######## design 1 ########
$ cat src/rtl/m8088_bus_bridge.sv
// m8088_bus_bridge: turns each m8088 minimum-mode bus cycle into one req/ack fabric
// transaction, holding READY low until the fabric answers or the cycle times out.
module m8088_bus_bridge #(
    parameter int ADDR_W   = 20,
    parameter int MIN_WAIT = 0,
    parameter int TIMEOUT  = 255
) (
    input  logic              CORE_CLK,
    input  logic              RESET_n,
    input  logic [ADDR_W-1:0] cpu_addr,
    input  logic [7:0]        cpu_dout,
    output logic [7:0]        cpu_din,
    input  logic              ALE,
    input  logic              RD_n,
    input  logic              WR_n,
    input  logic              INTA_n,
    input  logic              IOM,
    output logic              READY,
    input  logic [7:0]        int_vector,
    output logic              sys_req,
    output logic              sys_we,
    output logic              sys_io,
    output logic [ADDR_W-1:0] sys_addr,
    output logic [7:0]        sys_wdata,
    input  logic              sys_ack,
    input  logic [7:0]        sys_rdata,
    output logic              bus_error
);
    localparam logic [2:0] IDLE    = 3'd0;
    localparam logic [2:0] ARMED   = 3'd1;
    localparam logic [2:0] WSETTLE = 3'd2;
    localparam logic [2:0] REQ     = 3'd3;
    localparam logic [2:0] WAITS   = 3'd4;
    localparam logic [2:0] DONE    = 3'd5;

    logic [2:0] state;
    logic       ale_d;
    logic [7:0] timer;
    logic [3:0] wcnt;
    logic       ale_fall;
    logic       busy;

    assign ale_fall = ale_d & ~ALE;
    assign busy     = state != IDLE && state != DONE;

    always_ff @(posedge CORE_CLK or negedge RESET_n) begin
        if (!RESET_n) begin
            state     <= IDLE;
            ale_d     <= 1'b0;
            timer     <= 8'd0;
            wcnt      <= 4'd0;
            cpu_din   <= 8'hFF;
            READY     <= 1'b1;
            sys_req   <= 1'b0;
            sys_we    <= 1'b0;
            sys_io    <= 1'b0;
            sys_addr  <= '0;
            sys_wdata <= 8'd0;
            bus_error <= 1'b0;
        end else begin
            ale_d     <= ALE;
            bus_error <= 1'b0;
            // a new ALE while a cycle is in flight means the core gave up on it
            if (ale_fall && busy) begin
                sys_req   <= 1'b0;
                bus_error <= 1'b1;
                sys_addr  <= cpu_addr;
                sys_io    <= ~IOM;
                READY     <= 1'b0;
                state     <= ARMED;
            end else begin
                case (state)
                    IDLE: begin
                        READY <= 1'b1;
                        if (ale_fall) begin
                            sys_addr <= cpu_addr;
                            sys_io   <= ~IOM;
                            READY    <= 1'b0;
                            state    <= ARMED;
                        end
                    end
                    ARMED: begin
                        if (!INTA_n) begin
                            cpu_din <= int_vector;
                            wcnt    <= 4'(MIN_WAIT);
                            state   <= WAITS;
                        end else if (!RD_n) begin
                            sys_we  <= 1'b0;
                            sys_req <= 1'b1;
                            timer   <= 8'd0;
                            state   <= REQ;
                        end else if (!WR_n) begin
                            state <= WSETTLE;
                        end
                    end
                    WSETTLE: begin
                        sys_wdata <= cpu_dout;
                        sys_we    <= 1'b1;
                        sys_req   <= 1'b1;
                        timer     <= 8'd0;
                        state     <= REQ;
                    end
                    REQ: begin
                        timer <= timer + 8'd1;
                        // an ack on the final timer cycle still wins over the timeout
                        if (sys_ack) begin
                            sys_req <= 1'b0;
                            cpu_din <= sys_we ? cpu_din : sys_rdata;
                            wcnt    <= 4'(MIN_WAIT);
                            state   <= WAITS;
                        end else if (timer == 8'(TIMEOUT - 1)) begin
                            sys_req   <= 1'b0;
                            cpu_din   <= 8'hFF;
                            bus_error <= 1'b1;
                            wcnt      <= 4'(MIN_WAIT);
                            state     <= WAITS;
                        end
                    end
                    WAITS: begin
                        wcnt <= wcnt - 4'd1;
                        if (wcnt == 4'd0) begin
                            READY <= 1'b1;
                            state <= DONE;
                        end
                    end
                    DONE: begin
                        if (RD_n & WR_n & INTA_n)
                            state <= IDLE;
                    end
                    default: state <= IDLE;
                endcase
            end
        end
    end
endmodule

$ cat config.mk
export PLATFORM = sky130hd
export DESIGN_NAME = m8088_bus_bridge
export DESIGN_NICKNAME = d
export VERILOG_FILES = /design/src/rtl/m8088_bus_bridge.sv
export SDC_FILE = /design/constraint.sdc
export NUM_CORES = 1
export LEC_CHECK = 0
export CAP_MARGIN = 20
export CORE_MARGIN = 2
export CORE_UTILIZATION = 45
export DETAILED_ROUTE_END_ITERATION = 8
export GPL_TIMING_DRIVEN = 0
export PLACE_DENSITY = 0.79
export SKIP_LAST_GASP = 1
export SLEW_MARGIN = 20
export SYNTH_ARGS = -nofsm -noshare
export SYNTH_HDL_FRONTEND = slang
export SYNTH_SLANG_ARGS = --single-unit
$ cat constraint.sdc
create_clock -name CORE_CLK -period 2.2 [get_ports CORE_CLK]
set_input_delay 0.44 -clock CORE_CLK [delete_from_list [all_inputs] [get_ports CORE_CLK]]
set_output_delay 0.44 -clock CORE_CLK [all_outputs]
set_load 0.02 [all_outputs]
==> design_1/m1.png <==
Bar = 20 um.
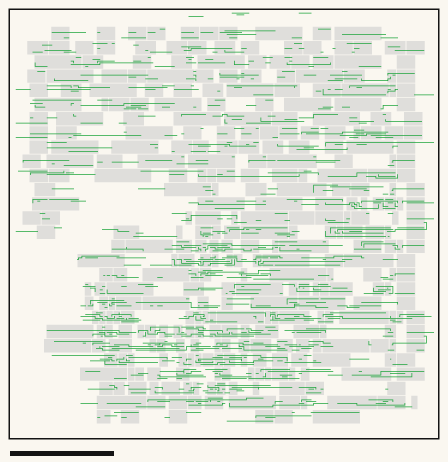
main direction = horizontal
longest straight run = 20.7 um

==> design_1/m2.png <==
Bar = 20 um.
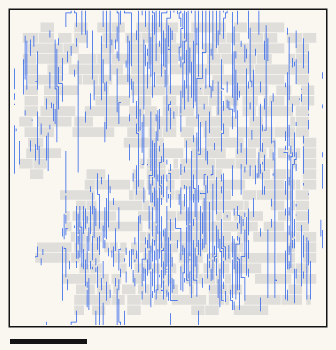
wire length on this layer = 3,240 um
nets with wire on the layer = 353
share of all routed wire = 51%

==> out/results.ini <==
[timing]
rsz0062_at_grt = false
finClkSkew_ps = 7.43
max_freq_mhz = 516
totalNegativeSetupSlack_ps = 0
period_used_pct = 88.1
finalCriticalPeriod_ps = 1940

[layout]
final_layout_top_logic_cells = 91 x clkdlybuf4s50_1, 48 x dfrtp_1, 28 x mux2_2
final_cells = 428
design_area_um2 = 3980
post-route-util_pct = 67.7
drive_gt1_share_pct = 21.2

[floorplan]
core_area_um2 = 5890
die_h_um = 82.0
io_pins = 93

[detailed_routing]
drc = 0
post_drt_wl_per_cell_um = 15.0
met3_length_um = 448
routedLengthMet1_um = 2570

[logic_synthesis]
top_cell_area_share_pct = 43.8
common_cells = 48 x dfrtp_1, 28 x mux2_2, 25 x nor2_1
syn_nets = 300
synth_async_sr_flop_share_pct = 100
ys_ff = 57
synth_area_um2 = 2740
ys_sh_aoi_pct = 10.4

[power]
totalPowerFinal_uw = 5070
p_per_area_nw_per_um2 = 1270
p_int_uw = 3310
p_clk_uw = 1100
p_clk_share_pct = 21.8
power_frac_comb_pct = 45.3

[place]
portBuffers = 92
dpl_cell_area_um2 = 3750
post-dp-hpwl_um = 4550

[clock_tree]
root_buffer = clkbuf_8
cts_resized = 0
post_cts_buffers = 0
clock_latency_ps = 330
cts_sinks = 57

[setup_path]
critical-path-max-stage-delay_ps = 490
cp-end-kind = flop
criticalPathCategory = primary input to flop
cp-start-kind = primary input

[global_route]
antenna_found_initial = 0
use_met1_pct = 23.9
grt_pass1_wl_um = 10100

[status]
status = finished clean

layout make-up:
| type | instances | area share (%) |
|---|---|---|
| Buffer | 11 | 1.67 |
| Timing Repair Buffer | 92 | 23.1 |
| Inverter | 15 | 1.41 |
| Clock inverter | 4 | 1.89 |
| Multi-Input combinational cell | 162 | 29.6 |
| Clock buffer | 12 | 3.90 |
| Tap cell | 75 | 2.36 |
| Sequential cell | 57 | 36.1 |
worst paths after layout:
| path | startpoint | slack (ps) | end | depth (start not counted) |
|---|---|---|---|---|
| hold / removal | RESET_n | 150 | ale_d$_DFF_PN0_ | 1 |
| setup reg to reg | timer[0]$_DFFE_PN0P_ | 310 | cpu_din[6]$_DFFE_PN1P_ | 7 |
| hold reg to reg | sys_io$_DFFE_PN0P_ | 490 | sys_io$_DFFE_PN0P_ | 2 |
| setup / recovery | ALE | 260 | sys_addr[2]$_DFFE_PN0P_ | 5 |
| min in group CORE_CLK | sys_io$_DFFE_PN0P_ | 490 | sys_io$_DFFE_PN0P_ | 2 |
| max in group asynchronous | RESET_n | 1560 | timer[2]$_DFFE_PN0P_ | 1 |

######## design 2 ########
--- config.mk ---
export PLATFORM = sky130hd
export DESIGN_NAME = arith_dword_sequencer_flat
export DESIGN_NICKNAME = d
export VERILOG_FILES = /design/src/rtl/arith_dword_sequencer_if.sv /design/src/rtl/arith_dword_sequencer.sv /design/src/flat_wrapper.sv
export SDC_FILE = /design/constraint.sdc
export NUM_CORES = 1
export LEC_CHECK = 0
export CAP_MARGIN = 10
export CELL_PAD_IN_SITES_DETAIL_PLACEMENT = 0
export CELL_PAD_IN_SITES_GLOBAL_PLACEMENT = 1
export CORE_AREA = 2 2 223 159
export DETAILED_ROUTE_END_ITERATION = 10
export DIE_AREA = 0 0 225 161
export PLACE_DENSITY_LB_ADDON = 0.1
export RECOVER_POWER = 50
export SETUP_SLACK_MARGIN = 0.15
export SYNTH_ARGS = -nofsm -noshare
export SYNTH_HDL_FRONTEND = slang
export SYNTH_SLANG_ARGS = --single-unit
--- constraint.sdc ---
create_clock -name clk -period 8.9 [get_ports clk]
set_input_delay 0.89 -clock clk [delete_from_list [all_inputs] [get_ports clk]]
set_output_delay 0.89 -clock clk [all_outputs]
set_load 0.005 [all_outputs]
--- src/rtl/arith_dword_sequencer_if.sv ---
// Request/result handshake and adder-side bus for the two-beat 64-bit
// arithmetic sequencer. The slave modport is the sequencer's view; the
// master modport is the environment (requester, consumer and adder).
interface arith_dword_sequencer_if;
  // request side
  logic        start_valid;
  logic        start_ready;
  logic [63:0] A_in;
  logic [63:0] B_in;
  logic [1:0]  S;
  logic        Cin_in;
  // adder side
  logic [31:0] A;
  logic [31:0] Y;
  logic        Cin;
  logic [31:0] G;
  logic        Cout;
  // result side
  logic [63:0] result;
  logic        C;
  logic        V;
  logic        N;
  logic        Z;
  logic        result_valid;
  logic        result_ready;

  modport slave (
    input  start_valid, A_in, B_in, S, Cin_in, G, Cout, result_ready,
    output start_ready, A, Y, Cin, result, C, V, N, Z, result_valid
  );

  modport master (
    output start_valid, A_in, B_in, S, Cin_in, G, Cout, result_ready,
    input  start_ready, A, Y, Cin, result, C, V, N, Z, result_valid
  );
endinterface

--- src/rtl/arith_dword_sequencer.sv ---
// Two-beat 64-bit arithmetic sequencer around an external combinational
// 32-bit adder. The low word is computed in LO, the high word in HI with
// the low-beat carry chained in, and the 64-bit result plus C/V/N/Z flags
// is presented in DONE until the consumer accepts it.
module arith_dword_sequencer (
  input  logic                          clk,
  input  logic                          reset,
  arith_dword_sequencer_if.slave        bus
);

  typedef enum logic [1:0] {
    IDLE = 2'd0,
    LO   = 2'd1,
    HI   = 2'd2,
    DONE = 2'd3
  } state_t;

  state_t      state_reg;

  // operands captured at the accept edge
  logic [63:0] a_reg;
  logic [63:0] b_reg;
  logic [1:0]  s_reg;
  logic        cin_reg;

  // low-beat partial result and carry; kept apart from the visible result
  // so that result only changes at the HI edge
  logic [31:0] lo_reg;
  logic        carry_reg;

  // visible result and flags
  logic [63:0] result_reg;
  logic        c_reg;
  logic        v_reg;
  logic        n_reg;
  logic        z_reg;
  logic        valid_reg;

  // registered adder drive; zero whenever the adder is not in use
  logic [31:0] a_drv_reg;
  logic [31:0] y_drv_reg;
  logic        cin_drv_reg;

  // B-input logic word: 00 zero, 01 B, 10 ~B, 11 all ones
  function automatic logic [31:0] ylogic(input logic [31:0] b, input logic [1:0] s);
    logic [31:0] y;
    case (s)
      2'b00:   y = 32'h0000_0000;
      2'b01:   y = b;
      2'b10:   y = ~b;
      default: y = 32'hFFFF_FFFF;
    endcase
    return y;
  endfunction

  // the high-beat signed overflow test uses the Y word actually driven in HI
  logic v_next;
  logic z_next;
  assign v_next = (a_reg[63] == y_drv_reg[31]) && (bus.G[31] != a_reg[63]);
  assign z_next = ({bus.G, lo_reg} == 64'd0);

  // sequencer FSM: operand capture, per-beat adder drive, result/flag update
  always_ff @(posedge clk or posedge reset) begin
    if (reset) begin
      state_reg   <= IDLE;
      a_reg       <= '0;
      b_reg       <= '0;
      s_reg       <= '0;
      cin_reg     <= 1'b0;
      lo_reg      <= '0;
      carry_reg   <= 1'b0;
      result_reg  <= '0;
      c_reg       <= 1'b0;
      v_reg       <= 1'b0;
      n_reg       <= 1'b0;
      z_reg       <= 1'b0;
      valid_reg   <= 1'b0;
      a_drv_reg   <= '0;
      y_drv_reg   <= '0;
      cin_drv_reg <= 1'b0;
    end else begin
      case (state_reg)
        IDLE: begin
          if (bus.start_valid) begin
            a_reg       <= bus.A_in;
            b_reg       <= bus.B_in;
            s_reg       <= bus.S;
            cin_reg     <= bus.Cin_in;
            // preload the low-beat drive so LO sees it from its first instant
            a_drv_reg   <= bus.A_in[31:0];
            y_drv_reg   <= ylogic(bus.B_in[31:0], bus.S);
            cin_drv_reg <= bus.Cin_in;
            state_reg   <= LO;
          end
        end
        LO: begin
          lo_reg      <= bus.G;
          carry_reg   <= bus.Cout;
          // switch the adder to the high word with the low carry chained in
          a_drv_reg   <= a_reg[63:32];
          y_drv_reg   <= ylogic(b_reg[63:32], s_reg);
          cin_drv_reg <= bus.Cout;
          state_reg   <= HI;
        end
        HI: begin
          result_reg  <= {bus.G, lo_reg};
          c_reg       <= bus.Cout;
          v_reg       <= v_next;
          n_reg       <= bus.G[31];
          z_reg       <= z_next;
          valid_reg   <= 1'b1;
          a_drv_reg   <= '0;
          y_drv_reg   <= '0;
          cin_drv_reg <= 1'b0;
          state_reg   <= DONE;
        end
        DONE: begin
          if (bus.result_ready) begin
            valid_reg <= 1'b0;
            state_reg <= IDLE;
          end
        end
        default: state_reg <= IDLE;
      endcase
    end
  end

  assign bus.start_ready  = (state_reg == IDLE);
  assign bus.A            = a_drv_reg;
  assign bus.Y            = y_drv_reg;
  assign bus.Cin          = cin_drv_reg;
  assign bus.result       = result_reg;
  assign bus.C            = c_reg;
  assign bus.V            = v_reg;
  assign bus.N            = n_reg;
  assign bus.Z            = z_reg;
  assign bus.result_valid = valid_reg;

endmodule
--- src/flat_wrapper.sv ---
// flat-port wrapper written by rule: the top's interface ports become plain ports
module arith_dword_sequencer_flat 
  (clk, reset, bus_start_valid, bus_A_in, bus_B_in, bus_S, bus_Cin_in, bus_G, bus_Cout, bus_result_ready, bus_start_ready, bus_A, bus_Y, bus_Cin, bus_result, bus_C, bus_V, bus_N, bus_Z, bus_result_valid);
  arith_dword_sequencer_if bus_i ();
  input  logic clk;
  input  logic reset;
  input wire logic [$bits(bus_i.start_valid)-1:0] bus_start_valid;
  input wire logic [$bits(bus_i.A_in)-1:0] bus_A_in;
  input wire logic [$bits(bus_i.B_in)-1:0] bus_B_in;
  input wire logic [$bits(bus_i.S)-1:0] bus_S;
  input wire logic [$bits(bus_i.Cin_in)-1:0] bus_Cin_in;
  input wire logic [$bits(bus_i.G)-1:0] bus_G;
  input wire logic [$bits(bus_i.Cout)-1:0] bus_Cout;
  input wire logic [$bits(bus_i.result_ready)-1:0] bus_result_ready;
  output wire logic [$bits(bus_i.start_ready)-1:0] bus_start_ready;
  output wire logic [$bits(bus_i.A)-1:0] bus_A;
  output wire logic [$bits(bus_i.Y)-1:0] bus_Y;
  output wire logic [$bits(bus_i.Cin)-1:0] bus_Cin;
  output wire logic [$bits(bus_i.result)-1:0] bus_result;
  output wire logic [$bits(bus_i.C)-1:0] bus_C;
  output wire logic [$bits(bus_i.V)-1:0] bus_V;
  output wire logic [$bits(bus_i.N)-1:0] bus_N;
  output wire logic [$bits(bus_i.Z)-1:0] bus_Z;
  output wire logic [$bits(bus_i.result_valid)-1:0] bus_result_valid;
  assign bus_i.start_valid = bus_start_valid;
  assign bus_i.A_in = bus_A_in;
  assign bus_i.B_in = bus_B_in;
  assign bus_i.S = bus_S;
  assign bus_i.Cin_in = bus_Cin_in;
  assign bus_i.G = bus_G;
  assign bus_i.Cout = bus_Cout;
  assign bus_i.result_ready = bus_result_ready;
  assign bus_start_ready = bus_i.start_ready;
  assign bus_A = bus_i.A;
  assign bus_Y = bus_i.Y;
  assign bus_Cin = bus_i.Cin;
  assign bus_result = bus_i.result;
  assign bus_C = bus_i.C;
  assign bus_V = bus_i.V;
  assign bus_N = bus_i.N;
  assign bus_Z = bus_i.Z;
  assign bus_result_valid = bus_i.result_valid;
  arith_dword_sequencer u_core (.clk(clk), .reset(reset), .bus(bus_i));
endmodule
==> design_2/m1.png <==
Bar = 50 um.
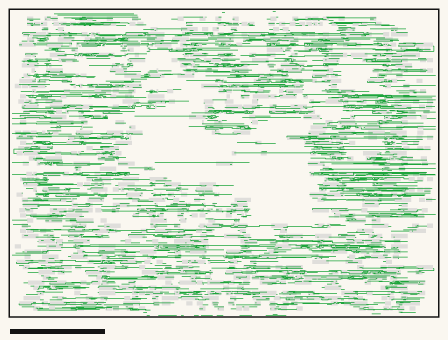
wire length on this layer = 14,700 um
share of all routed wire = 49%
routing usage on met1: 24.4%
detailed-route via count: 7,090
Routed WL: 30,200 um

==> design_2/m2.png <==
Bar = 50 um.
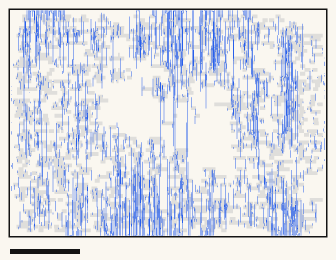
share of all routed wire = 42%
longest straight run = 67.0 um

==> design_2/m3.png <==
Bar = 50 um.
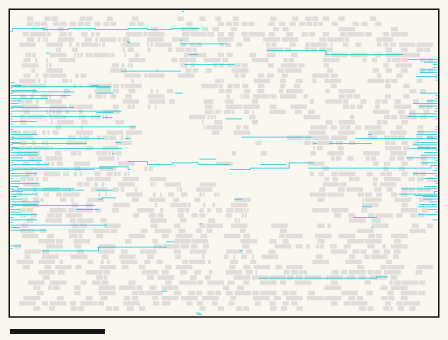
nets with wire on the layer = 132
share of all routed wire = 7.6%
main direction = horizontal
wire length on this layer = 2,310 um
met3 Use GR: 5.55%

==> out/results.ini <==
[timing]
slew_headroom_pct = -239
finClkSkew_ps = 6.58
max_freq_mhz = 207
setup_viol = 0
tightest_slew_ps = 5050
hold_viol = 0
slew_viol_final = 351
finalCriticalPeriod_ps = 4840

[setup_path]
criticalPathCategory = primary input to asynchronous set/reset pin
endpoint = u_core.lo_reg[3]$_DFFE_PP0N_
critPathBufInv = 3
crit_slowest_cell = clkinvlp_2
cp-start-kind = primary input
reg2reg_depth = 7
r2r_start = u_core.state_reg[1]$_DFFE_PP0P_
path_max_fanout = 108
worstSetupPathDepth = 3
cp-end-kind = asynchronous set/reset pin

[place]
place.gp.congestion = 0.736
portBuffers = 302

[logic_synthesis]
ys_sh_aoi_pct = 8.93
ys_sh_mux_pct = 24.5
flop_cell = dfrtp_1
synth_seq_share_pct = 57.7
ys_area_um2 = 10100
synthTopCellsByArea = dfrtp_1 58%, mux2_2 11%, mux2_1 7.6%
synth_top_cell_by_count = dfrtp_1
postSynthCellCount = 772
yosysWarnings = 0
xor_area_share_pct = 0
edf_count = 0
synth.logic.top_family = multiplexers
ys_ff = 233
synth_async_sr_flop_share_pct = 100
top_cell_area_share_pct = 57.7

[clock_tree]
root_buffer = clkbuf_16
clock_latency_ps = 540
htree_num_levels = 1
post_cts_buffers = 0
cts_sinks = 233
ctsHoldBuffers = 0
path_clk_slew_ps = 50
cts_buffers = 26
cts_tree = built

[worst_hold_path]
hold_path_class = flop to flop
whs_path_depth = 1
hold_end = u_core.bus.Y[29]$_DFFE_PP0P_
min-delay-start = u_core.bus.Y[29]$_DFFE_PP0P_

[detailed_routing]
viasPerCell = 4.70
detail-route-antenna-nets = 0
drt_iter0_markers = 303
firstDrtPassIters = 4

[floorplan]
die_h_um = 161
die_x_um = 225
die_area_um2 = 36200
floorplan.core_util_pct = 29.6
core_area_um2 = 34200

[layout]
final_cells = 1510
drive_gt1_share_pct = 14.0
largest_reg_flops = 64
post-route-util_pct = 42.0
nets = 1221

[status]
violations = capacitance limit, slew limit
status = finished with violations

[global_route]
grt_usage_pct = 16.5
antenna_found_initial = 5

[run]
max_cap_viol_count = 5

[cell usage in the layout (no fill, tap or decap), drive strengths merged, types with 9 or more instances in the layout]
cell type and instances:
nor2 39, clkbuf 47, a21oi 69, buf 9
o21a 32, o221ai 32, clkdlybuf4s50 273, nor4 14
mux2 163, mux2i 64, dlygate4sd3 29, nor2b 34
dfrtp 233
[metrics by stage]
stage	cell area, um2	setup WS, ps	total power, uW
floorplan	10100	1620	3300
global placement	13500	5230	4420
detailed placement	13500	5150	4440
CTS	14400	5710	5570
global route	14300	3170	5880
finish	14300	4060	5470
[power by group]
| part | total [uW] | switching [uW] | internal [uW] |
|---|---|---|---|
| logic | 2410 | 1040 | 1370 |
| registers | 1970 | 345 | 1630 |
| clock network | 1090 | 440 | 652 |
[cell type report]
class	count	area [um2]
timing repair buffer	312	3090
clock buffer	46	867
tap	442	553
inverter	5	20.0
fill	3191	19800
multi-input combinational	470	3980
antenna	2	5.00
sequential	233	5830
[per-layer routing]
layer	track usage (%)	routed length, um	vias up	part of all wire, %
li1	-	-	3343	-
met1	24.4	14700	3518	49
met2	23.3	12500	173	42
met3	5.55	2310	46	7.6
met4	3.55	566	10	1.9
met5	0	61	-	0.20

######## design 3 ########
==> config.mk <==
export PLATFORM = sky130hd
export DESIGN_NAME = spi_slave
export DESIGN_NICKNAME = d
export VERILOG_FILES = /design/src/rtl/spi_slave.sv
export SDC_FILE = /design/constraint.sdc
export NUM_CORES = 1
export LEC_CHECK = 0
export CORE_ASPECT_RATIO = 0.75
export CORE_UTILIZATION = 54
export DETAILED_ROUTE_END_ITERATION = 10
export GPL_TIMING_DRIVEN = 0
export MAX_ROUTING_LAYER = met4
export PLACE_DENSITY = 0.75
export SYNTH_ARGS = -nofsm -noshare
export SYNTH_HDL_FRONTEND = slang
export SYNTH_SLANG_ARGS = --single-unit
==> constraint.sdc <==
create_clock -name i_clk -period 2.1 [get_ports i_clk]
set_clock_uncertainty 0.1 [all_clocks]
set_input_delay 0.42 -clock i_clk [delete_from_list [all_inputs] [get_ports i_clk]]
set_output_delay 0.42 -clock i_clk [all_outputs]
set_load 0.02 [all_outputs]
==> src/rtl/spi_slave.sv <==
// SPI mode-0 responder oversampled in the i_clk domain, with a one-entry transmit buffer.
// Define SPI_SLAVE_LSB_FIRST_EN to put bit 0 first on the wire in both directions.
module spi_slave #(
  parameter int DATA_WIDTH  = 8,
  parameter int SYNC_STAGES = 2
) (
  input  logic                  i_clk,
  input  logic                  i_rst,
  input  logic                  i_spi_clk,
  input  logic                  i_spi_nss,
  input  logic                  i_spi_mosi,
  output logic                  o_spi_miso,
  output logic                  o_spi_miso_oe,
  input  logic [DATA_WIDTH-1:0] i_tx_data,
  input  logic                  i_tx_valid,
  output logic                  o_tx_ready,
  output logic [DATA_WIDTH-1:0] o_rx_data,
  output logic                  o_rx_valid,
  output logic                  o_tx_underrun,
  output logic                  o_frame_err,
  output logic                  o_busy
);
  localparam int CNT_W = (DATA_WIDTH > 2) ? $clog2(DATA_WIDTH) : 1;
  localparam logic [2:0] PIN_RST = 3'b010;

  typedef enum logic [1:0] {ST_IDLE, ST_LOAD, ST_SHIFT} state_t;

  logic [2:0]                        w_pin;
  logic [SYNC_STAGES-1:0][2:0]       r_sync;
  logic                              r_sck_d;
  logic                              r_nss_d;
  logic                              w_sck_s;
  logic                              w_nss_s;
  logic                              w_mosi_s;
  logic                              w_sck_rise;
  logic                              w_sck_fall;
  logic                              w_nss_fall;
  logic                              w_nss_rise;

  state_t                            r_state;
  logic [CNT_W-1:0]                  r_bit_cnt;
  logic                              r_reload;
  logic [DATA_WIDTH-1:0]             r_tx_shift;
  logic [DATA_WIDTH-2:0]             r_rx_shift;
  logic [DATA_WIDTH-1:0]             r_tx_buf;
  logic                              r_tx_full;
  logic [DATA_WIDTH-1:0]             r_rx_data;
  logic                              r_rx_valid;
  logic                              r_tx_underrun;
  logic                              r_frame_err;

  logic [DATA_WIDTH-1:0]             w_rx_word;
  logic [DATA_WIDTH-2:0]             w_rx_keep;
  logic [DATA_WIDTH-1:0]             w_tx_next;
  logic                              w_tx_bit;
  logic [DATA_WIDTH-1:0]             w_tx_fill;

  // All three pins share one synchronizer chain; reset state is an idle bus.
  assign w_pin = {i_spi_mosi, i_spi_nss, i_spi_clk};

  always_ff @(posedge i_clk or posedge i_rst) begin
    if (i_rst) begin
      r_sync  <= {SYNC_STAGES{PIN_RST}};
      r_sck_d <= 1'b0;
      r_nss_d <= 1'b1;
    end else begin
      r_sync  <= {r_sync[SYNC_STAGES-2:0], w_pin};
      r_sck_d <= w_sck_s;
      r_nss_d <= w_nss_s;
    end
  end

  assign w_sck_s    = r_sync[SYNC_STAGES-1][0];
  assign w_nss_s    = r_sync[SYNC_STAGES-1][1];
  assign w_mosi_s   = r_sync[SYNC_STAGES-1][2];
  assign w_sck_rise = w_sck_s & ~r_sck_d;
  assign w_sck_fall = ~w_sck_s & r_sck_d;
  assign w_nss_fall = ~w_nss_s & r_nss_d;
  assign w_nss_rise = w_nss_s & ~r_nss_d;

`ifdef SPI_SLAVE_LSB_FIRST_EN
  assign w_rx_word = {w_mosi_s, r_rx_shift};
  assign w_rx_keep = w_rx_word[DATA_WIDTH-1:1];
  assign w_tx_next = {1'b0, r_tx_shift[DATA_WIDTH-1:1]};
  assign w_tx_bit  = r_tx_shift[0];
`else
  assign w_rx_word = {r_rx_shift, w_mosi_s};
  assign w_rx_keep = w_rx_word[DATA_WIDTH-2:0];
  assign w_tx_next = {r_tx_shift[DATA_WIDTH-2:0], 1'b0};
  assign w_tx_bit  = r_tx_shift[DATA_WIDTH-1];
`endif

  // An empty buffer feeds zeros into the shifter.
  assign w_tx_fill = r_tx_full ? r_tx_buf : '0;

  always_ff @(posedge i_clk or posedge i_rst) begin
    if (i_rst) begin
      r_state       <= ST_IDLE;
      r_bit_cnt     <= '0;
      r_reload      <= 1'b0;
      r_tx_shift    <= '0;
      r_rx_shift    <= '0;
      r_tx_buf      <= '0;
      r_tx_full     <= 1'b0;
      r_rx_data     <= '0;
      r_rx_valid    <= 1'b0;
      r_tx_underrun <= 1'b0;
      r_frame_err   <= 1'b0;
    end else begin
      r_rx_valid    <= 1'b0;
      r_tx_underrun <= 1'b0;
      r_frame_err   <= 1'b0;
      case (r_state)
        ST_IDLE: begin
          if (w_nss_fall) r_state <= ST_LOAD;
        end
        ST_LOAD: begin
          r_tx_shift    <= w_tx_fill;
          r_tx_underrun <= ~r_tx_full;
          r_tx_full     <= 1'b0;
          r_bit_cnt     <= '0;
          r_reload      <= 1'b0;
          r_state       <= w_nss_s ? ST_IDLE : ST_SHIFT;
        end
        ST_SHIFT: begin
          // Abort outranks a simultaneous sample edge.
          if (w_nss_rise) begin
            r_state     <= ST_IDLE;
            r_frame_err <= (r_bit_cnt != '0);
            r_bit_cnt   <= '0;
            r_reload    <= 1'b0;
            r_tx_shift  <= '0;
            r_rx_shift  <= '0;
          end else if (w_sck_rise) begin
            r_rx_shift <= w_rx_keep;
            if (r_bit_cnt == CNT_W'(DATA_WIDTH - 1)) begin
              r_rx_data  <= w_rx_word;
              r_rx_valid <= 1'b1;
              r_bit_cnt  <= '0;
              r_reload   <= 1'b1;
            end else begin
              r_bit_cnt <= r_bit_cnt + CNT_W'(1);
            end
          end else if (w_sck_fall) begin
            if (r_reload) begin
              r_tx_shift    <= w_tx_fill;
              r_tx_underrun <= ~r_tx_full;
              r_tx_full     <= 1'b0;
              r_reload      <= 1'b0;
            end else begin
              r_tx_shift <= w_tx_next;
            end
          end
        end
        default: r_state <= ST_IDLE;
      endcase
      // A write needs an empty buffer, so it never collides with a consume of a full one.
      if (i_tx_valid && !r_tx_full) begin
        r_tx_buf  <= i_tx_data;
        r_tx_full <= 1'b1;
      end
    end
  end

  assign o_spi_miso    = ~w_nss_s & w_tx_bit;
  assign o_spi_miso_oe = ~w_nss_s;
  assign o_busy        = ~w_nss_s;
  assign o_tx_ready    = ~r_tx_full;
  assign o_rx_data     = r_rx_data;
  assign o_rx_valid    = r_rx_valid;
  assign o_tx_underrun = r_tx_underrun;
  assign o_frame_err   = r_frame_err;

endmodule

==> design_3/m1.png <==
Bar = 20 um.
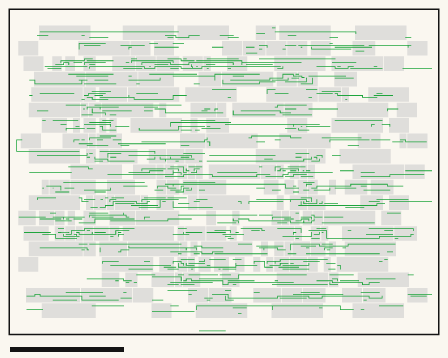
share of all routed wire = 48%
wire length on this layer = 1,990 um
nets with wire on the layer = 217
routing usage on met1: 29.8%
Routed WL: 4130 um
detailed-route via count: 1,497

==> out/results.ini <==
[floorplan]
floorplan.core_util_pct = 58.1
die_h_um = 57.1
n_tap_cell = 52

[place]
portBuffers = 28
dpl_cell_area_um2 = 2550
dp_slack_ps = 190

[setup_path]
cp-start-kind = flop
crit_required_ps = 1580
cp.arrival_ps = 1490
r2r_end = r_tx_shift[7]$_DFFE_PP0P_
critPathBufInv = 1
critical-path-max-stage-delay_ps = 600
endpoint = o_spi_miso
crit_slowest_cell = dfstp_2
r2r_start = r_state[0]$_DFFE_PP0P_
crit_chain = nor2b_1 > clkdlybuf4s50_1

[status]
status = finished clean

[layout]
post-route-util_pct = 70.4
diodes = 0
register_area_um2 = 1230
flops = 49
final_layout_top_logic_cells = 46 x dfrtp_1, 26 x clkdlybuf4s50_1, 15 x inv_1
nClkBuffers = 6

[timing]
period_used_pct = 95.7
fin_ws_ps = 90.4
slew_headroom_pct = 69.3
rsz0062_at_grt = false
tightest_slew_ps = 460
totalNegativeSetupSlack_ps = 0

[clock_tree]
cts_sinks = 49
clock_latency_ps = 300
post_cts_buffers = 0
path_clk_slew_ps = 90

[logic_synthesis]
synth_cell_types = 37
synth_area_per_cell_um2 = 11.9
synth_seq_share_pct = 56.4
yosysTopAreaCell = dfrtp_1
yosysWarnings = 0

[power]
power_frac_comb_pct = 33.9
power.group.top = sequential cells
p_int_uw = 1870

[run]
max_cap_viol_count = 0

[global_route]
grt_pass1_vias = 1480
grt_pass1_wl_um = 6810
grt_max_degree = 41

[detailed_routing]
routedLengthMet1_um = 1990
met2_length_um = 1920

-- Yosys cell counts (all sizes together) --
cell      n
nand3     6
o21ai    10
nand4b    1
a32o      7
buf       6
nor2      7
a21oi    11
inv      17
ha        8
a221o     1
nand2b    1
a2bb2oi   4
dfrtp    46
o31ai     6
nor2b     5
a221oi    3
clkbuf    3
o22ai     1
a31o      1
nor3      1
and3      1
nand4     3
nor3b     1
mux2     16
nand2    14
dfstp     3
a31oi     1
-- worst min path at each step --
stage,from,endpoint,slack (ps),depth (start not counted)
after floorplan,r_sync[0]$_DFF_PP0_,r_sync[3]$_DFF_PP0_,230,0
after global placement,r_sync[2]$_DFF_PP0_,r_sync[5]$_DFF_PP0_,230,0
after detailed placement,r_sync[0]$_DFF_PP0_,r_sync[3]$_DFF_PP0_,250,0
after CTS,i_rst,r_tx_buf[1]$_DFFE_PP0P_,250,2
after global routing,r_sync[1]$_DFF_PP1_,r_sync[4]$_DFF_PP1_,260,0
final,i_rst,r_tx_buf[0]$_DFFE_PP0P_,250,2
-- logic make-up after synthesis --
family	synth area share, %
fa+ha+maj	4.59
simple gates	10.2
buf+inv	5.45
flops	56.4
compound gates	15.1
mux	8.26

######## design 4 ########
==> design_4/m1.png <==
Bar = 20 um.
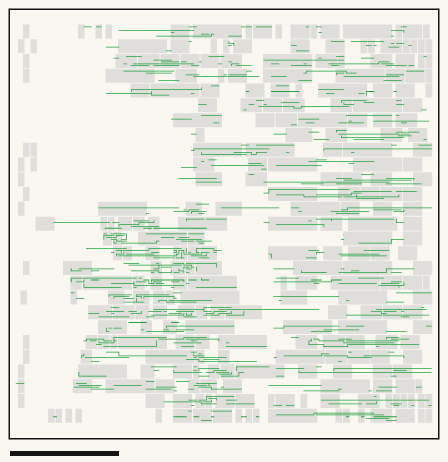
$ cat src/rtl/pipe_ctrl_pkg.sv
// Shared types for the five-stage pipeline controller: stall bus layout,
// instruction address width and controller state encodings.
package pipe_ctrl_pkg;

  localparam int StallW = 6;
  typedef logic [StallW-1:0] stall_bus_t;

  localparam int StallPC  = 0;
  localparam int StallIF  = 1;
  localparam int StallID  = 2;
  localparam int StallEX  = 3;
  localparam int StallMEM = 4;
  localparam int StallWB  = 5;

  localparam int InstAddrW = 32;
  typedef logic [InstAddrW-1:0] inst_addr_t;
  localparam inst_addr_t ZeroWord = '0;

  typedef enum logic [1:0] {
    ST_RUN      = 2'd0,
    ST_FLUSH    = 2'd1,
    ST_REDIRECT = 2'd2
  } state_e;

  // Hold every stage from the PC up to and including the requesting stage.
  function automatic stall_bus_t stall_upto(input int stage);
    stall_bus_t m;
    for (int i = 0; i < StallW; i++) m[i] = (i <= stage);
    return m;
  endfunction

endpackage

$ cat src/rtl/pipe_ctrl_if.sv
// Request/response bundle between the pipeline stages and pipe_ctrl.
interface pipe_ctrl_if;
  import pipe_ctrl_pkg::*;

  logic        stallreq_id;
  logic        stallreq_ex;
  logic        stallreq_mem;
  logic        excp_req;
  inst_addr_t  excp_pc;
  stall_bus_t  stall;
  logic        flush;
  logic        pc_load;
  inst_addr_t  new_pc;
  logic        stall_timeout;
  logic [31:0] stall_cycles;
  logic [31:0] flush_count;

  modport master (
    output stallreq_id, stallreq_ex, stallreq_mem, excp_req, excp_pc,
    input  stall, flush, pc_load, new_pc, stall_timeout, stall_cycles, flush_count
  );

  modport slave (
    input  stallreq_id, stallreq_ex, stallreq_mem, excp_req, excp_pc,
    output stall, flush, pc_load, new_pc, stall_timeout, stall_cycles, flush_count
  );
endinterface

$ cat src/rtl/pipe_ctrl_satcnt.sv
// Saturating up-counter with synchronous clear; at_limit flags cnt == LIMIT.
module pipe_ctrl_satcnt #(
  parameter int LIMIT = 255,
  parameter int W     = $clog2(LIMIT + 1)
) (
  input  logic         clk,
  input  logic         rst,
  input  logic         inc,
  input  logic         clr,
  output logic [W-1:0] cnt,
  output logic         at_limit
);

  logic [W-1:0] cnt_q, cnt_d;

  always_comb begin
    cnt_d = cnt_q;
    if (clr)                 cnt_d = '0;
    else if (inc && !at_limit) cnt_d = cnt_q + 1'b1;
  end

  always_ff @(posedge clk or posedge rst) begin
    if (rst) cnt_q <= '0;
    else     cnt_q <= cnt_d;
  end

  assign at_limit = (cnt_q == W'(LIMIT));
  assign cnt      = cnt_q;

endmodule

$ cat src/rtl/pipe_ctrl.sv
// Pipeline stall/flush controller: stall priority merge, exception flush and
// PC redirect sequencing, stall watchdog. Optional counters: PIPE_CTRL_PERF_EN.
module pipe_ctrl
  import pipe_ctrl_pkg::*;
#(
  parameter int FLUSH_LEN     = 1,
  parameter int STALL_TIMEOUT = 255
) (
  input  logic        clk,
  input  logic        rst,
  pipe_ctrl_if.slave  bus
);

  localparam int FcntW = $clog2(FLUSH_LEN + 1);
  localparam int WdW   = $clog2(STALL_TIMEOUT + 1);

  state_e           state_q, state_d;
  logic [FcntW-1:0] fcnt_q, fcnt_d;
  inst_addr_t       new_pc_q, new_pc_d;
  logic             flush_q, flush_d;
  logic             pc_load_q, pc_load_d;
  logic             timeout_q, timeout_d;

  logic       in_run, any_req, accept_excp;
  stall_bus_t stall_dec, stall_vec;
  logic       wd_inc, wd_clr, wd_at_limit, wd_hit;
  logic [WdW-1:0] wd_cnt;

  always_comb begin
    in_run      = (state_q == ST_RUN);
    any_req     = bus.stallreq_id | bus.stallreq_ex | bus.stallreq_mem;
    accept_excp = in_run & bus.excp_req;
    if (bus.stallreq_mem)     stall_dec = stall_upto(StallMEM);
    else if (bus.stallreq_ex) stall_dec = stall_upto(StallEX);
    else if (bus.stallreq_id) stall_dec = stall_upto(StallID);
    else                      stall_dec = '0;
    // An accepted exception wins over any stall raised in the same cycle.
    stall_vec = (in_run && !bus.excp_req) ? stall_dec : '0;
  end

  always_comb begin
    state_d  = state_q;
    fcnt_d   = fcnt_q;
    new_pc_d = new_pc_q;
    case (state_q)
      ST_RUN: begin
        if (accept_excp) begin
          state_d  = ST_FLUSH;
          fcnt_d   = FcntW'(FLUSH_LEN - 1);
          new_pc_d = bus.excp_pc;
        end
      end
      ST_FLUSH: begin
        if (fcnt_q == '0) state_d = ST_REDIRECT;
        else              fcnt_d  = fcnt_q - 1'b1;
      end
      ST_REDIRECT: state_d = ST_RUN;
      default:     state_d = ST_RUN;
    endcase
    flush_d   = (state_d == ST_FLUSH);
    pc_load_d = (state_d == ST_REDIRECT);
  end

  // Watchdog: counts consecutive stalled RUN cycles, flag latches on the
  // edge that completes the STALL_TIMEOUT-th one.
  always_comb begin
    wd_inc    = accept_excp ? 1'b0 : (in_run & any_req);
    wd_clr    = in_run & (~any_req | bus.excp_req);
    wd_hit    = wd_inc & (wd_at_limit | (wd_cnt == WdW'(STALL_TIMEOUT - 1)));
    timeout_d = timeout_q | wd_hit;
  end

  pipe_ctrl_satcnt #(.LIMIT(STALL_TIMEOUT), .W(WdW)) u_wd (
    .clk      (clk),
    .rst      (rst),
    .inc      (wd_inc),
    .clr      (wd_clr),
    .cnt      (wd_cnt),
    .at_limit (wd_at_limit)
  );

  always_ff @(posedge clk or posedge rst) begin
    if (rst) begin
      state_q   <= ST_RUN;
      fcnt_q    <= '0;
      new_pc_q  <= ZeroWord;
      flush_q   <= 1'b0;
      pc_load_q <= 1'b0;
      timeout_q <= 1'b0;
    end else begin
      state_q   <= state_d;
      fcnt_q    <= fcnt_d;
      new_pc_q  <= new_pc_d;
      flush_q   <= flush_d;
      pc_load_q <= pc_load_d;
      timeout_q <= timeout_d;
    end
  end

`ifdef PIPE_CTRL_PERF_EN
  logic [31:0] stall_cycles_q, stall_cycles_d;
  logic [31:0] flush_count_q, flush_count_d;

  always_comb begin
    stall_cycles_d = stall_cycles_q + {31'd0, |stall_vec};
    flush_count_d  = flush_count_q + {31'd0, accept_excp};
  end

  always_ff @(posedge clk or posedge rst) begin
    if (rst) begin
      stall_cycles_q <= '0;
      flush_count_q  <= '0;
    end else begin
      stall_cycles_q <= stall_cycles_d;
      flush_count_q  <= flush_count_d;
    end
  end

  assign bus.stall_cycles = stall_cycles_q;
  assign bus.flush_count  = flush_count_q;
`else
  assign bus.stall_cycles = ZeroWord;
  assign bus.flush_count  = ZeroWord;
`endif

  assign bus.stall         = stall_vec;
  assign bus.flush         = flush_q;
  assign bus.pc_load       = pc_load_q;
  assign bus.new_pc        = new_pc_q;
  assign bus.stall_timeout = timeout_q;

endmodule
$ cat src/flat_wrapper.sv
// flat-port wrapper written by rule: the top's interface ports become plain ports
module pipe_ctrl_flat import pipe_ctrl_pkg::*;
#(
  parameter int FLUSH_LEN     = 1,
  parameter int STALL_TIMEOUT = 255
)
  (clk, rst, bus_stallreq_id, bus_stallreq_ex, bus_stallreq_mem, bus_excp_req, bus_excp_pc, bus_stall, bus_flush, bus_pc_load, bus_new_pc, bus_stall_timeout, bus_stall_cycles, bus_flush_count);
  pipe_ctrl_if bus_i ();
  input  logic clk;
  input  logic rst;
  input wire logic [$bits(bus_i.stallreq_id)-1:0] bus_stallreq_id;
  input wire logic [$bits(bus_i.stallreq_ex)-1:0] bus_stallreq_ex;
  input wire logic [$bits(bus_i.stallreq_mem)-1:0] bus_stallreq_mem;
  input wire logic [$bits(bus_i.excp_req)-1:0] bus_excp_req;
  input wire logic [$bits(bus_i.excp_pc)-1:0] bus_excp_pc;
  output wire logic [$bits(bus_i.stall)-1:0] bus_stall;
  output wire logic [$bits(bus_i.flush)-1:0] bus_flush;
  output wire logic [$bits(bus_i.pc_load)-1:0] bus_pc_load;
  output wire logic [$bits(bus_i.new_pc)-1:0] bus_new_pc;
  output wire logic [$bits(bus_i.stall_timeout)-1:0] bus_stall_timeout;
  output wire logic [$bits(bus_i.stall_cycles)-1:0] bus_stall_cycles;
  output wire logic [$bits(bus_i.flush_count)-1:0] bus_flush_count;
  assign bus_i.stallreq_id = bus_stallreq_id;
  assign bus_i.stallreq_ex = bus_stallreq_ex;
  assign bus_i.stallreq_mem = bus_stallreq_mem;
  assign bus_i.excp_req = bus_excp_req;
  assign bus_i.excp_pc = bus_excp_pc;
  assign bus_stall = bus_i.stall;
  assign bus_flush = bus_i.flush;
  assign bus_pc_load = bus_i.pc_load;
  assign bus_new_pc = bus_i.new_pc;
  assign bus_stall_timeout = bus_i.stall_timeout;
  assign bus_stall_cycles = bus_i.stall_cycles;
  assign bus_flush_count = bus_i.flush_count;
  pipe_ctrl #(.FLUSH_LEN(FLUSH_LEN), .STALL_TIMEOUT(STALL_TIMEOUT)) u_core (.clk(clk), .rst(rst), .bus(bus_i));
endmodule
$ cat config.mk
export PLATFORM = sky130hd
export DESIGN_NAME = pipe_ctrl_flat
export DESIGN_NICKNAME = d
export VERILOG_FILES = /design/src/rtl/pipe_ctrl_pkg.sv /design/src/rtl/pipe_ctrl_if.sv /design/src/rtl/pipe_ctrl_satcnt.sv /design/src/rtl/pipe_ctrl.sv /design/src/flat_wrapper.sv
export SDC_FILE = /design/constraint.sdc
export NUM_CORES = 1
export LEC_CHECK = 0
export CORE_UTILIZATION = 41
export DETAILED_ROUTE_END_ITERATION = 7
export PLACE_DENSITY = 0.84
export REMOVE_ABC_BUFFERS = 1
export SETUP_SLACK_MARGIN = 0.05
export SYNTH_ARGS = -nofsm -noshare
export SYNTH_HDL_FRONTEND = slang
export SYNTH_HIERARCHICAL = 1
export SYNTH_SLANG_ARGS = --single-unit
$ cat constraint.sdc
create_clock -name clk -period 5.81 [get_ports clk]
set_input_delay 1.162 -clock clk [delete_from_list [all_inputs] [get_ports clk]]
set_output_delay 1.162 -clock clk [all_outputs]
set_load 0.02 [all_outputs]
==> out/results.ini <==
[status]
status = finished clean

[worst_hold_path]
min-delay-start = u_core/bus.stall_timeout$_DFF_PP0_
whs_path_depth = 1

[detailed_routing]
detail-route-antenna-nets = 0
viasPerCell = 4.39
firstDrtPassIters = 4
drt_iter0_markers = 27

[logic_synthesis]
flop_cell = dfrtp_1
ys_area_um2 = 2410
synthTopCellsByArea = dfrtp_1 46%, buf_4 21%, mux2_2 14%
yosysWarnings = 6
top_cell_area_share_pct = 45.6
synth.logic.top_family = buffers and inverters
yosys_cells = 205
ys_sh_aoi_pct = 4.09
postSynthCellCount = 205
synth_seq_share_pct = 45.6

[timing]
fin_ws_ps = 1670
max_freq_mhz = 242
holdWs_ps = 457
finClkSkew_ps = 2.77
finalCriticalPeriod_ps = 4140
rsz0062_at_grt = false
slew_headroom_pct = 19.1

[power]
totalPowerFinal_uw = 1030
p_sw_uw = 336
ir_drop_mv = 0.129
p_clk_share_pct = 21.9
power_frac_comb_pct = 37.9
p_per_area_nw_per_um2 = 336
p_int_uw = 695
leakagePower_uw = 0.00136

[layout]
fillers = 487
design_area_um2 = 3070
nets = 320
drive_gt1_share_pct = 16.7
diodes = 0
area_growth_pct = 27.2
final_layout_top_logic_cells = 77 x clkdlybuf4s50_1, 65 x conb_1, 44 x dfrtp_1
final_common_cell = clkdlybuf4s50_1

[global_route]
grt_pass1_vias = 1474
antenna_found_initial = 0

[clock_tree]
cts_tree = built
path_clk_slew_ps = 80
cts_sinks = 44
htree_num_levels = 2
cts_buffers = 5
cts.path.max_buffers = 2
clock_latency_ps = 290

[setup_path]
cp-start-kind = primary input
cp-startpoint = bus_excp_req
reg2reg_depth = 4
r2r_start = u_core/state_q[0]$_DFF_PP0_
crit_required_ps = 4650

[place]
portBuffers = 77
dp_slack_ps = 1650
post-dp-hpwl_um = 3390
dpl_cell_area_um2 = 2960

[floorplan]
die_x_um = 78.7
floorplan.core_util_pct = 43.1
die_area_um2 = 6200
core_area_um2 = 5610
num_rows = 27
io_pins = 143

[run]
max_cap_viol_count = 0

## Picture notes: design_4/m1.png
nets with wire on the layer = 239
share of all routed wire = 42%
longest straight run = 24.4 um
main direction = horizontal

[flip-flops by register name (all words and copies together), names as in the netlist]
| name | count |
|---|---|
| u_core/bus.new_pc | 32 |
| u_core/u_wd/cnt | 8 |
| u_core/bus.flush | 1 |
| u_core/bus.pc_load | 1 |
| u_core/bus.stall_timeout | 1 |
| u_core/state_q | 1 |
[layout make-up]
type	instances	area, um2	area share, %
multi-input cells	148	971	31.6
clock inverters	2	35.0	1.14
repair buffers	80	793	25.8
flip-flops and latches	44	1100	35.9
inverters	2	7.51	0.244
clock buffers	6	72.6	2.36
well taps	72	90.1	2.93
[power groups by stage]
stage               clock, uW  combinational, uW  sequential, uW
floorplan                   0                138             491
global placement            0                387             414
detailed placement          0                394             421
CTS                       234                394             415
global route              248                415             425
finish                    226                391             414
[per-layer routing]
metal	wire length [um]	vias to the layer above	track usage (%)	share of wire (%)
met1	1850	740	18.0	42
li1	-	720	-	-
met2	2210	89	23.7	50
met3	339	4	3.91	7.6
met5	0	-	0	0
met4	32	0	5.93	0.72
[critical path, stage by stage]
cell and delay (ps):
clkdlybuf4s50_1 510, nor4_1 580, clkdlybuf4s50_1 720

######## design 5 ########
**src/rtl/dmem_write_buffer.sv**
```systemverilog
// Line write buffer between D_cache and slow_memD; writes ack 2 cycles after request, full buffer stalls writes.
// Reads have priority over drains. Build option WBUF_FWD_EN: buffer hits forward data and misses bypass queued drains.
module dmem_write_buffer #(
    parameter int DEPTH = 4
) (
    input  logic         clk,
    input  logic         proc_reset,
    input  logic         cache_read,
    input  logic         cache_write,
    input  logic [27:0]  cache_addr,
    input  logic [127:0] cache_wdata,
    output logic [127:0] cache_rdata,
    output logic         cache_ready,
    output logic         mem_read,
    output logic         mem_write,
    output logic [27:0]  mem_addr,
    output logic [127:0] mem_wdata,
    input  logic [127:0] mem_rdata,
    input  logic         mem_ready
);

    localparam int PW = $clog2(DEPTH);

    localparam logic [1:0] C_IDLE = 2'd0;
    localparam logic [1:0] C_WAIT = 2'd1;
    localparam logic [1:0] C_RESP = 2'd2;

    localparam logic [1:0] M_IDLE = 2'd0;
    localparam logic [1:0] M_WR   = 2'd1;
    localparam logic [1:0] M_RD   = 2'd2;

    logic [1:0]   r_c_state;
    logic [1:0]   r_m_state;
    logic [27:0]  r_addr [DEPTH];
    logic [127:0] r_data [DEPTH];
    logic [PW-1:0] r_head;
    logic [PW-1:0] r_tail;
    logic [PW:0]  r_count;
    logic [27:0]  r_rd_addr;
    logic [127:0] r_rdata;
    logic [27:0]  r_mem_addr;
    logic [127:0] r_mem_wdata;

    logic          w_full;
    logic          w_rd_eligible;
    logic          w_hold_drain;
    logic          w_rd_go;
    logic          w_launch_wr;
    logic          w_head_busy;
    logic          w_pop;
    logic          w_push;
    logic          w_coal;
    logic          w_wr_hit;
    logic [PW-1:0] w_wr_idx;
    logic [PW-1:0] w_idx;
`ifdef WBUF_FWD_EN
    logic          w_rd_hit;
    logic [127:0]  w_rd_data;
`endif

    assign w_full = (r_count == (PW+1)'(DEPTH));

`ifdef WBUF_FWD_EN
    assign w_rd_eligible = 1'b1;
    // Keep memory free for a read that may follow a just-acked request.
    assign w_hold_drain  = (r_c_state == C_RESP) ||
                           ((r_c_state == C_IDLE) && cache_read && !cache_write);
`else
    assign w_rd_eligible = (r_count == '0);
    assign w_hold_drain  = 1'b0;
`endif

    assign w_rd_go     = (r_m_state == M_IDLE) && (r_c_state == C_WAIT) && w_rd_eligible;
    assign w_launch_wr = (r_m_state == M_IDLE) && !w_rd_go && (r_count != '0) && !w_hold_drain;
    // A head being launched this edge is already frozen, so writes to it must allocate anew.
    assign w_head_busy = (r_m_state == M_WR) || w_launch_wr;
    assign w_pop       = (r_m_state == M_WR) && mem_ready;

    always_comb begin
        w_wr_hit  = 1'b0;
        w_wr_idx  = '0;
        w_idx     = '0;
`ifdef WBUF_FWD_EN
        w_rd_hit  = 1'b0;
        w_rd_data = '0;
`endif
        for (int k = 0; k < DEPTH; k++) begin
            w_idx = r_head + PW'(k);
            if (((PW+1)'(k) < r_count) && (r_addr[w_idx] == cache_addr)) begin
                if (!((k == 0) && w_head_busy)) begin
                    w_wr_hit = 1'b1;
                    w_wr_idx = w_idx;
                end
`ifdef WBUF_FWD_EN
                w_rd_hit  = 1'b1;
                w_rd_data = r_data[w_idx];
`endif
            end
        end
    end

    assign w_coal = (r_c_state == C_IDLE) && cache_write && w_wr_hit;
    assign w_push = (r_c_state == C_IDLE) && cache_write && !w_wr_hit && !w_full;

    always_ff @(posedge clk or posedge proc_reset) begin
        if (proc_reset) begin
            r_c_state <= C_IDLE;
            r_rd_addr <= '0;
            r_rdata   <= '0;
        end else begin
            case (r_c_state)
                C_IDLE: begin
                    if (cache_write) begin
                        if (w_wr_hit || !w_full) begin
                            r_c_state <= C_RESP;
                        end
                    end else if (cache_read) begin
`ifdef WBUF_FWD_EN
                        if (w_rd_hit) begin
                            r_rdata   <= w_rd_data;
                            r_c_state <= C_RESP;
                        end else begin
                            r_rd_addr <= cache_addr;
                            r_c_state <= C_WAIT;
                        end
`else
                        r_rd_addr <= cache_addr;
                        r_c_state <= C_WAIT;
`endif
                    end
                end
                C_WAIT: begin
                    if ((r_m_state == M_RD) && mem_ready) begin
                        r_rdata   <= mem_rdata;
                        r_c_state <= C_RESP;
                    end
                end
                default: r_c_state <= C_IDLE;
            endcase
        end
    end

    always_ff @(posedge clk or posedge proc_reset) begin
        if (proc_reset) begin
            r_head  <= '0;
            r_tail  <= '0;
            r_count <= '0;
        end else begin
            if (w_push) r_tail <= r_tail + 1'b1;
            if (w_pop)  r_head <= r_head + 1'b1;
            if (w_push && !w_pop)      r_count <= r_count + 1'b1;
            else if (!w_push && w_pop) r_count <= r_count - 1'b1;
        end
    end

    // Entry storage needs no reset: validity is defined by head/count.
    always_ff @(posedge clk) begin
        if (w_push) begin
            r_addr[r_tail] <= cache_addr;
            r_data[r_tail] <= cache_wdata;
        end
        if (w_coal) begin
            r_data[w_wr_idx] <= cache_wdata;
        end
    end

    always_ff @(posedge clk or posedge proc_reset) begin
        if (proc_reset) begin
            r_m_state   <= M_IDLE;
            r_mem_addr  <= '0;
            r_mem_wdata <= '0;
        end else begin
            case (r_m_state)
                M_IDLE: begin
                    if (w_rd_go) begin
                        r_m_state  <= M_RD;
                        r_mem_addr <= r_rd_addr;
                    end else if (w_launch_wr) begin
                        r_m_state   <= M_WR;
                        r_mem_addr  <= r_addr[r_head];
                        r_mem_wdata <= r_data[r_head];
                    end
                end
                M_WR, M_RD: begin
                    if (mem_ready) begin
                        r_m_state   <= M_IDLE;
                        r_mem_addr  <= '0;
                        r_mem_wdata <= '0;
                    end
                end
                default: r_m_state <= M_IDLE;
            endcase
        end
    end

    assign cache_ready = (r_c_state == C_RESP);
    assign cache_rdata = r_rdata;
    assign mem_read    = (r_m_state == M_RD);
    assign mem_write   = (r_m_state == M_WR);
    assign mem_addr    = r_mem_addr;
    assign mem_wdata   = r_mem_wdata;

endmodule
```
**config.mk**
```make
export PLATFORM = sky130hd
export DESIGN_NAME = dmem_write_buffer
export DESIGN_NICKNAME = d
export VERILOG_FILES = /design/src/rtl/dmem_write_buffer.sv
export SDC_FILE = /design/constraint.sdc
export NUM_CORES = 1
export LEC_CHECK = 0
export CAP_MARGIN = 0
export CORE_UTILIZATION = 55
export DETAILED_ROUTE_END_ITERATION = 10
export PLACE_DENSITY_LB_ADDON = 0.05
export SETUP_SLACK_MARGIN = 0.1
export SYNTH_ARGS = -nofsm -noshare
export SYNTH_HDL_FRONTEND = slang
export SYNTH_SLANG_ARGS = --single-unit
export TNS_END_PERCENT = 1
```
**constraint.sdc**
```tcl
create_clock -name clk -period 24.6 [get_ports clk]
set_input_delay 2.46 -clock clk [delete_from_list [all_inputs] [get_ports clk]]
set_output_delay 2.46 -clock clk [all_outputs]
set_load 0.02 [all_outputs]
```
==> design_5/m1.png <==
Bar = 100 um.
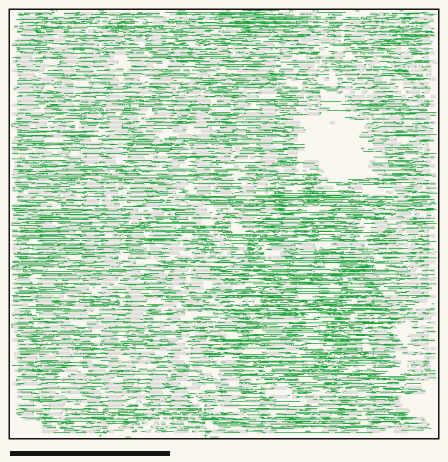
longest straight run = 101 um
share of all routed wire = 39%
nets with wire on the layer = 2,770
wire length on this layer = 38.5 mm
detailed-route via count: 22,200
Routed WL: 99,600 um
routing usage on met1: 35.9%

==> design_5/m2.png <==
Bar = 100 um.
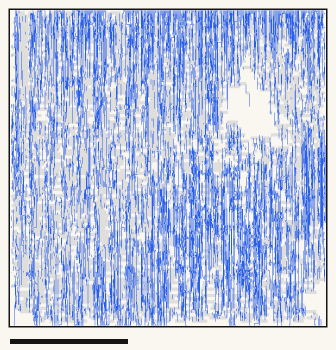
main direction = vertical
share of all routed wire = 50%
wire length on this layer = 50.3 mm
nets with wire on the layer = 2,778
longest straight run = 112 um

==> out/results.ini <==
[status]
status = finished clean

[layout]
fillers = 4661
nets = 2995
num-nonclk-inverters = 27
design_area_um2 = 48600

[detailed_routing]
met3_length_um = 7980
met2_length_um = 50300
detail-route-antenna-nets = 0

[logic_synthesis]
yosysTopAreaCell = edfxtp_1
synth_area_per_cell_um2 = 18.2

[global_route]
grt_pass1_vias = 22900
grt_max_degree = 135
grt.overflow.total = 0
grt_util_met3_pct = 7.42

[setup_path]
crit_required_ps = 24860
crit_slowest_cell = buf_4
r2r_slack_ps = 17130
cp-end-kind = flop
cp_top_family = buffers and inverters
crit_chain = clkdlybuf4s50_1 > inv_1 > xnor2_1 > a21oi_1 > or4_1 > nor4_1 > o2111ai_1 > a41oi_2 > nor2_1 > a21oi_2 > nor3b_2 > buf_4 > buf_4
criticalPathCategory = primary input to flop

[timing]
finalCriticalPeriod_ps = 7840

[clock_tree]
path_clk_slew_ps = 60
cts_tree = built
clock_latency_ps = 650
post_cts_buffers = 0

[place]
place.gp.congestion = 0.935

worst paths after layout:
check                                              start                     endpoint  depth (start not counted)
worst min register to register  mem_addr[13]$_DFFE_PP0P_     mem_addr[13]$_DFFE_PP0P_                          2
worst min-delay path            mem_addr[13]$_DFFE_PP0P_     mem_addr[13]$_DFFE_PP0P_                          2
min in group asynchronous                     proc_reset  cache_rdata[26]$_DFFE_PP0P_                          2
worst max-delay path                      cache_addr[11]     r_data[2][113]$_DFFE_PP_                         13
worst max register to register     r_head[1]$_DFFE_PP0P_     r_data[2][113]$_DFFE_PP_                         13
max in group asynchronous                     proc_reset     mem_wdata[6]$_DFFE_PP0P_                          4
where the power goes:
part / leakage [uW] / switching [uW] / total [uW] / internal, uW
logic: 0.00654 / 1210 / 2210 / 997
registers: 0.00989 / 182 / 2240 / 2060
clock network: 0.00154 / 608 / 1430 / 824
total: 0.0180 / 2000 / 5870 / 3880
flip-flops by register name (all words and copies together) (netlist names):
register	flops
r_tail	2
r_c_state	2
r_addr	112
mem_addr	28
mem_wdata	128
r_m_state	2
r_head	2
r_data	512
cache_rdata	128
r_rd_addr	28
r_count	3

######## design 6 ########
<file path="config.mk">
export PLATFORM = sky130hd
export DESIGN_NAME = bf_io_responder
export DESIGN_NICKNAME = d
export VERILOG_FILES = /design/src/rtl/bf_io_responder.sv
export SDC_FILE = /design/constraint.sdc
export NUM_CORES = 1
export LEC_CHECK = 0
export ABC_AREA = 1
export CORE_MARGIN = 10
export CORE_UTILIZATION = 40
export DETAILED_ROUTE_END_ITERATION = 10
export SYNTH_ARGS = -nofsm -noshare
export SYNTH_HDL_FRONTEND = slang
export SYNTH_SLANG_ARGS = --single-unit
</file>
<file path="constraint.sdc">
create_clock -name clk -period 3.67 [get_ports clk]
set_clock_uncertainty 0.15 [all_clocks]
set_input_delay 0.367 -clock clk [delete_from_list [all_inputs] [get_ports clk]]
set_output_delay 0.367 -clock clk [all_outputs]
set_load 0.02 [all_outputs]
</file>
<file path="src/rtl/bf_io_responder.sv">
// Byte I/O responder for the CPU's '.' and ',' instructions.
// CPU writes queue into a TX FIFO that drains to a valid/ready byte sink.
// CPU reads pop from an RX FIFO that is filled from a valid/ready byte source.
// A read on an empty RX FIFO blocks until a byte arrives.

// Small byte FIFO with first-word fall-through head and an occupancy count.
// Push when full and pop when empty are ignored, so the level cannot wrap.
module bf_io_fifo #(
  parameter int DEPTH = 16,
  parameter int AW    = $clog2(DEPTH)
) (
  input  logic          clk,
  input  logic          rst,
  input  logic          push,
  input  logic [7:0]    push_data,
  input  logic          pop,
  output logic [7:0]    head,
  output logic [AW:0]   level,
  output logic          full,
  output logic          empty
);

  localparam logic [AW:0] DEPTH_L = (AW+1)'(DEPTH);
  localparam logic [AW:0] ONE_L   = (AW+1)'(1);
  localparam logic [AW-1:0] PTR_ONE = AW'(1);

  logic [7:0]    mem [DEPTH];
  logic [AW-1:0] wr_ptr;
  logic [AW-1:0] rd_ptr;
  logic          do_push;
  logic          do_pop;

  assign full    = (level == DEPTH_L);
  assign empty   = (level == '0);
  assign do_push = push && !full;
  assign do_pop  = pop && !empty;
  assign head    = mem[rd_ptr];

  // Storage has no reset; only pointers and level define what is valid.
  always_ff @(posedge clk) begin
    if (do_push) begin
      mem[wr_ptr] <= push_data;
    end
  end

  // Pointers wrap naturally at DEPTH; a simultaneous push and pop keeps the level.
  always_ff @(posedge clk or posedge rst) begin
    if (rst) begin
      wr_ptr <= '0;
      rd_ptr <= '0;
      level  <= '0;
    end else begin
      if (do_push) begin
        wr_ptr <= wr_ptr + PTR_ONE;
      end
      if (do_pop) begin
        rd_ptr <= rd_ptr + PTR_ONE;
      end
      case ({do_push, do_pop})
        2'b10:   level <= level + ONE_L;
        2'b01:   level <= level - ONE_L;
        default: level <= level;
      endcase
    end
  end

endmodule

// Top level: four-phase CPU handshake in front of the two FIFOs.
module bf_io_responder #(
  parameter int FIFO_DEPTH = 16,
  parameter int FIFO_AW    = $clog2(FIFO_DEPTH)
) (
  input  logic               clk,
  input  logic               rst,
  input  logic               io_req,
  input  logic               io_dir,
  input  logic [7:0]         io_wdata,
  output logic               io_ack,
  output logic [7:0]         io_rdata,
  output logic               tx_valid,
  output logic [7:0]         tx_data,
  input  logic               tx_ready,
  input  logic               rx_valid,
  input  logic [7:0]         rx_data,
  output logic               rx_ready,
  output logic [FIFO_AW:0]   tx_level,
  output logic [FIFO_AW:0]   rx_level,
  output logic               rd_blocked
);

  localparam logic DIRECTION_READ  = 1'b0;
  localparam logic DIRECTION_WRITE = 1'b1;

  typedef enum logic [1:0] {
    IDLE    = 2'd0,
    WR_WAIT = 2'd1,
    RD_WAIT = 2'd2,
    ACK     = 2'd3
  } state_t;

  state_t      state;
  state_t      state_next;
  logic        ack_next;
  logic        blocked_next;
  logic        load_rdata;
  logic        tx_push;
  logic        tx_pop;
  logic        tx_full;
  logic        tx_empty;
  logic        rx_push;
  logic        rx_pop;
  logic        rx_full;
  logic        rx_empty;
  logic [7:0]  rx_head;

  assign tx_valid = !tx_empty;
  assign tx_pop   = tx_valid && tx_ready;
  assign rx_ready = !rx_full;
  assign rx_push  = rx_valid && rx_ready;

  bf_io_fifo #(
    .DEPTH (FIFO_DEPTH),
    .AW    (FIFO_AW)
  ) u_tx_fifo (
    .clk       (clk),
    .rst       (rst),
    .push      (tx_push),
    .push_data (io_wdata),
    .pop       (tx_pop),
    .head      (tx_data),
    .level     (tx_level),
    .full      (tx_full),
    .empty     (tx_empty)
  );

  bf_io_fifo #(
    .DEPTH (FIFO_DEPTH),
    .AW    (FIFO_AW)
  ) u_rx_fifo (
    .clk       (clk),
    .rst       (rst),
    .push      (rx_push),
    .push_data (rx_data),
    .pop       (rx_pop),
    .head      (rx_head),
    .level     (rx_level),
    .full      (rx_full),
    .empty     (rx_empty)
  );

  // Next-state logic; full/empty come from pre-edge levels, so a same-edge
  // drain or fill never lets a waiting request through early.
  always_comb begin
    state_next   = state;
    ack_next     = io_ack;
    blocked_next = rd_blocked;
    load_rdata   = 1'b0;
    tx_push      = 1'b0;
    rx_pop       = 1'b0;
    case (state)
      IDLE: begin
        if (io_req) begin
          if (io_dir == DIRECTION_WRITE) begin
            if (!tx_full) begin
              tx_push    = 1'b1;
              ack_next   = 1'b1;
              state_next = ACK;
            end else begin
              state_next = WR_WAIT;
            end
          end else if (io_dir == DIRECTION_READ) begin
            if (!rx_empty) begin
              rx_pop     = 1'b1;
              load_rdata = 1'b1;
              ack_next   = 1'b1;
              state_next = ACK;
            end else begin
              blocked_next = 1'b1;
              state_next   = RD_WAIT;
            end
          end
        end
      end
      WR_WAIT: begin
        if (!tx_full) begin
          tx_push    = 1'b1;
          ack_next   = 1'b1;
          state_next = ACK;
        end
      end
      RD_WAIT: begin
        if (!rx_empty) begin
          rx_pop       = 1'b1;
          load_rdata   = 1'b1;
          ack_next     = 1'b1;
          blocked_next = 1'b0;
          state_next   = ACK;
        end
      end
      ACK: begin
        if (!io_req) begin
          ack_next   = 1'b0;
          state_next = IDLE;
        end
      end
      default: begin
        state_next = IDLE;
      end
    endcase
  end

  // Registered handshake outputs; io_rdata only changes on a successful pop.
  always_ff @(posedge clk or posedge rst) begin
    if (rst) begin
      state      <= IDLE;
      io_ack     <= 1'b0;
      rd_blocked <= 1'b0;
      io_rdata   <= 8'h00;
    end else begin
      state      <= state_next;
      io_ack     <= ack_next;
      rd_blocked <= blocked_next;
      if (load_rdata) begin
        io_rdata <= rx_head;
      end
    end
  end

endmodule

</file>
==> design_6/m1.png <==
Bar = 50 um.
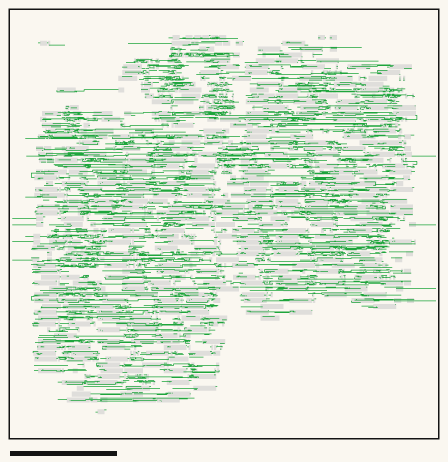
wire length on this layer = 12,200 um
nets with wire on the layer = 1,161

==> design_6/m2.png <==
Bar = 50 um.
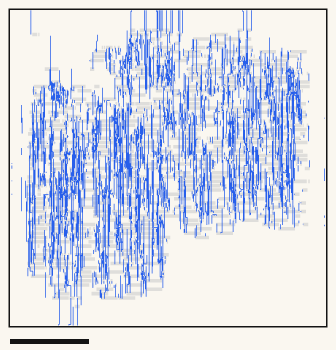
main direction = vertical
longest straight run = 70.2 um
wire length on this layer = 14,400 um
share of all routed wire = 50%

==> out/results.ini <==
[layout]
sh_seq_area_pct = 58.1
clock_cell_area_share_pct = 7.50
nets = 1269
diodes = 0
register_area_um2 = 8640
signal_buffers = 76
fillers = 2863
drive_gt1_share_pct = 8.64

[floorplan]
die_area_um2 = 39600

[power]
p_sw_uw = 4660
p_per_area_nw_per_um2 = 834
powerComb_uw = 4480
power_frac_comb_pct = 36.2
power.group.top = sequential cells

[setup_path]
crit_required_ps = 3150
r2r_end = u_rx_fifo.level[4]$_DFFE_PP0P_
cp-startpoint = u_tx_fifo.rd_ptr[1]$_DFFE_PP0P_
crit_slowest_cell = dfrtp_2
cp-end-kind = output pin
reg2reg_depth = 16
cp_top_family = buffers and inverters
cp.arrival_ps = 2870

[global_route]
grt_usage_pct = 14.5
gr-usage-met2_pct = 25.3
grt_pass1_wl_um = 45100

[clock_tree]
ctsHoldBuffers = 0
cts_sinks = 294
cts_resized = 0
clock_latency_ps = 570
post_cts_buffers = 0

[detailed_routing]
detail-route-antenna-nets = 0
met3_length_um = 1380
post_drt_wl_per_cell_um = 17.3

[timing]
finalCriticalPeriod_ps = 3390
slew_viol_final = 0
period_used_pct = 92.2
slew_headroom_pct = 38.3

[logic_synthesis]
synth_async_sr_flop_share_pct = 12.9
ys_sh_aoi_pct = 5.76
synth_seq_share_pct = 67.3
synth_cell_types = 35
yosysWarnings = 0
edf_count = 256
yosys_cells = 1165
simple_gate_area_share_pct = 17.1
postSynthCellCount = 1165

[place]
post-dp-hpwl_um = 18400
portBuffers = 51

[status]
status = finished clean

[worst_hold_path]
hold_path_class = primary input to asynchronous set/reset pin

[per-stage QoR]
stage	total power, uW	area, um2	worst slack, ps	hold WS [ps]	utilization [%]
floorplan	7670	12800	920	316	-
global placement	9100	13800	758	317	43.5
detailed placement	9150	13800	648	334	43.5
CTS	12500	14900	276	202	47.0
global route	13300	14900	110	229	47.0
finish	12400	14900	284	174	47.0
[synthesized netlist by cell type (7+ instances only)]
master	number	area share, %
xor2_1	13	0.89
ha_1	21	2.0
edfxtp_1	256	60
a21oi_1	37	1.4
nor3_1	16	0.62
nand3_2	7	0.55
inv_1	125	3.7
nor2_1	65	1.9
buf_2	28	1.1
nand3_1	117	4.6
dfrtp_1	38	7.4
nand2_2	7	0.34
o21ai_0	58	2.3
o211ai_1	32	1.9
nand2_1	299	8.7
[sequential cells by signal, summed over array words and instances (netlist names)]
name	count
u_tx_fifo.level	5
u_rx_fifo.mem	128
state	2
u_rx_fifo.wr_ptr	4
io_rdata	8
u_rx_fifo.level	5
io_ack	1
u_rx_fifo.rd_ptr	4
u_tx_fifo.rd_ptr	4
rd_blocked	1
u_tx_fifo.mem	128
u_tx_fifo.wr_ptr	4

######## design 7 ########
$ cat src/rtl/minterm_sweeper_pkg.sv
// Shared types and helpers for the minterm sweeper.
// Holds the sweep state enum, the truth-table width helper and the Gray-code helper.
// No logic of its own; imported by minterm_sweeper and minterm_lookup.
package minterm_sweeper_pkg;

  typedef enum logic [1:0] {
    SW_IDLE = 2'd0,
    SW_RUN  = 2'd1,
    SW_DONE = 2'd2
  } sw_state_t;

  // Bits in one function's truth table: one per minterm.
  function automatic int mask_w(input int n_vars);
    return 1 << n_vars;
  endfunction

  // Binary-reflected Gray code; callers truncate to their index width.
  function automatic logic [31:0] to_gray(input logic [31:0] b);
    return b ^ (b >> 1);
  endfunction

endpackage

$ cat src/rtl/minterm_lookup.sv
// Purpose: read one function's value at a variable vector from its truth table.
// Latency: combinational, zero cycles. Backpressure: none (pure lookup).
// Ports: tbl = truth table (bit m is the value at minterm m), sel = variable vector, val = result.
module minterm_lookup
  import minterm_sweeper_pkg::*;
#(
  parameter int N_VARS = 4
) (
  input  logic [mask_w(N_VARS)-1:0] tbl,
  input  logic [N_VARS-1:0]         sel,
  output logic                      val
);

  assign val = tbl[sel];

endmodule

$ cat src/rtl/minterm_sweeper.sv
// Purpose: sweep all 2^N_VARS minterms, stream vars + N_FUNCS function values, count true minterms.
// Latency: first beat one cycle after start; 2^N_VARS+2 cycles start-to-done with ready_i held high.
// Backpressure: valid/ready; beat held stable while ready_i=0; abort_i wins over a same-cycle accept.
// Ports: start_i/abort_i control, mask_i truth tables (latched at start), ready_i consumer handshake;
//        valid_o/m_o/vars_o/f_o beat, count_o per-function ones count, busy_o in RUN, done_o pulse.
// Build option: define SWEEP_GRAY_EN to present vars_o in Gray order (m_o stays binary).
module minterm_sweeper
  import minterm_sweeper_pkg::*;
#(
  parameter int N_VARS  = 4,
  parameter int N_FUNCS = 2
) (
  input  logic                            clk,
  input  logic                            rst_n,
  input  logic                            start_i,
  input  logic                            abort_i,
  input  logic [N_FUNCS*(1<<N_VARS)-1:0]  mask_i,
  input  logic                            ready_i,
  output logic                            valid_o,
  output logic [N_VARS-1:0]               m_o,
  output logic [N_VARS-1:0]               vars_o,
  output logic [N_FUNCS-1:0]              f_o,
  output logic [N_FUNCS*(N_VARS+1)-1:0]   count_o,
  output logic                            busy_o,
  output logic                            done_o
);

  localparam int                MW   = mask_w(N_VARS);
  localparam int                CW   = N_VARS + 1;
  localparam logic [N_VARS-1:0] LAST = N_VARS'(MW - 1);

  sw_state_t                 state_q, state_d;
  logic [N_FUNCS*MW-1:0]     mask_q;
  logic [N_VARS-1:0]         idx_q;
  logic [N_FUNCS*CW-1:0]     cnt_q;
  logic [N_VARS-1:0]         vars;
  logic [N_FUNCS-1:0]        fval;
  logic                      start_ok;
  logic                      accept;

`ifdef SWEEP_GRAY_EN
  assign vars = N_VARS'(to_gray(32'(idx_q)));
`else
  assign vars = idx_q;
`endif

  for (genvar f = 0; f < N_FUNCS; f++) begin : g_lookup
    minterm_lookup #(.N_VARS(N_VARS)) u_lookup (
      .tbl (mask_q[f*MW +: MW]),
      .sel (vars),
      .val (fval[f])
    );
  end

  // accept here means a counted accept: abort suppresses it.
  always_comb begin
    state_d  = state_q;
    start_ok = 1'b0;
    accept   = 1'b0;
    case (state_q)
      SW_IDLE: begin
        if (start_i) begin
          start_ok = 1'b1;
          state_d  = SW_RUN;
        end
      end
      SW_RUN: begin
        if (abort_i) begin
          state_d = SW_IDLE;
        end else if (ready_i) begin
          accept = 1'b1;
          if (idx_q == LAST) state_d = SW_DONE;
        end
      end
      SW_DONE: state_d = SW_IDLE;
      default: state_d = SW_IDLE;
    endcase
  end

  always_ff @(posedge clk or negedge rst_n) begin
    if (!rst_n) state_q <= SW_IDLE;
    else        state_q <= state_d;
  end

  // Index stops at LAST on the final accept; RUN exits before it could wrap.
  always_ff @(posedge clk or negedge rst_n) begin
    if (!rst_n) begin
      mask_q <= '0;
      idx_q  <= '0;
      cnt_q  <= '0;
    end else if (start_ok) begin
      mask_q <= mask_i;
      idx_q  <= '0;
      cnt_q  <= '0;
    end else if (accept) begin
      for (int f = 0; f < N_FUNCS; f++) begin
        cnt_q[f*CW +: CW] <= cnt_q[f*CW +: CW] + CW'(fval[f]);
      end
      if (idx_q != LAST) idx_q <= idx_q + 1'b1;
    end
  end

  assign valid_o = (state_q == SW_RUN);
  assign busy_o  = (state_q == SW_RUN);
  assign done_o  = (state_q == SW_DONE);
  assign m_o     = idx_q;
  assign vars_o  = vars;
  assign f_o     = fval;
  assign count_o = cnt_q;

endmodule

$ cat config.mk
export PLATFORM = sky130hd
export DESIGN_NAME = minterm_sweeper
export DESIGN_NICKNAME = d
export VERILOG_FILES = /design/src/rtl/minterm_sweeper_pkg.sv /design/src/rtl/minterm_lookup.sv /design/src/rtl/minterm_sweeper.sv
export SDC_FILE = /design/constraint.sdc
export NUM_CORES = 1
export LEC_CHECK = 0
export CORE_UTILIZATION = 46
export CTS_BUF_LIST = sky130_fd_sc_hd__clkbuf_8
export CTS_CLUSTER_DIAMETER = 120
export DETAILED_ROUTE_END_ITERATION = 8
export GPL_ROUTABILITY_DRIVEN = 0
export PLACE_DENSITY = 0.85
export RECOVER_POWER = 25
export SKIP_CTS_REPAIR_TIMING = 1
export SYNTH_ARGS = -nofsm -noshare
export SYNTH_HDL_FRONTEND = slang
export SYNTH_SLANG_ARGS = --single-unit
export TNS_END_PERCENT = 100
$ cat constraint.sdc
create_clock -name clk -period 1.98 [get_ports clk]
set_clock_uncertainty 0.05 [all_clocks]
set_input_delay 0.396 -clock clk [delete_from_list [all_inputs] [get_ports clk]]
set_output_delay 0.396 -clock clk [all_outputs]
set_load 0.01 [all_outputs]
==> design_7/m1.png <==
Bar = 20 um.
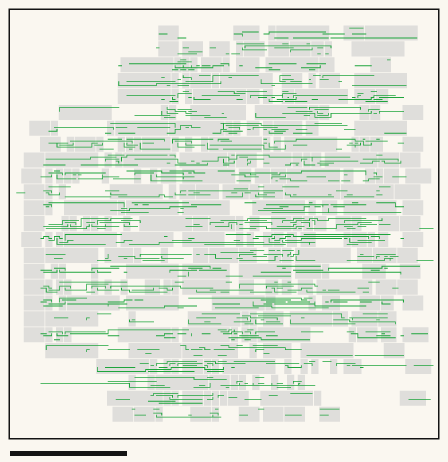
nets with wire on the layer = 307
main direction = horizontal
longest straight run = 22.1 um
share of all routed wire = 42%

==> out/results.ini <==
[status]
status = finished with violations
violations = setup timing

[logic_synthesis]
top_cell_area_share_pct = 51.4
synth_area_per_cell_um2 = 9.51
ys_area_um2 = 2340
synth_cell_types = 28
synth_adder_area_share_pct = 2.68
synth_async_sr_flop_share_pct = 100

[timing]
max_freq_mhz = 433
totalNegativeSetupSlack_ps = -2330
hold_viol = 0
slew_headroom_pct = 44.0
finalCriticalPeriod_ps = 2310
holdWs_ps = 433
setup_viol = 12
fin_ws_ps = -329

[detailed_routing]
wirelength_um = 5820
firstDrtPassIters = 4
met2_length_um = 2960
met3_length_um = 269
viasPerCell = 5.25

[clock_tree]
cts_sinks = 48
cts_buffers = 5
path_clk_slew_ps = 90

[place]
post-dp-hpwl_um = 3770
portBuffers = 59

[worst_hold_path]
min-delay-start = mask_q[4]$_DFFE_PN0P_
hold_path_class = flop to flop
hold_end = mask_q[4]$_DFFE_PN0P_

[global_route]
antenna_found_initial = 0
grt_util_met3_pct = 5.08
use_met1_pct = 29.1
grt.overflow.total = 0

[setup_path]
r2r_start = m_o[0]$_DFFE_PN0P_
r2r_slack_ps = -290
reg2reg_depth = 9

[run]
max_cap_viol_count = 0
warning_count = 28

[floorplan]
die_h_um = 73.3
core_area_um2 = 4820
floorplan.core_util_pct = 48.5

[power]
pg_seq_uw = 1250
p_clk_uw = 627

[layout]
drive_gt1_share_pct = 17.2
area_growth_pct = 39.7
diodes = 0

==> design_7/m2.png <==
Bar = 20 um.
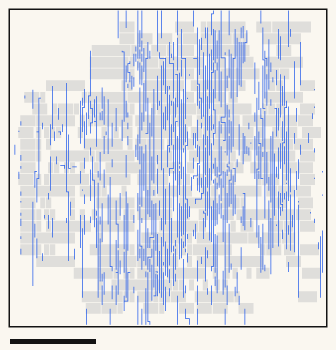
nets with wire on the layer = 295
wire length on this layer = 2,960 um
share of all routed wire = 51%

==> sequential cells by signal, indices dropped and copies added (netlist names) <==
signal and flops:
mask_q 32, count_o 10, m_o 4, state_q 2
==> layout make-up <==
type | count | area share, %
multi-input cells | 174 | 33.0
clock inverters | 2 | 0.460
inverters | 3 | 0.345
clock buffers | 6 | 2.53
well taps | 67 | 2.57
repair buffers | 81 | 24.2
flip-flops and latches | 48 | 36.9
==> per-stage QoR <==
step                setup WS (ps)  power, uW  util, %  std cells
detailed placement           -309       1920     63.8        367
floorplan                   -81.1       1610        -        246
global placement             -264       1880     63.8        367
finish                       -329       2610     67.8        381
CTS                          -642       2540     65.8        375
global route                 -400       2740     67.8        381
==> worst max-delay path: cells and delay by family (launching register included) <==
family,cells,cell delay (ps)
muxes,1,490
DFF,1,430
buffers and inverters,2,310
AOI/OAI and AO/OA,1,210
and+or+nand+nor,1,110
==> cells in the final DEF, fill, tap and decap left out, types with 4 or more instances in the layout <==
cell type	count
nand2_1	109
clkdlybuf4s50_1	51
dfrtp_1	44
buf_4	15
nand3_1	8
a21oi_1	7
clkbuf_8	6
dlymetal6s2s_1	6
mux4_2	5
nand3_2	4
or3_1	4
ha_4	4
dfrtp_2	4

######## design 8 ########
[config.mk]
export PLATFORM = sky130hd
export DESIGN_NAME = mult_div_seq_flat
export DESIGN_NICKNAME = d
export VERILOG_FILES = /design/src/rtl/mdu_pkg.sv /design/src/rtl/mult_div_seq_if.sv /design/src/rtl/mdu_step.sv /design/src/rtl/mult_div_seq.sv /design/src/flat_wrapper.sv
export SDC_FILE = /design/constraint.sdc
export NUM_CORES = 1
export LEC_CHECK = 0
export CAP_MARGIN = 20
export CORE_MARGIN = 2
export CORE_UTILIZATION = 50
export CTS_CLUSTER_SIZE = 40
export DETAILED_ROUTE_END_ITERATION = 6
export PLACE_DENSITY = 0.79
export SLEW_MARGIN = 5
export SYNTH_ARGS = -nofsm -noshare
export SYNTH_HDL_FRONTEND = slang
export SYNTH_SLANG_ARGS = --single-unit
[constraint.sdc]
create_clock -name clk -period 5.8 [get_ports clk]
set_input_delay 0.58 -clock clk [delete_from_list [all_inputs] [get_ports clk]]
set_output_delay 0.58 -clock clk [all_outputs]
set_load 0.005 [all_outputs]
[src/rtl/mdu_pkg.sv]
// Shared encodings for the multiply/divide sequencer: FSM states and operation codes.
package mdu_pkg;

  typedef enum logic [2:0] {
    IDLE = 3'd0,
    MULT = 3'd1,
    DIV  = 3'd2,
    FIX  = 3'd3,
    DONE = 3'd4
  } state_e;

  localparam logic OP_MULT = 1'b0;
  localparam logic OP_DIV  = 1'b1;

endpackage

[src/rtl/mult_div_seq_if.sv]
// Request/result bundle between the control unit (master) and the mult/div sequencer (slave).
interface mult_div_seq_if #(
  parameter int unsigned WIDTH = 32
);
  logic             start;
  logic             op;
  logic [WIDTH-1:0] a_in;
  logic [WIDTH-1:0] b_in;
  logic             busy;
  logic             done;
  logic             div_zero;
  logic [WIDTH-1:0] hi_out;
  logic [WIDTH-1:0] lo_out;

  modport master (
    output start, op, a_in, b_in,
    input  busy, done, div_zero, hi_out, lo_out
  );

  modport slave (
    input  start, op, a_in, b_in,
    output busy, done, div_zero, hi_out, lo_out
  );
endinterface

[src/rtl/mdu_step.sv]
// One combinational iteration: radix-2 Booth step for MULT, restoring step for DIV.
module mdu_step
  import mdu_pkg::*;
#(
  parameter int unsigned WIDTH = 32
) (
  input  logic             op,
  input  logic [WIDTH:0]   acc,
  input  logic [WIDTH-1:0] q,
  input  logic             q_m1,
  input  logic [WIDTH-1:0] m,
  output logic [WIDTH:0]   acc_nxt,
  output logic [WIDTH-1:0] q_nxt,
  output logic             q_m1_nxt
);
  logic [WIDTH:0] m_sx;
  logic [WIDTH:0] m_zx;
  logic [WIDTH:0] sum;
  logic [WIDTH:0] shl;

  always_comb begin
    m_sx     = {m[WIDTH-1], m};
    m_zx     = {1'b0, m};
    sum      = acc;
    shl      = '0;
    acc_nxt  = acc;
    q_nxt    = q;
    q_m1_nxt = q_m1;
    if (op == OP_MULT) begin
      case ({q[0], q_m1})
        2'b10:   sum = acc - m_sx;
        2'b01:   sum = acc + m_sx;
        default: sum = acc;
      endcase
      // Arithmetic right shift of {acc, Q, q-1}.
      {acc_nxt, q_nxt, q_m1_nxt} = {sum[WIDTH], sum, q};
    end else begin
      shl   = {acc[WIDTH-1:0], q[WIDTH-1]};
      q_nxt = {q[WIDTH-2:0], 1'b0};
      if (shl >= m_zx) begin
        acc_nxt  = shl - m_zx;
        q_nxt[0] = 1'b1;
      end else begin
        acc_nxt = shl;
      end
      q_m1_nxt = 1'b0;
    end
  end
endmodule

[src/rtl/mult_div_seq.sv]
// Multicycle signed MULT/DIV sequencer owning the HI/LO result path.
module mult_div_seq
  import mdu_pkg::*;
#(
  parameter int unsigned WIDTH = 32,
  parameter int unsigned CNT_W = 6
) (
  input logic           clk,
  input logic           reset,
  mult_div_seq_if.slave bus
);
  state_e           state_q;
  logic [CNT_W-1:0] cnt_q;
  logic             op_q;
  logic             q_m1_q;
  logic             neg_q;
  logic             sa_q;
  logic             dz_q;
  logic             done_q;
  logic             div_zero_q;
  logic [WIDTH:0]   acc_q;
  logic [WIDTH-1:0] q_q;
  logic [WIDTH-1:0] m_q;
  logic [WIDTH-1:0] hi_q;
  logic [WIDTH-1:0] lo_q;
  logic [WIDTH:0]   acc_nxt;
  logic [WIDTH-1:0] q_nxt;
  logic             q_m1_nxt;
  logic [WIDTH-1:0] a_abs;
  logic [WIDTH-1:0] b_abs;

  assign a_abs = bus.a_in[WIDTH-1] ? (~bus.a_in + 1'b1) : bus.a_in;
  assign b_abs = bus.b_in[WIDTH-1] ? (~bus.b_in + 1'b1) : bus.b_in;

  mdu_step #(
    .WIDTH(WIDTH)
  ) u_step (
    .op      (op_q),
    .acc     (acc_q),
    .q       (q_q),
    .q_m1    (q_m1_q),
    .m       (m_q),
    .acc_nxt (acc_nxt),
    .q_nxt   (q_nxt),
    .q_m1_nxt(q_m1_nxt)
  );

  always_ff @(posedge clk) begin
    if (!reset) begin
      state_q    <= IDLE;
      cnt_q      <= '0;
      op_q       <= OP_MULT;
      q_m1_q     <= 1'b0;
      neg_q      <= 1'b0;
      sa_q       <= 1'b0;
      dz_q       <= 1'b0;
      done_q     <= 1'b0;
      div_zero_q <= 1'b0;
      acc_q      <= '0;
      q_q        <= '0;
      m_q        <= '0;
      hi_q       <= '0;
      lo_q       <= '0;
    end else begin
      done_q     <= 1'b0;
      div_zero_q <= 1'b0;
      unique case (state_q)
        IDLE: begin
          if (bus.start) begin
            op_q   <= bus.op;
            acc_q  <= '0;
            q_m1_q <= 1'b0;
            cnt_q  <= '0;
            sa_q   <= bus.a_in[WIDTH-1];
            neg_q  <= bus.a_in[WIDTH-1] ^ bus.b_in[WIDTH-1];
            dz_q   <= 1'b0;
            if (bus.op == OP_MULT) begin
              m_q     <= bus.a_in;
              q_q     <= bus.b_in;
              state_q <= MULT;
            end else if (bus.b_in == '0) begin
              dz_q    <= 1'b1;
              state_q <= DONE;
            end else begin
              m_q     <= b_abs;
              q_q     <= a_abs;
              state_q <= DIV;
            end
          end
        end
        MULT, DIV: begin
          acc_q  <= acc_nxt;
          q_q    <= q_nxt;
          q_m1_q <= q_m1_nxt;
          if (cnt_q == CNT_W'(WIDTH - 1)) begin
            cnt_q   <= '0;
            state_q <= FIX;
          end else begin
            cnt_q <= cnt_q + 1'b1;
          end
        end
        FIX: begin
          if (op_q == OP_MULT) begin
            hi_q <= acc_q[WIDTH-1:0];
            lo_q <= q_q;
          end else begin
            // Truncating division: quotient sign from a^b, remainder sign from a.
            lo_q <= neg_q ? (~q_q + 1'b1) : q_q;
            hi_q <= sa_q ? (~acc_q[WIDTH-1:0] + 1'b1) : acc_q[WIDTH-1:0];
          end
          state_q <= DONE;
        end
        DONE: begin
          done_q     <= 1'b1;
          div_zero_q <= dz_q;
          state_q    <= IDLE;
        end
        default: state_q <= IDLE;
      endcase
    end
  end

  assign bus.busy     = (state_q != IDLE);
  assign bus.done     = done_q;
  assign bus.div_zero = div_zero_q;
  assign bus.hi_out   = hi_q;
  assign bus.lo_out   = lo_q;
endmodule

[src/flat_wrapper.sv]
// flat-port wrapper written by rule: the top's interface ports become plain ports
module mult_div_seq_flat import mdu_pkg::*;
#(
  parameter int unsigned WIDTH = 32,
  parameter int unsigned CNT_W = 6
)
  (clk, reset, bus_start, bus_op, bus_a_in, bus_b_in, bus_busy, bus_done, bus_div_zero, bus_hi_out, bus_lo_out);
  mult_div_seq_if #(.WIDTH(WIDTH)) bus_i ();
  input logic clk;
  input logic reset;
  input wire logic [$bits(bus_i.start)-1:0] bus_start;
  input wire logic [$bits(bus_i.op)-1:0] bus_op;
  input wire logic [$bits(bus_i.a_in)-1:0] bus_a_in;
  input wire logic [$bits(bus_i.b_in)-1:0] bus_b_in;
  output wire logic [$bits(bus_i.busy)-1:0] bus_busy;
  output wire logic [$bits(bus_i.done)-1:0] bus_done;
  output wire logic [$bits(bus_i.div_zero)-1:0] bus_div_zero;
  output wire logic [$bits(bus_i.hi_out)-1:0] bus_hi_out;
  output wire logic [$bits(bus_i.lo_out)-1:0] bus_lo_out;
  assign bus_i.start = bus_start;
  assign bus_i.op = bus_op;
  assign bus_i.a_in = bus_a_in;
  assign bus_i.b_in = bus_b_in;
  assign bus_busy = bus_i.busy;
  assign bus_done = bus_i.done;
  assign bus_div_zero = bus_i.div_zero;
  assign bus_hi_out = bus_i.hi_out;
  assign bus_lo_out = bus_i.lo_out;
  mult_div_seq #(.WIDTH(WIDTH), .CNT_W(CNT_W)) u_core (.clk(clk), .reset(reset), .bus(bus_i));
endmodule
==> design_8/m1.png <==
Bar = 50 um.
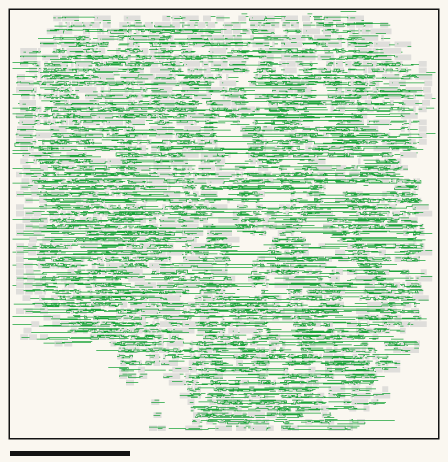
share of all routed wire = 43%
nets with wire on the layer = 2,090
wire length on this layer = 22.0 mm
Routed WL: 51,700 um
detailed-route via count: 15,800
routing usage on met1: 42.1%

==> out/results.ini <==
[status]
status = finished clean

[run]
max_cap_viol_count = 0
warning_count = 27

[place]
dpl_cell_area_um2 = 16800
post-dp-hpwl_um = 39200

[layout]
final_layout_top_logic_cells = 275 x nor2_1, 215 x a21oi_1, 176 x dfxtp_1
drive_gt1_share_pct = 5.57
diodes = 0
final_cells = 2534
logic_area_um2 = 10900
fillers = 2859
area_growth_pct = 14.3

[power]
p_int_uw = 5770
leakagePower_uw = 0.00658
p_sw_uw = 6640
power_frac_comb_pct = 72.7
ir_drop_mv = 0.408
p_clk_share_pct = 10.4
power.group.top = combinational logic
p_seq_share_pct = 16.8

[clock_tree]
cts_resized = 0
post_cts_buffers = 0
cts_buffers = 17
htree_num_levels = 4
cts_tree = built

[detailed_routing]
viasPerCell = 6.23
drt_iter0_markers = 1639
met2_length_um = 22900
firstDrtPassIters = 5
routedLengthMet1_um = 22000
drc = 0

[logic_synthesis]
ys_sh_aoi_pct = 28.4
synth_area_um2 = 15300
syn_nets = 2222
ys_area_um2 = 15300
flop_cell = dfxtp_1
synth.logic.top_family = AND-OR/OR-AND gates
yosysWarnings = 0
synth_top_cell_by_count = nor2_1
simple_gate_area_share_pct = 22.0

[timing]
rsz0062_at_grt = false
slew_viol_final = 0
finalCriticalPeriod_ps = 4540
finClkSkew_ps = 16.7
tightest_slew_ps = 935

[global_route]
grt_pass1_vias = 14400
grt.overflow.total = 0
grt_max_degree = 99

[floorplan]
floorplan.core_util_pct = 50.4
die_area_um2 = 32000
num_rows = 64
io_pins = 135

[setup_path]
endpoint = u_core.acc_q[31]$_SDFFE_PN0P_
critical-path-max-stage-delay_ps = 550
r2r_end = u_core.acc_q[31]$_SDFFE_PN0P_
path_max_fanout = 6
worstSetupPathDepth = 17
cp.arrival_ps = 4910
cp-startpoint = u_core.m_q[3]$_SDFFE_PN0P_
reg2reg_depth = 17
r2r_slack_ps = 1260

[worst_hold_path]
hold_path_class = flop to flop
whs_path_depth = 2

## per-layer routing
metal	vias up	global-route usage (%)
met5	-	0
met4	0	18.7
met3	123	4.71
met2	679	50.3
met1	7376	42.1
li1	7619	-
## registers in the layout (all words and copies together), names as in the netlist
register / flops
u_core.acc_q: 33
u_core.bus.hi_out: 32
u_core.bus.lo_out: 32
u_core.m_q: 32
u_core.q_q: 32
u_core.cnt_q: 6
u_core.state_q: 3
u_core.bus.div_zero: 1
u_core.bus.done: 1
u_core.dz_q: 1
u_core.neg_q: 1
u_core.op_q: 1
u_core.q_m1_q: 1
u_core.sa_q: 1
## metrics by stage
step | utilization, % | setup WS (ps) | hold WS, ps | total power (uW)
6_report | 57.6 | 1260 | 452 | 12400
5_1_grt | 57.6 | 974 | 480 | 13300
4_1_cts | 57.6 | 1330 | 455 | 12200
3_5_place_dp | 55.4 | 1380 | 444 | 10900
3_3_place_gp | 55.4 | 1510 | 441 | 10800
2_1_floorplan | - | 2040 | 426 | 8630
## layout make-up
type | instances | area share, %
multi-input combinational | 1694 | 62.6
sequential | 177 | 20.3
timing repair buffer | 164 | 8.95
tap | 396 | 2.83
clock buffer | 17 | 2.43
inverter | 71 | 1.54
clock inverter | 15 | 1.36

######## design 9 ########
===== config.mk =====
export PLATFORM = sky130hd
export DESIGN_NAME = hog_norm_frame_sequencer_flat
export DESIGN_NICKNAME = d
export VERILOG_FILES = /design/src/rtl/hog_norm_frame_sequencer_if.sv /design/src/rtl/hog_norm_frame_sequencer.sv /design/src/flat_wrapper.sv
export SDC_FILE = /design/constraint.sdc
export NUM_CORES = 1
export LEC_CHECK = 0
export CAP_MARGIN = 20
export CORE_AREA = 2 2 75 84
export CTS_CLUSTER_SIZE = 16
export DETAILED_ROUTE_END_ITERATION = 8
export DIE_AREA = 0 0 77 86
export PLACE_DENSITY = 0.91
export SLEW_MARGIN = 20
export SYNTH_ARGS = -nofsm -noshare
export SYNTH_HDL_FRONTEND = slang
export SYNTH_SLANG_ARGS = --single-unit

===== constraint.sdc =====
create_clock -name aclk -period 4.4 [get_ports aclk]
set_input_delay 1.32 -clock aclk [delete_from_list [all_inputs] [get_ports aclk]]
set_output_delay 1.32 -clock aclk [all_outputs]
set_load 0.02 [all_outputs]

===== src/rtl/hog_norm_frame_sequencer_if.sv =====
// Datapath-side handshake bundle of the HOG frame sequencer.
//   hist_start      sequencer -> histogram engine, one-cycle start pulse
//   hist_finish     histogram engine -> sequencer, one-cycle finish pulse
//   bram_sel        histogram BRAM owner: 0 = histogram engine, 1 = normalization
//   histogram_done  sequencer -> normalization pipeline, one-cycle pulse
//   bin*_feature_valid  normalization feature stream strobes
// master = sequencer side, slave = datapath side.
interface hog_norm_frame_sequencer_if;
  logic hist_start;
  logic hist_finish;
  logic bram_sel;
  logic histogram_done;
  logic bin0_17_feature_valid;
  logic bin18_26_feature_valid;
  logic bin27_30_feature_valid;

  modport master (
    output hist_start, bram_sel, histogram_done,
    input  hist_finish, bin0_17_feature_valid, bin18_26_feature_valid,
           bin27_30_feature_valid
  );

  modport slave (
    input  hist_start, bram_sel, histogram_done,
    output hist_finish, bin0_17_feature_valid, bin18_26_feature_valid,
           bin27_30_feature_valid
  );
endinterface


===== src/rtl/hog_norm_frame_sequencer.sv =====
// Frame-level controller for the HOG histogram -> normalization datapath.
// Starts the histogram engine, hands the histogram BRAM to the normalization
// engine after a settle delay, counts 31-feature cells until cfg_cells are done
// and reports busy / frame_done / sticky status {timeout, seq_err, cfg_err}.
// Ports:
//   aclk, arest   clock, synchronous active-high reset
//   start, abort  one-cycle requests from the register block
//   cfg_cells     cells expected this frame (latched at start)
//   dp            datapath handshake (master modport)
//   busy, frame_done, cell_count, status  register-block status
// Optional feature: define HOG_SEQ_WATCHDOG_EN to enable the idle watchdog
// (WDOG_CYC idle cycles in HIST/SETTLE/NORM -> timeout, frame ends).
module hog_norm_frame_sequencer #(
  parameter int CELL_W     = 16,
  parameter int SETTLE_CYC = 2,
  parameter int WDOG_CYC   = 65535
) (
  input  logic                       aclk,
  input  logic                       arest,
  input  logic                       start,
  input  logic                       abort,
  input  logic [CELL_W-1:0]          cfg_cells,
  hog_norm_frame_sequencer_if.master dp,
  output logic                       busy,
  output logic                       frame_done,
  output logic [CELL_W-1:0]          cell_count,
  output logic [2:0]                 status
);

  typedef enum logic [2:0] {IDLE, HIST, SETTLE, NORM, DONE} state_t;

  state_t              state;
  logic [CELL_W-1:0]   cfg_lat;
  logic [3:0]          settle_cnt;
  logic [4:0]          c18;
  logic [3:0]          c9;
  logic [1:0]          c4;

  logic [4:0]          c18_nx;
  logic [3:0]          c9_nx;
  logic [1:0]          c4_nx;
  logic                any_strobe;
  logic                cell_evt;
  logic [CELL_W-1:0]   cell_next;

`ifdef HOG_SEQ_WATCHDOG_EN
  localparam logic [15:0] WD_LAST = 16'(WDOG_CYC - 1);
  logic [15:0] wd_cnt;
`endif

  // Per-stream counters including any strobe arriving this cycle, so the
  // sequence check at cell completion sees the same-cycle bins.
  always_comb begin
    any_strobe = dp.bin0_17_feature_valid | dp.bin18_26_feature_valid |
                 dp.bin27_30_feature_valid;
    c18_nx = c18;
    c9_nx  = c9;
    c4_nx  = c4;
    if (dp.bin0_17_feature_valid)  c18_nx = (c18 == 5'd17) ? 5'd0 : c18 + 5'd1;
    if (dp.bin18_26_feature_valid) c9_nx  = (c9 == 4'd8)   ? 4'd0 : c9 + 4'd1;
    if (dp.bin27_30_feature_valid) c4_nx  = c4 + 2'd1;
    cell_evt  = (state == NORM) && dp.bin27_30_feature_valid && (c4 == 2'd3);
    cell_next = cell_count + CELL_W'(1);
  end

  always_ff @(posedge aclk) begin
    if (arest) begin
      state             <= IDLE;
      cfg_lat           <= '0;
      settle_cnt        <= '0;
      c18               <= '0;
      c9                <= '0;
      c4                <= '0;
      busy              <= 1'b0;
      frame_done        <= 1'b0;
      cell_count        <= '0;
      status            <= '0;
      dp.hist_start     <= 1'b0;
      dp.bram_sel       <= 1'b0;
      dp.histogram_done <= 1'b0;
`ifdef HOG_SEQ_WATCHDOG_EN
      wd_cnt            <= '0;
`endif
    end else begin
      dp.hist_start     <= 1'b0;
      dp.histogram_done <= 1'b0;
      frame_done        <= 1'b0;
      if (state != IDLE && abort) begin
        state       <= IDLE;
        busy        <= 1'b0;
        dp.bram_sel <= 1'b0;
      end else begin
        // Strobes outside NORM are protocol errors only while a frame is
        // active; in IDLE they would corrupt the status held from last frame.
        if (state inside {HIST, SETTLE, DONE} && any_strobe) status[1] <= 1'b1;
        case (state)
          IDLE: begin
            if (start) begin
              cfg_lat    <= cfg_cells;
              cell_count <= '0;
              c18        <= '0;
              c9         <= '0;
              c4         <= '0;
              busy       <= 1'b1;
              if (cfg_cells == '0) begin
                status <= 3'b001;
                state  <= DONE;
              end else begin
                status        <= '0;
                dp.hist_start <= 1'b1;
                state         <= HIST;
              end
            end
          end
          HIST: begin
            if (dp.hist_finish) begin
              state       <= SETTLE;
              dp.bram_sel <= 1'b1;
              settle_cnt  <= '0;
            end
          end
          SETTLE: begin
            if (settle_cnt == 4'(SETTLE_CYC - 1)) begin
              state             <= NORM;
              dp.histogram_done <= 1'b1;
            end else begin
              settle_cnt <= settle_cnt + 4'd1;
            end
          end
          NORM: begin
            c18 <= c18_nx;
            c9  <= c9_nx;
            c4  <= c4_nx;
            if (cell_evt) begin
              cell_count <= cell_next;
              if (c18_nx != '0 || c9_nx != '0) status[1] <= 1'b1;
              if (cell_next == cfg_lat) begin
                state       <= DONE;
                dp.bram_sel <= 1'b0;
              end
            end
          end
          DONE: begin
            frame_done  <= 1'b1;
            busy        <= 1'b0;
            dp.bram_sel <= 1'b0;
            state       <= IDLE;
          end
          default: state <= IDLE;
        endcase
`ifdef HOG_SEQ_WATCHDOG_EN
        // Idle counter restarts on every state change and on any datapath
        // activity; timeout overrides whatever transition the case chose.
        if (!(state inside {HIST, SETTLE, NORM}) || dp.hist_finish || any_strobe ||
            (state == SETTLE && settle_cnt == 4'(SETTLE_CYC - 1))) begin
          wd_cnt <= '0;
        end else if (wd_cnt == WD_LAST) begin
          wd_cnt            <= '0;
          status[2]         <= 1'b1;
          state             <= DONE;
          dp.bram_sel       <= 1'b0;
          dp.histogram_done <= 1'b0;
        end else begin
          wd_cnt <= wd_cnt + 16'd1;
        end
`endif
      end
    end
  end

endmodule


===== src/flat_wrapper.sv =====
// flat-port wrapper written by rule: the top's interface ports become plain ports
module hog_norm_frame_sequencer_flat 
#(
  parameter int CELL_W     = 16,
  parameter int SETTLE_CYC = 2,
  parameter int WDOG_CYC   = 65535
)
  (aclk, arest, start, abort, cfg_cells, busy, frame_done, cell_count, status, dp_hist_start, dp_bram_sel, dp_histogram_done, dp_hist_finish, dp_bin0_17_feature_valid, dp_bin18_26_feature_valid, dp_bin27_30_feature_valid);
  hog_norm_frame_sequencer_if dp_i ();
  input  logic aclk;
  input  logic arest;
  input  logic start;
  input  logic abort;
  input  logic [CELL_W-1:0] cfg_cells;
  output logic busy;
  output logic frame_done;
  output logic [CELL_W-1:0] cell_count;
  output logic [2:0] status;
  output wire logic [$bits(dp_i.hist_start)-1:0] dp_hist_start;
  output wire logic [$bits(dp_i.bram_sel)-1:0] dp_bram_sel;
  output wire logic [$bits(dp_i.histogram_done)-1:0] dp_histogram_done;
  input wire logic [$bits(dp_i.hist_finish)-1:0] dp_hist_finish;
  input wire logic [$bits(dp_i.bin0_17_feature_valid)-1:0] dp_bin0_17_feature_valid;
  input wire logic [$bits(dp_i.bin18_26_feature_valid)-1:0] dp_bin18_26_feature_valid;
  input wire logic [$bits(dp_i.bin27_30_feature_valid)-1:0] dp_bin27_30_feature_valid;
  assign dp_hist_start = dp_i.hist_start;
  assign dp_bram_sel = dp_i.bram_sel;
  assign dp_histogram_done = dp_i.histogram_done;
  assign dp_i.hist_finish = dp_hist_finish;
  assign dp_i.bin0_17_feature_valid = dp_bin0_17_feature_valid;
  assign dp_i.bin18_26_feature_valid = dp_bin18_26_feature_valid;
  assign dp_i.bin27_30_feature_valid = dp_bin27_30_feature_valid;
  hog_norm_frame_sequencer #(.CELL_W(CELL_W), .SETTLE_CYC(SETTLE_CYC), .WDOG_CYC(WDOG_CYC)) u_core (.aclk(aclk), .arest(arest), .start(start), .abort(abort), .cfg_cells(cfg_cells), .dp(dp_i), .busy(busy), .frame_done(frame_done), .cell_count(cell_count), .status(status));
endmodule

==> design_9/congestion_map.png <==
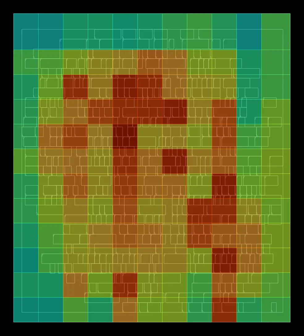
met3 Use GR: 4.84%
grt met2 use: 47.4%
grt peak-use layer: met2
drt wl/cell: 15.6 um

==> out/results.ini <==
[layout]
post-route-util_pct = 69.1
final_common_cell = nand2_1
fillers = 497
largest_cell_class = multi-input combinational cells
sh_seq_area_pct = 28.8
register_area_um2 = 1140
comb_cells = 351
comb-cell-share_pct = 50.7

[setup_path]
crit_chain = clkdlybuf4s50_1 > nand2_1 > nor4_1 > nand3_1 > a2111oi_2 > nand4b_1 > nor3_1 > mux2_1
cp.arrival_ps = 3800
cp-end-kind = flop
r2r_start = u_core.cell_count[0]$_SDFFE_PP0P_
endpoint = u_core.dp.bram_sel$_SDFFE_PP0P_

[logic_synthesis]
synth_adder_area_share_pct = 3.04
yosysWarnings = 0
synth_area_um2 = 3290
ys_sh_mux_pct = 0.342
yosysTopAreaCell = dfxtp_1
ys_ff = 57
synth_area_per_cell_um2 = 7.46

[power]
ir_drop_mv = 0.202
p_clk_uw = 514
p_sw_share_pct = 26.0
p_seq_share_pct = 45.1
pg_seq_uw = 551

[global_route]
grt_pass1_vias = 3154
antenna_found_initial = 0
grt.overflow.total = 0
grt_pass1_wl_um = 14200

[floorplan]
die_area_um2 = 6620
num_rows = 29
die_x_um = 77

[clock_tree]
root_buffer = clkbuf_8

[worst_hold_path]
min-delay-start = u_core.status[0]$_SDFFE_PP0P_
hold_path_class = flop to flop

[timing]
slew_viol_final = 0
fin_ws_ps = 817
totalNegativeSetupSlack_ps = 0
rsz0062_at_grt = false
hold_viol = 0
finClkSkew_ps = 3.91
finalCriticalPeriod_ps = 3580

[status]
status = finished clean

[run]
max_cap_viol_count = 0

[place]
place.gp.congestion = 0.909
dp_slack_ps = 530
post-dp-hpwl_um = 5930

[detailed_routing]
dr_total_vias = 3390

==> design_9/m2.png <==
Bar = 20 um.
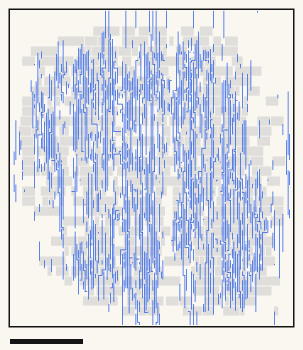
wire length on this layer = 4,360 um
main direction = vertical
longest straight run = 30.3 um
nets with wire on the layer = 429

## per-stage QoR
step / hold WS, ps / cell area, um2 / total power [uW] / std cells
floorplan: 448 / 3290 / 659 / 441
global placement: 451 / 3750 / 712 / 542
detailed placement: 452 / 3750 / 717 / 542
CTS: 465 / 3960 / 1220 / 558
global route: 484 / 3960 / 1260 / 558
finish: 462 / 3960 / 1220 / 558
## worst min-delay path, delay by kind of cell, from the launching register on
family	cells	cell delay [ps]
AOI/OAI and AO/OA	1	50
DFF	1	310
and+or+nand+nor	1	50
## metal layers
layer / vias to the layer above / track usage [%] / part of all wire (%)
met5: - / 0 / 0
met4: 0 / 10.2 / 1.6
met3: 14 / 4.84 / 6.5
met2: 154 / 47.4 / 50
met1: 1570 / 31.2 / 42
li1: 1652 / - / -
## sequential cells by signal, summed over array words and instances (netlist names)
signal / count
u_core.cell_count: 16
u_core.c18: 5
u_core.status: 2
u_core.dp.bram_sel: 1
u_core.dp.hist_start: 1
u_core.state: 3
u_core.busy: 1
u_core.cfg_lat: 16
u_core.settle_cnt: 4
u_core.c9: 4
u_core.dp.histogram_done: 1
u_core.frame_done: 1
u_core.c4: 2

######## design 10 ########
File: config.mk
export PLATFORM = sky130hd
export DESIGN_NAME = addsub_seq_flat
export DESIGN_NICKNAME = d
export VERILOG_FILES = /design/src/rtl/addsub_seq_if.sv /design/src/rtl/addsub_seq.sv /design/src/flat_wrapper.sv
export SDC_FILE = /design/constraint.sdc
export NUM_CORES = 1
export LEC_CHECK = 0
export ABC_AREA = 1
export CAP_MARGIN = 20
export CORE_MARGIN = 2
export CORE_UTILIZATION = 35
export DETAILED_ROUTE_END_ITERATION = 8
export PLACE_DENSITY = 0.65
export SETUP_SLACK_MARGIN = 0.15
export SKIP_CTS_REPAIR_TIMING = 1
export SYNTH_ARGS = -nofsm -noshare
export SYNTH_HDL_FRONTEND = slang
export SYNTH_SLANG_ARGS = --single-unit
File: constraint.sdc
create_clock -name clk -period 4.8 [get_ports clk]
set_clock_uncertainty 0.1 [all_clocks]
set_input_delay 0.72 -clock clk [delete_from_list [all_inputs] [get_ports clk]]
set_output_delay 0.72 -clock clk [all_outputs]
set_load 0.005 [all_outputs]
File: src/rtl/addsub_seq_if.sv
// Handshake and data bundle between the ALU control FSM and addsub_seq.
//   master : the requester (drives start, op_sub, a, b; receives result/flags)
//   slave  : the adder/subtractor block
// Signals:
//   start, op_sub, a, b        request side
//   ready, done                handshake status
//   sum, carryout, overflow,
//   zero, negative             result and flags, valid from the done pulse onward
interface addsub_seq_if #(
  parameter int WIDTH = 32
);
  logic             start;
  logic             op_sub;
  logic [WIDTH-1:0] a;
  logic [WIDTH-1:0] b;
  logic             ready;
  logic             done;
  logic [WIDTH-1:0] sum;
  logic             carryout;
  logic             overflow;
  logic             zero;
  logic             negative;

  modport master (
    output start, op_sub, a, b,
    input  ready, done, sum, carryout, overflow, zero, negative
  );

  modport slave (
    input  start, op_sub, a, b,
    output ready, done, sum, carryout, overflow, zero, negative
  );
endinterface

File: src/rtl/addsub_seq.sv
// Multi-cycle two's-complement adder/subtractor. Adds CHUNK bits per clock,
// LSB chunk first, rippling the carry between chunks through a register so a
// wide operation reuses one narrow adder slice.
// Ports:
//   clk    rising-edge clock
//   reset  synchronous, active-high; aborts any operation in flight
//   bus    addsub_seq_if.slave: start/op_sub/a/b in; ready/done/sum/flags out
// A request is accepted on an edge with start && ready; done pulses for one
// cycle NCHUNK edges later. Result and flags only change on the edge that
// enters DONE.
module addsub_seq #(
  parameter int WIDTH = 32,
  parameter int CHUNK = 8
) (
  input logic         clk,
  input logic         reset,
  addsub_seq_if.slave bus
);
  localparam int NCHUNK = WIDTH / CHUNK;
  localparam int CW     = (NCHUNK > 1) ? $clog2(NCHUNK) : 1;
  localparam logic [CW-1:0] LAST_CHUNK = CW'(NCHUNK - 1);

  localparam logic [1:0] S_IDLE = 2'd0;
  localparam logic [1:0] S_RUN  = 2'd1;
  localparam logic [1:0] S_DONE = 2'd2;

  generate
    if (WIDTH < 2 || CHUNK < 1 || (WIDTH % CHUNK) != 0) begin : g_bad_params
      $error("addsub_seq: WIDTH must be >= 2 and a multiple of CHUNK");
    end
  endgenerate

  logic [1:0]       state_q, state_d;
  logic [WIDTH-1:0] a_q, a_d;
  logic [WIDTH-1:0] b_q, b_d;          // already inverted for subtraction
  logic             carry_q, carry_d;
  logic [CW-1:0]    cnt_q, cnt_d;
  logic [WIDTH-1:0] sum_work_q, sum_work_d;
  logic [WIDTH-1:0] sum_q, sum_d;
  logic             carryout_q, carryout_d;
  logic             overflow_q, overflow_d;
  logic             zero_q, zero_d;
  logic             negative_q, negative_d;

  logic [CHUNK-1:0] a_chunk;
  logic [CHUNK-1:0] b_chunk;
  logic [CHUNK-1:0] s_chunk;
  logic             c_chunk;
  logic             msb_cin;

  always_comb begin
    state_d    = state_q;
    a_d        = a_q;
    b_d        = b_q;
    carry_d    = carry_q;
    cnt_d      = cnt_q;
    sum_work_d = sum_work_q;
    sum_d      = sum_q;
    carryout_d = carryout_q;
    overflow_d = overflow_q;
    zero_d     = zero_q;
    negative_d = negative_q;

    a_chunk = a_q[cnt_q*CHUNK +: CHUNK];
    b_chunk = b_q[cnt_q*CHUNK +: CHUNK];
    {c_chunk, s_chunk} = {1'b0, a_chunk} + {1'b0, b_chunk} + {{CHUNK{1'b0}}, carry_q};
    // On the last chunk s_chunk[CHUNK-1] is result bit WIDTH-1, so the carry
    // into that bit falls out of the sum bit and the two operand bits.
    msb_cin = a_q[WIDTH-1] ^ b_q[WIDTH-1] ^ s_chunk[CHUNK-1];

    case (state_q)
      S_RUN: begin
        sum_work_d[cnt_q*CHUNK +: CHUNK] = s_chunk;
        carry_d = c_chunk;
        cnt_d   = cnt_q + 1'b1;
        if (cnt_q == LAST_CHUNK) begin
          state_d    = S_DONE;
          sum_d      = sum_work_d;
          carryout_d = c_chunk;
          overflow_d = msb_cin ^ c_chunk;
          zero_d     = (sum_work_d == '0);
          negative_d = sum_work_d[WIDTH-1];
        end
      end
      default: begin
        // IDLE and DONE both accept; DONE falls back to IDLE otherwise.
        if (state_q == S_DONE) state_d = S_IDLE;
        if (bus.start) begin
          state_d = S_RUN;
          a_d     = bus.a;
          b_d     = bus.op_sub ? ~bus.b : bus.b;
          carry_d = bus.op_sub;  // +1 completes the two's-complement negate
          cnt_d   = '0;
        end
      end
    endcase
  end

  always_ff @(posedge clk) begin
    if (reset) begin
      state_q    <= S_IDLE;
      a_q        <= '0;
      b_q        <= '0;
      carry_q    <= 1'b0;
      cnt_q      <= '0;
      sum_work_q <= '0;
      sum_q      <= '0;
      carryout_q <= 1'b0;
      overflow_q <= 1'b0;
      zero_q     <= 1'b0;
      negative_q <= 1'b0;
    end else begin
      state_q    <= state_d;
      a_q        <= a_d;
      b_q        <= b_d;
      carry_q    <= carry_d;
      cnt_q      <= cnt_d;
      sum_work_q <= sum_work_d;
      sum_q      <= sum_d;
      carryout_q <= carryout_d;
      overflow_q <= overflow_d;
      zero_q     <= zero_d;
      negative_q <= negative_d;
    end
  end

  assign bus.ready    = (state_q != S_RUN);
  assign bus.done     = (state_q == S_DONE);
  assign bus.sum      = sum_q;
  assign bus.carryout = carryout_q;
  assign bus.overflow = overflow_q;
  assign bus.zero     = zero_q;
  assign bus.negative = negative_q;
endmodule

File: src/flat_wrapper.sv
// flat-port wrapper written by rule: the top's interface ports become plain ports
module addsub_seq_flat 
#(
  parameter int WIDTH = 32,
  parameter int CHUNK = 8
)
  (clk, reset, bus_start, bus_op_sub, bus_a, bus_b, bus_ready, bus_done, bus_sum, bus_carryout, bus_overflow, bus_zero, bus_negative);
  addsub_seq_if #(.WIDTH(WIDTH)) bus_i ();
  input logic clk;
  input logic reset;
  input wire logic [$bits(bus_i.start)-1:0] bus_start;
  input wire logic [$bits(bus_i.op_sub)-1:0] bus_op_sub;
  input wire logic [$bits(bus_i.a)-1:0] bus_a;
  input wire logic [$bits(bus_i.b)-1:0] bus_b;
  output wire logic [$bits(bus_i.ready)-1:0] bus_ready;
  output wire logic [$bits(bus_i.done)-1:0] bus_done;
  output wire logic [$bits(bus_i.sum)-1:0] bus_sum;
  output wire logic [$bits(bus_i.carryout)-1:0] bus_carryout;
  output wire logic [$bits(bus_i.overflow)-1:0] bus_overflow;
  output wire logic [$bits(bus_i.zero)-1:0] bus_zero;
  output wire logic [$bits(bus_i.negative)-1:0] bus_negative;
  assign bus_i.start = bus_start;
  assign bus_i.op_sub = bus_op_sub;
  assign bus_i.a = bus_a;
  assign bus_i.b = bus_b;
  assign bus_ready = bus_i.ready;
  assign bus_done = bus_i.done;
  assign bus_sum = bus_i.sum;
  assign bus_carryout = bus_i.carryout;
  assign bus_overflow = bus_i.overflow;
  assign bus_zero = bus_i.zero;
  assign bus_negative = bus_i.negative;
  addsub_seq #(.WIDTH(WIDTH), .CHUNK(CHUNK)) u_core (.clk(clk), .reset(reset), .bus(bus_i));
endmodule
==> design_10/m1.png <==
Bar = 50 um.
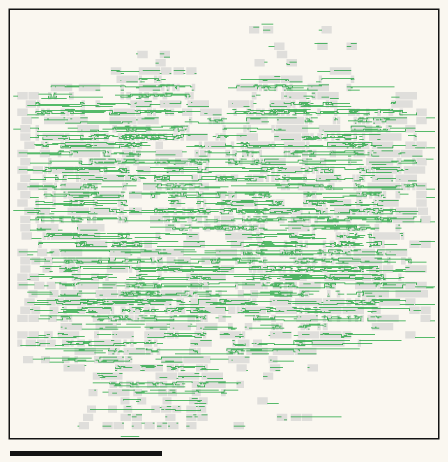
wire length on this layer = 8,620 um
nets with wire on the layer = 958
main direction = horizontal
share of all routed wire = 48%

==> out/results.ini <==
[status]
status = finished clean

[logic_synthesis]
ys_sh_mux_pct = 0
synth_cell_types = 37
xor_area_share_pct = 4.52
top_cell_area_share_pct = 41.4
flop_cell = dfxtp_1
synth_area_um2 = 6580
ys_area_um2 = 6580

[floorplan]
n_tap_cell = 234
io_pins = 106

[timing]
holdWs_ps = 358
slew_headroom_pct = 40.0
finalCriticalPeriod_ps = 3350

[setup_path]
criticalPathCategory = flop to flop
cp.arrival_ps = 3570

[global_route]
grt_pass1_vias = 5702

[worst_hold_path]
min-delay-start = u_core.bus.sum[11]$_SDFFE_PP0P_

[clock_tree]
cts_sinks = 136

[layout]
bufAreaShareNonClock_pct = 13.1
signal_buffers = 113
comb-cell-share_pct = 39.0

[detailed_routing]
firstDrtPassIters = 7
drt_iter0_markers = 493

[place]
dpl_cell_area_um2 = 7740

==> design_10/m3.png <==
Bar = 50 um.
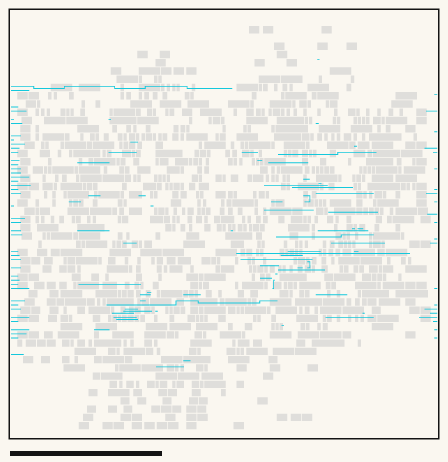
nets with wire on the layer = 100
main direction = horizontal
longest straight run = 57.0 um
wire length on this layer = 815 um

cell families (layout without fill, tap and decap cells):
kind of cell             count (synthesis)  count (layout)
AND-OR/OR-AND                          216             216
XOR/XNOR                                34              34
adder cells (fa/ha/maj)                 15              15
buffers and inverters                  150             240
flip-flops                             136             136
AND/OR/NAND/NOR                        344             344
per-layer routing:
| layer | global-route usage [%] | wire [um] | vias to the layer above |
|---|---|---|---|
| met5 | 0 | 0 | - |
| met4 | 7.21 | 444 | 0 |
| met3 | 4.45 | 814 | 32 |
| met2 | 29.7 | 8180 | 170 |
| met1 | 24.3 | 8620 | 2702 |
| li1 | - | - | 3101 |
state kept, by name, summed over array words and instances (netlist names):
name                 flops
u_core.bus.overflow      1
u_core.bus.negative      1
u_core.sum_work_q       32
u_core.bus.zero          1
u_core.b_q              32
u_core.bus.sum          31
u_core.cnt_q             2
u_core.state_q           2
u_core.a_q              32
u_core.carry_q           1
u_core.bus.carryout      1
where the power goes:
part           internal [uW]  switching (uW)
logic                    229             382
registers               1200            38.6
clock network            936             493
total                   2360             914

######## design 11 ########
File: src/rtl/reg_bus_resp_slice_pkg.sv
// reg_bus_resp_slice_pkg: shared state and bus types for the register-bus response slice
package reg_bus_resp_slice_pkg;
    localparam int DW = 32;
    localparam int AW = 32;
    typedef enum logic [1:0] {IDLE, REQ, RSP} state_e;
    typedef struct packed {
        logic          write;
        logic [AW-1:0] addr;
        logic [DW-1:0] wdata;
        logic [DW/8-1:0] wstrb;
    } req_t;
    typedef struct packed {
        logic [DW-1:0] rdata;
        logic          error;
    } rsp_t;
endpackage

File: src/rtl/reg_bus_resp_slice_if.sv
// reg_bus_resp_slice_if: register-bus request/response bundle with master and slave views
interface reg_bus_resp_slice_if
    import reg_bus_resp_slice_pkg::*;
#(
    parameter int DataWidth = DW,
    parameter int AddrWidth = AW
);
    logic                   valid;
    logic                   write;
    logic [AddrWidth-1:0]   addr;
    logic [DataWidth-1:0]   wdata;
    logic [DataWidth/8-1:0] wstrb;
    logic                   ready;
    logic [DataWidth-1:0]   rdata;
    logic                   error;
    modport master (output valid, write, addr, wdata, wstrb, input ready, rdata, error);
    modport slave  (input valid, write, addr, wdata, wstrb, output ready, rdata, error);
endinterface

File: src/rtl/reg_bus_timeout_cnt.sv
// reg_bus_timeout_cnt: clearable cycle counter flagging the last allowed wait cycle
module reg_bus_timeout_cnt #(
    parameter int TimeoutCycles = 255
) (
    input  logic clk,
    input  logic rst,
    input  logic clr,
    input  logic en,
    output logic expired
);
    localparam int W = $clog2(TimeoutCycles + 1);
    logic [W-1:0] cnt;
    always_ff @(posedge clk)
        if (rst || clr) cnt <= '0;
        else if (en) cnt <= cnt + 1'b1;
    assign expired = en && (cnt == W'(TimeoutCycles - 1));
endmodule

File: src/rtl/reg_bus_resp_slice.sv
// reg_bus_resp_slice: registered reg-bus cut with misalign rejection; REG_BUS_RESP_SLICE_TIMEOUT_EN adds abort
module reg_bus_resp_slice
    import reg_bus_resp_slice_pkg::*;
#(
    parameter int DataWidth     = 32,
    parameter int AddrWidth     = 32,
    parameter int TimeoutCycles = 255
) (
    input logic                  clk_i,
    input logic                  rst_i,
    reg_bus_resp_slice_if.slave  slv,
    reg_bus_resp_slice_if.master mst
);
    localparam int OW = $clog2(DataWidth / 8);
    state_e                 state;
    logic                   write;
    logic [AddrWidth-1:0]   addr;
    logic [DataWidth-1:0]   wdata;
    logic [DataWidth/8-1:0] wstrb;
    logic [DataWidth-1:0]   rdata;
    logic                   error;
    logic                   timeout;
`ifdef REG_BUS_RESP_SLICE_TIMEOUT_EN
    reg_bus_timeout_cnt #(.TimeoutCycles(TimeoutCycles)) u_cnt (
        .clk     (clk_i),
        .rst     (rst_i),
        .clr     (state == IDLE),
        .en      (state == REQ && !mst.ready),
        .expired (timeout)
    );
`else
    assign timeout = 1'b0;
`endif
    always_ff @(posedge clk_i)
        if (rst_i) begin
            state <= IDLE;
            write <= 1'b0;
            addr  <= '0;
            wdata <= '0;
            wstrb <= '0;
            rdata <= '0;
            error <= 1'b0;
        end else begin
            case (state)
                IDLE: if (slv.valid) begin
                    write <= slv.write;
                    addr  <= slv.addr;
                    wdata <= slv.wdata;
                    wstrb <= slv.wstrb;
                    if (slv.addr[OW-1:0] != '0) begin
                        rdata <= '0;
                        error <= 1'b1;
                        state <= RSP;
                    end else state <= REQ;
                end
                REQ: if (mst.ready) begin
                    // write responses pass rdata through untouched; only failed reads are zeroed
                    rdata <= (mst.error && !write) ? '0 : mst.rdata;
                    error <= mst.error;
                    state <= RSP;
                end else if (timeout) begin
                    rdata <= '0;
                    error <= 1'b1;
                    state <= RSP;
                end
                default: state <= IDLE;
            endcase
        end
    assign slv.ready = state == RSP;
    assign slv.rdata = rdata;
    assign slv.error = error;
    assign mst.valid = state == REQ;
    assign mst.write = write;
    assign mst.addr  = addr;
    assign mst.wdata = wdata;
    assign mst.wstrb = wstrb;
endmodule

File: src/flat_wrapper.sv
// flat-port wrapper written by rule: the top's interface ports become plain ports
module reg_bus_resp_slice_flat import reg_bus_resp_slice_pkg::*;
#(
    parameter int DataWidth     = 32,
    parameter int AddrWidth     = 32,
    parameter int TimeoutCycles = 255
)
  (clk_i, rst_i, slv_valid, slv_write, slv_addr, slv_wdata, slv_wstrb, slv_ready, slv_rdata, slv_error, mst_valid, mst_write, mst_addr, mst_wdata, mst_wstrb, mst_ready, mst_rdata, mst_error);
  reg_bus_resp_slice_if #(.DataWidth(DataWidth), .AddrWidth(AddrWidth)) slv_i ();
  reg_bus_resp_slice_if #(.DataWidth(DataWidth), .AddrWidth(AddrWidth)) mst_i ();
  input logic clk_i;
  input logic rst_i;
  input wire logic [$bits(slv_i.valid)-1:0] slv_valid;
  input wire logic [$bits(slv_i.write)-1:0] slv_write;
  input wire logic [$bits(slv_i.addr)-1:0] slv_addr;
  input wire logic [$bits(slv_i.wdata)-1:0] slv_wdata;
  input wire logic [$bits(slv_i.wstrb)-1:0] slv_wstrb;
  output wire logic [$bits(slv_i.ready)-1:0] slv_ready;
  output wire logic [$bits(slv_i.rdata)-1:0] slv_rdata;
  output wire logic [$bits(slv_i.error)-1:0] slv_error;
  output wire logic [$bits(mst_i.valid)-1:0] mst_valid;
  output wire logic [$bits(mst_i.write)-1:0] mst_write;
  output wire logic [$bits(mst_i.addr)-1:0] mst_addr;
  output wire logic [$bits(mst_i.wdata)-1:0] mst_wdata;
  output wire logic [$bits(mst_i.wstrb)-1:0] mst_wstrb;
  input wire logic [$bits(mst_i.ready)-1:0] mst_ready;
  input wire logic [$bits(mst_i.rdata)-1:0] mst_rdata;
  input wire logic [$bits(mst_i.error)-1:0] mst_error;
  assign slv_i.valid = slv_valid;
  assign slv_i.write = slv_write;
  assign slv_i.addr = slv_addr;
  assign slv_i.wdata = slv_wdata;
  assign slv_i.wstrb = slv_wstrb;
  assign slv_ready = slv_i.ready;
  assign slv_rdata = slv_i.rdata;
  assign slv_error = slv_i.error;
  assign mst_valid = mst_i.valid;
  assign mst_write = mst_i.write;
  assign mst_addr = mst_i.addr;
  assign mst_wdata = mst_i.wdata;
  assign mst_wstrb = mst_i.wstrb;
  assign mst_i.ready = mst_ready;
  assign mst_i.rdata = mst_rdata;
  assign mst_i.error = mst_error;
  reg_bus_resp_slice #(.DataWidth(DataWidth), .AddrWidth(AddrWidth), .TimeoutCycles(TimeoutCycles)) u_core (.clk_i(clk_i), .rst_i(rst_i), .slv(slv_i), .mst(mst_i));
endmodule
File: config.mk
export PLATFORM = sky130hd
export DESIGN_NAME = reg_bus_resp_slice_flat
export DESIGN_NICKNAME = d
export VERILOG_FILES = /design/src/rtl/reg_bus_resp_slice_pkg.sv /design/src/rtl/reg_bus_resp_slice_if.sv /design/src/rtl/reg_bus_timeout_cnt.sv /design/src/rtl/reg_bus_resp_slice.sv /design/src/flat_wrapper.sv
export SDC_FILE = /design/constraint.sdc
export NUM_CORES = 1
export LEC_CHECK = 0
export CAP_MARGIN = 20
export CORE_MARGIN = 2
export CORE_UTILIZATION = 40
export CTS_CLUSTER_DIAMETER = 50
export CTS_CLUSTER_SIZE = 20
export DETAILED_ROUTE_END_ITERATION = 10
export HOLD_SLACK_MARGIN = 0.03
export PLACE_DENSITY = 0.86
export SYNTH_ARGS = -nofsm -noshare
export SYNTH_HDL_FRONTEND = slang
export SYNTH_SLANG_ARGS = --single-unit
File: constraint.sdc
create_clock -name clk_i -period 1.9 [get_ports clk_i]
set_input_delay 0.38 -clock clk_i [delete_from_list [all_inputs] [get_ports clk_i]]
set_output_delay 0.38 -clock clk_i [all_outputs]
set_load 0.01 [all_outputs]
==> design_11/m1.png <==
Bar = 20 um.
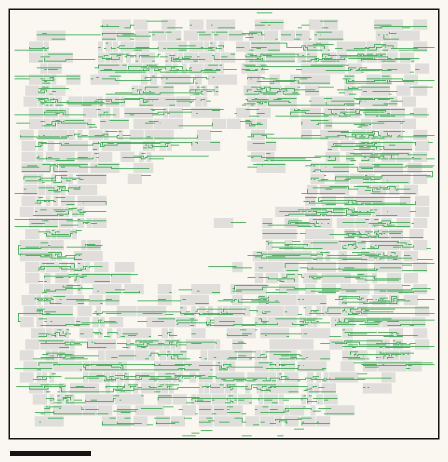
nets with wire on the layer = 662
longest straight run = 36.8 um
detailed-route via count: 4,112
routing usage on met1: 25.6%
Routed WL: 12,100 um

==> design_11/m2.png <==
Bar = 20 um.
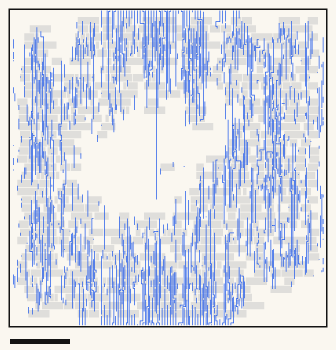
wire length on this layer = 5,810 um
main direction = vertical
longest straight run = 43.5 um
grt met2 use: 36.5%

-- stage by stage --
| stage | setup slack (ps) | hold WS [ps] | setup TNS [ps] | total power [uW] | utilization [%] |
|---|---|---|---|---|---|
| 2_1_floorplan | 559 | 481 | 0 | 2720 | - |
| 3_3_place_gp | 16.4 | 441 | 0 | 3190 | 61.9 |
| 3_5_place_dp | -1.52 | 446 | -5.10 | 3210 | 61.9 |
| 4_1_cts | 15.5 | 459 | 0 | 4880 | 64.4 |
| 5_1_grt | 147 | 471 | 0 | 5050 | 64.4 |
| 6_report | 223 | 460 | 0 | 4850 | 64.4 |
-- layout make-up --
cell class	count	area (um2)
Clock inverter	5	103
Tap cell	136	170
Timing Repair Buffer	224	2290
Inverter	4	15.0
Fill cell	850	3620
Sequential cell	104	2090
Multi-Input combinational cell	319	1750
Clock buffer	11	151
-- final timing paths --
kind | end | slack, ps | cells after the start
hold reg to reg | u_core.mst.wstrb[3]$_SDFFE_PP0P_ | 460 | 2
setup reg to reg | u_core.mst.addr[2]$_SDFFE_PP0P_ | 480 | 4
setup / recovery | slv_rdata[9] | 220 | 1
hold / removal | u_core.mst.wstrb[3]$_SDFFE_PP0P_ | 460 | 2
==> out/results.ini <==
[status]
status = finished clean

[setup_path]
cp-startpoint = u_core.slv.rdata[9]$_SDFFE_PP0P_
cp-end-kind = output pin
cp.arrival_ps = 1300

[power]
power_frac_comb_pct = 16.9

[logic_synthesis]
synth_seq_share_pct = 50.4
ys_ff = 104
xor_area_share_pct = 0
postSynthCellCount = 472
ys_sh_aoi_pct = 17.3

[layout]
largestRegisters = u_core.mst.addr (32), u_core.mst.wdata (32), u_core.slv.rdata (32)
drive_gt1_share_pct = 5.70

[detailed_routing]
post_drt_wl_per_cell_um = 15.0
firstDrtPassIters = 4

[worst_hold_path]
hold_path_class = flop to flop

[timing]
setup_viol = 0

[place]
dpl_cell_area_um2 = 6300

[floorplan]
die_area_um2 = 11100


######## design 12 ########
--- config.mk ---
export PLATFORM = sky130hd
export DESIGN_NAME = dut_rr_arbiter
export DESIGN_NICKNAME = d
export VERILOG_FILES = /design/src/rtl/dut_arb_pkg.sv /design/src/rtl/tag_fifo.sv /design/src/rtl/dut_rr_arbiter.sv
export SDC_FILE = /design/constraint.sdc
export NUM_CORES = 1
export LEC_CHECK = 0
export CAP_MARGIN = 5
export CORE_AREA = 2 2 278 280
export CTS_CLUSTER_DIAMETER = 40
export DETAILED_ROUTE_END_ITERATION = 6
export DIE_AREA = 0 0 280 282
export HOLD_SLACK_MARGIN = 0.05
export SYNTH_ARGS = -nofsm -noshare
export SYNTH_HDL_FRONTEND = slang
export SYNTH_SLANG_ARGS = --single-unit
--- constraint.sdc ---
create_clock -name clk -period 2.4 [get_ports clk]
set_input_delay 0.24 -clock clk [delete_from_list [all_inputs] [get_ports clk]]
set_output_delay 0.24 -clock clk [all_outputs]
set_load 0.005 [all_outputs]
--- src/rtl/dut_arb_pkg.sv ---
// Shared types and widths for the two-requester round-robin arbiter.
// Imported by the tag FIFO and the arbiter top.
package dut_arb_pkg;

    localparam int TAG_DEPTH_DEFAULT = 4;
    localparam int BYTE_W = 8;
    localparam int LANES  = 8;
    localparam int REQ_W  = BYTE_W * LANES;
    localparam int DOUT_W = 256;

    typedef enum logic {
        IDLE,
        ISSUE
    } state_e;

endpackage

--- src/rtl/tag_fifo.sv ---
// One-bit tag FIFO recording which requester owns each in-flight issue.
// Push and pop may occur on the same edge, including when full.
module tag_fifo #(
    parameter int DEPTH = 4
) (
    input  logic                     clk,
    input  logic                     rst,
    input  logic                     push_i,
    input  logic                     din_i,
    input  logic                     pop_i,
    output logic                     head_o,
    output logic [$clog2(DEPTH):0]   count_o,
    output logic                     full_o,
    output logic                     empty_o
);

    localparam int AW = $clog2(DEPTH);
    localparam int CW = AW + 1;
    localparam logic [CW-1:0] DEPTH_C = CW'(DEPTH);

    logic [DEPTH-1:0] mem_q, mem_d;
    logic [AW-1:0]    wr_q, wr_d;
    logic [AW-1:0]    rd_q, rd_d;
    logic [CW-1:0]    count_q, count_d;
    logic             do_push, do_pop;

    always_comb begin
        mem_d   = mem_q;
        wr_d    = wr_q;
        rd_d    = rd_q;
        count_d = count_q;
        do_pop  = pop_i && (count_q != '0);
        // a full FIFO still accepts a push when the head leaves on the same edge
        do_push = push_i && ((count_q != DEPTH_C) || do_pop);
        if (do_push) begin
            mem_d[wr_q] = din_i;
            wr_d        = wr_q + AW'(1);
        end
        if (do_pop) begin
            rd_d = rd_q + AW'(1);
        end
        if (do_push && !do_pop) begin
            count_d = count_q + CW'(1);
        end else if (do_pop && !do_push) begin
            count_d = count_q - CW'(1);
        end
    end

    always_ff @(posedge clk or posedge rst) begin
        if (rst) begin
            mem_q   <= '0;
            wr_q    <= '0;
            rd_q    <= '0;
            count_q <= '0;
        end else begin
            mem_q   <= mem_d;
            wr_q    <= wr_d;
            rd_q    <= rd_d;
            count_q <= count_d;
        end
    end

    assign head_o  = mem_q[rd_q];
    assign count_o = count_q;
    assign full_o  = (count_q == DEPTH_C);
    assign empty_o = (count_q == '0);

endmodule

--- src/rtl/dut_rr_arbiter.sv ---
// Round-robin front end sharing one in-order engine between two requesters;
// results are steered back by a FIFO of issue tags.
module dut_rr_arbiter
    import dut_arb_pkg::*;
#(
    parameter int TAG_DEPTH = TAG_DEPTH_DEFAULT
) (
    input  logic              clk,
    input  logic              rst,
    input  logic              req0_vld,
    output logic              req0_busy,
    input  logic [REQ_W-1:0]  req0_data,
    input  logic              req1_vld,
    output logic              req1_busy,
    input  logic [REQ_W-1:0]  req1_data,
    output logic              din_vld,
    input  logic              din_busy,
    output logic [BYTE_W-1:0] din_data_a,
    output logic [BYTE_W-1:0] din_data_b,
    output logic [BYTE_W-1:0] din_data_c,
    output logic [BYTE_W-1:0] din_data_d,
    output logic [BYTE_W-1:0] din_data_e,
    output logic [BYTE_W-1:0] din_data_f,
    output logic [BYTE_W-1:0] din_data_g,
    output logic [BYTE_W-1:0] din_data_h,
    input  logic              dout_vld,
    output logic              dout_busy,
    input  logic [DOUT_W-1:0] dout_data,
    output logic              rsp0_vld,
    input  logic              rsp0_busy,
    output logic              rsp1_vld,
    input  logic              rsp1_busy,
    output logic [DOUT_W-1:0] rsp_data
);

    localparam int CW = $clog2(TAG_DEPTH) + 1;
    localparam logic [CW-1:0] DEPTH_C = CW'(TAG_DEPTH);

    state_e           state_q, state_d;
    logic             ptr_q, ptr_d;
    logic             tag_q, tag_d;
    logic [REQ_W-1:0] data_q, data_d;

    logic [CW-1:0] fifo_count;
    logic          fifo_full, fifo_empty, fifo_head;
    logic          push, pop;
    logic          win, grant;

    always_comb begin
        state_d = state_q;
        ptr_d   = ptr_q;
        tag_d   = tag_q;
        data_d  = data_q;
        push    = 1'b0;
        din_vld = 1'b0;
        // ptr_q names the requester that wins a tie
        win   = (req0_vld && req1_vld) ? ptr_q : req1_vld;
        grant = !rst && (state_q == IDLE) && (fifo_count < DEPTH_C)
                && (req0_vld || req1_vld);
        unique case (state_q)
            IDLE: begin
                if (grant) begin
                    tag_d   = win;
                    data_d  = win ? req1_data : req0_data;
                    state_d = ISSUE;
                end
            end
            ISSUE: begin
                din_vld = 1'b1;
                if (!din_busy) begin
                    push    = !fifo_full;
                    ptr_d   = ~tag_q;
                    state_d = IDLE;
                end
            end
        endcase
        req0_busy = !(grant && !win);
        req1_busy = !(grant && win);
    end

    always_ff @(posedge clk or posedge rst) begin
        if (rst) begin
            state_q <= IDLE;
            ptr_q   <= 1'b0;
            tag_q   <= 1'b0;
            data_q  <= '0;
        end else begin
            state_q <= state_d;
            ptr_q   <= ptr_d;
            tag_q   <= tag_d;
            data_q  <= data_d;
        end
    end

    assign din_data_a = data_q[0*BYTE_W +: BYTE_W];
    assign din_data_b = data_q[1*BYTE_W +: BYTE_W];
    assign din_data_c = data_q[2*BYTE_W +: BYTE_W];
    assign din_data_d = data_q[3*BYTE_W +: BYTE_W];
    assign din_data_e = data_q[4*BYTE_W +: BYTE_W];
    assign din_data_f = data_q[5*BYTE_W +: BYTE_W];
    assign din_data_g = data_q[6*BYTE_W +: BYTE_W];
    assign din_data_h = data_q[7*BYTE_W +: BYTE_W];

    // results follow the oldest outstanding tag; nothing pops while empty
    assign rsp0_vld  = dout_vld && !fifo_empty && !fifo_head;
    assign rsp1_vld  = dout_vld && !fifo_empty && fifo_head;
    assign dout_busy = fifo_empty || (fifo_head ? rsp1_busy : rsp0_busy);
    assign pop       = dout_vld && !dout_busy;
    assign rsp_data  = dout_data;

    tag_fifo #(
        .DEPTH (TAG_DEPTH)
    ) u_fifo (
        .clk     (clk),
        .rst     (rst),
        .push_i  (push),
        .din_i   (tag_q),
        .pop_i   (pop),
        .head_o  (fifo_head),
        .count_o (fifo_count),
        .full_o  (fifo_full),
        .empty_o (fifo_empty)
    );

endmodule

==> design_12/m1.png <==
Bar = 100 um.
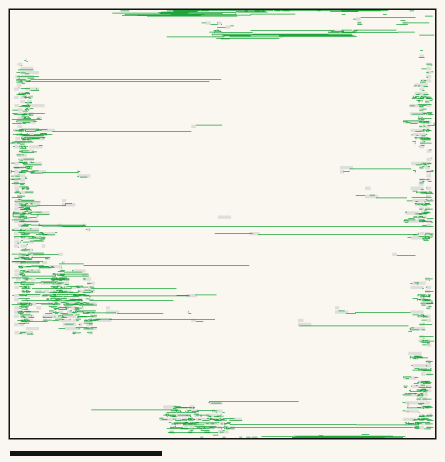
nets with wire on the layer = 593
share of all routed wire = 20%
detailed-route via count: 3,787
Routed WL: 37,800 um
routing usage on met1: 4.76%

==> design_12/congestion_map.png <==
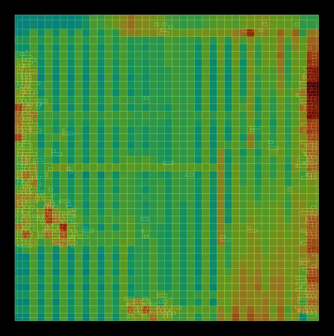
post-layout util: 9.25%
grt met2 use: 16.1%
drt wl/cell: 25.5 um
met3 Use GR: 11.8%
total track usage: 9.15%

==> out/results.ini <==
[power]
p_int_uw = 4500
power_frac_comb_pct = 44.2
totalPowerFinal_uw = 6930
p_sw_uw = 2430
leakagePower_uw = 0.00281
p_per_area_nw_per_um2 = 989
powerComb_uw = 3060
pg_seq_uw = 2360

[clock_tree]
htree_num_levels = 3
cts_resized = 5
cts_tree = built
post_cts_buffers = 1
root_buffer = clkbuf_16
ctsHoldBuffers = 0

[global_route]
grt.overflow.total = 0
antenna_found_initial = 1
grt_pass1_wl_um = 44900
top_usage_layer = met2
grt_pass1_vias = 4076

[layout]
comb_cells = 116
nClkBuffers = 9
nets = 893
final_layout_top_logic_cells = 203 x clkdlybuf4s50_1, 78 x dfrtp_1, 70 x inv_1
design_area_um2 = 7010
flops = 78
area_growth_pct = 31.7
drive_gt1_share_pct = 9.20
num-nonclk-inverters = 71
signal_buffers = 219
comb-cell-share_pct = 15.5

[floorplan]
die_x_um = 280
core_area_um2 = 75700
n_tap_cell = 978
io_pins = 718
die_area_um2 = 79000

[logic_synthesis]
synth_area_per_cell_um2 = 9.81
synth_seq_share_pct = 36.7
yosysTopAreaCell = dfrtp_1
top_cell_area_share_pct = 36.7
ys_ff = 78
synth_area_um2 = 5320
common_cells = 256 x buf_4, 78 x dfrtp_1, 71 x inv_1
syn_nets = 940

[timing]
max_freq_mhz = 420
hold_viol = 0
totalNegativeSetupSlack_ps = 0
setup_viol = 0
period_used_pct = 99.2
fin_ws_ps = 19.7

[detailed_routing]
firstDrtPassIters = 5
drc = 0
drt_iter0_markers = 269

[setup_path]
critPathBufInv = 1
path_max_fanout = 3
crit_chain = mux2_4 > mux2i_4 > mux2i_2 > nand2_1 > ha_2 > inv_1 > fa_1 > mux2_2
crit_slowest_cell = dfrtp_1
cp.arrival_ps = 2650
criticalPathCategory = flop to flop

[run]
warning_count = 29

[place]
dp_cells = 1458

[status]
status = finished clean

[worst_hold_path]
hold_path_class = primary input to asynchronous set/reset pin

path summary, 6_finish.rpt:
path / from / endpoint / slack (ps) / cells past startpoint
min in group clk: din_busy / state_q$_DFF_PP0_ / 420 / 3
max reg2reg: u_fifo.rd_q[1]$_DFFE_PP0P_ / u_fifo.count_o[1]$_DFFE_PP0P_ / 20 / 8
max in group asynchronous: rst / data_q[28]$_DFFE_PP0P_ / 1450 / 3
min: rst / data_q[24]$_DFFE_PP0P_ / 300 / 2
max: u_fifo.rd_q[1]$_DFFE_PP0P_ / u_fifo.count_o[1]$_DFFE_PP0P_ / 20 / 8
min reg2reg: data_q[36]$_DFFE_PP0P_ / data_q[36]$_DFFE_PP0P_ / 490 / 2
kinds of logic after synthesis:
group	Yosys count	share of synthesized area [%]
buf+inv	348	43.6
flops	78	36.7
xor+xnor	5	0.824
mux	11	2.24
fa+ha+maj	6	1.55
compound gates	70	12.7
simple gates	24	2.35
flip-flops by register name (all words and copies together) (netlist names):
| signal | cells |
|---|---|
| state_q | 1 |
| data_q | 64 |
| u_fifo.wr_q | 2 |
| u_fifo.count_o | 3 |
| u_fifo.rd_q | 2 |
| u_fifo.mem_q | 4 |
| ptr_q | 1 |
| tag_q | 1 |

######## design 13 ########
File: config.mk
export PLATFORM = sky130hd
export DESIGN_NAME = n_serial_sub
export DESIGN_NICKNAME = d
export VERILOG_FILES = /design/src/rtl/n_serial_sub.sv
export SDC_FILE = /design/constraint.sdc
export NUM_CORES = 1
export LEC_CHECK = 0
export CAP_MARGIN = 20
export CORE_UTILIZATION = 30
export CTS_CLUSTER_DIAMETER = 200
export DETAILED_ROUTE_END_ITERATION = 12
export PLACE_DENSITY = 0.62
export RECOVER_POWER = 100
export REMOVE_ABC_BUFFERS = 1
export SLEW_MARGIN = 0
export SYNTH_ARGS = -nofsm -noshare
export SYNTH_HDL_FRONTEND = slang
export SYNTH_SLANG_ARGS = --single-unit
File: constraint.sdc
create_clock -name clk -period 1.6 [get_ports clk]
set_input_delay 0.48 -clock clk [delete_from_list [all_inputs] [get_ports clk]]
set_output_delay 0.48 -clock clk [all_outputs]
set_load 0.02 [all_outputs]
File: src/rtl/n_serial_sub.sv
// n_serial_sub: bit-serial subtractor producing one difference bit per cycle, LSB first,
// with a valid/ready handshake on both sides. Define N_SERIAL_SUB_OVERFLOW_EN to add the signed overflow flag.
module n_serial_sub #(
    parameter int SIZE = 4
) (
    input  logic            clk,
    input  logic            rst,
    input  logic            in_valid,
    output logic            in_ready,
    input  logic [SIZE-1:0] in_1,
    input  logic [SIZE-1:0] in_2,
    input  logic            borrow_in,
    output logic [SIZE-1:0] diff,
    output logic            borrow_out,
`ifdef N_SERIAL_SUB_OVERFLOW_EN
    output logic            overflow,
`endif
    output logic            out_valid,
    input  logic            out_ready
);
    localparam int CNT_W = (SIZE > 1) ? $clog2(SIZE) : 1;
    localparam logic [CNT_W-1:0] LAST = CNT_W'(SIZE - 1);

    typedef enum logic [1:0] {IDLE, SHIFT, DONE} state_t;

    state_t            state, state_nxt;
    logic [SIZE-1:0]   a_q, b_q;
    logic              br_q;
    logic [CNT_W-1:0]  cnt_q;
    logic              bit_a, bit_b, bit_d, br_nxt, last_bit;
    logic [SIZE:0]     diff_ext;

    function automatic logic sub_diff(input logic a, input logic b, input logic br);
        return a ^ b ^ br;
    endfunction

    function automatic logic sub_borrow(input logic a, input logic b, input logic br);
        return (~a & b) | (~(a ^ b) & br);
    endfunction

    assign bit_a    = a_q[0];
    assign bit_b    = b_q[0];
    assign bit_d    = sub_diff(bit_a, bit_b, br_q);
    assign br_nxt   = sub_borrow(bit_a, bit_b, br_q);
    assign last_bit = (cnt_q == LAST);
    // New bit enters at the MSB; after SIZE shifts bit 0 has reached diff[0].
    assign diff_ext = {bit_d, diff};

    always_ff @(posedge clk) begin
        if (rst) state <= IDLE;
        else     state <= state_nxt;
    end

    always_comb begin
        state_nxt = state;
        in_ready  = 1'b0;
        out_valid = 1'b0;
        case (state)
            IDLE: begin
                in_ready = 1'b1;
                if (in_valid) state_nxt = SHIFT;
            end
            SHIFT: begin
                if (last_bit) state_nxt = DONE;
            end
            DONE: begin
                out_valid = 1'b1;
                if (out_ready) state_nxt = IDLE;
            end
            default: state_nxt = IDLE;
        endcase
    end

    always_ff @(posedge clk) begin
        if (rst) begin
            a_q        <= '0;
            b_q        <= '0;
            br_q       <= 1'b0;
            cnt_q      <= '0;
            diff       <= '0;
            borrow_out <= 1'b0;
`ifdef N_SERIAL_SUB_OVERFLOW_EN
            overflow   <= 1'b0;
`endif
        end else begin
            case (state)
                IDLE: begin
                    if (in_valid) begin
                        a_q   <= in_1;
                        b_q   <= in_2;
                        br_q  <= borrow_in;
                        cnt_q <= '0;
                    end
                end
                SHIFT: begin
                    a_q   <= a_q >> 1;
                    b_q   <= b_q >> 1;
                    br_q  <= br_nxt;
                    cnt_q <= cnt_q + 1'b1;
                    diff  <= diff_ext[SIZE:1];
                    if (last_bit) begin
                        borrow_out <= br_nxt;
`ifdef N_SERIAL_SUB_OVERFLOW_EN
                        // On the last bit the operand LSBs are the original sign bits.
                        overflow   <= (bit_a ^ bit_b) & (bit_d ^ bit_a);
`endif
                    end
                end
                default: ;
            endcase
        end
    end

endmodule

==> design_13/m1.png <==
Bar = 20 um.
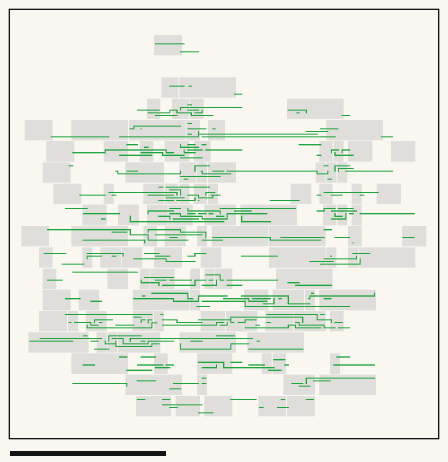
longest straight run = 17.0 um
share of all routed wire = 48%
wire length on this layer = 835 um
main direction = horizontal
nets with wire on the layer = 112

==> design_13/m2.png <==
Bar = 20 um.
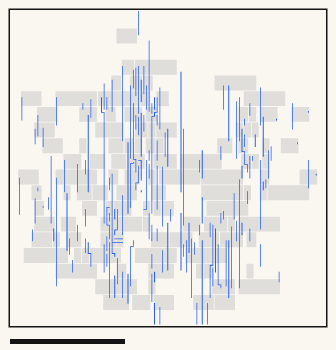
wire length on this layer = 796 um
longest straight run = 20.7 um
main direction = vertical
nets with wire on the layer = 108
share of all routed wire = 46%

==> out/results.ini <==
[status]
status = finished clean

[detailed_routing]
drc = 0
drt_iter0_markers = 11
routedLengthMet1_um = 835
post_drt_wl_per_cell_um = 11.9

[layout]
drive_gt1_share_pct = 24.1
area_growth_pct = 31.8

[clock_tree]
cts_resized = 12
cts.path.max_buffers = 2
clock_latency_ps = 300
htree_num_levels = 1

[timing]
slew_viol_final = 0
period_used_pct = 93.6

[global_route]
grt_pass1_vias = 714

[setup_path]
endpoint = br_q$_SDFFE_PP0P_
r2r_start = state[1]$_SDFFE_PP0P_

[place]
portBuffers = 19

[floorplan]
num_rows = 18

[logic_synthesis]
postSynthCellCount = 92
synth_async_sr_flop_share_pct = 0
flop_cell = dfxtp_1
synth_cell_types = 26
synthTopCellsByArea = dfxtp_1 43%, o221a_2 6.7%, a21oi_1 6.6%

[power]
p_sw_share_pct = 26.4

==> cell usage in the layout (no fill, tap or decap), types with 2 or more instances in the layout <==
cell type / n
a21oi_1: 11
a21oi_2: 2
a22oi_1: 2
a32oi_1: 2
buf_4: 5
clkbuf_2: 2
clkbuf_4: 4
clkdlybuf4s50_1: 11
dfxtp_1: 17
dlygate4sd2_1: 5
inv_1: 9
nand2_1: 9
nor2_1: 9
nor3_1: 3
o221a_2: 5
o22ai_1: 2
or2_2: 2
or3b_1: 2
==> area by class of cell <==
cell class                 count  area, um2
clock buffer                   4       36.3
timing repair buffer          26        239
tap                           30       37.5
inverter                       9       33.8
sequential                    18        362
fill                         279       1460
multi-input combinational     59        395
==> power groups by stage <==
| stage | registers, uW | logic, uW | clock network (uW) |
|---|---|---|---|
| detailed placement | 506 | 179 | 0 |
| global route | 500 | 192 | 326 |
| CTS | 497 | 176 | 300 |
| global placement | 506 | 176 | 0 |
| floorplan | 509 | 87.6 | 0 |
| finish | 496 | 173 | 290 |
==> logic make-up after synthesis <==
group / Yosys count / share of synthesized area, %
simple gates: 29 / 17.2
fa+ha+maj: 2 / 3.89
compound gates: 27 / 25.0
mux: 1 / 1.20
buf+inv: 15 / 9.72
flops: 18 / 43.0

######## design 14 ########
==> design_14/m4.png <==
Bar = 20 um.
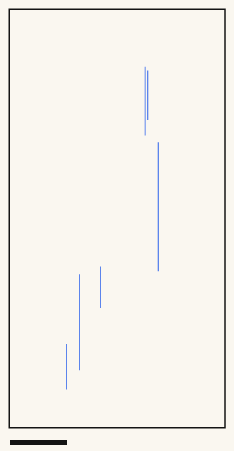
==> design_14/m1.png <==
Bar = 20 um.
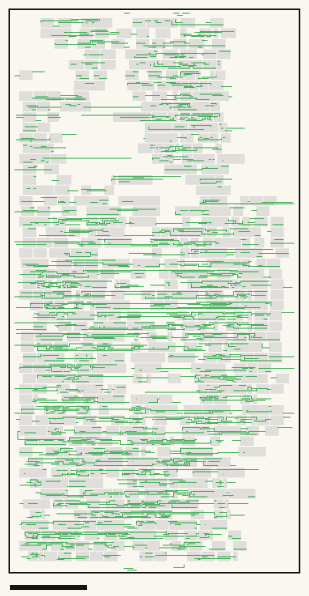
===== src/rtl/lut_sched_pkg.sv =====
// Shared constants, pipeline stage type and half-word select for the GELU LUT read scheduler.
package lut_sched_pkg;

  localparam int DEF_N_REQ   = 4;
  localparam int DEF_LUT_AW  = 12;
  localparam int DEF_SRAM_AW = 13;
  localparam int DEF_DW      = 16;

  // Stage payload is sized from the package defaults, so the top must be built with matching N_REQ/DW.
  typedef struct packed {
    logic                 valid;
    logic [DEF_N_REQ-1:0] tag;
    logic [DEF_N_REQ-1:0] sign;
  } lut_stage_t;

  function automatic logic [DEF_DW-1:0] sel_half(input logic [2*DEF_DW-1:0] word, input logic sign);
    return sign ? word[2*DEF_DW-1:DEF_DW] : word[DEF_DW-1:0];
  endfunction

endpackage


===== src/rtl/lut_rd_sched_if.sv =====
// Lane-side request/response bundle of the LUT read scheduler; master = GELU lanes, slave = scheduler.
interface lut_rd_sched_if #(
  parameter int N_REQ  = lut_sched_pkg::DEF_N_REQ,
  parameter int LUT_AW = lut_sched_pkg::DEF_LUT_AW,
  parameter int DW     = lut_sched_pkg::DEF_DW
);

  logic [N_REQ-1:0]        req_valid;
  logic [N_REQ-1:0]        req_ready;
  logic [N_REQ*LUT_AW-1:0] req_addr;
  logic [N_REQ-1:0]        req_sign;
  logic [N_REQ-1:0]        rsp_valid;
  logic [N_REQ*DW-1:0]     rsp_data;

  modport master (
    output req_valid, req_addr, req_sign,
    input  req_ready, rsp_valid, rsp_data
  );

  modport slave (
    input  req_valid, req_addr, req_sign,
    output req_ready, rsp_valid, rsp_data
  );

endinterface


===== src/rtl/lut_rr_arb.sv =====
// Round-robin arbiter: one-hot grant searched upward from ptr, ptr moves past the winner.
module lut_rr_arb #(
  parameter int N = 4,
  localparam int IW = (N > 1) ? $clog2(N) : 1
) (
  input  logic          clk,
  input  logic          rst,
  input  logic          en,
  input  logic [N-1:0]  req,
  output logic [N-1:0]  grant,
  output logic [IW-1:0] grant_idx,
  output logic          grant_valid
);

  logic [IW-1:0] ptr;
  logic [IW-1:0] idx;
  int            sum;

  always_comb begin
    // NOTE: every output gets a default before the search so no path can infer a latch.
    grant_valid = 1'b0;
    grant_idx   = '0;
    idx         = '0;
    sum         = 0;
    if (en) begin
      for (int i = 0; i < N; i++) begin
        sum = int'(ptr) + i;
        if (sum >= N) sum = sum - N;
        idx = IW'(sum);
        if (!grant_valid && req[idx]) begin
          grant_valid = 1'b1;
          grant_idx   = idx;
        end
      end
    end
    grant = grant_valid ? (N'(1) << grant_idx) : '0;
  end

  always_ff @(posedge clk) begin
    // NOTE: sequential state uses non-blocking assignment so all registers sample pre-edge values.
    if (rst) begin
      ptr <= '0;
    end else if (grant_valid) begin
      ptr <= (grant_idx == IW'(N - 1)) ? '0 : grant_idx + 1'b1;
    end
  end

endmodule


===== src/rtl/lut_rd_sched.sv =====
// Shares the GELU LUT SRAM read port between lanes: RR grant, 2-cycle read pipeline, per-lane half select.
// Optional macro LUT_ADDR_MERGE_EN also grants every valid lane sharing the winner's address.
module lut_rd_sched
  import lut_sched_pkg::*;
#(
  parameter int N_REQ   = DEF_N_REQ,
  parameter int LUT_AW  = DEF_LUT_AW,
  parameter int SRAM_AW = DEF_SRAM_AW,
  parameter int DW      = DEF_DW,
  localparam int IW     = (N_REQ > 1) ? $clog2(N_REQ) : 1
) (
  input  logic               clk,
  input  logic               rst,
  lut_rd_sched_if.slave      lanes,
  input  logic               lut_lock,
  output logic               sram_rd_en,
  output logic [SRAM_AW-1:0] sram_raddr,
  input  logic [2*DW-1:0]    sram_rdata,
  output logic               busy
);

  logic [N_REQ-1:0]  grant;
  logic [N_REQ-1:0]  ready;
  logic [IW-1:0]     grant_idx;
  logic              grant_valid;
  logic              arb_en;
  logic [LUT_AW-1:0] addr_v [N_REQ];
  logic [LUT_AW-1:0] prim_addr;

  lut_stage_t        s1;
  logic              s2_valid;
  logic [N_REQ-1:0]  s2_tag;
  logic [DW-1:0]     rsp_q [N_REQ];

  for (genvar i = 0; i < N_REQ; i++) begin : g_lane
    assign addr_v[i] = lanes.req_addr[i*LUT_AW +: LUT_AW];
    assign lanes.rsp_data[i*DW +: DW] = rsp_q[i];
  end

  // Lock and reset both block new grants in the same cycle; issued reads are unaffected by lock.
  assign arb_en = !lut_lock && !rst;

  lut_rr_arb #(.N(N_REQ)) u_arb (
    .clk         (clk),
    .rst         (rst),
    .en          (arb_en),
    .req         (lanes.req_valid),
    .grant       (grant),
    .grant_idx   (grant_idx),
    .grant_valid (grant_valid)
  );

  assign prim_addr = addr_v[grant_idx];

  always_comb begin
    ready = grant;
`ifdef LUT_ADDR_MERGE_EN
    for (int i = 0; i < N_REQ; i++) begin
      if (grant_valid && lanes.req_valid[i] && (addr_v[i] == prim_addr)) ready[i] = 1'b1;
    end
`endif
  end

  assign lanes.req_ready = ready;
  assign sram_rd_en      = grant_valid;
  assign sram_raddr      = SRAM_AW'(prim_addr);

  always_ff @(posedge clk) begin
    if (rst) begin
      s1       <= '0;
      s2_valid <= 1'b0;
      s2_tag   <= '0;
      // NOTE: the result array is small register storage and is reset so rsp_data reads 0 after reset.
      rsp_q    <= '{default: '0};
    end else begin
      s1.valid <= grant_valid;
      s1.tag   <= ready;
      s1.sign  <= lanes.req_sign;
      s2_valid <= s1.valid;
      s2_tag   <= s1.tag;
      for (int i = 0; i < N_REQ; i++) begin
        if (s1.valid && s1.tag[i]) rsp_q[i] <= sel_half(sram_rdata, s1.sign[i]);
      end
    end
  end

  assign lanes.rsp_valid = s2_valid ? s2_tag : '0;
  assign busy            = (|lanes.req_valid) | s1.valid | s2_valid;

endmodule


===== src/flat_wrapper.sv =====
// flat-port wrapper written by rule: the top's interface ports become plain ports
module lut_rd_sched_flat import lut_sched_pkg::*;
#(
  parameter int N_REQ   = DEF_N_REQ,
  parameter int LUT_AW  = DEF_LUT_AW,
  parameter int SRAM_AW = DEF_SRAM_AW,
  parameter int DW      = DEF_DW,
  localparam int IW     = (N_REQ > 1) ? $clog2(N_REQ) : 1
)
  (clk, rst, lut_lock, sram_rd_en, sram_raddr, sram_rdata, busy, lanes_req_valid, lanes_req_addr, lanes_req_sign, lanes_req_ready, lanes_rsp_valid, lanes_rsp_data);
  lut_rd_sched_if #(.N_REQ(N_REQ), .LUT_AW(LUT_AW), .DW(DW)) lanes_i ();
  input  logic clk;
  input  logic rst;
  input  logic lut_lock;
  output logic sram_rd_en;
  output logic [SRAM_AW-1:0] sram_raddr;
  input  logic [2*DW-1:0] sram_rdata;
  output logic busy;
  input wire logic [$bits(lanes_i.req_valid)-1:0] lanes_req_valid;
  input wire logic [$bits(lanes_i.req_addr)-1:0] lanes_req_addr;
  input wire logic [$bits(lanes_i.req_sign)-1:0] lanes_req_sign;
  output wire logic [$bits(lanes_i.req_ready)-1:0] lanes_req_ready;
  output wire logic [$bits(lanes_i.rsp_valid)-1:0] lanes_rsp_valid;
  output wire logic [$bits(lanes_i.rsp_data)-1:0] lanes_rsp_data;
  assign lanes_i.req_valid = lanes_req_valid;
  assign lanes_i.req_addr = lanes_req_addr;
  assign lanes_i.req_sign = lanes_req_sign;
  assign lanes_req_ready = lanes_i.req_ready;
  assign lanes_rsp_valid = lanes_i.rsp_valid;
  assign lanes_rsp_data = lanes_i.rsp_data;
  lut_rd_sched #(.N_REQ(N_REQ), .LUT_AW(LUT_AW), .SRAM_AW(SRAM_AW), .DW(DW)) u_core (.clk(clk), .rst(rst), .lanes(lanes_i), .lut_lock(lut_lock), .sram_rd_en(sram_rd_en), .sram_raddr(sram_raddr), .sram_rdata(sram_rdata), .busy(busy));
endmodule

===== config.mk =====
export PLATFORM = sky130hd
export DESIGN_NAME = lut_rd_sched_flat
export DESIGN_NICKNAME = d
export VERILOG_FILES = /design/src/rtl/lut_sched_pkg.sv /design/src/rtl/lut_rd_sched_if.sv /design/src/rtl/lut_rr_arb.sv /design/src/rtl/lut_rd_sched.sv /design/src/flat_wrapper.sv
export SDC_FILE = /design/constraint.sdc
export NUM_CORES = 1
export LEC_CHECK = 0
export CAP_MARGIN = 30
export CORE_ASPECT_RATIO = 2
export CORE_MARGIN = 2
export CORE_UTILIZATION = 38
export DETAILED_ROUTE_END_ITERATION = 8
export MAX_ROUTING_LAYER = met4
export PLACE_DENSITY = 0.9
export RECOVER_POWER = 25
export SYNTH_ARGS = -nofsm -noshare
export SYNTH_HDL_FRONTEND = slang
export SYNTH_SLANG_ARGS = --single-unit

===== constraint.sdc =====
create_clock -name clk -period 2.05 [get_ports clk]
set_input_delay 0.3075 -clock clk [delete_from_list [all_inputs] [get_ports clk]]
set_output_delay 0.3075 -clock clk [all_outputs]
set_load 0.02 [all_outputs]

==> out/results.ini <==
[floorplan]
core_area_um2 = 9950
io_pins = 178
die_area_um2 = 11000
num_rows = 52

[setup_path]
crit_slowest_cell = mux4_2
crit_required_ps = 1740
worstSetupPathDepth = 6
cp-end-kind = output pin

[logic_synthesis]
synth_area_um2 = 3840
synth.logic.top_family = multiplexers
ys_sh_mux_pct = 23.8
postSynthCellCount = 383
syn_nets = 478

[timing]
rsz0062_at_grt = true
fin_ws_ps = -246
setup_viol = 16
finClkSkew_ps = 4.80
slew_viol_final = 75
hold_viol = 0
tightest_slew_ps = 1520

[power]
totalPowerFinal_uw = 4130
p_clk_uw = 1790
powerComb_uw = 739
leakagePower_uw = 0.00228

[layout]
final_cells = 704
fillers = 803

[global_route]
antenna_found_initial = 0
grt_max_degree = 75

[status]
status = finished with violations
violations = capacitance limit, slew limit, setup timing

[clock_tree]
cts.path.max_buffers = 2
cts_tree = built
cts_sinks = 80
ctsHoldBuffers = 0

[place]
portBuffers = 176

[detailed_routing]
firstDrtPassIters = 4
dr_total_vias = 3643
drc = 0
detail-route-antenna-nets = 0

[run]
warning_count = 32
max_cap_viol_count = 1

About design_14/m4.png:
longest straight run = 44.9 um
wire length on this layer = 149 um
main direction = vertical
nets with wire on the layer = 5

About design_14/m1.png:
nets with wire on the layer = 578
longest straight run = 40.0 um

layout make-up:
class                      count  share of cell area, %
multi-input combinational    259                   33.5
timing repair buffer         209                   32.6
sequential                    80                   25.4
clock buffer                  13                   4.42
tap                          135                   2.66
clock inverter                 2                  0.947
inverter                       6                  0.513
worst paths after layout:
check             slack [ps]                               end                        startpoint
setup reg to reg         380  u_core.u_arb.ptr[1]$_SDFFE_PP0P_  u_core.u_arb.ptr[0]$_SDFFE_PP0P_
hold / removal           460       u_core.s2_tag[0]$_SDFF_PP0_           u_core.s1[4]$_SDFF_PP0_
setup / recovery        -250                    sram_raddr[11]  u_core.u_arb.ptr[0]$_SDFFE_PP0P_
hold reg to reg          460       u_core.s2_tag[0]$_SDFF_PP0_           u_core.s1[4]$_SDFF_PP0_
metal layers:
metal	vias up	GRT usage, %	share of wire (%)
li1	1751	-	-
met1	1747	29.6	43
met2	131	35.3	49
met3	14	5.24	6.5
met4	0	5.89	1.2
met5	-	-	0
cell usage after synthesis (3+ instances only):
library cell  count
buf_1             4
and2_1           16
ha_1              4
mux2i_1          64
dfxtp_1          80
buf_2             6
nor2_1           68
nand2_1           3
nor2b_1           9
inv_1             4
a211oi_1         64
mux4_2           11
clkbuf_1         26

######## design 15 ########
==> design_15/m1.png <==
Bar = 10 um.
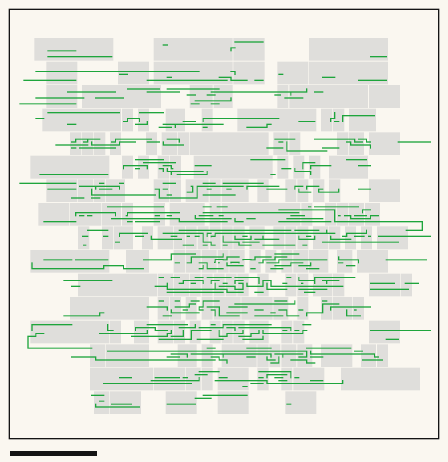
==> design_15/m2.png <==
Bar = 10 um.
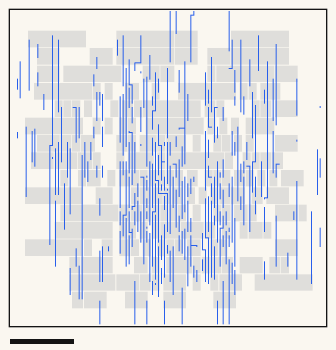
### config.mk
export PLATFORM = sky130hd
export DESIGN_NAME = ascon_aead_ctrl_flat
export DESIGN_NICKNAME = d
export VERILOG_FILES = /design/src/rtl/ascon_aead_ctrl_if.sv /design/src/rtl/ascon_aead_ctrl.sv /design/src/flat_wrapper.sv
export SDC_FILE = /design/constraint.sdc
export NUM_CORES = 1
export LEC_CHECK = 0
export ABC_AREA = 1
export CAP_MARGIN = 20
export CORE_MARGIN = 2
export CORE_UTILIZATION = 53
export DETAILED_ROUTE_END_ITERATION = 7
export PLACE_DENSITY = 0.83
export SYNTH_ARGS = -nofsm -noshare
export SYNTH_HDL_FRONTEND = slang
export SYNTH_SLANG_ARGS = --single-unit
### constraint.sdc
create_clock -name clk -period 3.9 [get_ports clk]
set_input_delay 0.975 -clock clk [delete_from_list [all_inputs] [get_ports clk]]
set_output_delay 0.975 -clock clk [all_outputs]
set_load 0.02 [all_outputs]
### src/rtl/ascon_aead_ctrl_if.sv
// Block-stream handshake between the AEAD controller and its data source/tag sink.
interface ascon_aead_ctrl_if;
  logic ad_valid;
  logic ad_last;
  logic ad_ready;
  logic msg_valid;
  logic msg_last;
  logic msg_ready;
  logic tag_valid;
  logic tag_ready;

  // Data source / tag consumer side
  modport master (
    output ad_valid, ad_last, msg_valid, msg_last, tag_ready,
    input  ad_ready, msg_ready, tag_valid
  );

  // Controller side
  modport slave (
    input  ad_valid, ad_last, msg_valid, msg_last, tag_ready,
    output ad_ready, msg_ready, tag_valid
  );
endinterface

### src/rtl/ascon_aead_ctrl.sv
// Ascon AEAD sequencing controller: drives permutation rounds, key/domain XOR
// pulses and the AD/message/tag handshakes for an external Ascon datapath.
module ascon_aead_ctrl #(
  parameter int unsigned ROUNDS_A = 12,
  parameter int unsigned ROUNDS_B = 6
) (
  input  logic                  clk,
  input  logic                  rst_n,
  input  logic                  start,
  input  logic                  no_ad,
  input  logic                  abort,
  ascon_aead_ctrl_if.slave      bus,
  output logic                  load_init,
  output logic                  round_en,
  output logic [3:0]            round_idx,
  output logic                  init_kxor,
  output logic                  dom_sep,
  output logic                  final_kxor,
  output logic                  tag_en,
  output logic                  busy
);

  localparam int unsigned IDX_W      = 4;
  localparam int unsigned LAST_ROUND = 11;
  localparam logic [IDX_W-1:0] IDX_LAST = IDX_W'(LAST_ROUND);
  localparam logic [IDX_W-1:0] IDX_A0   = IDX_W'(12 - ROUNDS_A);
  localparam logic [IDX_W-1:0] IDX_B0   = IDX_W'(12 - ROUNDS_B);

  typedef enum logic [3:0] {
    ST_IDLE, ST_LOAD, ST_INIT_P, ST_INIT_KX, ST_AD_WAIT, ST_AD_P,
    ST_DSEP, ST_MSG_WAIT, ST_MSG_P, ST_FIN_P, ST_FIN_TAG, ST_TAG_OUT
  } state_e;

  typedef struct packed {
    logic load_init;
    logic round_en;
    logic init_kxor;
    logic dom_sep;
    logic final_kxor;
    logic tag_en;
    logic tag_valid;
    logic busy;
  } ctrl_t;

  state_e           state_q, state_d;
  logic [IDX_W-1:0] idx_q, idx_d;
  logic             no_ad_q, no_ad_d;
  logic             ad_last_q, ad_last_d;
  ctrl_t            ctrl_q, ctrl_d;
  logic             round_last;
  logic             perm_d;

  assign round_last = (idx_q == IDX_LAST);

  // Next state, round counter and registered-output precompute
  always_comb begin
    state_d   = state_q;
    idx_d     = '0;
    no_ad_d   = no_ad_q;
    ad_last_d = ad_last_q;
    ctrl_d    = '0;
    perm_d    = 1'b0;

    if (abort) begin
      state_d = ST_IDLE;
      no_ad_d = 1'b0;
    end else begin
      case (state_q)
        ST_IDLE: begin
          if (start) begin
            state_d = ST_LOAD;
            no_ad_d = no_ad;
          end
        end
        ST_LOAD: begin
          state_d = ST_INIT_P;
          idx_d   = IDX_A0;
        end
        ST_INIT_P: begin
          if (round_last) state_d = ST_INIT_KX;
          else            idx_d   = idx_q + IDX_W'(1);
        end
        ST_INIT_KX: begin
          state_d = no_ad_q ? ST_DSEP : ST_AD_WAIT;
        end
        ST_AD_WAIT: begin
          if (bus.ad_valid) begin
            state_d   = ST_AD_P;
            idx_d     = IDX_B0;
            ad_last_d = bus.ad_last;
          end
        end
        ST_AD_P: begin
          if (round_last) state_d = ad_last_q ? ST_DSEP : ST_AD_WAIT;
          else            idx_d   = idx_q + IDX_W'(1);
        end
        ST_DSEP: begin
          state_d = ST_MSG_WAIT;
        end
        ST_MSG_WAIT: begin
          if (bus.msg_valid) begin
            // The final block skips p^b and goes straight to finalization
            if (bus.msg_last) begin
              state_d = ST_FIN_P;
              idx_d   = IDX_A0;
            end else begin
              state_d = ST_MSG_P;
              idx_d   = IDX_B0;
            end
          end
        end
        ST_MSG_P: begin
          if (round_last) state_d = ST_MSG_WAIT;
          else            idx_d   = idx_q + IDX_W'(1);
        end
        ST_FIN_P: begin
          if (round_last) state_d = ST_FIN_TAG;
          else            idx_d   = idx_q + IDX_W'(1);
        end
        ST_FIN_TAG: begin
          state_d = ST_TAG_OUT;
        end
        ST_TAG_OUT: begin
          if (bus.tag_ready) state_d = ST_IDLE;
        end
        default: begin
          state_d = ST_IDLE;
        end
      endcase
    end

    perm_d = (state_d == ST_INIT_P) || (state_d == ST_AD_P) ||
             (state_d == ST_MSG_P)  || (state_d == ST_FIN_P);

    ctrl_d.load_init  = (state_d == ST_LOAD);
    ctrl_d.round_en   = perm_d;
    ctrl_d.init_kxor  = (state_d == ST_INIT_KX);
    ctrl_d.dom_sep    = (state_d == ST_DSEP);
    ctrl_d.final_kxor = (state_d == ST_FIN_P) && (idx_d == IDX_A0);
    ctrl_d.tag_en     = (state_d == ST_FIN_TAG);
    ctrl_d.tag_valid  = (state_d == ST_TAG_OUT);
    ctrl_d.busy       = (state_d != ST_IDLE);
  end

  // State, counter, flags and output registers
  always_ff @(posedge clk or negedge rst_n) begin
    if (!rst_n) begin
      state_q   <= ST_IDLE;
      idx_q     <= '0;
      no_ad_q   <= 1'b0;
      ad_last_q <= 1'b0;
      ctrl_q    <= '0;
    end else begin
      state_q   <= state_d;
      idx_q     <= idx_d;
      no_ad_q   <= no_ad_d;
      ad_last_q <= ad_last_d;
      ctrl_q    <= ctrl_d;
    end
  end

  // Ready signals are pure state decodes so they never depend on valid
  assign bus.ad_ready  = (state_q == ST_AD_WAIT);
  assign bus.msg_ready = (state_q == ST_MSG_WAIT);
  assign bus.tag_valid = ctrl_q.tag_valid;

  assign load_init  = ctrl_q.load_init;
  assign round_en   = ctrl_q.round_en;
  assign round_idx  = idx_q;
  assign init_kxor  = ctrl_q.init_kxor;
  assign dom_sep    = ctrl_q.dom_sep;
  assign final_kxor = ctrl_q.final_kxor;
  assign tag_en     = ctrl_q.tag_en;
  assign busy       = ctrl_q.busy;

endmodule

### src/flat_wrapper.sv
// flat-port wrapper written by rule: the top's interface ports become plain ports
module ascon_aead_ctrl_flat 
#(
  parameter int unsigned ROUNDS_A = 12,
  parameter int unsigned ROUNDS_B = 6
)
  (clk, rst_n, start, no_ad, abort, load_init, round_en, round_idx, init_kxor, dom_sep, final_kxor, tag_en, busy, bus_ad_valid, bus_ad_last, bus_msg_valid, bus_msg_last, bus_tag_ready, bus_ad_ready, bus_msg_ready, bus_tag_valid);
  ascon_aead_ctrl_if bus_i ();
  input  logic clk;
  input  logic rst_n;
  input  logic start;
  input  logic no_ad;
  input  logic abort;
  output logic load_init;
  output logic round_en;
  output logic [3:0] round_idx;
  output logic init_kxor;
  output logic dom_sep;
  output logic final_kxor;
  output logic tag_en;
  output logic busy;
  input wire logic [$bits(bus_i.ad_valid)-1:0] bus_ad_valid;
  input wire logic [$bits(bus_i.ad_last)-1:0] bus_ad_last;
  input wire logic [$bits(bus_i.msg_valid)-1:0] bus_msg_valid;
  input wire logic [$bits(bus_i.msg_last)-1:0] bus_msg_last;
  input wire logic [$bits(bus_i.tag_ready)-1:0] bus_tag_ready;
  output wire logic [$bits(bus_i.ad_ready)-1:0] bus_ad_ready;
  output wire logic [$bits(bus_i.msg_ready)-1:0] bus_msg_ready;
  output wire logic [$bits(bus_i.tag_valid)-1:0] bus_tag_valid;
  assign bus_i.ad_valid = bus_ad_valid;
  assign bus_i.ad_last = bus_ad_last;
  assign bus_i.msg_valid = bus_msg_valid;
  assign bus_i.msg_last = bus_msg_last;
  assign bus_i.tag_ready = bus_tag_ready;
  assign bus_ad_ready = bus_i.ad_ready;
  assign bus_msg_ready = bus_i.msg_ready;
  assign bus_tag_valid = bus_i.tag_valid;
  ascon_aead_ctrl #(.ROUNDS_A(ROUNDS_A), .ROUNDS_B(ROUNDS_B)) u_core (.clk(clk), .rst_n(rst_n), .start(start), .no_ad(no_ad), .abort(abort), .bus(bus_i), .load_init(load_init), .round_en(round_en), .round_idx(round_idx), .init_kxor(init_kxor), .dom_sep(dom_sep), .final_kxor(final_kxor), .tag_en(tag_en), .busy(busy));
endmodule
==> out/results.ini <==
[status]
status = finished clean

[timing]
tightest_slew_ps = 786

[clock_tree]
cts.path.max_buffers = 2

[global_route]
grt.overflow.total = 0
top_usage_layer = met2

[detailed_routing]
detail-route-antenna-nets = 0
routedLengthMet1_um = 1030
met3_length_um = 110
drt_iter0_markers = 31

[logic_synthesis]
top_cell_area_share_pct = 41.2
simple_gate_area_share_pct = 41.4
synth_seq_share_pct = 41.2
edf_count = 0
synth.logic.top_family = simple AND/OR/NAND/NOR gates

[setup_path]
crit_required_ps = 2920
path_max_fanout = 9
crit_chain = nand2_2 > nor2_4 > clkdlybuf4s50_1

[floorplan]
io_pins = 24
floorplan.core_util_pct = 55.7

[layout]
logic_area_um2 = 527
sh_seq_area_pct = 32.8

[worst_hold_path]
hold_path_class = flop to flop

[power]
ir_drop_mv = 0.239

About design_15/m1.png:
share of all routed wire = 44%
main direction = horizontal
nets with wire on the layer = 177
longest straight run = 23.0 um

About design_15/m2.png:
main direction = vertical
wire length on this layer = 1,160 um

==> layout by cell type, fill, tap and decap left out, drive strengths merged <==
master         synthesis  routed
nor2                  25      25
xor2                   1       1
nand3                 20      20
clkinv                 1       1
inv                   24      24
nand2                 48      48
a21oi                  6       6
nand4                  2       2
clkbuf                 0       4
nor3                   1       1
o21ai                  3       3
clkdlybuf4s50          0      23
ha                     1       1
dfrtp                 18      18
==> metrics by stage <==
stage	hold WS, ps	utilization, %	cell area, um2	total power (uW)	std cells
6_report	508	69.9	1370	445	204
5_1_grt	548	69.9	1370	471	204
4_1_cts	516	69.9	1370	447	204
3_5_place_dp	503	68.0	1340	330	200
3_3_place_gp	486	68.0	1340	326	200
2_1_floorplan	481	-	1090	292	152
==> final timing paths <==
kind | to | slack [ps] | cells after the start
max | bus_msg_ready | 1000 | 3
min | u_core.round_idx[0]$_DFF_PN0_ | 510 | 1
max reg2reg | u_core.round_en$_DFF_PN0_ | 2220 | 9
min reg2reg | u_core.round_idx[0]$_DFF_PN0_ | 510 | 1
max in group asynchronous | u_core.bus.tag_valid$_DFF_PN0_ | 2280 | 1
min in group asynchronous | u_core.ad_last_q$_DFFE_PN0P_ | 1110 | 1

######## design 16 ########
==> design_16/m1.png <==
Bar = 50 um.
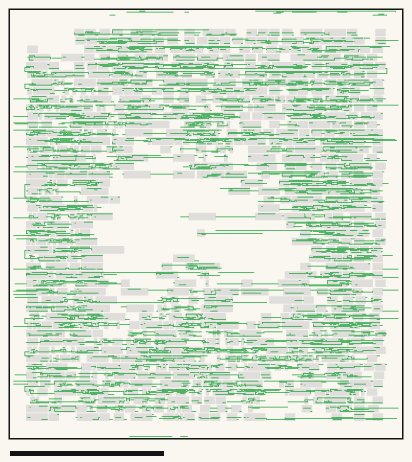
==> design_16/m2.png <==
Bar = 50 um.
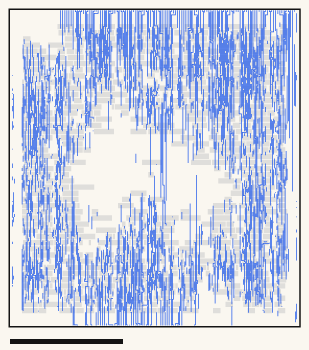
==> design_16/m3.png <==
Bar = 50 um.
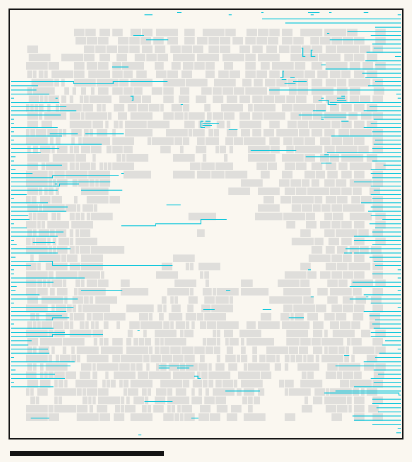
===== config.mk =====
export PLATFORM = sky130hd
export DESIGN_NAME = reg_bus_arbiter
export DESIGN_NICKNAME = d
export VERILOG_FILES = /design/src/rtl/reg_bus_arbiter.sv
export SDC_FILE = /design/constraint.sdc
export NUM_CORES = 1
export LEC_CHECK = 0
export CAP_MARGIN = 0
export CORE_ASPECT_RATIO = 1.1
export CORE_MARGIN = 5
export CORE_UTILIZATION = 43
export DETAILED_ROUTE_END_ITERATION = 10
export PLACE_DENSITY = 0.95
export RECOVER_POWER = 50
export SETUP_SLACK_MARGIN = 0.02
export SLEW_MARGIN = 20
export SYNTH_ARGS = -nofsm -noshare
export SYNTH_HDL_FRONTEND = slang
export SYNTH_SLANG_ARGS = --single-unit

===== constraint.sdc =====
create_clock -name aclk -period 3.6 [get_ports aclk]
set_clock_uncertainty 0.05 [all_clocks]
set_input_delay 0.54 -clock aclk [delete_from_list [all_inputs] [get_ports aclk]]
set_output_delay 0.54 -clock aclk [all_outputs]
set_load 0.01 [all_outputs]

===== src/rtl/reg_bus_arbiter.sv =====
// reg_bus_arbiter: round-robin arbiter granting two requesters fixed-latency
// access (ADDR -> CAPT -> ACK) to a shared single-port register block.
`default_nettype none

module reg_bus_arbiter #(
  parameter int ADDR_W = 32,
  parameter int DATA_W = 32,
  parameter int CNT_W  = 16
) (
  input  logic              aclk,
  input  logic              areset,
  input  logic              m0_req,
  input  logic              m0_wr,
  input  logic [ADDR_W-1:0] m0_addr,
  input  logic [DATA_W-1:0] m0_wdata,
  output logic              m0_ack,
  output logic [DATA_W-1:0] m0_rdata,
  input  logic              m1_req,
  input  logic              m1_wr,
  input  logic [ADDR_W-1:0] m1_addr,
  input  logic [DATA_W-1:0] m1_wdata,
  output logic              m1_ack,
  output logic [DATA_W-1:0] m1_rdata,
  output logic              reg_wen,
  output logic [ADDR_W-1:0] reg_addr,
  output logic [DATA_W-1:0] reg_wdata,
  input  logic [DATA_W-1:0] reg_rdata,
  output logic              busy,
  output logic [CNT_W-1:0]  m0_count,
  output logic [CNT_W-1:0]  m1_count
);

  typedef enum logic [1:0] {IDLE, ADDR, CAPT, ACK} state_t;

  state_t state;
  logic   last_grant;
  logic   gnt;

  logic              elig0, elig1, pick;
  logic              sel_wr;
  logic [ADDR_W-1:0] sel_addr;
  logic [DATA_W-1:0] sel_wdata;

  // A requester is never eligible while its own ack is being presented.
  assign elig0 = m0_req & ~m0_ack;
  assign elig1 = m1_req & ~m1_ack;

  // pick = 1 selects m1; on a tie the requester not granted last time wins.
  assign pick      = (elig0 & elig1) ? ~last_grant : elig1;
  assign sel_wr    = pick ? m1_wr    : m0_wr;
  assign sel_addr  = pick ? m1_addr  : m0_addr;
  assign sel_wdata = pick ? m1_wdata : m0_wdata;

  assign busy = (state != IDLE);

  always_ff @(posedge aclk) begin
    if (areset) begin
      state      <= IDLE;
      last_grant <= 1'b1;
      gnt        <= 1'b0;
      m0_ack     <= 1'b0;
      m1_ack     <= 1'b0;
      m0_rdata   <= '0;
      m1_rdata   <= '0;
      m0_count   <= '0;
      m1_count   <= '0;
      reg_wen    <= 1'b0;
      reg_addr   <= '0;
      reg_wdata  <= '0;
    end else begin
      m0_ack <= 1'b0;
      m1_ack <= 1'b0;
      case (state)
        IDLE: begin
          if (elig0 | elig1) begin
            gnt        <= pick;
            last_grant <= pick;
            // The register-bus outputs double as the latched request fields.
            reg_wen    <= sel_wr;
            reg_addr   <= sel_addr;
            reg_wdata  <= sel_wdata;
            state      <= ADDR;
          end
        end
        ADDR: begin
          reg_wen <= 1'b0;
          state   <= CAPT;
        end
        CAPT: begin
          if (gnt) begin
            m1_rdata <= reg_rdata;
            m1_ack   <= 1'b1;
            m1_count <= m1_count + CNT_W'(1);
          end else begin
            m0_rdata <= reg_rdata;
            m0_ack   <= 1'b1;
            m0_count <= m0_count + CNT_W'(1);
          end
          reg_addr  <= '0;
          reg_wdata <= '0;
          state     <= ACK;
        end
        ACK: begin
          state <= IDLE;
        end
        default: begin
          state <= IDLE;
        end
      endcase
    end
  end

endmodule

`default_nettype wire


==> out/results.ini <==
[detailed_routing]
met2_length_um = 11900
routedLengthMet1_um = 8660

[status]
status = finished with violations
violations = capacitance limit, slew limit

[timing]
max_freq_mhz = 374
slew_viol_final = 35
tightest_slew_ps = 1660

[floorplan]
num_rows = 47

[logic_synthesis]
yosysTopAreaCell = dfxtp_1
synth_cell_types = 35
ys_sh_aoi_pct = 16.1

[setup_path]
cp_top_family = buffers and inverters
critPathBufInv = 2

[clock_tree]
ctsHoldBuffers = 0

[run]
max_cap_viol_count = 1

## Picture notes: design_16/m1.png
longest straight run = 45.5 um
main direction = horizontal
nets with wire on the layer = 1,066
wire length on this layer = 8,660 um

## Picture notes: design_16/m2.png
main direction = vertical
share of all routed wire = 50%
wire length on this layer = 11,900 um
longest straight run = 79.7 um
Routed WL: 23,800 um
grt met2 use: 45.0%

## Picture notes: design_16/m3.png
nets with wire on the layer = 216
share of all routed wire = 9.8%
wire length on this layer = 2,340 um

-- stage by stage --
step           hold slack, ps  cell area (um2)  total power [uW]
2_1_floorplan             431             6530              3370
3_3_place_gp              390             9980              4500
3_5_place_dp              395             9980              4570
4_1_cts                   385            10600              6400
5_1_grt                   396            10500              6510
6_report                  401            10500              6230
-- tightest hold or removal path: stages, from the launching register on --
cell and delay, ps:
dfxtp_1 310, nand2_1 50, a21oi_1 50
-- sequential cells by signal (all words and copies together) (netlist names), 2 cells and up --
register	cells
m1_rdata	32
m0_rdata	32
state	2
reg_wdata	32
m0_count	16
reg_addr	32
m1_count	16
-- final cells by class --
| class | instances | area share [%] |
|---|---|---|
| timing repair buffer | 340 | 32.1 |
| sequential | 167 | 31.7 |
| multi-input combinational | 472 | 28.0 |
| clock buffer | 17 | 4.03 |
| tap | 196 | 2.33 |
| clock inverter | 15 | 1.54 |
| inverter | 10 | 0.356 |
-- logic make-up (layout without fill, tap and decap cells) --
group | after synthesis | after routing
and+or+nand+nor | 223 | 223
buffers and inverters | 59 | 382
DFF | 167 | 167
AOI/OAI and AO/OA | 156 | 156
xor gates and xnor gates | 22 | 22
muxes | 65 | 65
adders and majority gates | 6 | 6

######## design 17 ########
--- config.mk ---
export PLATFORM = sky130hd
export DESIGN_NAME = hashcore_sched
export DESIGN_NICKNAME = d
export VERILOG_FILES = /design/src/rtl/hashcore_sched.sv
export SDC_FILE = /design/constraint.sdc
export NUM_CORES = 2
export LEC_CHECK = 0
export CORE_UTILIZATION = 49
export CTS_BUF_LIST = sky130_fd_sc_hd__clkbuf_4 sky130_fd_sc_hd__clkbuf_8
export CTS_CLUSTER_DIAMETER = 50
export DETAILED_ROUTE_END_ITERATION = 7
export PLACE_DENSITY = 0.82
export SETUP_SLACK_MARGIN = 0.2
export SLEW_MARGIN = 20
export SYNTH_ARGS = -nofsm -noshare
export SYNTH_HDL_FRONTEND = slang
export SYNTH_SLANG_ARGS = --single-unit
--- constraint.sdc ---
create_clock -name hash_clk -period 5.97 [get_ports hash_clk]
set_input_delay 0.8955 -clock hash_clk [delete_from_list [all_inputs] [get_ports hash_clk]]
set_output_delay 0.8955 -clock hash_clk [all_outputs]
set_load 0.02 [all_outputs]
--- src/rtl/hashcore_sched.sv ---
// Work loader and golden-nonce collector for an array of hashcores.
// Shifts a parallel work word MSB-first onto the shared din/shift bus, then strobes loadnonce.
// Golden-nonce strobes are held per core, arbitrated round-robin into a show-ahead FIFO,
// and offered to the consumer over gn_valid/gn_ready.
// Optional build macro HASHCORE_STALE_FLUSH_EN: accepting new work flushes pending matches
// and the FIFO, and matches are ignored from the accept cycle until the FSM is back in IDLE.
module hashcore_sched #(
  parameter int unsigned NCORES     = 4,
  parameter int unsigned WORK_BITS  = 384,
  parameter int unsigned FIFO_DEPTH = 8
) (
  input  logic                            hash_clk,
  input  logic                            reset_n,
  input  logic [WORK_BITS-1:0]            work_data,
  input  logic                            work_valid,
  output logic                            work_ready,
  output logic                            din,
  output logic                            shift,
  output logic                            loadnonce,
  input  logic [NCORES-1:0]               core_match,
  input  logic [32*NCORES-1:0]            core_nonce,
  output logic                            gn_valid,
  input  logic                            gn_ready,
  output logic [31:0]                     gn_nonce,
  output logic [2:0]                      gn_core,
  output logic [7:0]                      drop_cnt,
  output logic [$clog2(FIFO_DEPTH):0]     fifo_level
);

  localparam int unsigned CntW  = $clog2(WORK_BITS);
  localparam int unsigned AddrW = $clog2(FIFO_DEPTH);
  localparam int unsigned LvlW  = AddrW + 1;
  localparam logic [LvlW-1:0] FullLvl = LvlW'(FIFO_DEPTH);

  typedef enum logic [1:0] {StIdle, StShift, StLoad} state_e;

  state_e                   state_q, state_d;
  logic [WORK_BITS-1:0]     shreg_q, shreg_d;
  logic [CntW-1:0]          cnt_q, cnt_d;
  logic                     shift_q, shift_d;
  logic                     din_q, din_d;
  logic                     loadnonce_q, loadnonce_d;

  logic [NCORES-1:0]        pend_v_q, pend_v_d;
  logic [NCORES-1:0][31:0]  pend_n_q, pend_n_d;
  logic [2:0]               rr_q, rr_d;
  logic [7:0]               drop_cnt_q, drop_cnt_d;

  logic [34:0]              mem_q [FIFO_DEPTH];
  logic [AddrW-1:0]         wr_ptr_q, wr_ptr_d, rd_ptr_q, rd_ptr_d;
  logic [LvlW-1:0]          level_q, level_d;

  logic                     accept, flush, pop;
  logic [NCORES-1:0]        match_m;
  logic                     gnt_vld, push;
  logic [2:0]               gnt_idx;
  logic [NCORES-1:0]        gnt_oh;
  logic [31:0]              gnt_nonce;
  logic [3:0]               drops;
  logic [8:0]               drop_sum;

  assign work_ready = reset_n && (state_q == StIdle);
  assign accept     = work_valid && work_ready;
  assign gn_valid   = reset_n && (level_q != '0);
  assign pop        = gn_valid && gn_ready;
  assign {gn_core, gn_nonce} = mem_q[rd_ptr_q];
  assign shift      = shift_q;
  assign din        = din_q;
  assign loadnonce  = loadnonce_q;
  assign drop_cnt   = drop_cnt_q;
  assign fifo_level = level_q;

`ifdef HASHCORE_STALE_FLUSH_EN
  // Matches seen while a new work word is being loaded belong to the old work.
  assign flush   = accept;
  assign match_m = (accept || (state_q != StIdle)) ? '0 : core_match;
`else
  assign flush   = 1'b0;
  assign match_m = core_match;
`endif

  // Work FSM: latch on accept, emit one bit per cycle, then a single loadnonce strobe.
  always_comb begin
    state_d     = state_q;
    shreg_d     = shreg_q;
    cnt_d       = cnt_q;
    shift_d     = 1'b0;
    din_d       = 1'b0;
    loadnonce_d = 1'b0;
    unique case (state_q)
      StIdle: begin
        if (accept) begin
          shift_d = 1'b1;
          din_d   = work_data[WORK_BITS-1];
          shreg_d = {work_data[WORK_BITS-2:0], 1'b0};
          cnt_d   = CntW'(WORK_BITS - 1);
          state_d = StShift;
        end
      end
      StShift: begin
        if (cnt_q == '0) begin
          loadnonce_d = 1'b1;
          state_d     = StLoad;
        end else begin
          shift_d = 1'b1;
          din_d   = shreg_q[WORK_BITS-1];
          shreg_d = {shreg_q[WORK_BITS-2:0], 1'b0};
          cnt_d   = cnt_q - 1'b1;
        end
      end
      StLoad: state_d = StIdle;
      default: state_d = StIdle;
    endcase
  end

  // Round-robin arbiter: first pending core at or after rr_q, only if the FIFO has room.
  always_comb begin
    gnt_vld   = 1'b0;
    gnt_idx   = '0;
    gnt_oh    = '0;
    gnt_nonce = '0;
    if (level_q < FullLvl) begin
      for (int unsigned off = 0; off < NCORES; off++) begin
        for (int unsigned j = 0; j < NCORES; j++) begin
          if (!gnt_vld && pend_v_q[j] && (j == ((int'(rr_q) + off) % NCORES))) begin
            gnt_vld   = 1'b1;
            gnt_idx   = 3'(j);
            gnt_oh[j] = 1'b1;
            gnt_nonce = pend_n_q[j];
          end
        end
      end
    end
  end

  assign push = gnt_vld && !flush;

  // Pending regs, drop counting and RR pointer update.
  always_comb begin
    pend_v_d = pend_v_q;
    pend_n_d = pend_n_q;
    drops    = '0;
    rr_d     = rr_q;
    for (int unsigned i = 0; i < NCORES; i++) begin
      if (match_m[i] && (!pend_v_q[i] || gnt_oh[i])) begin
        pend_v_d[i] = 1'b1;
        pend_n_d[i] = core_nonce[32*i +: 32];
      end else begin
        if (gnt_oh[i]) pend_v_d[i] = 1'b0;
        if (match_m[i]) drops = drops + 4'd1;
      end
    end
    if (flush) pend_v_d = '0;
    if (push) rr_d = (gnt_idx == 3'(NCORES - 1)) ? 3'd0 : gnt_idx + 3'd1;
    drop_sum   = {1'b0, drop_cnt_q} + {5'd0, drops};
    drop_cnt_d = drop_sum[8] ? 8'hFF : drop_sum[7:0];
  end

  // FIFO pointers and occupancy; a flush discards everything including a same-cycle pop.
  always_comb begin
    wr_ptr_d = wr_ptr_q;
    rd_ptr_d = rd_ptr_q;
    level_d  = level_q;
    if (flush) begin
      wr_ptr_d = '0;
      rd_ptr_d = '0;
      level_d  = '0;
    end else begin
      if (push) wr_ptr_d = wr_ptr_q + 1'b1;
      if (pop)  rd_ptr_d = rd_ptr_q + 1'b1;
      unique case ({push, pop})
        2'b10:   level_d = level_q + 1'b1;
        2'b01:   level_d = level_q - 1'b1;
        default: level_d = level_q;
      endcase
    end
  end

  // State registers with synchronous active-low reset.
  always_ff @(posedge hash_clk) begin
    if (!reset_n) begin
      state_q     <= StIdle;
      shreg_q     <= '0;
      cnt_q       <= '0;
      shift_q     <= 1'b0;
      din_q       <= 1'b0;
      loadnonce_q <= 1'b0;
      pend_v_q    <= '0;
      pend_n_q    <= '0;
      rr_q        <= '0;
      drop_cnt_q  <= '0;
      wr_ptr_q    <= '0;
      rd_ptr_q    <= '0;
      level_q     <= '0;
    end else begin
      state_q     <= state_d;
      shreg_q     <= shreg_d;
      cnt_q       <= cnt_d;
      shift_q     <= shift_d;
      din_q       <= din_d;
      loadnonce_q <= loadnonce_d;
      pend_v_q    <= pend_v_d;
      pend_n_q    <= pend_n_d;
      rr_q        <= rr_d;
      drop_cnt_q  <= drop_cnt_d;
      wr_ptr_q    <= wr_ptr_d;
      rd_ptr_q    <= rd_ptr_d;
      level_q     <= level_d;
    end
  end

  // FIFO storage; contents are only meaningful below the level, so no reset is needed.
  always_ff @(posedge hash_clk) begin
    if (reset_n && push) mem_q[wr_ptr_q] <= {gnt_idx, gnt_nonce};
  end

endmodule
==> design_17/m1.png <==
Bar = 100 um.
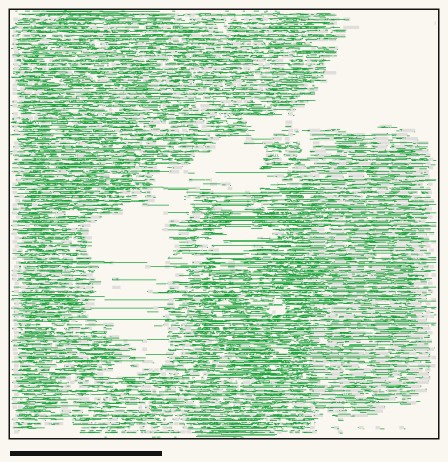
longest straight run = 67.6 um
main direction = horizontal
routing usage on met1: 35.7%
detailed-route via count: 31,800
Routed WL: 118,000 um

==> out/results.ini <==
[setup_path]
r2r_end = drop_cnt[7]$_SDFF_PN0_
r2r_start = pend_v_q[2]$_SDFFE_PN0P_
path_max_fanout = 21

[power]
totalPowerFinal_uw = 15700
ir_drop_mv = 0.154

[timing]
slew_headroom_pct = 24.4
tightest_slew_ps = 1130

[global_route]
grt_usage_pct = 28.9

[detailed_routing]
post_drt_wl_per_cell_um = 21.8
drc = 11

[status]
status = finished with violations
violations = DRC

[floorplan]
num_rows = 102
io_pins = 572

[logic_synthesis]
ys_sh_mux_pct = 5.17
ys_sh_aoi_pct = 22.0
flop_cell = dfxtp_1
edf_count = 272

[clock_tree]
cts_resized = 0
cts_buffers = 140

[layout]
design_area_um2 = 47600

## sequential cells by signal, indices dropped and copies added, names as in the netlist, 2 cells and up, named ones only
register	flops
cnt_q	9
drop_cnt	8
fifo_level	4
mem_q	272
pend_n_q	128
pend_v_q	4
rd_ptr_q	3
rr_q	2
shreg_q	383
state_q	2
wr_ptr_q	3
## layout make-up
| type | count | area [um2] |
|---|---|---|
| antenna | 37 | 92.6 |
| inverter | 18 | 75.1 |
| clock inverter | 38 | 398 |
| sequential | 824 | 19200 |
| clock buffer | 209 | 2540 |
| tap | 1040 | 1300 |
| multi-input combinational | 2623 | 17700 |
| timing repair buffer | 631 | 6270 |
| fill | 6289 | 30000 |
## power breakdown
part / internal, uW / leakage [uW] / switching, uW
Combinational: 1530 / 0.00785 / 2020
Clock: 2950 / 0.00157 / 2380
Sequential: 6470 / 0.00708 / 370
Total: 10900 / 0.0165 / 4760
## layer usage
metal | track usage, % | routed length [um]
met4 | 15.6 | 5590
met3 | 8.95 | 12000
met5 | 0 | 178
met1 | 35.7 | 45000
met2 | 45.2 | 55400

######## design 18 ########
<file path="config.mk">
export PLATFORM = sky130hd
export DESIGN_NAME = quant_sequencer
export DESIGN_NICKNAME = d
export VERILOG_FILES = /design/src/rtl/quant_sequencer.sv
export SDC_FILE = /design/constraint.sdc
export NUM_CORES = 1
export LEC_CHECK = 0
export CORE_AREA = 5 5 177 128
export CTS_CLUSTER_SIZE = 10
export DETAILED_ROUTE_END_ITERATION = 12
export DIE_AREA = 0 0 182 133
export GPL_ROUTABILITY_DRIVEN = 0
export PLACE_DENSITY_LB_ADDON = 0.08
export SYNTH_ARGS = -nofsm -noshare
export SYNTH_HDL_FRONTEND = slang
export SYNTH_SLANG_ARGS = --single-unit
</file>
<file path="constraint.sdc">
create_clock -name clk -period 2.4 [get_ports clk]
set_input_delay 0.6 -clock clk [delete_from_list [all_inputs] [get_ports clk]]
set_output_delay 0.6 -clock clk [all_outputs]
set_load 0.05 [all_outputs]
</file>
<file path="src/rtl/quant_sequencer.sv">
// quant_sequencer: drives one quantization job end to end.
// It scans an int32 source buffer for the peak magnitude, or skips the scan
// when the quantizer already holds a valid scale. It then requests
// calibration, streams the samples through the quantizer and writes the int8
// results to the destination buffer. A bounded drain wait sets a sticky
// timeout flag if results stop arriving.
module quant_sequencer #(
  parameter int ADDR_W        = 10,
  parameter int DRAIN_TIMEOUT = 64
) (
  input  logic                     clk,
  input  logic                     reset_n,
  input  logic                     start,
  input  logic [ADDR_W:0]          length,
  input  logic                     reuse_scale,
  output logic                     busy,
  output logic                     done,
  output logic                     timeout_err,
  output logic                     src_rd_en,
  output logic [ADDR_W-1:0]        src_rd_addr,
  input  logic signed [31:0]       src_rd_data,
  output logic                     q_start_calib,
  output logic [31:0]              q_max_abs,
  input  logic                     q_calib_ready,
  input  logic                     q_data_ready,
  output logic signed [31:0]       q_data_in,
  output logic                     q_data_valid,
  input  logic signed [7:0]        q_data_out,
  input  logic                     q_data_valid_out,
  output logic                     dst_wr_en,
  output logic [ADDR_W-1:0]        dst_wr_addr,
  output logic [7:0]               dst_wr_data
);

  typedef enum logic [2:0] {
    IDLE,
    SCAN,
    CALIB_REQ,
    CALIB_WAIT,
    STREAM,
    DRAIN,
    DONE
  } state_t;

  localparam logic [ADDR_W:0] MAX_LEN = {1'b1, {ADDR_W{1'b0}}};
  localparam logic [ADDR_W:0] CNT_ONE = {{ADDR_W{1'b0}}, 1'b1};
  localparam logic [31:0]     DRAIN_LAST = 32'(DRAIN_TIMEOUT - 1);

  state_t          state;
  logic [ADDR_W:0] len_q;
  logic [ADDR_W:0] len_sat;
  logic [ADDR_W:0] rd_cnt;
  logic [ADDR_W:0] wr_cnt;
  logic [31:0]     run_max;
  logic [31:0]     raw;
  logic [31:0]     mag;
  logic [31:0]     next_max;
  logic [31:0]     drain_cnt;
  logic            scan_pend;
  logic            calib_first;

  // Length saturation, magnitude of the returning word, running-max update
  // and the pass-through of read data into the quantizer.
  always_comb begin
    len_sat   = (length > MAX_LEN) ? MAX_LEN : length;
    raw       = src_rd_data;
    mag       = raw[31] ? (~raw + 32'd1) : raw;
    next_max  = (scan_pend && (mag > run_max)) ? mag : run_max;
    q_data_in = q_data_valid ? src_rd_data : '0;
  end

  // Job FSM: state, read-side counters, calibration handshake and status outputs.
  always_ff @(posedge clk or negedge reset_n) begin
    if (!reset_n) begin
      state         <= IDLE;
      len_q         <= '0;
      rd_cnt        <= '0;
      run_max       <= '0;
      drain_cnt     <= '0;
      scan_pend     <= 1'b0;
      calib_first   <= 1'b0;
      busy          <= 1'b0;
      done          <= 1'b0;
      timeout_err   <= 1'b0;
      src_rd_en     <= 1'b0;
      src_rd_addr   <= '0;
      q_start_calib <= 1'b0;
      q_max_abs     <= '0;
      q_data_valid  <= 1'b0;
    end else begin
      done          <= 1'b0;
      q_start_calib <= 1'b0;
      // A sample reaches the quantizer one cycle after each streaming read.
      q_data_valid  <= (state == STREAM) && src_rd_en;
      case (state)
        IDLE: begin
          if (start) begin
            len_q       <= len_sat;
            timeout_err <= 1'b0;
            run_max     <= '0;
            q_max_abs   <= '0;
            scan_pend   <= 1'b0;
            busy        <= 1'b1;
            if (len_sat == '0) begin
              state <= DONE;
            end else begin
              state       <= (reuse_scale && q_data_ready) ? STREAM : SCAN;
              src_rd_en   <= 1'b1;
              src_rd_addr <= '0;
              rd_cnt      <= CNT_ONE;
            end
          end
        end
        SCAN: begin
          run_max   <= next_max;
          scan_pend <= src_rd_en;
          if (rd_cnt != len_q) begin
            src_rd_en   <= 1'b1;
            src_rd_addr <= rd_cnt[ADDR_W-1:0];
            rd_cnt      <= rd_cnt + CNT_ONE;
          end else begin
            src_rd_en <= 1'b0;
          end
          // Last word is back once a read was pending and none is in flight.
          if (scan_pend && !src_rd_en) begin
            state         <= CALIB_REQ;
            scan_pend     <= 1'b0;
            q_start_calib <= 1'b1;
            q_max_abs     <= next_max;
          end
        end
        CALIB_REQ: begin
          state       <= CALIB_WAIT;
          calib_first <= 1'b1;
        end
        CALIB_WAIT: begin
          // The ready flag may still be stale in the first cycle after the pulse.
          if (calib_first) begin
            calib_first <= 1'b0;
          end else if (q_calib_ready) begin
            state       <= STREAM;
            src_rd_en   <= 1'b1;
            src_rd_addr <= '0;
            rd_cnt      <= CNT_ONE;
          end
        end
        STREAM: begin
          if (rd_cnt != len_q) begin
            src_rd_en   <= 1'b1;
            src_rd_addr <= rd_cnt[ADDR_W-1:0];
            rd_cnt      <= rd_cnt + CNT_ONE;
          end else begin
            src_rd_en <= 1'b0;
            state     <= DRAIN;
            drain_cnt <= '0;
          end
        end
        DRAIN: begin
          if (wr_cnt == len_q) begin
            state <= DONE;
          end else if (drain_cnt == DRAIN_LAST) begin
            timeout_err <= 1'b1;
            state       <= DONE;
          end else begin
            drain_cnt <= drain_cnt + 32'd1;
          end
        end
        DONE: begin
          done  <= 1'b1;
          busy  <= 1'b0;
          state <= IDLE;
        end
        default: state <= IDLE;
      endcase
    end
  end

  // Write side: commit each quantizer result to the destination buffer until the job length is reached.
  always_ff @(posedge clk or negedge reset_n) begin
    if (!reset_n) begin
      wr_cnt      <= '0;
      dst_wr_en   <= 1'b0;
      dst_wr_addr <= '0;
      dst_wr_data <= '0;
    end else begin
      dst_wr_en <= 1'b0;
      if (state == IDLE) begin
        wr_cnt <= '0;
      end else if (((state == STREAM) || (state == DRAIN)) && q_data_valid_out &&
                   (wr_cnt != len_q)) begin
        dst_wr_en   <= 1'b1;
        dst_wr_addr <= wr_cnt[ADDR_W-1:0];
        dst_wr_data <= q_data_out;
        wr_cnt      <= wr_cnt + CNT_ONE;
      end
    end
  end

endmodule

</file>
==> design_18/m1.png <==
Bar = 50 um.
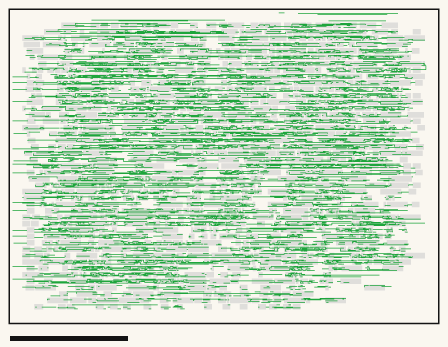
main direction = horizontal
wire length on this layer = 15,600 um
Routed WL: 32,800 um
routing usage on met1: 39.7%
detailed-route via count: 9,869

==> design_18/m2.png <==
Bar = 50 um.
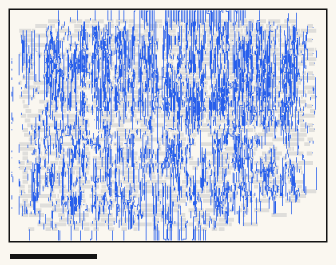
nets with wire on the layer = 1,335
wire length on this layer = 14,700 um
share of all routed wire = 45%
longest straight run = 35.7 um
main direction = vertical
grt met2 use: 39.7%

==> out/results.ini <==
[power]
power_frac_comb_pct = 55.8
p_seq_share_pct = 26.2
p_sw_share_pct = 43.2
totalPowerFinal_uw = 15600
p_int_uw = 8870
ir_drop_mv = 0.701

[layout]
post-route-util_pct = 73.4
drive_gt1_share_pct = 32.4
final_cells = 1729
area_growth_pct = 54.7
design_area_um2 = 15400
largestRegisters = drain_cnt (32), q_max_abs (32), run_max (32)
nets = 1528

[timing]
holdWs_ps = 77.6
fin_ws_ps = -1660
setup_viol = 64
totalNegativeSetupSlack_ps = -102010
slew_viol_final = 0
hold_viol = 0
period_used_pct = 169
tightest_slew_ps = 693
rsz0062_at_grt = true

[setup_path]
crit_chain = clkdlybuf4s15_1 > or4_4 > or3_4 > o41ai_4 > xnor2_1 > ha_1 > nand4_1 > nor4_4 > and3_4 > o41a_1 > o211ai_1 > buf_4 > buf_12 > mux2_4
r2r_end = run_max[29]$_DFFE_PN0P_
r2r_slack_ps = -350
endpoint = run_max[29]$_DFFE_PN0P_
cp-end-kind = flop
critical-path-max-stage-delay_ps = 520
path_max_fanout = 8
crit_slowest_cell = or4_4
cp.arrival_ps = 4370

[clock_tree]
cts_buffers = 17
cts.path.max_buffers = 2
ctsHoldBuffers = 0
clock_latency_ps = 440
cts_sinks = 169
cts_tree = built
post_cts_buffers = 34
cts_resized = 132

[logic_synthesis]
top_cell_area_share_pct = 42.4
synthTopCellsByArea = dfrtp_1 42%, nand2_1 4.6%, ha_1 4.5%
edf_count = 0
yosysTopAreaCell = dfrtp_1
synth_async_sr_flop_share_pct = 100
yosysWarnings = 0
yosys_cells = 1060
synth_area_um2 = 9970
postSynthCellCount = 1060

[status]
violations = setup timing
status = finished with violations

[place]
post-dp-hpwl_um = 22800
dpl_cell_area_um2 = 13800
portBuffers = 156
dp_slack_ps = -2530

[detailed_routing]
drt_iter0_markers = 966
routed.top_layer = met4
post_drt_wl_per_cell_um = 19.0
detail-route-antenna-nets = 0
met3_length_um = 1920
firstDrtPassIters = 5
routedLengthMet1_um = 15600
met2_length_um = 14700
viasPerCell = 5.71

[floorplan]
die_h_um = 133
die_x_um = 182
die_area_um2 = 24200

[run]
warning_count = 29

[global_route]
grt_util_met3_pct = 4.51
top_usage_layer = met2
grt_pass1_wl_um = 52100

## layout make-up
| class | count | area (um2) | area share (%) |
|---|---|---|---|
| clock buffers | 23 | 478 | 3.10 |
| clock inverters | 9 | 114 | 0.738 |
| inverters | 57 | 239 | 1.55 |
| multi-input cells | 772 | 6000 | 38.9 |
| flip-flops and latches | 169 | 4230 | 27.4 |
| well taps | 282 | 353 | 2.29 |
| repair buffers | 417 | 4010 | 26.0 |
## power by group through the flow
| stage | sequential (uW) | combinational, uW | clock [uW] |
|---|---|---|---|
| 2_1_floorplan | 5240 | 3430 | 0 |
| 3_3_place_gp | 4100 | 7680 | 0 |
| 3_5_place_dp | 4120 | 7800 | 0 |
| 4_1_cts | 4080 | 8340 | 2860 |
| 5_1_grt | 4170 | 9280 | 2980 |
| 6_report | 4090 | 8720 | 2820 |
## cells by family (layout without fill, tap and decap cells)
group	after synthesis	in the layout	synth area share, %
and+or+nand+nor	383	383	19.2
AOI/OAI and AO/OA	228	228	17.0
DFF	169	169	42.4
buffers and inverters	119	506	4.68
xor gates and xnor gates	63	63	5.53
muxes	62	62	6.71
adders and majority gates	36	36	4.52

######## design 19 ########
==> design_19/m1.png <==
Bar = 20 um.
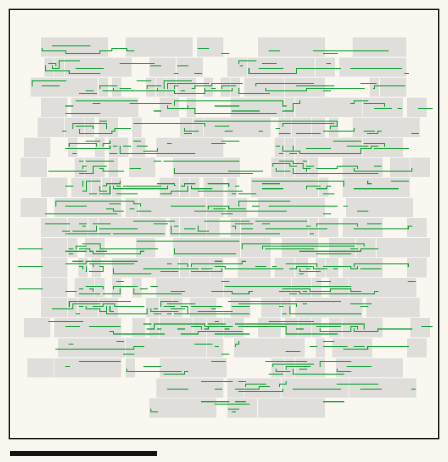
## config.mk

```make
export PLATFORM = sky130hd
export DESIGN_NAME = serial_adder_ctrl_flat
export DESIGN_NICKNAME = d
export VERILOG_FILES = /design/src/rtl/serial_adder_ctrl_if.sv /design/src/rtl/serial_adder_ctrl.sv /design/src/flat_wrapper.sv
export SDC_FILE = /design/constraint.sdc
export NUM_CORES = 1
export LEC_CHECK = 0
export CAP_MARGIN = 20
export CORE_UTILIZATION = 53
export CTS_BUF_LIST = sky130_fd_sc_hd__clkbuf_2
export CTS_CLUSTER_DIAMETER = 50
export DETAILED_ROUTE_END_ITERATION = 16
export HOLD_SLACK_MARGIN = 0.1
export PLACE_DENSITY = 0.81
export SLEW_MARGIN = 10
export SYNTH_ARGS = -nofsm -noshare
export SYNTH_HDL_FRONTEND = slang
export SYNTH_SLANG_ARGS = --single-unit
```

## constraint.sdc

```tcl
create_clock -name clk -period 1.6 [get_ports clk]
set_input_delay 0.32 -clock clk [delete_from_list [all_inputs] [get_ports clk]]
set_output_delay 0.32 -clock clk [all_outputs]
set_load 0.05 [all_outputs]
```

## src/rtl/serial_adder_ctrl_if.sv

```systemverilog
// rtl/serial_adder_ctrl_if.sv - start/done operand and result bundle for the serial adder
// Ports (master = requester, slave = adder):
//   start, a, b, cin : request and operands, driven by the master
//   busy, done       : status, driven by the slave
//   sum, cout        : registered result, driven by the slave
interface serial_adder_ctrl_if #(
  parameter int WIDTH = 8
) ();
  logic             start;
  logic [WIDTH-1:0] a;
  logic [WIDTH-1:0] b;
  logic             cin;
  logic             busy;
  logic             done;
  logic [WIDTH-1:0] sum;
  logic             cout;

  modport master (
    output start, a, b, cin,
    input  busy, done, sum, cout
  );

  modport slave (
    input  start, a, b, cin,
    output busy, done, sum, cout
  );
endinterface

```

## src/rtl/serial_adder_ctrl.sv

```systemverilog
// rtl/serial_adder_ctrl.sv - bit-serial adder sequencer around a single-bit fadder cell
// Ports:
//   clk  : rising-edge clock
//   rst  : asynchronous active-high reset
//   bus  : serial_adder_ctrl_if.slave (start/a/b/cin in, busy/done/sum/cout out)

// Single-bit full adder cell: led0 = sum bit, led1 = carry out.
module fadder (
  input  logic btn1,
  input  logic btn2,
  input  logic btn3,
  output logic led0,
  output logic led1
);
  assign led0 = btn1 ^ btn2 ^ btn3;
  assign led1 = (btn1 & btn2) | (btn1 & btn3) | (btn2 & btn3);
endmodule

module serial_adder_ctrl #(
  parameter int WIDTH = 8
) (
  input  logic                clk,
  input  logic                rst,
  serial_adder_ctrl_if.slave  bus
);
  localparam int CW = $clog2(WIDTH) + 1;

  typedef enum logic [1:0] {
    IDLE = 2'd0,
    RUN  = 2'd1,
    DONE = 2'd2
  } state_t;

  state_t           state_q;
  state_t           state_d;
  logic [WIDTH-1:0] a_sh;
  logic [WIDTH-1:0] b_sh;
  logic             carry;
  logic [CW-1:0]    cnt;
  logic [WIDTH-1:0] psum;
  logic [WIDTH-1:0] psum_d;
  logic [WIDTH-1:0] sum_q;
  logic             cout_q;
  logic             led0;
  logic             led1;
  logic             last_bit;

  fadder u_fadder (
    .btn1 (a_sh[0]),
    .btn2 (b_sh[0]),
    .btn3 (carry),
    .led0 (led0),
    .led1 (led1)
  );

  assign last_bit = (cnt == CW'(WIDTH - 1));

  // New sum bit enters at the MSB; after WIDTH shifts bit i holds sum bit i.
  // Written as shift-then-overwrite so WIDTH=1 needs no special case.
  always_comb begin
    psum_d            = psum >> 1;
    psum_d[WIDTH-1]   = led0;
  end

  always_ff @(posedge clk or posedge rst) begin
    if (rst) begin
      state_q <= IDLE;
    end else begin
      state_q <= state_d;
    end
  end

  always_comb begin
    state_d = state_q;
    case (state_q)
      IDLE:    if (bus.start) state_d = RUN;
      RUN:     if (last_bit)  state_d = DONE;
      DONE:    state_d = IDLE;
      default: state_d = IDLE;
    endcase
  end

  always_ff @(posedge clk or posedge rst) begin
    if (rst) begin
      a_sh   <= '0;
      b_sh   <= '0;
      carry  <= 1'b0;
      cnt    <= '0;
      psum   <= '0;
      sum_q  <= '0;
      cout_q <= 1'b0;
    end else begin
      case (state_q)
        IDLE: begin
          if (bus.start) begin
            a_sh  <= bus.a;
            b_sh  <= bus.b;
            carry <= bus.cin;
            cnt   <= '0;
            psum  <= '0;
          end
        end
        RUN: begin
          psum  <= psum_d;
          carry <= led1;
          a_sh  <= a_sh >> 1;
          b_sh  <= b_sh >> 1;
          cnt   <= cnt + CW'(1);
          // Result registers only move on completion so sum/cout hold between operations.
          if (last_bit) begin
            sum_q  <= psum_d;
            cout_q <= led1;
          end
        end
        default: ;
      endcase
    end
  end

  assign bus.busy = (state_q == RUN);
  assign bus.done = (state_q == DONE);
  assign bus.sum  = sum_q;
  assign bus.cout = cout_q;
endmodule
```

## src/flat_wrapper.sv

```systemverilog
// flat-port wrapper written by rule: the top's interface ports become plain ports
module serial_adder_ctrl_flat 
#(
  parameter int WIDTH = 8
)
  (clk, rst, bus_start, bus_a, bus_b, bus_cin, bus_busy, bus_done, bus_sum, bus_cout);
  serial_adder_ctrl_if #(.WIDTH(WIDTH)) bus_i ();
  input  logic clk;
  input  logic rst;
  input wire logic [$bits(bus_i.start)-1:0] bus_start;
  input wire logic [$bits(bus_i.a)-1:0] bus_a;
  input wire logic [$bits(bus_i.b)-1:0] bus_b;
  input wire logic [$bits(bus_i.cin)-1:0] bus_cin;
  output wire logic [$bits(bus_i.busy)-1:0] bus_busy;
  output wire logic [$bits(bus_i.done)-1:0] bus_done;
  output wire logic [$bits(bus_i.sum)-1:0] bus_sum;
  output wire logic [$bits(bus_i.cout)-1:0] bus_cout;
  assign bus_i.start = bus_start;
  assign bus_i.a = bus_a;
  assign bus_i.b = bus_b;
  assign bus_i.cin = bus_cin;
  assign bus_busy = bus_i.busy;
  assign bus_done = bus_i.done;
  assign bus_sum = bus_i.sum;
  assign bus_cout = bus_i.cout;
  serial_adder_ctrl #(.WIDTH(WIDTH)) u_core (.clk(clk), .rst(rst), .bus(bus_i));
endmodule
```

==> out/results.ini <==
[status]
status = finished clean

[power]
ir_drop_mv = 0.976
power.group.top = combinational logic

[worst_hold_path]
hold_path_class = primary input to asynchronous set/reset pin

[clock_tree]
path_clk_slew_ps = 200
root_buffer = clkbuf_2
post_cts_buffers = 1
ctsHoldBuffers = 0
cts_resized = 1

[detailed_routing]
drc = 0
dr_total_vias = 1226

[timing]
max_freq_mhz = 638
fin_ws_ps = 33.1
slew_headroom_pct = 85.5
tightest_slew_ps = 216

[setup_path]
crit_chain = buf_6 > nor2b_4 > buf_12

[global_route]
grt.overflow.total = 0

[place]
dpl_cell_area_um2 = 2040

[logic_synthesis]
synth_async_sr_flop_share_pct = 100
ys_area_um2 = 1670
edf_count = 0

[layout]
area_growth_pct = 29.7
post-route-util_pct = 75.2
nClkBuffers = 5

[run]
max_cap_viol_count = 0

About design_19/m1.png:
wire length on this layer = 1,440 um
longest straight run = 19.3 um

## worst paths after layout
check | start | to | slack, ps | depth (start not counted)
min in group clk | bus_b[7] | u_core.b_sh[7]$_DFFE_PP0P_ | 450 | 3
min reg2reg | u_core.b_sh[1]$_DFFE_PP0P_ | u_core.b_sh[1]$_DFFE_PP0P_ | 500 | 2
max | u_core.state_q[1]$_DFFE_PP0P_ | bus_done | 30 | 3
min | rst | u_core.bus.sum[5]$_DFFE_PP0P_ | 240 | 3
max in group asynchronous | rst | u_core.cnt[1]$_DFFE_PP0P_ | 1140 | 3
max reg2reg | u_core.state_q[1]$_DFFE_PP0P_ | u_core.bus.sum[4]$_DFFE_PP0P_ | 80 | 5
## per-layer routing
metal | up-vias | share of wire (%) | GRT usage, %
met3 | 6 | 5.2 | 7.59
met5 | - | 0 | 0
li1 | 592 | - | -
met1 | 588 | 44 | 26.6
met4 | 0 | 1.2 | 6.12
met2 | 40 | 50 | 36.0
## registers in the layout, indices dropped and copies added (netlist names)
register / flops
u_core.a_sh: 8
u_core.cnt: 4
u_core.psum: 7
u_core.bus.sum: 8
u_core.state_q: 2
u_core.carry: 1
u_core.b_sh: 8
u_core.bus.cout: 1

######## design 20 ########
===== src/rtl/v_pkg.sv =====
// Shared definitions for the vector store unit.
//   VLEN              : bits per vector register
//   VLSU_VSE*/VSSE*   : store opcodes (bit 2 = strided, bits 1:0 = log2 of element bytes)
//   vsu_state_t       : store FSM states
//   sew_decode        : opcode -> log2(element bytes)
//   op_valid          : opcode legality
package v_pkg;

  localparam int unsigned VLEN = 128;

  localparam logic [3:0] VLSU_VSE8   = 4'h0;
  localparam logic [3:0] VLSU_VSE16  = 4'h1;
  localparam logic [3:0] VLSU_VSE32  = 4'h2;
  localparam logic [3:0] VLSU_VSSE8  = 4'h4;
  localparam logic [3:0] VLSU_VSSE16 = 4'h5;
  localparam logic [3:0] VLSU_VSSE32 = 4'h6;

  typedef enum logic [1:0] {
    IDLE  = 2'd0,
    STORE = 2'd1,
    DONE  = 2'd2
  } vsu_state_t;

  // 0 = 8-bit, 1 = 16-bit, 2 = 32-bit elements
  function automatic logic [1:0] sew_decode(input logic [3:0] op);
    return op[1:0];
  endfunction

  function automatic logic op_valid(input logic [3:0] op);
    return (op[3] == 1'b0) && (op[1:0] != 2'd3);
  endfunction

  function automatic logic op_strided(input logic [3:0] op);
    return op[2];
  endfunction

endpackage


===== src/rtl/v_store_lane.sv =====
// One memory lane of the vector store unit (purely combinational).
// Ports:
//   elem     : element index carried by this lane in the beat
//   base     : byte address of element 0
//   stride   : signed byte stride (used when strided = 1)
//   strided  : strided addressing select
//   sew      : log2 of element bytes (0/1/2)
//   group    : register group data, element e at [e*SEW +: SEW]
//   addr     : lane byte address
//   data     : element zero-extended and shifted to byte lane addr[1:0]
//   be       : byte enables, truncated to 4 bits
//   misalign : element not naturally aligned for its size
module v_store_lane #(
  parameter int unsigned VLEN = 128
) (
  input  logic [5:0]          elem,
  input  logic [31:0]         base,
  input  logic [31:0]         stride,
  input  logic                strided,
  input  logic [1:0]          sew,
  input  logic [4*VLEN-1:0]   group,
  output logic [31:0]         addr,
  output logic [31:0]         data,
  output logic [3:0]          be,
  output logic                misalign
);

  logic [31:0] offset;
  logic [31:0] elem_val;
  logic [3:0]  be_base;

  always_comb begin
    offset   = strided ? (32'(elem) * stride) : (32'(elem) << sew);
    addr     = base + offset;
    elem_val = '0;
    be_base  = 4'b1111;
    case (sew)
      2'd0: begin
        elem_val = {24'b0, group[{elem, 3'b000} +: 8]};
        be_base  = 4'b0001;
      end
      2'd1: begin
        elem_val = {16'b0, group[{elem[4:0], 4'b0000} +: 16]};
        be_base  = 4'b0011;
      end
      default: begin
        elem_val = group[{elem[3:0], 5'b00000} +: 32];
        be_base  = 4'b1111;
      end
    endcase
    // Bytes pushed past bit 31 fall off; the shifted enables drop them too.
    data     = elem_val << {addr[1:0], 3'b000};
    be       = be_base << addr[1:0];
    misalign = ((sew == 2'd1) && addr[0]) || ((sew == 2'd2) && (addr[1:0] != 2'b00));
  end

endmodule


===== src/rtl/v_store_unit.sv =====
// Vector store unit: streams up to 512 bits of register group data to a 4-lane,
// 32-bit-per-lane memory write port, 4 elements per beat, under mem_we/mem_ready.
// Optional feature macro: VSU_MISALIGN_CHECK_EN (disables misaligned lanes and
// reports them on s_err at completion).
// Ports:
//   clk, rst            : clock, synchronous active-high reset
//   s_start             : start request (honoured only when idle)
//   vlsu_op, lmul, vl   : opcode, register grouping, element count
//   s_base_addr         : byte address of element 0
//   s_stride            : signed byte stride for strided ops
//   s_data_in           : register group data
//   mem_ready           : memory accepts the presented beat
//   s_busy, s_done      : operation in progress, one-cycle completion pulse
//   s_err               : valid with s_done; bad opcode or misaligned lane
//   mem_we, mem_lane_en : beat valid, per-lane enables
//   mem_addrN/dataN/beN : per-lane address, data and byte enables
module v_store_unit #(
  parameter int unsigned VLEN   = v_pkg::VLEN,
  parameter int unsigned NLANES = 4
) (
  input  logic                clk,
  input  logic                rst,
  input  logic                s_start,
  input  logic [3:0]          vlsu_op,
  input  logic [2:0]          lmul,
  input  logic [6:0]          vl,
  input  logic [31:0]         s_base_addr,
  input  logic [31:0]         s_stride,
  input  logic [4*VLEN-1:0]   s_data_in,
  input  logic                mem_ready,
  output logic                s_busy,
  output logic                s_done,
  output logic                s_err,
  output logic                mem_we,
  output logic [3:0]          mem_lane_en,
  output logic [31:0]         mem_addr0,
  output logic [31:0]         mem_addr1,
  output logic [31:0]         mem_addr2,
  output logic [31:0]         mem_addr3,
  output logic [31:0]         mem_data0,
  output logic [31:0]         mem_data1,
  output logic [31:0]         mem_data2,
  output logic [31:0]         mem_data3,
  output logic [3:0]          mem_be0,
  output logic [3:0]          mem_be1,
  output logic [3:0]          mem_be2,
  output logic [3:0]          mem_be3
);

  import v_pkg::*;

  localparam int unsigned GroupW = 4 * VLEN;

  vsu_state_t state_q;

  // Operation context captured at start
  logic              strided_q;
  logic [1:0]        sew_q;
  logic [31:0]       base_q;
  logic [31:0]       stride_q;
  logic [GroupW-1:0] group_q;
  logic [6:0]        count_q;
  logic [3:0]        last_q;
  logic [3:0]        beat_q;
  logic              sticky_q;

  // Registered outputs
  logic              busy_q, done_q, err_q, we_q;
  logic [3:0]        lane_en_q;
  logic [31:0]       addr_q [NLANES];
  logic [31:0]       data_q [NLANES];
  logic [3:0]        be_q   [NLANES];

  // Start-time decode of the raw inputs
  logic       in_valid;
  logic [1:0] in_sew;
  logic [1:0] lmul_sh;
  logic [6:0] per_reg, vlmax, in_count;
  logic [3:0] in_last;

  always_comb begin
    in_valid = op_valid(vlsu_op);
    in_sew   = sew_decode(vlsu_op);
    case (lmul)
      3'b001:  lmul_sh = 2'd1;
      3'b010:  lmul_sh = 2'd2;
      default: lmul_sh = 2'd0;
    endcase
    per_reg  = 7'(VLEN / 8) >> in_sew;
    vlmax    = per_reg << lmul_sh;
    in_count = (vl < vlmax) ? vl : vlmax;
    in_last  = 4'((in_count - 7'd1) >> 2);
  end

  logic load, accept, last_accept, present;

  assign load        = (state_q == IDLE) && s_start;
  assign accept      = (state_q == STORE) && we_q && mem_ready;
  assign last_accept = accept && (beat_q == last_q);
  assign present     = (load && in_valid && (in_count != 7'd0)) || (accept && !last_accept);

  // Lanes are fed the context of the beat to be presented next, so that beat 0
  // can be registered in the same cycle the start is accepted.
  logic              src_strided;
  logic [1:0]        src_sew;
  logic [31:0]       src_base, src_stride;
  logic [GroupW-1:0] src_group;
  logic [6:0]        src_count;
  logic [3:0]        next_beat;

  always_comb begin
    src_strided = load ? op_strided(vlsu_op) : strided_q;
    src_sew     = load ? in_sew              : sew_q;
    src_base    = load ? s_base_addr         : base_q;
    src_stride  = load ? s_stride            : stride_q;
    src_group   = load ? s_data_in           : group_q;
    src_count   = load ? in_count            : count_q;
    next_beat   = load ? 4'd0                : beat_q + 4'd1;
  end

  logic [31:0]       lane_addr [NLANES];
  logic [31:0]       lane_data [NLANES];
  logic [3:0]        lane_be   [NLANES];
  logic [NLANES-1:0] lane_mis, lane_on, lane_en;
  logic              miss_any;

  for (genvar k = 0; k < NLANES; k++) begin : g_lane
    v_store_lane #(
      .VLEN (VLEN)
    ) u_lane (
      .elem     ({next_beat, 2'(k)}),
      .base     (src_base),
      .stride   (src_stride),
      .strided  (src_strided),
      .sew      (src_sew),
      .group    (src_group),
      .addr     (lane_addr[k]),
      .data     (lane_data[k]),
      .be       (lane_be[k]),
      .misalign (lane_mis[k])
    );
    assign lane_on[k] = {1'b0, next_beat, 2'(k)} < src_count;
  end

`ifdef VSU_MISALIGN_CHECK_EN
  assign lane_en  = lane_on & ~lane_mis;
  assign miss_any = |(lane_on & lane_mis);
`else
  logic unused_mis;
  assign unused_mis = ^lane_mis;
  assign lane_en    = lane_on;
  assign miss_any   = 1'b0;
`endif

  // Control and context
  always_ff @(posedge clk) begin
    if (rst) begin
      state_q   <= IDLE;
      strided_q <= 1'b0;
      sew_q     <= 2'd0;
      base_q    <= '0;
      stride_q  <= '0;
      group_q   <= '0;
      count_q   <= '0;
      last_q    <= '0;
      beat_q    <= '0;
      sticky_q  <= 1'b0;
      busy_q    <= 1'b0;
      done_q    <= 1'b0;
      err_q     <= 1'b0;
    end else begin
      done_q <= 1'b0;
      unique case (state_q)
        IDLE: begin
          if (s_start) begin
            strided_q <= src_strided;
            sew_q     <= src_sew;
            base_q    <= src_base;
            stride_q  <= src_stride;
            group_q   <= src_group;
            count_q   <= src_count;
            last_q    <= in_last;
            beat_q    <= 4'd0;
            sticky_q  <= miss_any;
            if (!in_valid || (in_count == 7'd0)) begin
              state_q <= DONE;
              done_q  <= 1'b1;
              err_q   <= !in_valid;
            end else begin
              state_q <= STORE;
              busy_q  <= 1'b1;
            end
          end
        end
        STORE: begin
          if (last_accept) begin
            state_q <= DONE;
            busy_q  <= 1'b0;
            done_q  <= 1'b1;
            err_q   <= sticky_q;
          end else if (accept) begin
            beat_q   <= next_beat;
            sticky_q <= sticky_q | miss_any;
          end
        end
        DONE: begin
          state_q <= IDLE;
          err_q   <= 1'b0;
        end
        default: state_q <= IDLE;
      endcase
    end
  end

  // Memory port: loaded when a beat is presented, cleared after the last accept;
  // otherwise held so the port stays stable while mem_ready is low.
  always_ff @(posedge clk) begin
    if (rst || last_accept) begin
      we_q      <= 1'b0;
      lane_en_q <= '0;
      for (int k = 0; k < NLANES; k++) begin
        addr_q[k] <= '0;
        data_q[k] <= '0;
        be_q[k]   <= '0;
      end
    end else if (present) begin
      we_q      <= 1'b1;
      lane_en_q <= lane_en;
      for (int k = 0; k < NLANES; k++) begin
        addr_q[k] <= lane_addr[k];
        data_q[k] <= lane_data[k];
        be_q[k]   <= lane_en[k] ? lane_be[k] : 4'b0000;
      end
    end
  end

  assign s_busy      = busy_q;
  assign s_done      = done_q;
  assign s_err       = err_q;
  assign mem_we      = we_q;
  assign mem_lane_en = lane_en_q;
  assign mem_addr0   = addr_q[0];
  assign mem_addr1   = addr_q[1];
  assign mem_addr2   = addr_q[2];
  assign mem_addr3   = addr_q[3];
  assign mem_data0   = data_q[0];
  assign mem_data1   = data_q[1];
  assign mem_data2   = data_q[2];
  assign mem_data3   = data_q[3];
  assign mem_be0     = be_q[0];
  assign mem_be1     = be_q[1];
  assign mem_be2     = be_q[2];
  assign mem_be3     = be_q[3];

endmodule


===== config.mk =====
export PLATFORM = sky130hd
export DESIGN_NAME = v_store_unit
export DESIGN_NICKNAME = d
export VERILOG_FILES = /design/src/rtl/v_pkg.sv /design/src/rtl/v_store_lane.sv /design/src/rtl/v_store_unit.sv
export SDC_FILE = /design/constraint.sdc
export NUM_CORES = 2
export LEC_CHECK = 0
export ABC_AREA = 0
export CAP_MARGIN = 20
export CORE_AREA = 2 2 345 347
export DETAILED_ROUTE_END_ITERATION = 16
export DIE_AREA = 0 0 347 349
export GPL_ROUTABILITY_DRIVEN = 1
export PLACE_DENSITY = 0.79
export SYNTH_ARGS = -nofsm -noshare
export SYNTH_HDL_FRONTEND = slang
export SYNTH_SLANG_ARGS = --single-unit

===== constraint.sdc =====
create_clock -name clk -period 37.7 [get_ports clk]
set_input_delay 9.425 -clock clk [delete_from_list [all_inputs] [get_ports clk]]
set_output_delay 9.425 -clock clk [all_outputs]
set_load 0.01 [all_outputs]

==> design_20/m1.png <==
Bar = 100 um.
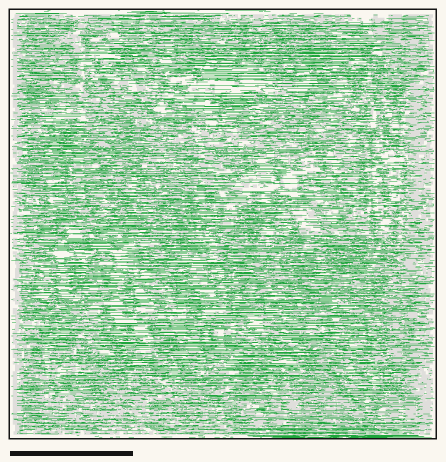
longest straight run = 105 um
nets with wire on the layer = 8,899
share of all routed wire = 33%
main direction = horizontal
detailed-route via count: 67,200
routing usage on met1: 59.3%

==> design_20/m2.png <==
Bar = 100 um.
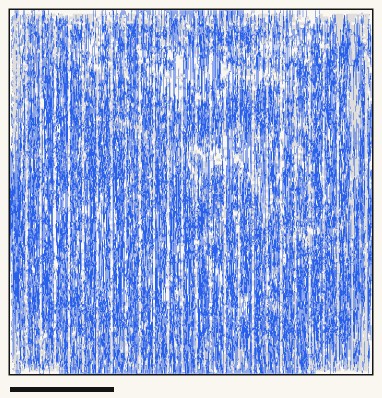
wire length on this layer = 130 mm
share of all routed wire = 40%
nets with wire on the layer = 8,122
longest straight run = 107 um
main direction = vertical

==> design_20/m3.png <==
Bar = 100 um.
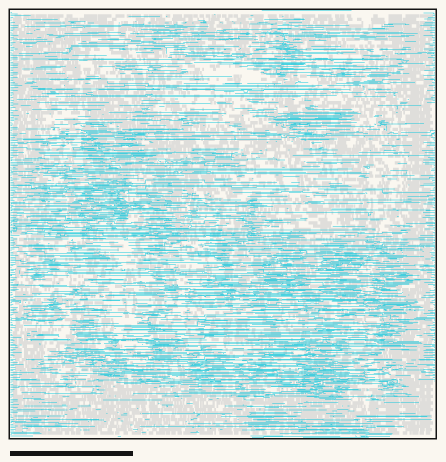
nets with wire on the layer = 1,928
share of all routed wire = 16%
Routed WL: 325,000 um
met3 Use GR: 22.0%

Yosys cell counts, drive strengths merged, types with 21 or more instances:
library cell	n
a311oi	28
edfxtp	270
o22ai	66
o21a	43
clkbuf	321
fa	222
and2	79
dfxtp	604
mux4	141
and3	42
nor3	117
nor4	47
a21o	78
nor2	558
a21oi	1076
buf	193
mux2i	289
o21bai	31
a31oi	40
nand2	1611
nand3	70
o31ai	39
ha	286
o211ai	61
xnor2	107
xor2	98
nand2b	146
a2111oi	21
o21ai	349
nor2b	53
a211oi	87
o22a	30
inv	369
o311ai	29
worst max-delay path: cells and delay by family:
kind | cells | cell delay [ps]
adder cells (fa/ha/maj) | 5 | 1790
multiplexers | 1 | 710
XOR/XNOR | 1 | 170
AND-OR/OR-AND | 7 | 2730
buffers and inverters | 9 | 2240
AND/OR/NAND/NOR | 8 | 1930
layer usage:
layer / vias up / share of wire (%) / global-route usage (%) / wire length, um
met3: 1314 / 16 / 22.0 / 50800
met2: 5295 / 40 / 73.2 / 130000
li1: 28700 / - / - / -
met4: 30 / 11 / 47.2 / 36600
met5: - / 0.071 / 0.280 / 230
met1: 31900 / 33 / 59.3 / 107000
==> out/results.ini <==
[setup_path]
cp-startpoint = s_start
cp-end-kind = flop
criticalPathCategory = primary input to flop
r2r_start = beat_q[0]$_SDFFE_PP0P_
cp-start-kind = primary input
cp.arrival_ps = 19200
crit_slowest_cell = a211oi_1

[power]
p_clk_share_pct = 31.6
power_frac_comb_pct = 34.1
powerComb_uw = 1130
p_seq_share_pct = 34.3
power.group.top = sequential cells
p_per_area_nw_per_um2 = 42.6

[timing]
fin_ws_ps = 18960
rsz0062_at_grt = false
finalCriticalPeriod_ps = 18740
max_freq_mhz = 53.4
setup_viol = 0
hold_viol = 0
totalNegativeSetupSlack_ps = 0

[place]
dpl_cell_area_um2 = 74000
place.gp.congestion = 1.12
dp_slack_ps = 18800

[worst_hold_path]
hold_path_class = flop to flop
whs_path_depth = 2
min-delay-start = group_q[226]$_SDFFE_PP0P_

[clock_tree]
cts_tree = built
htree_num_levels = 3
cts_buffers = 97
path_clk_slew_ps = 70

[logic_synthesis]
synth_cell_types = 85
ys_area_um2 = 64300
simple_gate_area_share_pct = 18.7
synth_adder_area_share_pct = 12.5
synth_async_sr_flop_share_pct = 0
top_cell_area_share_pct = 18.8
ys_ff = 874
edf_count = 270
xor_area_share_pct = 2.88

[global_route]
grt_max_degree = 193

[layout]
num-nonclk-inverters = 372
final_layout_top_logic_cells = 1,608 x nand2_1, 1,076 x a21oi_1, 872 x clkdlybuf4s50_1
bufAreaShareNonClock_pct = 12.7
register_area_um2 = 20200
clock_cell_area_share_pct = 4.47
final_common_cell = nand2_1
final_cells = 10100
design_area_um2 = 77700
largest_cell_class = multi-input combinational cells
comb-cell-share_pct = 52.4
comb_cells = 6077
top_register = group_q

[floorplan]
num_rows = 126
die_h_um = 349
floorplan.core_util_pct = 54.7

[status]
status = finished clean

[detailed_routing]
drt_iter0_markers = 10400


######## design 21 ########
==> design_21/m1.png <==
Bar = 20 um.
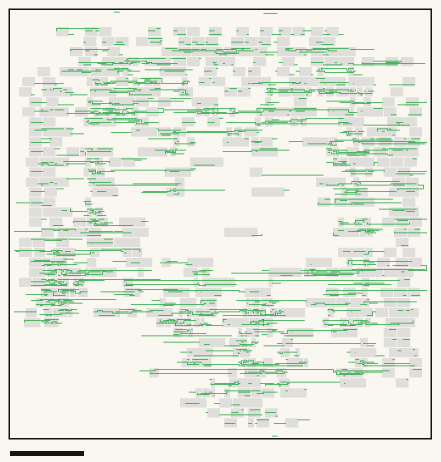
[config.mk]
export PLATFORM = sky130hd
export DESIGN_NAME = serdes_tx_sched_flat
export DESIGN_NICKNAME = d
export VERILOG_FILES = /design/src/rtl/serdes_pkg.sv /design/src/rtl/serdes_tx_sched_if.sv /design/src/rtl/serdes_tx_sched_rr_arbiter.sv /design/src/rtl/serdes_tx_sched.sv /design/src/flat_wrapper.sv
export SDC_FILE = /design/constraint.sdc
export NUM_CORES = 1
export LEC_CHECK = 0
export CAP_MARGIN = 15
export CORE_AREA = 2 2 112 114
export CTS_CLUSTER_DIAMETER = 200
export DETAILED_ROUTE_END_ITERATION = 16
export DIE_AREA = 0 0 114 116
export PLACE_DENSITY_LB_ADDON = 0.3
export SYNTH_ARGS = -nofsm -noshare
export SYNTH_HDL_FRONTEND = slang
export SYNTH_HIERARCHICAL = 1
export SYNTH_SLANG_ARGS = --single-unit
[constraint.sdc]
create_clock -name clk -period 2.9 [get_ports clk]
set_input_delay 0.58 -clock clk [delete_from_list [all_inputs] [get_ports clk]]
set_output_delay 0.58 -clock clk [all_outputs]
set_load 0.02 [all_outputs]
[src/rtl/serdes_pkg.sv]
// rtl/serdes_pkg.sv - shared types and width helpers for the serdes TX scheduler
package serdes_pkg;

  localparam int WORD_W_DEF = 32;

  typedef enum logic [1:0] {
    IDLE  = 2'd0,
    LOAD  = 2'd1,
    SHIFT = 2'd2,
    GAP   = 2'd3
  } state_t;

  function automatic int idx_w(input int n);
    return (n > 1) ? $clog2(n) : 1;
  endfunction

  localparam int IDX_W_DEF = idx_w(4);

endpackage

[src/rtl/serdes_tx_sched_if.sv]
// rtl/serdes_tx_sched_if.sv - requester and serializer-side signals of the TX scheduler
interface serdes_tx_sched_if
  import serdes_pkg::*;
#(
  parameter int N_REQ  = 4,
  parameter int WORD_W = WORD_W_DEF
);
  localparam int IW = idx_w(N_REQ);

  logic [N_REQ-1:0]        req_valid;
  logic [N_REQ*WORD_W-1:0] req_data;
  logic [N_REQ-1:0]        req_ready;
  logic                    ser_load;
  logic [WORD_W-1:0]       ser_data;
  logic                    frame_valid;
  logic [IW-1:0]           frame_src;
  logic                    frame_last;
  logic                    busy;

  modport master (
    output req_valid, req_data,
    input  req_ready, ser_load, ser_data, frame_valid, frame_src, frame_last, busy
  );

  modport slave (
    input  req_valid, req_data,
    output req_ready, ser_load, ser_data, frame_valid, frame_src, frame_last, busy
  );

endinterface

[src/rtl/serdes_tx_sched_rr_arbiter.sv]
// rtl/serdes_tx_sched_rr_arbiter.sv - combinational round-robin pick starting at ptr
module rr_arbiter
  import serdes_pkg::*;
#(
  parameter int  N_REQ = 4,
  localparam int IW    = idx_w(N_REQ)
) (
  input  logic [N_REQ-1:0] req,
  input  logic [IW-1:0]    ptr,
  output logic [N_REQ-1:0] grant,
  output logic [IW-1:0]    grant_idx,
  output logic             any_grant
);

  // k walks the priority order from ptr; j keeps every bit select constant
  always_comb begin
    grant     = '0;
    grant_idx = '0;
    any_grant = 1'b0;
    for (int k = 0; k < N_REQ; k++) begin
      for (int j = 0; j < N_REQ; j++) begin
        if (!any_grant && req[j] && (j == ((int'(ptr) + k) % N_REQ))) begin
          grant[j]  = 1'b1;
          grant_idx = IW'(j);
          any_grant = 1'b1;
        end
      end
    end
  end

endmodule

[src/rtl/serdes_tx_sched.sv]
// rtl/serdes_tx_sched.sv - round-robin word scheduler in front of a 32-bit serializer
module serdes_tx_sched
  import serdes_pkg::*;
#(
  parameter int N_REQ      = 4,
  parameter int WORD_W     = WORD_W_DEF,
  parameter int GAP_CYCLES = 0
) (
  input  logic              clk,
  input  logic              rst,
  input  logic              enable,
  serdes_tx_sched_if.slave  bus
);

  localparam int             IW       = idx_w(N_REQ);
  localparam int             BW       = idx_w(WORD_W);
  localparam logic [BW-1:0]  BIT_INIT = BW'(WORD_W - 1);
  localparam logic [3:0]     GAP_INIT = (GAP_CYCLES > 0) ? 4'(GAP_CYCLES - 1) : 4'd0;

  state_t            state, state_nxt;
  logic [IW-1:0]     rr_ptr;
  logic [IW-1:0]     grant_idx;
  logic [N_REQ-1:0]  grant;
  logic              any_grant;
  logic              accept;
  logic [BW-1:0]     bit_cnt;
  logic [3:0]        gap_cnt;
  logic [WORD_W-1:0] ser_data_q;
  logic [IW-1:0]     frame_src_q;
  logic [WORD_W-1:0] words [N_REQ];

  for (genvar i = 0; i < N_REQ; i++) begin : g_words
    assign words[i] = bus.req_data[i*WORD_W +: WORD_W];
  end

  rr_arbiter #(.N_REQ(N_REQ)) u_arb (
    .req       (bus.req_valid),
    .ptr       (rr_ptr),
    .grant     (grant),
    .grant_idx (grant_idx),
    .any_grant (any_grant)
  );

  // rst gates the combinational accept so no strobe leaks during reset
  assign accept = (state == IDLE) && enable && any_grant && !rst;

  always_ff @(posedge clk) begin
    if (rst) state <= IDLE;
    else     state <= state_nxt;
  end

  always_ff @(posedge clk) begin
    if (rst) begin
      rr_ptr      <= '0;
      bit_cnt     <= '0;
      gap_cnt     <= '0;
      ser_data_q  <= '0;
      frame_src_q <= '0;
    end else begin
      if (accept) begin
        ser_data_q  <= words[grant_idx];
        frame_src_q <= grant_idx;
        rr_ptr      <= IW'((int'(grant_idx) + 1) % N_REQ);
      end
      case (state)
        LOAD:  bit_cnt <= BIT_INIT;
        SHIFT: begin
          if (bit_cnt != '0)        bit_cnt <= bit_cnt - 1'b1;
          else if (GAP_CYCLES > 0)  gap_cnt <= GAP_INIT;
        end
        GAP:   if (gap_cnt != '0) gap_cnt <= gap_cnt - 1'b1;
        default: ;
      endcase
    end
  end

  always_comb begin
    state_nxt = state;
    case (state)
      IDLE:  if (accept) state_nxt = LOAD;
      LOAD:  state_nxt = SHIFT;
      SHIFT: if (bit_cnt == '0) state_nxt = (GAP_CYCLES > 0) ? GAP : IDLE;
      GAP:   if (gap_cnt == '0) state_nxt = IDLE;
      default: state_nxt = IDLE;
    endcase
  end

  always_comb begin
    bus.req_ready   = accept ? grant : '0;
    bus.ser_load    = (state == LOAD);
    bus.frame_valid = (state == SHIFT);
    bus.frame_last  = (state == SHIFT) && (bit_cnt == '0);
    bus.busy        = (state != IDLE);
    bus.ser_data    = ser_data_q;
    bus.frame_src   = frame_src_q;
  end

endmodule

[src/flat_wrapper.sv]
// flat-port wrapper written by rule: the top's interface ports become plain ports
module serdes_tx_sched_flat import serdes_pkg::*;
#(
  parameter int N_REQ      = 4,
  parameter int WORD_W     = WORD_W_DEF,
  parameter int GAP_CYCLES = 0
)
  (clk, rst, enable, bus_req_valid, bus_req_data, bus_req_ready, bus_ser_load, bus_ser_data, bus_frame_valid, bus_frame_src, bus_frame_last, bus_busy);
  serdes_tx_sched_if #(.N_REQ(N_REQ), .WORD_W(WORD_W)) bus_i ();
  input  logic clk;
  input  logic rst;
  input  logic enable;
  input wire logic [$bits(bus_i.req_valid)-1:0] bus_req_valid;
  input wire logic [$bits(bus_i.req_data)-1:0] bus_req_data;
  output wire logic [$bits(bus_i.req_ready)-1:0] bus_req_ready;
  output wire logic [$bits(bus_i.ser_load)-1:0] bus_ser_load;
  output wire logic [$bits(bus_i.ser_data)-1:0] bus_ser_data;
  output wire logic [$bits(bus_i.frame_valid)-1:0] bus_frame_valid;
  output wire logic [$bits(bus_i.frame_src)-1:0] bus_frame_src;
  output wire logic [$bits(bus_i.frame_last)-1:0] bus_frame_last;
  output wire logic [$bits(bus_i.busy)-1:0] bus_busy;
  assign bus_i.req_valid = bus_req_valid;
  assign bus_i.req_data = bus_req_data;
  assign bus_req_ready = bus_i.req_ready;
  assign bus_ser_load = bus_i.ser_load;
  assign bus_ser_data = bus_i.ser_data;
  assign bus_frame_valid = bus_i.frame_valid;
  assign bus_frame_src = bus_i.frame_src;
  assign bus_frame_last = bus_i.frame_last;
  assign bus_busy = bus_i.busy;
  serdes_tx_sched #(.N_REQ(N_REQ), .WORD_W(WORD_W), .GAP_CYCLES(GAP_CYCLES)) u_core (.clk(clk), .rst(rst), .enable(enable), .bus(bus_i));
endmodule
==> out/results.ini <==
[status]
status = finished clean

[global_route]
grt_max_degree = 49
gr-usage-met2_pct = 25.0
grt_pass1_wl_um = 14500
grt_usage_pct = 13.7

[layout]
clock_cell_area_share_pct = 2.56
design_area_um2 = 5030
nClkBuffers = 6
fillers = 1173
final_cells = 614
comb-cell-share_pct = 36.4
signal_buffers = 191
diodes = 0
final_common_cell = clkdlybuf4s50_1
comb_cells = 213
drive_gt1_share_pct = 13.1
logic_area_um2 = 1830

[setup_path]
cp-startpoint = bus_req_valid[1]
cp-start-kind = primary input
crit_required_ps = 2320
criticalPathCategory = primary input to output pin
cp.arrival_ps = 2150
reg2reg_depth = 8
r2r_slack_ps = 710
endpoint = bus_req_ready[3]
path_max_fanout = 6
cp-end-kind = output pin

[logic_synthesis]
top_cell_area_share_pct = 32.1
synth_cell_types = 41
yosysWarnings = 6
ys_ff = 47
synth_area_um2 = 2930
flop_cell = dfxtp_1
synth_seq_share_pct = 32.1

[clock_tree]
cts_buffers = 5
cts_tree = built
htree_num_levels = 2
cts_sinks = 47

[timing]
rsz0062_at_grt = false
fin_ws_ps = 170
finClkSkew_ps = 2.53
max_freq_mhz = 366
slew_headroom_pct = 71.6
holdWs_ps = 469
slew_viol_final = 0
totalNegativeSetupSlack_ps = 0
tightest_slew_ps = 426

[detailed_routing]
routedLengthMet1_um = 3810
met2_length_um = 4850
post_drt_wl_per_cell_um = 15.6
detail-route-antenna-nets = 0

[place]
place.gp.congestion = 0.746
post-dp-hpwl_um = 7320
portBuffers = 176
dp_cells = 607

[power]
ir_drop_mv = 0.199
p_int_uw = 1500
leakagePower_uw = 0.00177
p_per_area_nw_per_um2 = 417
totalPowerFinal_uw = 2100
p_sw_share_pct = 28.3
p_sw_uw = 594

[worst_hold_path]
hold_path_class = flop to flop

[floorplan]
die_x_um = 114
floorplan.core_util_pct = 24.6
num_rows = 40
die_area_um2 = 13200
io_pins = 177

[run]
warning_count = 26

## Picture notes: design_21/m1.png
nets with wire on the layer = 498
share of all routed wire = 40%
routing usage on met1: 16.3%
detailed-route via count: 3,014
Routed WL: 9580 um

==> sequential cells by signal, summed over array words and instances, names as in the netlist <==
signal and count:
u_core/bit_cnt 5, u_core/bus.frame_src 2, u_core/bus.ser_data 32, u_core/gap_cnt 4, u_core/state 2, u_core/rr_ptr 2
==> timing repair <==
action / in CTS / in global routing
endpoints found under the setup margin: 2 / 2
setup buffers: 0 / 1
gates resized: 2 / 2
pin swaps: 0 / 0
hold endpoints to repair: 0 / 0
gates cloned: 0 / 0
==> kinds of logic (layout without fill, tap and decap cells) <==
kind of cell,after synthesis,count (layout),share of synthesized area (%)
buf+inv,41,207,6.23
simple gates,106,106,20.9
mux,33,33,25.0
compound gates,70,70,14.3
xor+xnor,2,2,0.598
flops,47,47,32.1
fa+ha+maj,2,2,0.853
==> power by group through the flow <==
stage                     clock (uW)  combinational [uW]  sequential (uW)
after CTS                        559                 815              761
after detailed placement           0                 812              775
after global placement             0                 805              770
after floorplan                    0                 358              826
final                            532                 804              761
after global routing             580                 866              770
==> critical path: cells and delay by family <==
| kind | cells | cell delay, ps |
|---|---|---|
| buffers and inverters | 3 | 1000 |
| AND/OR/NAND/NOR | 1 | 160 |
| AND-OR/OR-AND | 2 | 410 |

######## design 22 ########
==> config.mk <==
export PLATFORM = sky130hd
export DESIGN_NAME = twos_complement_serial
export DESIGN_NICKNAME = d
export VERILOG_FILES = /design/src/rtl/twos_complement_serial.sv
export SDC_FILE = /design/constraint.sdc
export NUM_CORES = 1
export LEC_CHECK = 0
export CAP_MARGIN = 30
export CORE_MARGIN = 2
export CORE_UTILIZATION = 54
export CTS_BUF_LIST = sky130_fd_sc_hd__clkbuf_16
export CTS_CLUSTER_SIZE = 24
export DETAILED_ROUTE_END_ITERATION = 10
export PLACE_DENSITY = 0.82
export SYNTH_ARGS = -nofsm -noshare
export SYNTH_HDL_FRONTEND = slang
export SYNTH_SLANG_ARGS = --single-unit
export TNS_END_PERCENT = 1
==> constraint.sdc <==
create_clock -name clk -period 5.8 [get_ports clk]
set_input_delay 0.58 -clock clk [delete_from_list [all_inputs] [get_ports clk]]
set_output_delay 0.58 -clock clk [all_outputs]
set_load 0.005 [all_outputs]
==> src/rtl/twos_complement_serial.sv <==
// Bit-serial two's complement unit: pass, negate or absolute value, one bit per cycle, LSB first.
// Define TWOS_COMPLEMENT_SERIAL_OVF_EN to add the ovf port (negation of the most-negative value).
module twos_complement_serial #(
    parameter int WIDTH = 8
) (
    input  logic             clk,
    input  logic             rst,
    input  logic             start,
    input  logic [1:0]       mode,
    input  logic [WIDTH-1:0] in,
    output logic             busy,
    output logic             done,
    output logic [WIDTH-1:0] out
`ifdef TWOS_COMPLEMENT_SERIAL_OVF_EN
    ,
    output logic             ovf
`endif
);

    localparam int CW = (WIDTH > 1) ? $clog2(WIDTH) : 1;
    localparam logic [CW-1:0]    LAST     = CW'(WIDTH - 1);
    localparam logic [WIDTH-1:0] MOST_NEG = {1'b1, {(WIDTH-1){1'b0}}};

    typedef enum logic [1:0] {
        IDLE = 2'd0,
        RUN  = 2'd1,
        DONE = 2'd2
    } state_t;

    state_t           state;
    logic [WIDTH-1:0] op;
    logic [1:0]       op_mode;
    logic [CW-1:0]    cnt;
    logic             carry;

    logic negate;
    logic bit_in;
    logic bit_res;

    // Mode 11 is reserved and falls through to pass.
    always_comb begin
        negate  = (op_mode == 2'b01) || ((op_mode == 2'b10) && op[WIDTH-1]);
        bit_in  = op[cnt];
        bit_res = negate ? (~bit_in ^ carry) : bit_in;
    end

    always_ff @(posedge clk or posedge rst) begin
        if (rst) begin
            state   <= IDLE;
            op      <= '0;
            op_mode <= 2'b00;
            cnt     <= '0;
            carry   <= 1'b1;
            out     <= '0;
            busy    <= 1'b0;
            done    <= 1'b0;
`ifdef TWOS_COMPLEMENT_SERIAL_OVF_EN
            ovf     <= 1'b0;
`endif
        end else begin
            case (state)
                IDLE, DONE: begin
                    done <= 1'b0;
                    if (start) begin
                        op      <= in;
                        op_mode <= mode;
                        out     <= '0;
                        cnt     <= '0;
                        carry   <= 1'b1;
                        busy    <= 1'b1;
                        state   <= RUN;
`ifdef TWOS_COMPLEMENT_SERIAL_OVF_EN
                        ovf     <= 1'b0;
`endif
                    end
                end
                RUN: begin
                    out[cnt] <= bit_res;
                    if (negate) begin
                        carry <= ~bit_in & carry;
                    end
                    if (cnt == LAST) begin
                        state <= DONE;
                        busy  <= 1'b0;
                        done  <= 1'b1;
`ifdef TWOS_COMPLEMENT_SERIAL_OVF_EN
                        ovf   <= negate && (op == MOST_NEG);
`endif
                    end else begin
                        cnt <= cnt + 1'b1;
                    end
                end
                default: begin
                    state <= IDLE;
                    busy  <= 1'b0;
                    done  <= 1'b0;
                end
            endcase
        end
    end

endmodule
==> design_22/m1.png <==
Bar = 20 um.
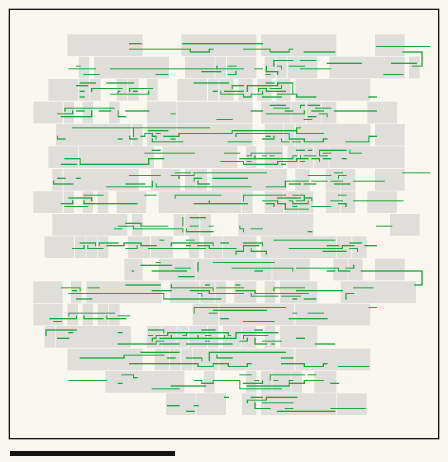
wire length on this layer = 957 um
longest straight run = 16.6 um

==> out/results.ini <==
[global_route]
antenna_found_initial = 0
grt_util_met3_pct = 4.89
gr-usage-met2_pct = 39.9

[place]
portBuffers = 22
dpl_cell_area_um2 = 1460
dp_cells = 176
post-dp-hpwl_um = 1680
dp_slack_ps = 3360

[timing]
slew_headroom_pct = 35.5
setup_viol = 0
totalNegativeSetupSlack_ps = 0

[layout]
flops = 26
fillers = 165
logic_area_um2 = 541
comb-cell-share_pct = 35.2
drive_gt1_share_pct = 4.61
area_growth_pct = 24.4
design_area_um2 = 1540
nClkBuffers = 3
signal_buffers = 22
num-nonclk-inverters = 3
register_area_um2 = 652
bufAreaShareNonClock_pct = 14.3

[logic_synthesis]
yosysTopAreaCell = dfrtp_1
synth_seq_share_pct = 52.7
top_cell_area_share_pct = 50.6
ys_sh_mux_pct = 4.96
common_cells = 41 x nand2_1, 25 x dfrtp_1, 13 x nand3_1
synth.logic.top_family = simple AND/OR/NAND/NOR gates

[clock_tree]
cts_tree = built
post_cts_buffers = 0
clock_latency_ps = 260
cts_sinks = 26
htree_num_levels = 1

[detailed_routing]
drt_iter0_markers = 14
post_drt_wl_per_cell_um = 13.7
routed.top_layer = met4
wirelength_um = 2460
drc = 0
routedLengthMet1_um = 956

[floorplan]
core_area_um2 = 2190
die_h_um = 51.8
n_tap_cell = 28
die_x_um = 51.8

[setup_path]
path_max_fanout = 11

[worst_hold_path]
hold_path_class = flop to flop

[status]
status = finished clean

[power]
ir_drop_mv = 0.289
leakagePower_uw = 0.000694

[run]
max_cap_viol_count = 0

## path summary, 6_finish.rpt
path,startpoint,endpoint,slack [ps],depth (start not counted)
worst max-delay path,cnt[0]$_DFFE_PP0P_,out[5]$_DFFE_PP0P_,3620,7
worst min-delay path,op[1]$_DFFE_PP0P_,op[1]$_DFFE_PP0P_,480,2
worst max register to register,cnt[0]$_DFFE_PP0P_,out[5]$_DFFE_PP0P_,3620,7
worst min register to register,op[1]$_DFFE_PP0P_,op[1]$_DFFE_PP0P_,480,2
max in group asynchronous,rst,out[5]$_DFFE_PP0P_,4360,2
min in group asynchronous,rst,out[3]$_DFFE_PP0P_,850,2
## power by group
| part | total, uW | leakage [uW] | switching [uW] | internal, uW |
|---|---|---|---|---|
| clock | 150 | 0.0000385 | 57.5 | 92.1 |
| combinational | 351 | 0.000328 | 184 | 167 |
| sequential | 325 | 0.000327 | 64.0 | 261 |
## sequential cells by signal, summed over array words and instances, names as in the netlist
signal   count
done         1
op           8
op_mode      2
carry        1
busy         1
out          8
state        2
cnt          3
## worst max-delay path: stages (launching register included)
cell,delay [ps]
dfrtp_1,610
mux2i_1,190
a22oi_2,270
nand3_1,120
ha_1,270
a21boi_0,150
a41oi_4,320
o21ai_1,120

######## design 23 ########
==> src/rtl/uart_rx_fifo.sv <==
// uart_rx_fifo
//   UART receiver feeding a show-ahead receive FIFO. The serial line is
//   brought into the clk domain by a 2-FF synchroniser. Each bit is decided
//   by a 3-sample majority vote around mid-bit. A start bit that does not
//   survive the vote is rejected as a glitch. An all-zero frame followed by
//   a still-low line is a break: one word is stored and nothing more until
//   the line returns high. Every stored word carries its own parity and
//   framing error flags.
//
// Ports
//   clk        system clock
//   rstn       asynchronous active-low reset
//   rxd        serial input, asynchronous to clk, idle high
//   rdata      FIFO head data (holds the last popped value while empty)
//   rvalid     FIFO non-empty; rdata/perr/ferr describe the head word
//   rready     consumer pops the head when rvalid && rready
//   perr       parity error flag of the head word (always 0 without parity)
//   ferr       framing error flag of the head word
//   overrun    sticky: a received word was dropped because the FIFO was full
//   err_clr    one-cycle pulse that clears overrun
//   fifo_count number of stored words
module uart_rx_fifo #(
  parameter int CLK_PER_HALF_BIT = 5208,
  parameter int DATA_BITS        = 8,
  parameter int PARITY           = 0,
  parameter int STOP_BITS        = 1,
  parameter int FIFO_DEPTH       = 4
) (
  input  logic                          clk,
  input  logic                          rstn,
  input  logic                          rxd,
  output logic [DATA_BITS-1:0]          rdata,
  output logic                          rvalid,
  input  logic                          rready,
  output logic                          perr,
  output logic                          ferr,
  output logic                          overrun,
  input  logic                          err_clr,
  output logic [$clog2(FIFO_DEPTH):0]   fifo_count
);

  localparam int CW = $clog2(2 * CLK_PER_HALF_BIT);
  localparam int AW = $clog2(FIFO_DEPTH);
  localparam int WW = DATA_BITS + 2;

  localparam logic [CW-1:0] CNT_TOP   = CW'(2 * CLK_PER_HALF_BIT - 1);
  localparam logic [CW-1:0] SMP_0     = CW'(CLK_PER_HALF_BIT - 1);
  localparam logic [CW-1:0] SMP_1     = CW'(CLK_PER_HALF_BIT);
  localparam logic [CW-1:0] SMP_2     = CW'(CLK_PER_HALF_BIT + 1);
  localparam logic [3:0]    LAST_BIT  = 4'(DATA_BITS - 1);
  localparam logic          STOP_LAST = (STOP_BITS == 2);
  localparam logic          ODD       = (PARITY == 1);
  localparam logic [AW:0]   DEPTH     = (AW+1)'(FIFO_DEPTH);

  typedef enum logic [2:0] {
    ST_IDLE,
    ST_START,
    ST_DATA,
    ST_PAR,
    ST_STOP,
    ST_BRK
  } state_t;

  function automatic logic maj3(input logic a, input logic b, input logic c);
    return (a & b) | (a & c) | (b & c);
  endfunction

  logic                 rxd_p0, rxd_s;
  logic [CW-1:0]        cnt;
  logic                 smp0_p1, smp1_p1;
  state_t               state, state_n;
  logic [DATA_BITS-1:0] shreg;
  logic [3:0]           bit_cnt;
  logic                 stop_cnt;
  logic                 perr_w, ferr_w, any_one;
  logic                 start_det, samp_pt, maj_bit;
  logic                 ferr_nx, any_nx, last_stop, is_break;

  logic                 vld_p1;
  logic [WW-1:0]        word_p1;

  logic [WW-1:0]        mem [FIFO_DEPTH];
  logic [AW-1:0]        wptr, rptr, rptr_n;
  logic [AW:0]          count, count_n, count_after_pop;
  logic                 full, pop, push, drop;
  logic [WW-1:0]        head_n;
  logic                 perr_q;

  // ---- stage p0: synchroniser and bit timing ----
  always_ff @(posedge clk or negedge rstn) begin
    if (!rstn) begin
      rxd_p0 <= 1'b1;
      rxd_s  <= 1'b1;
    end else begin
      rxd_p0 <= rxd;
      rxd_s  <= rxd_p0;
    end
  end

  always_ff @(posedge clk or negedge rstn) begin
    if (!rstn) begin
      cnt     <= '0;
      smp0_p1 <= 1'b0;
      smp1_p1 <= 1'b0;
    end else begin
      if (start_det || cnt == CNT_TOP) cnt <= '0;
      else                             cnt <= cnt + 1'b1;
      if (cnt == SMP_0) smp0_p1 <= rxd_s;
      if (cnt == SMP_1) smp1_p1 <= rxd_s;
    end
  end

  always_comb begin
    start_det = (state == ST_IDLE) && !rxd_s;
    samp_pt   = (cnt == SMP_2);
    maj_bit   = maj3(smp0_p1, smp1_p1, rxd_s);
    ferr_nx   = ferr_w | ~maj_bit;
    any_nx    = any_one | maj_bit;
    last_stop = (state == ST_STOP) && samp_pt && (stop_cnt == STOP_LAST);
    // A break is a frame of nothing but zeros, parity and stop bits included.
    is_break  = last_stop && (shreg == '0) && ferr_nx && !any_nx;
  end

  // ---- stage p1: frame FSM ----
  always_ff @(posedge clk or negedge rstn) begin
    if (!rstn) state <= ST_IDLE;
    else       state <= state_n;
  end

  always_comb begin
    state_n = state;
    case (state)
      ST_IDLE:  if (!rxd_s) state_n = ST_START;
      ST_START: if (samp_pt) state_n = maj_bit ? ST_IDLE : ST_DATA;
      ST_DATA:  if (samp_pt && bit_cnt == LAST_BIT)
                  state_n = (PARITY != 0) ? ST_PAR : ST_STOP;
      ST_PAR:   if (samp_pt) state_n = ST_STOP;
      // Leave at the last stop sample rather than the end of the stop bit,
      // so a sender running slightly fast is still tracked.
      ST_STOP:  if (last_stop) state_n = is_break ? ST_BRK : ST_IDLE;
      ST_BRK:   if (rxd_s) state_n = ST_IDLE;
      default:  state_n = ST_IDLE;
    endcase
  end

  always_ff @(posedge clk or negedge rstn) begin
    if (!rstn) begin
      bit_cnt  <= '0;
      stop_cnt <= 1'b0;
      perr_w   <= 1'b0;
      ferr_w   <= 1'b0;
      any_one  <= 1'b0;
    end else if (start_det) begin
      bit_cnt  <= '0;
      stop_cnt <= 1'b0;
      perr_w   <= 1'b0;
      ferr_w   <= 1'b0;
      any_one  <= 1'b0;
    end else if (samp_pt) begin
      case (state)
        ST_DATA: begin
          bit_cnt <= bit_cnt + 1'b1;
          any_one <= any_nx;
        end
        ST_PAR: begin
          perr_w  <= (((^shreg) ^ maj_bit) != ODD);
          any_one <= any_nx;
        end
        ST_STOP: begin
          ferr_w   <= ferr_nx;
          any_one  <= any_nx;
          stop_cnt <= 1'b1;
        end
        default: ;
      endcase
    end
  end

  // LSB arrives first, so each new bit enters at the top and shifts down.
  always_ff @(posedge clk) begin
    if (state == ST_DATA && samp_pt) shreg <= {maj_bit, shreg[DATA_BITS-1:1]};
  end

  // ---- stage p2: word handed to the FIFO one cycle after the last stop sample ----
  always_ff @(posedge clk or negedge rstn) begin
    if (!rstn) vld_p1 <= 1'b0;
    else       vld_p1 <= last_stop;
  end

  always_ff @(posedge clk) begin
    if (last_stop) word_p1 <= {perr_w, ferr_nx, shreg};
  end

  // ---- FIFO ----
  always_comb begin
    full            = (count == DEPTH);
    rvalid          = (count != '0);
    pop             = rvalid && rready;
    push            = vld_p1 && (!full || pop);
    drop            = vld_p1 && full && !pop;
    rptr_n          = rptr + AW'(pop);
    count_after_pop = count - (AW+1)'(pop);
    count_n         = count_after_pop + (AW+1)'(push);
    // When the FIFO drains to empty this cycle, an incoming word goes
    // straight to the head registers instead of waiting a cycle in memory.
    head_n          = (count_after_pop == '0) ? word_p1 : mem[rptr_n];
  end

  always_ff @(posedge clk) begin
    if (push) mem[wptr] <= word_p1;
  end

  always_ff @(posedge clk or negedge rstn) begin
    if (!rstn) begin
      wptr    <= '0;
      rptr    <= '0;
      count   <= '0;
      overrun <= 1'b0;
    end else begin
      if (push) wptr <= wptr + 1'b1;
      rptr  <= rptr_n;
      count <= count_n;
      if (drop)         overrun <= 1'b1;
      else if (err_clr) overrun <= 1'b0;
    end
  end

  // Registered head: refreshed whenever something remains stored, held otherwise.
  always_ff @(posedge clk or negedge rstn) begin
    if (!rstn) begin
      rdata  <= '0;
      perr_q <= 1'b0;
      ferr   <= 1'b0;
    end else if (count_n != '0) begin
      {perr_q, ferr, rdata} <= head_n;
    end
  end

  assign perr       = (PARITY == 0) ? 1'b0 : perr_q;
  assign fifo_count = count;

endmodule

==> config.mk <==
export PLATFORM = sky130hd
export DESIGN_NAME = uart_rx_fifo
export DESIGN_NICKNAME = d
export VERILOG_FILES = /design/src/rtl/uart_rx_fifo.sv
export SDC_FILE = /design/constraint.sdc
export NUM_CORES = 1
export LEC_CHECK = 0
export ABC_AREA = 1
export CAP_MARGIN = 10
export CORE_UTILIZATION = 25
export DETAILED_ROUTE_END_ITERATION = 7
export GPL_TIMING_DRIVEN = 0
export PLACE_DENSITY = 0.43
export SETUP_SLACK_MARGIN = 0.5
export SYNTH_ARGS = -nofsm -noshare
export SYNTH_HDL_FRONTEND = slang
export SYNTH_SLANG_ARGS = --single-unit
==> constraint.sdc <==
create_clock -name clk -period 4.31 [get_ports clk]
set_input_delay 1.0775 -clock clk [delete_from_list [all_inputs] [get_ports clk]]
set_output_delay 1.0775 -clock clk [all_outputs]
set_load 0.02 [all_outputs]
==> design_23/m3.png <==
Bar = 50 um.
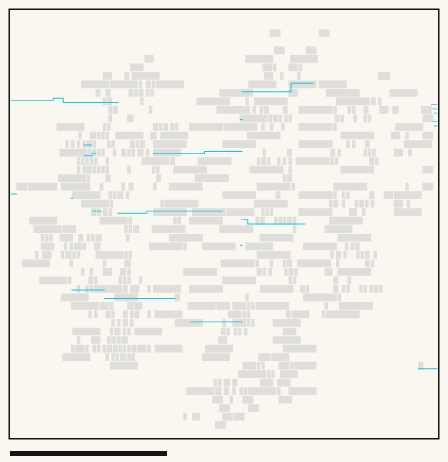
nets with wire on the layer = 13
wire length on this layer = 218 um
share of all routed wire = 2.4%
longest straight run = 24.1 um

==> design_23/m2.png <==
Bar = 50 um.
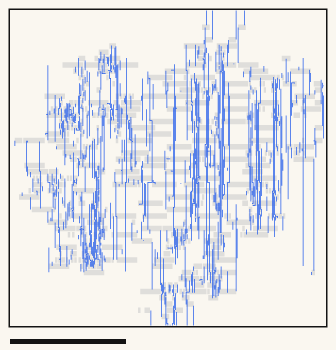
wire length on this layer = 4,910 um
share of all routed wire = 54%
grt met2 use: 20.3%
Routed WL: 9110 um
detailed-route via count: 2,939

routing by layer:
layer  track usage [%]  vias up  part of all wire, %
met4              3.89        0                  1.4
met5                 0        -                    0
li1                  -     1537                    -
met2              20.3       27                   54
met3              3.33       10                  2.4
met1              11.3     1365                   42
cell families after synthesis:
group | share of synthesized area, %
buffers and inverters | 7.70
adder cells (fa/ha/maj) | 3.59
XOR/XNOR | 2.82
AND-OR/OR-AND | 7.93
AND/OR/NAND/NOR | 17.3
flip-flops | 60.6
other | 0.0828
synth_stat cells (3+ instances only):
library cell	number	area, um2
buf_2	3	15.0
edfxtp_1	53	1590
nand2_1	103	387
a21oi_1	15	75.1
ha_1	13	163
nand4_1	8	50.1
dfrtp_1	44	1100
buf_4	3	22.5
nor3_1	4	20.0
a21oi_2	9	78.8
o21ai_0	30	150
nor2_2	4	25.0
xor2_1	8	70.1
nand3_1	11	55.1
nor2_1	55	206
inv_1	78	293
worst max-delay path, delay by kind of cell:
family,cells,cell delay [ps]
compound gates,4,780
simple gates,2,140
fa+ha+maj,1,180
buf+inv,4,1160
==> out/results.ini <==
[setup_path]
reg2reg_depth = 10
cp-end-kind = flop
crit_slowest_cell = clkdlybuf4s50_1
endpoint = rdata[2]$_DFFE_PN0P_

[layout]
nClkBuffers = 10
final_layout_top_logic_cells = 103 x nand2_1, 78 x inv_1, 55 x nor2_1
largest_reg_flops = 36
bufAreaShareNonClock_pct = 4.67
largestRegisters = mem (36), cnt (14), word_p1 (9)
post-route-util_pct = 30.3
final_cells = 722

[logic_synthesis]
synth_async_sr_flop_share_pct = 46.5
synth_seq_share_pct = 60.6

[power]
pg_seq_uw = 1110
power_frac_comb_pct = 35.6
ir_drop_mv = 0.226

[timing]
tightest_slew_ps = 1050
finClkSkew_ps = 6.03

[detailed_routing]
drc = 0

[run]
warning_count = 31

[status]
status = finished clean

[place]
dp_cells = 706
portBuffers = 18
dpl_cell_area_um2 = 5010

[floorplan]
die_x_um = 137

[clock_tree]
cts_tree = built

[worst_hold_path]
hold_path_class = flop to flop



==> gallery <==
Met3 routing.
Plate I
Bar = 20 um.
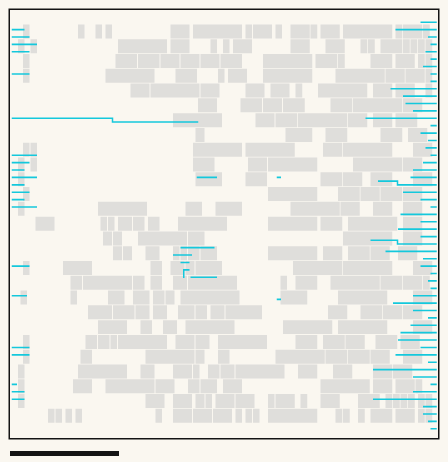
Plate II
Bar = 20 um.
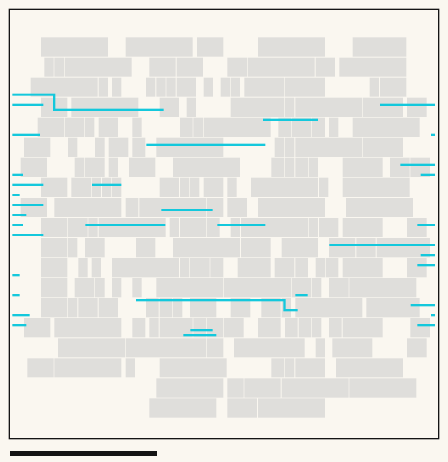
Plate III
Bar = 10 um.
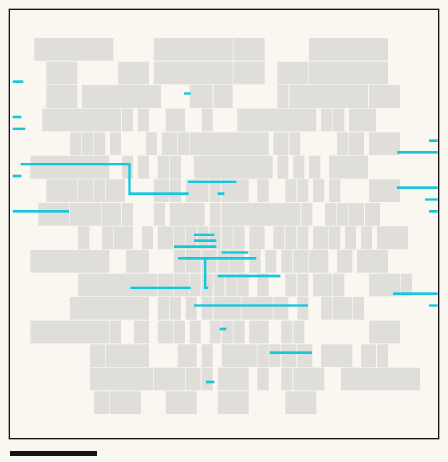
Plate IV
Bar = 50 um.
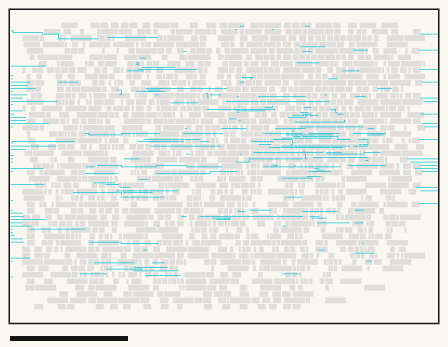
Plate V
Bar = 20 um.
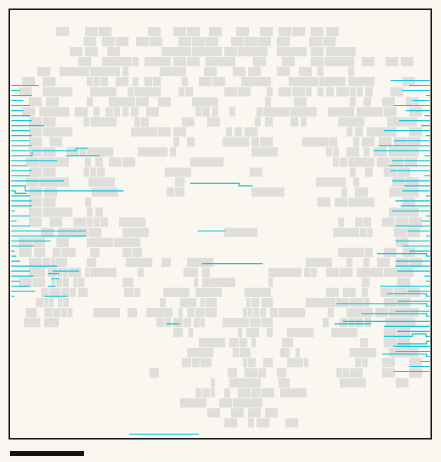
Plate VI
Bar = 20 um.
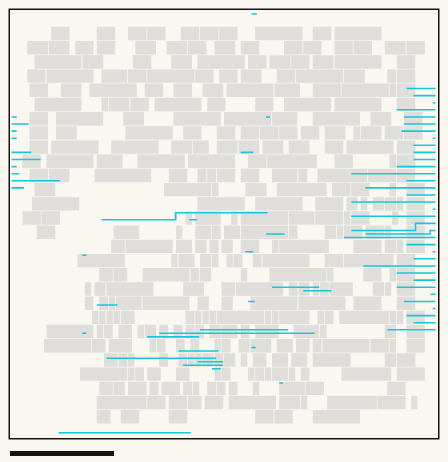
- smallest die: Plate III
| from | picture |
|---|---|
| design 19 | Plate II |
| design 18 | Plate IV |
| design 21 | Plate V |
| design 1 | Plate VI |
| design 4 | Plate I |
| design 15 | Plate III |

Key to Plate II:
nets with wire on the layer = 31
longest straight run = 20.0 um
main direction = horizontal
share of all routed wire = 5.2%


==> screenshots <==
Routing congestion.
image #1
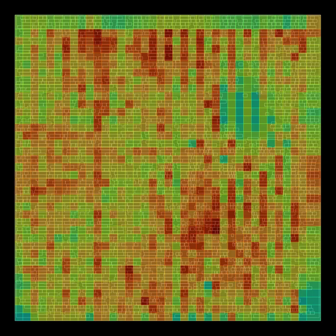
image #2
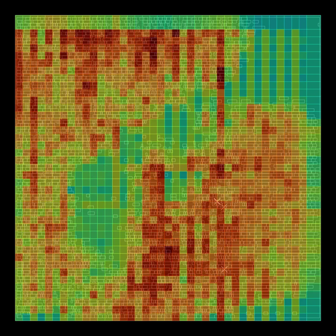
image #3
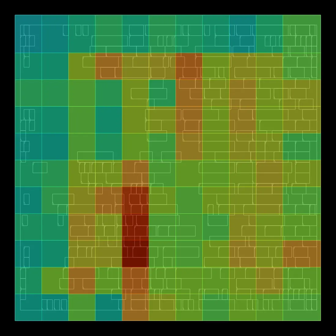
image #4
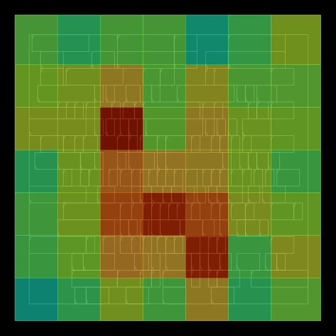
image #5
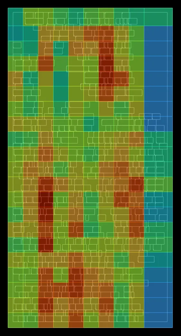
image #6
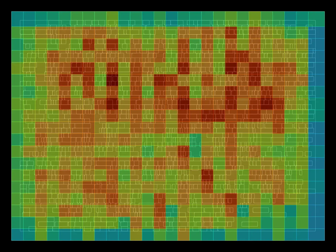
| picture | from |
|---|---|
| image #5 | design 14 |
| image #2 | design 17 |
| image #1 | design 5 |
| image #6 | design 18 |
| image #4 | design 15 |
| image #3 | design 4 |
The one with the lowest track usage is image #3.
The one with the most wire per cell is image #1.

Power is estimated from default activity; no workload was simulated.
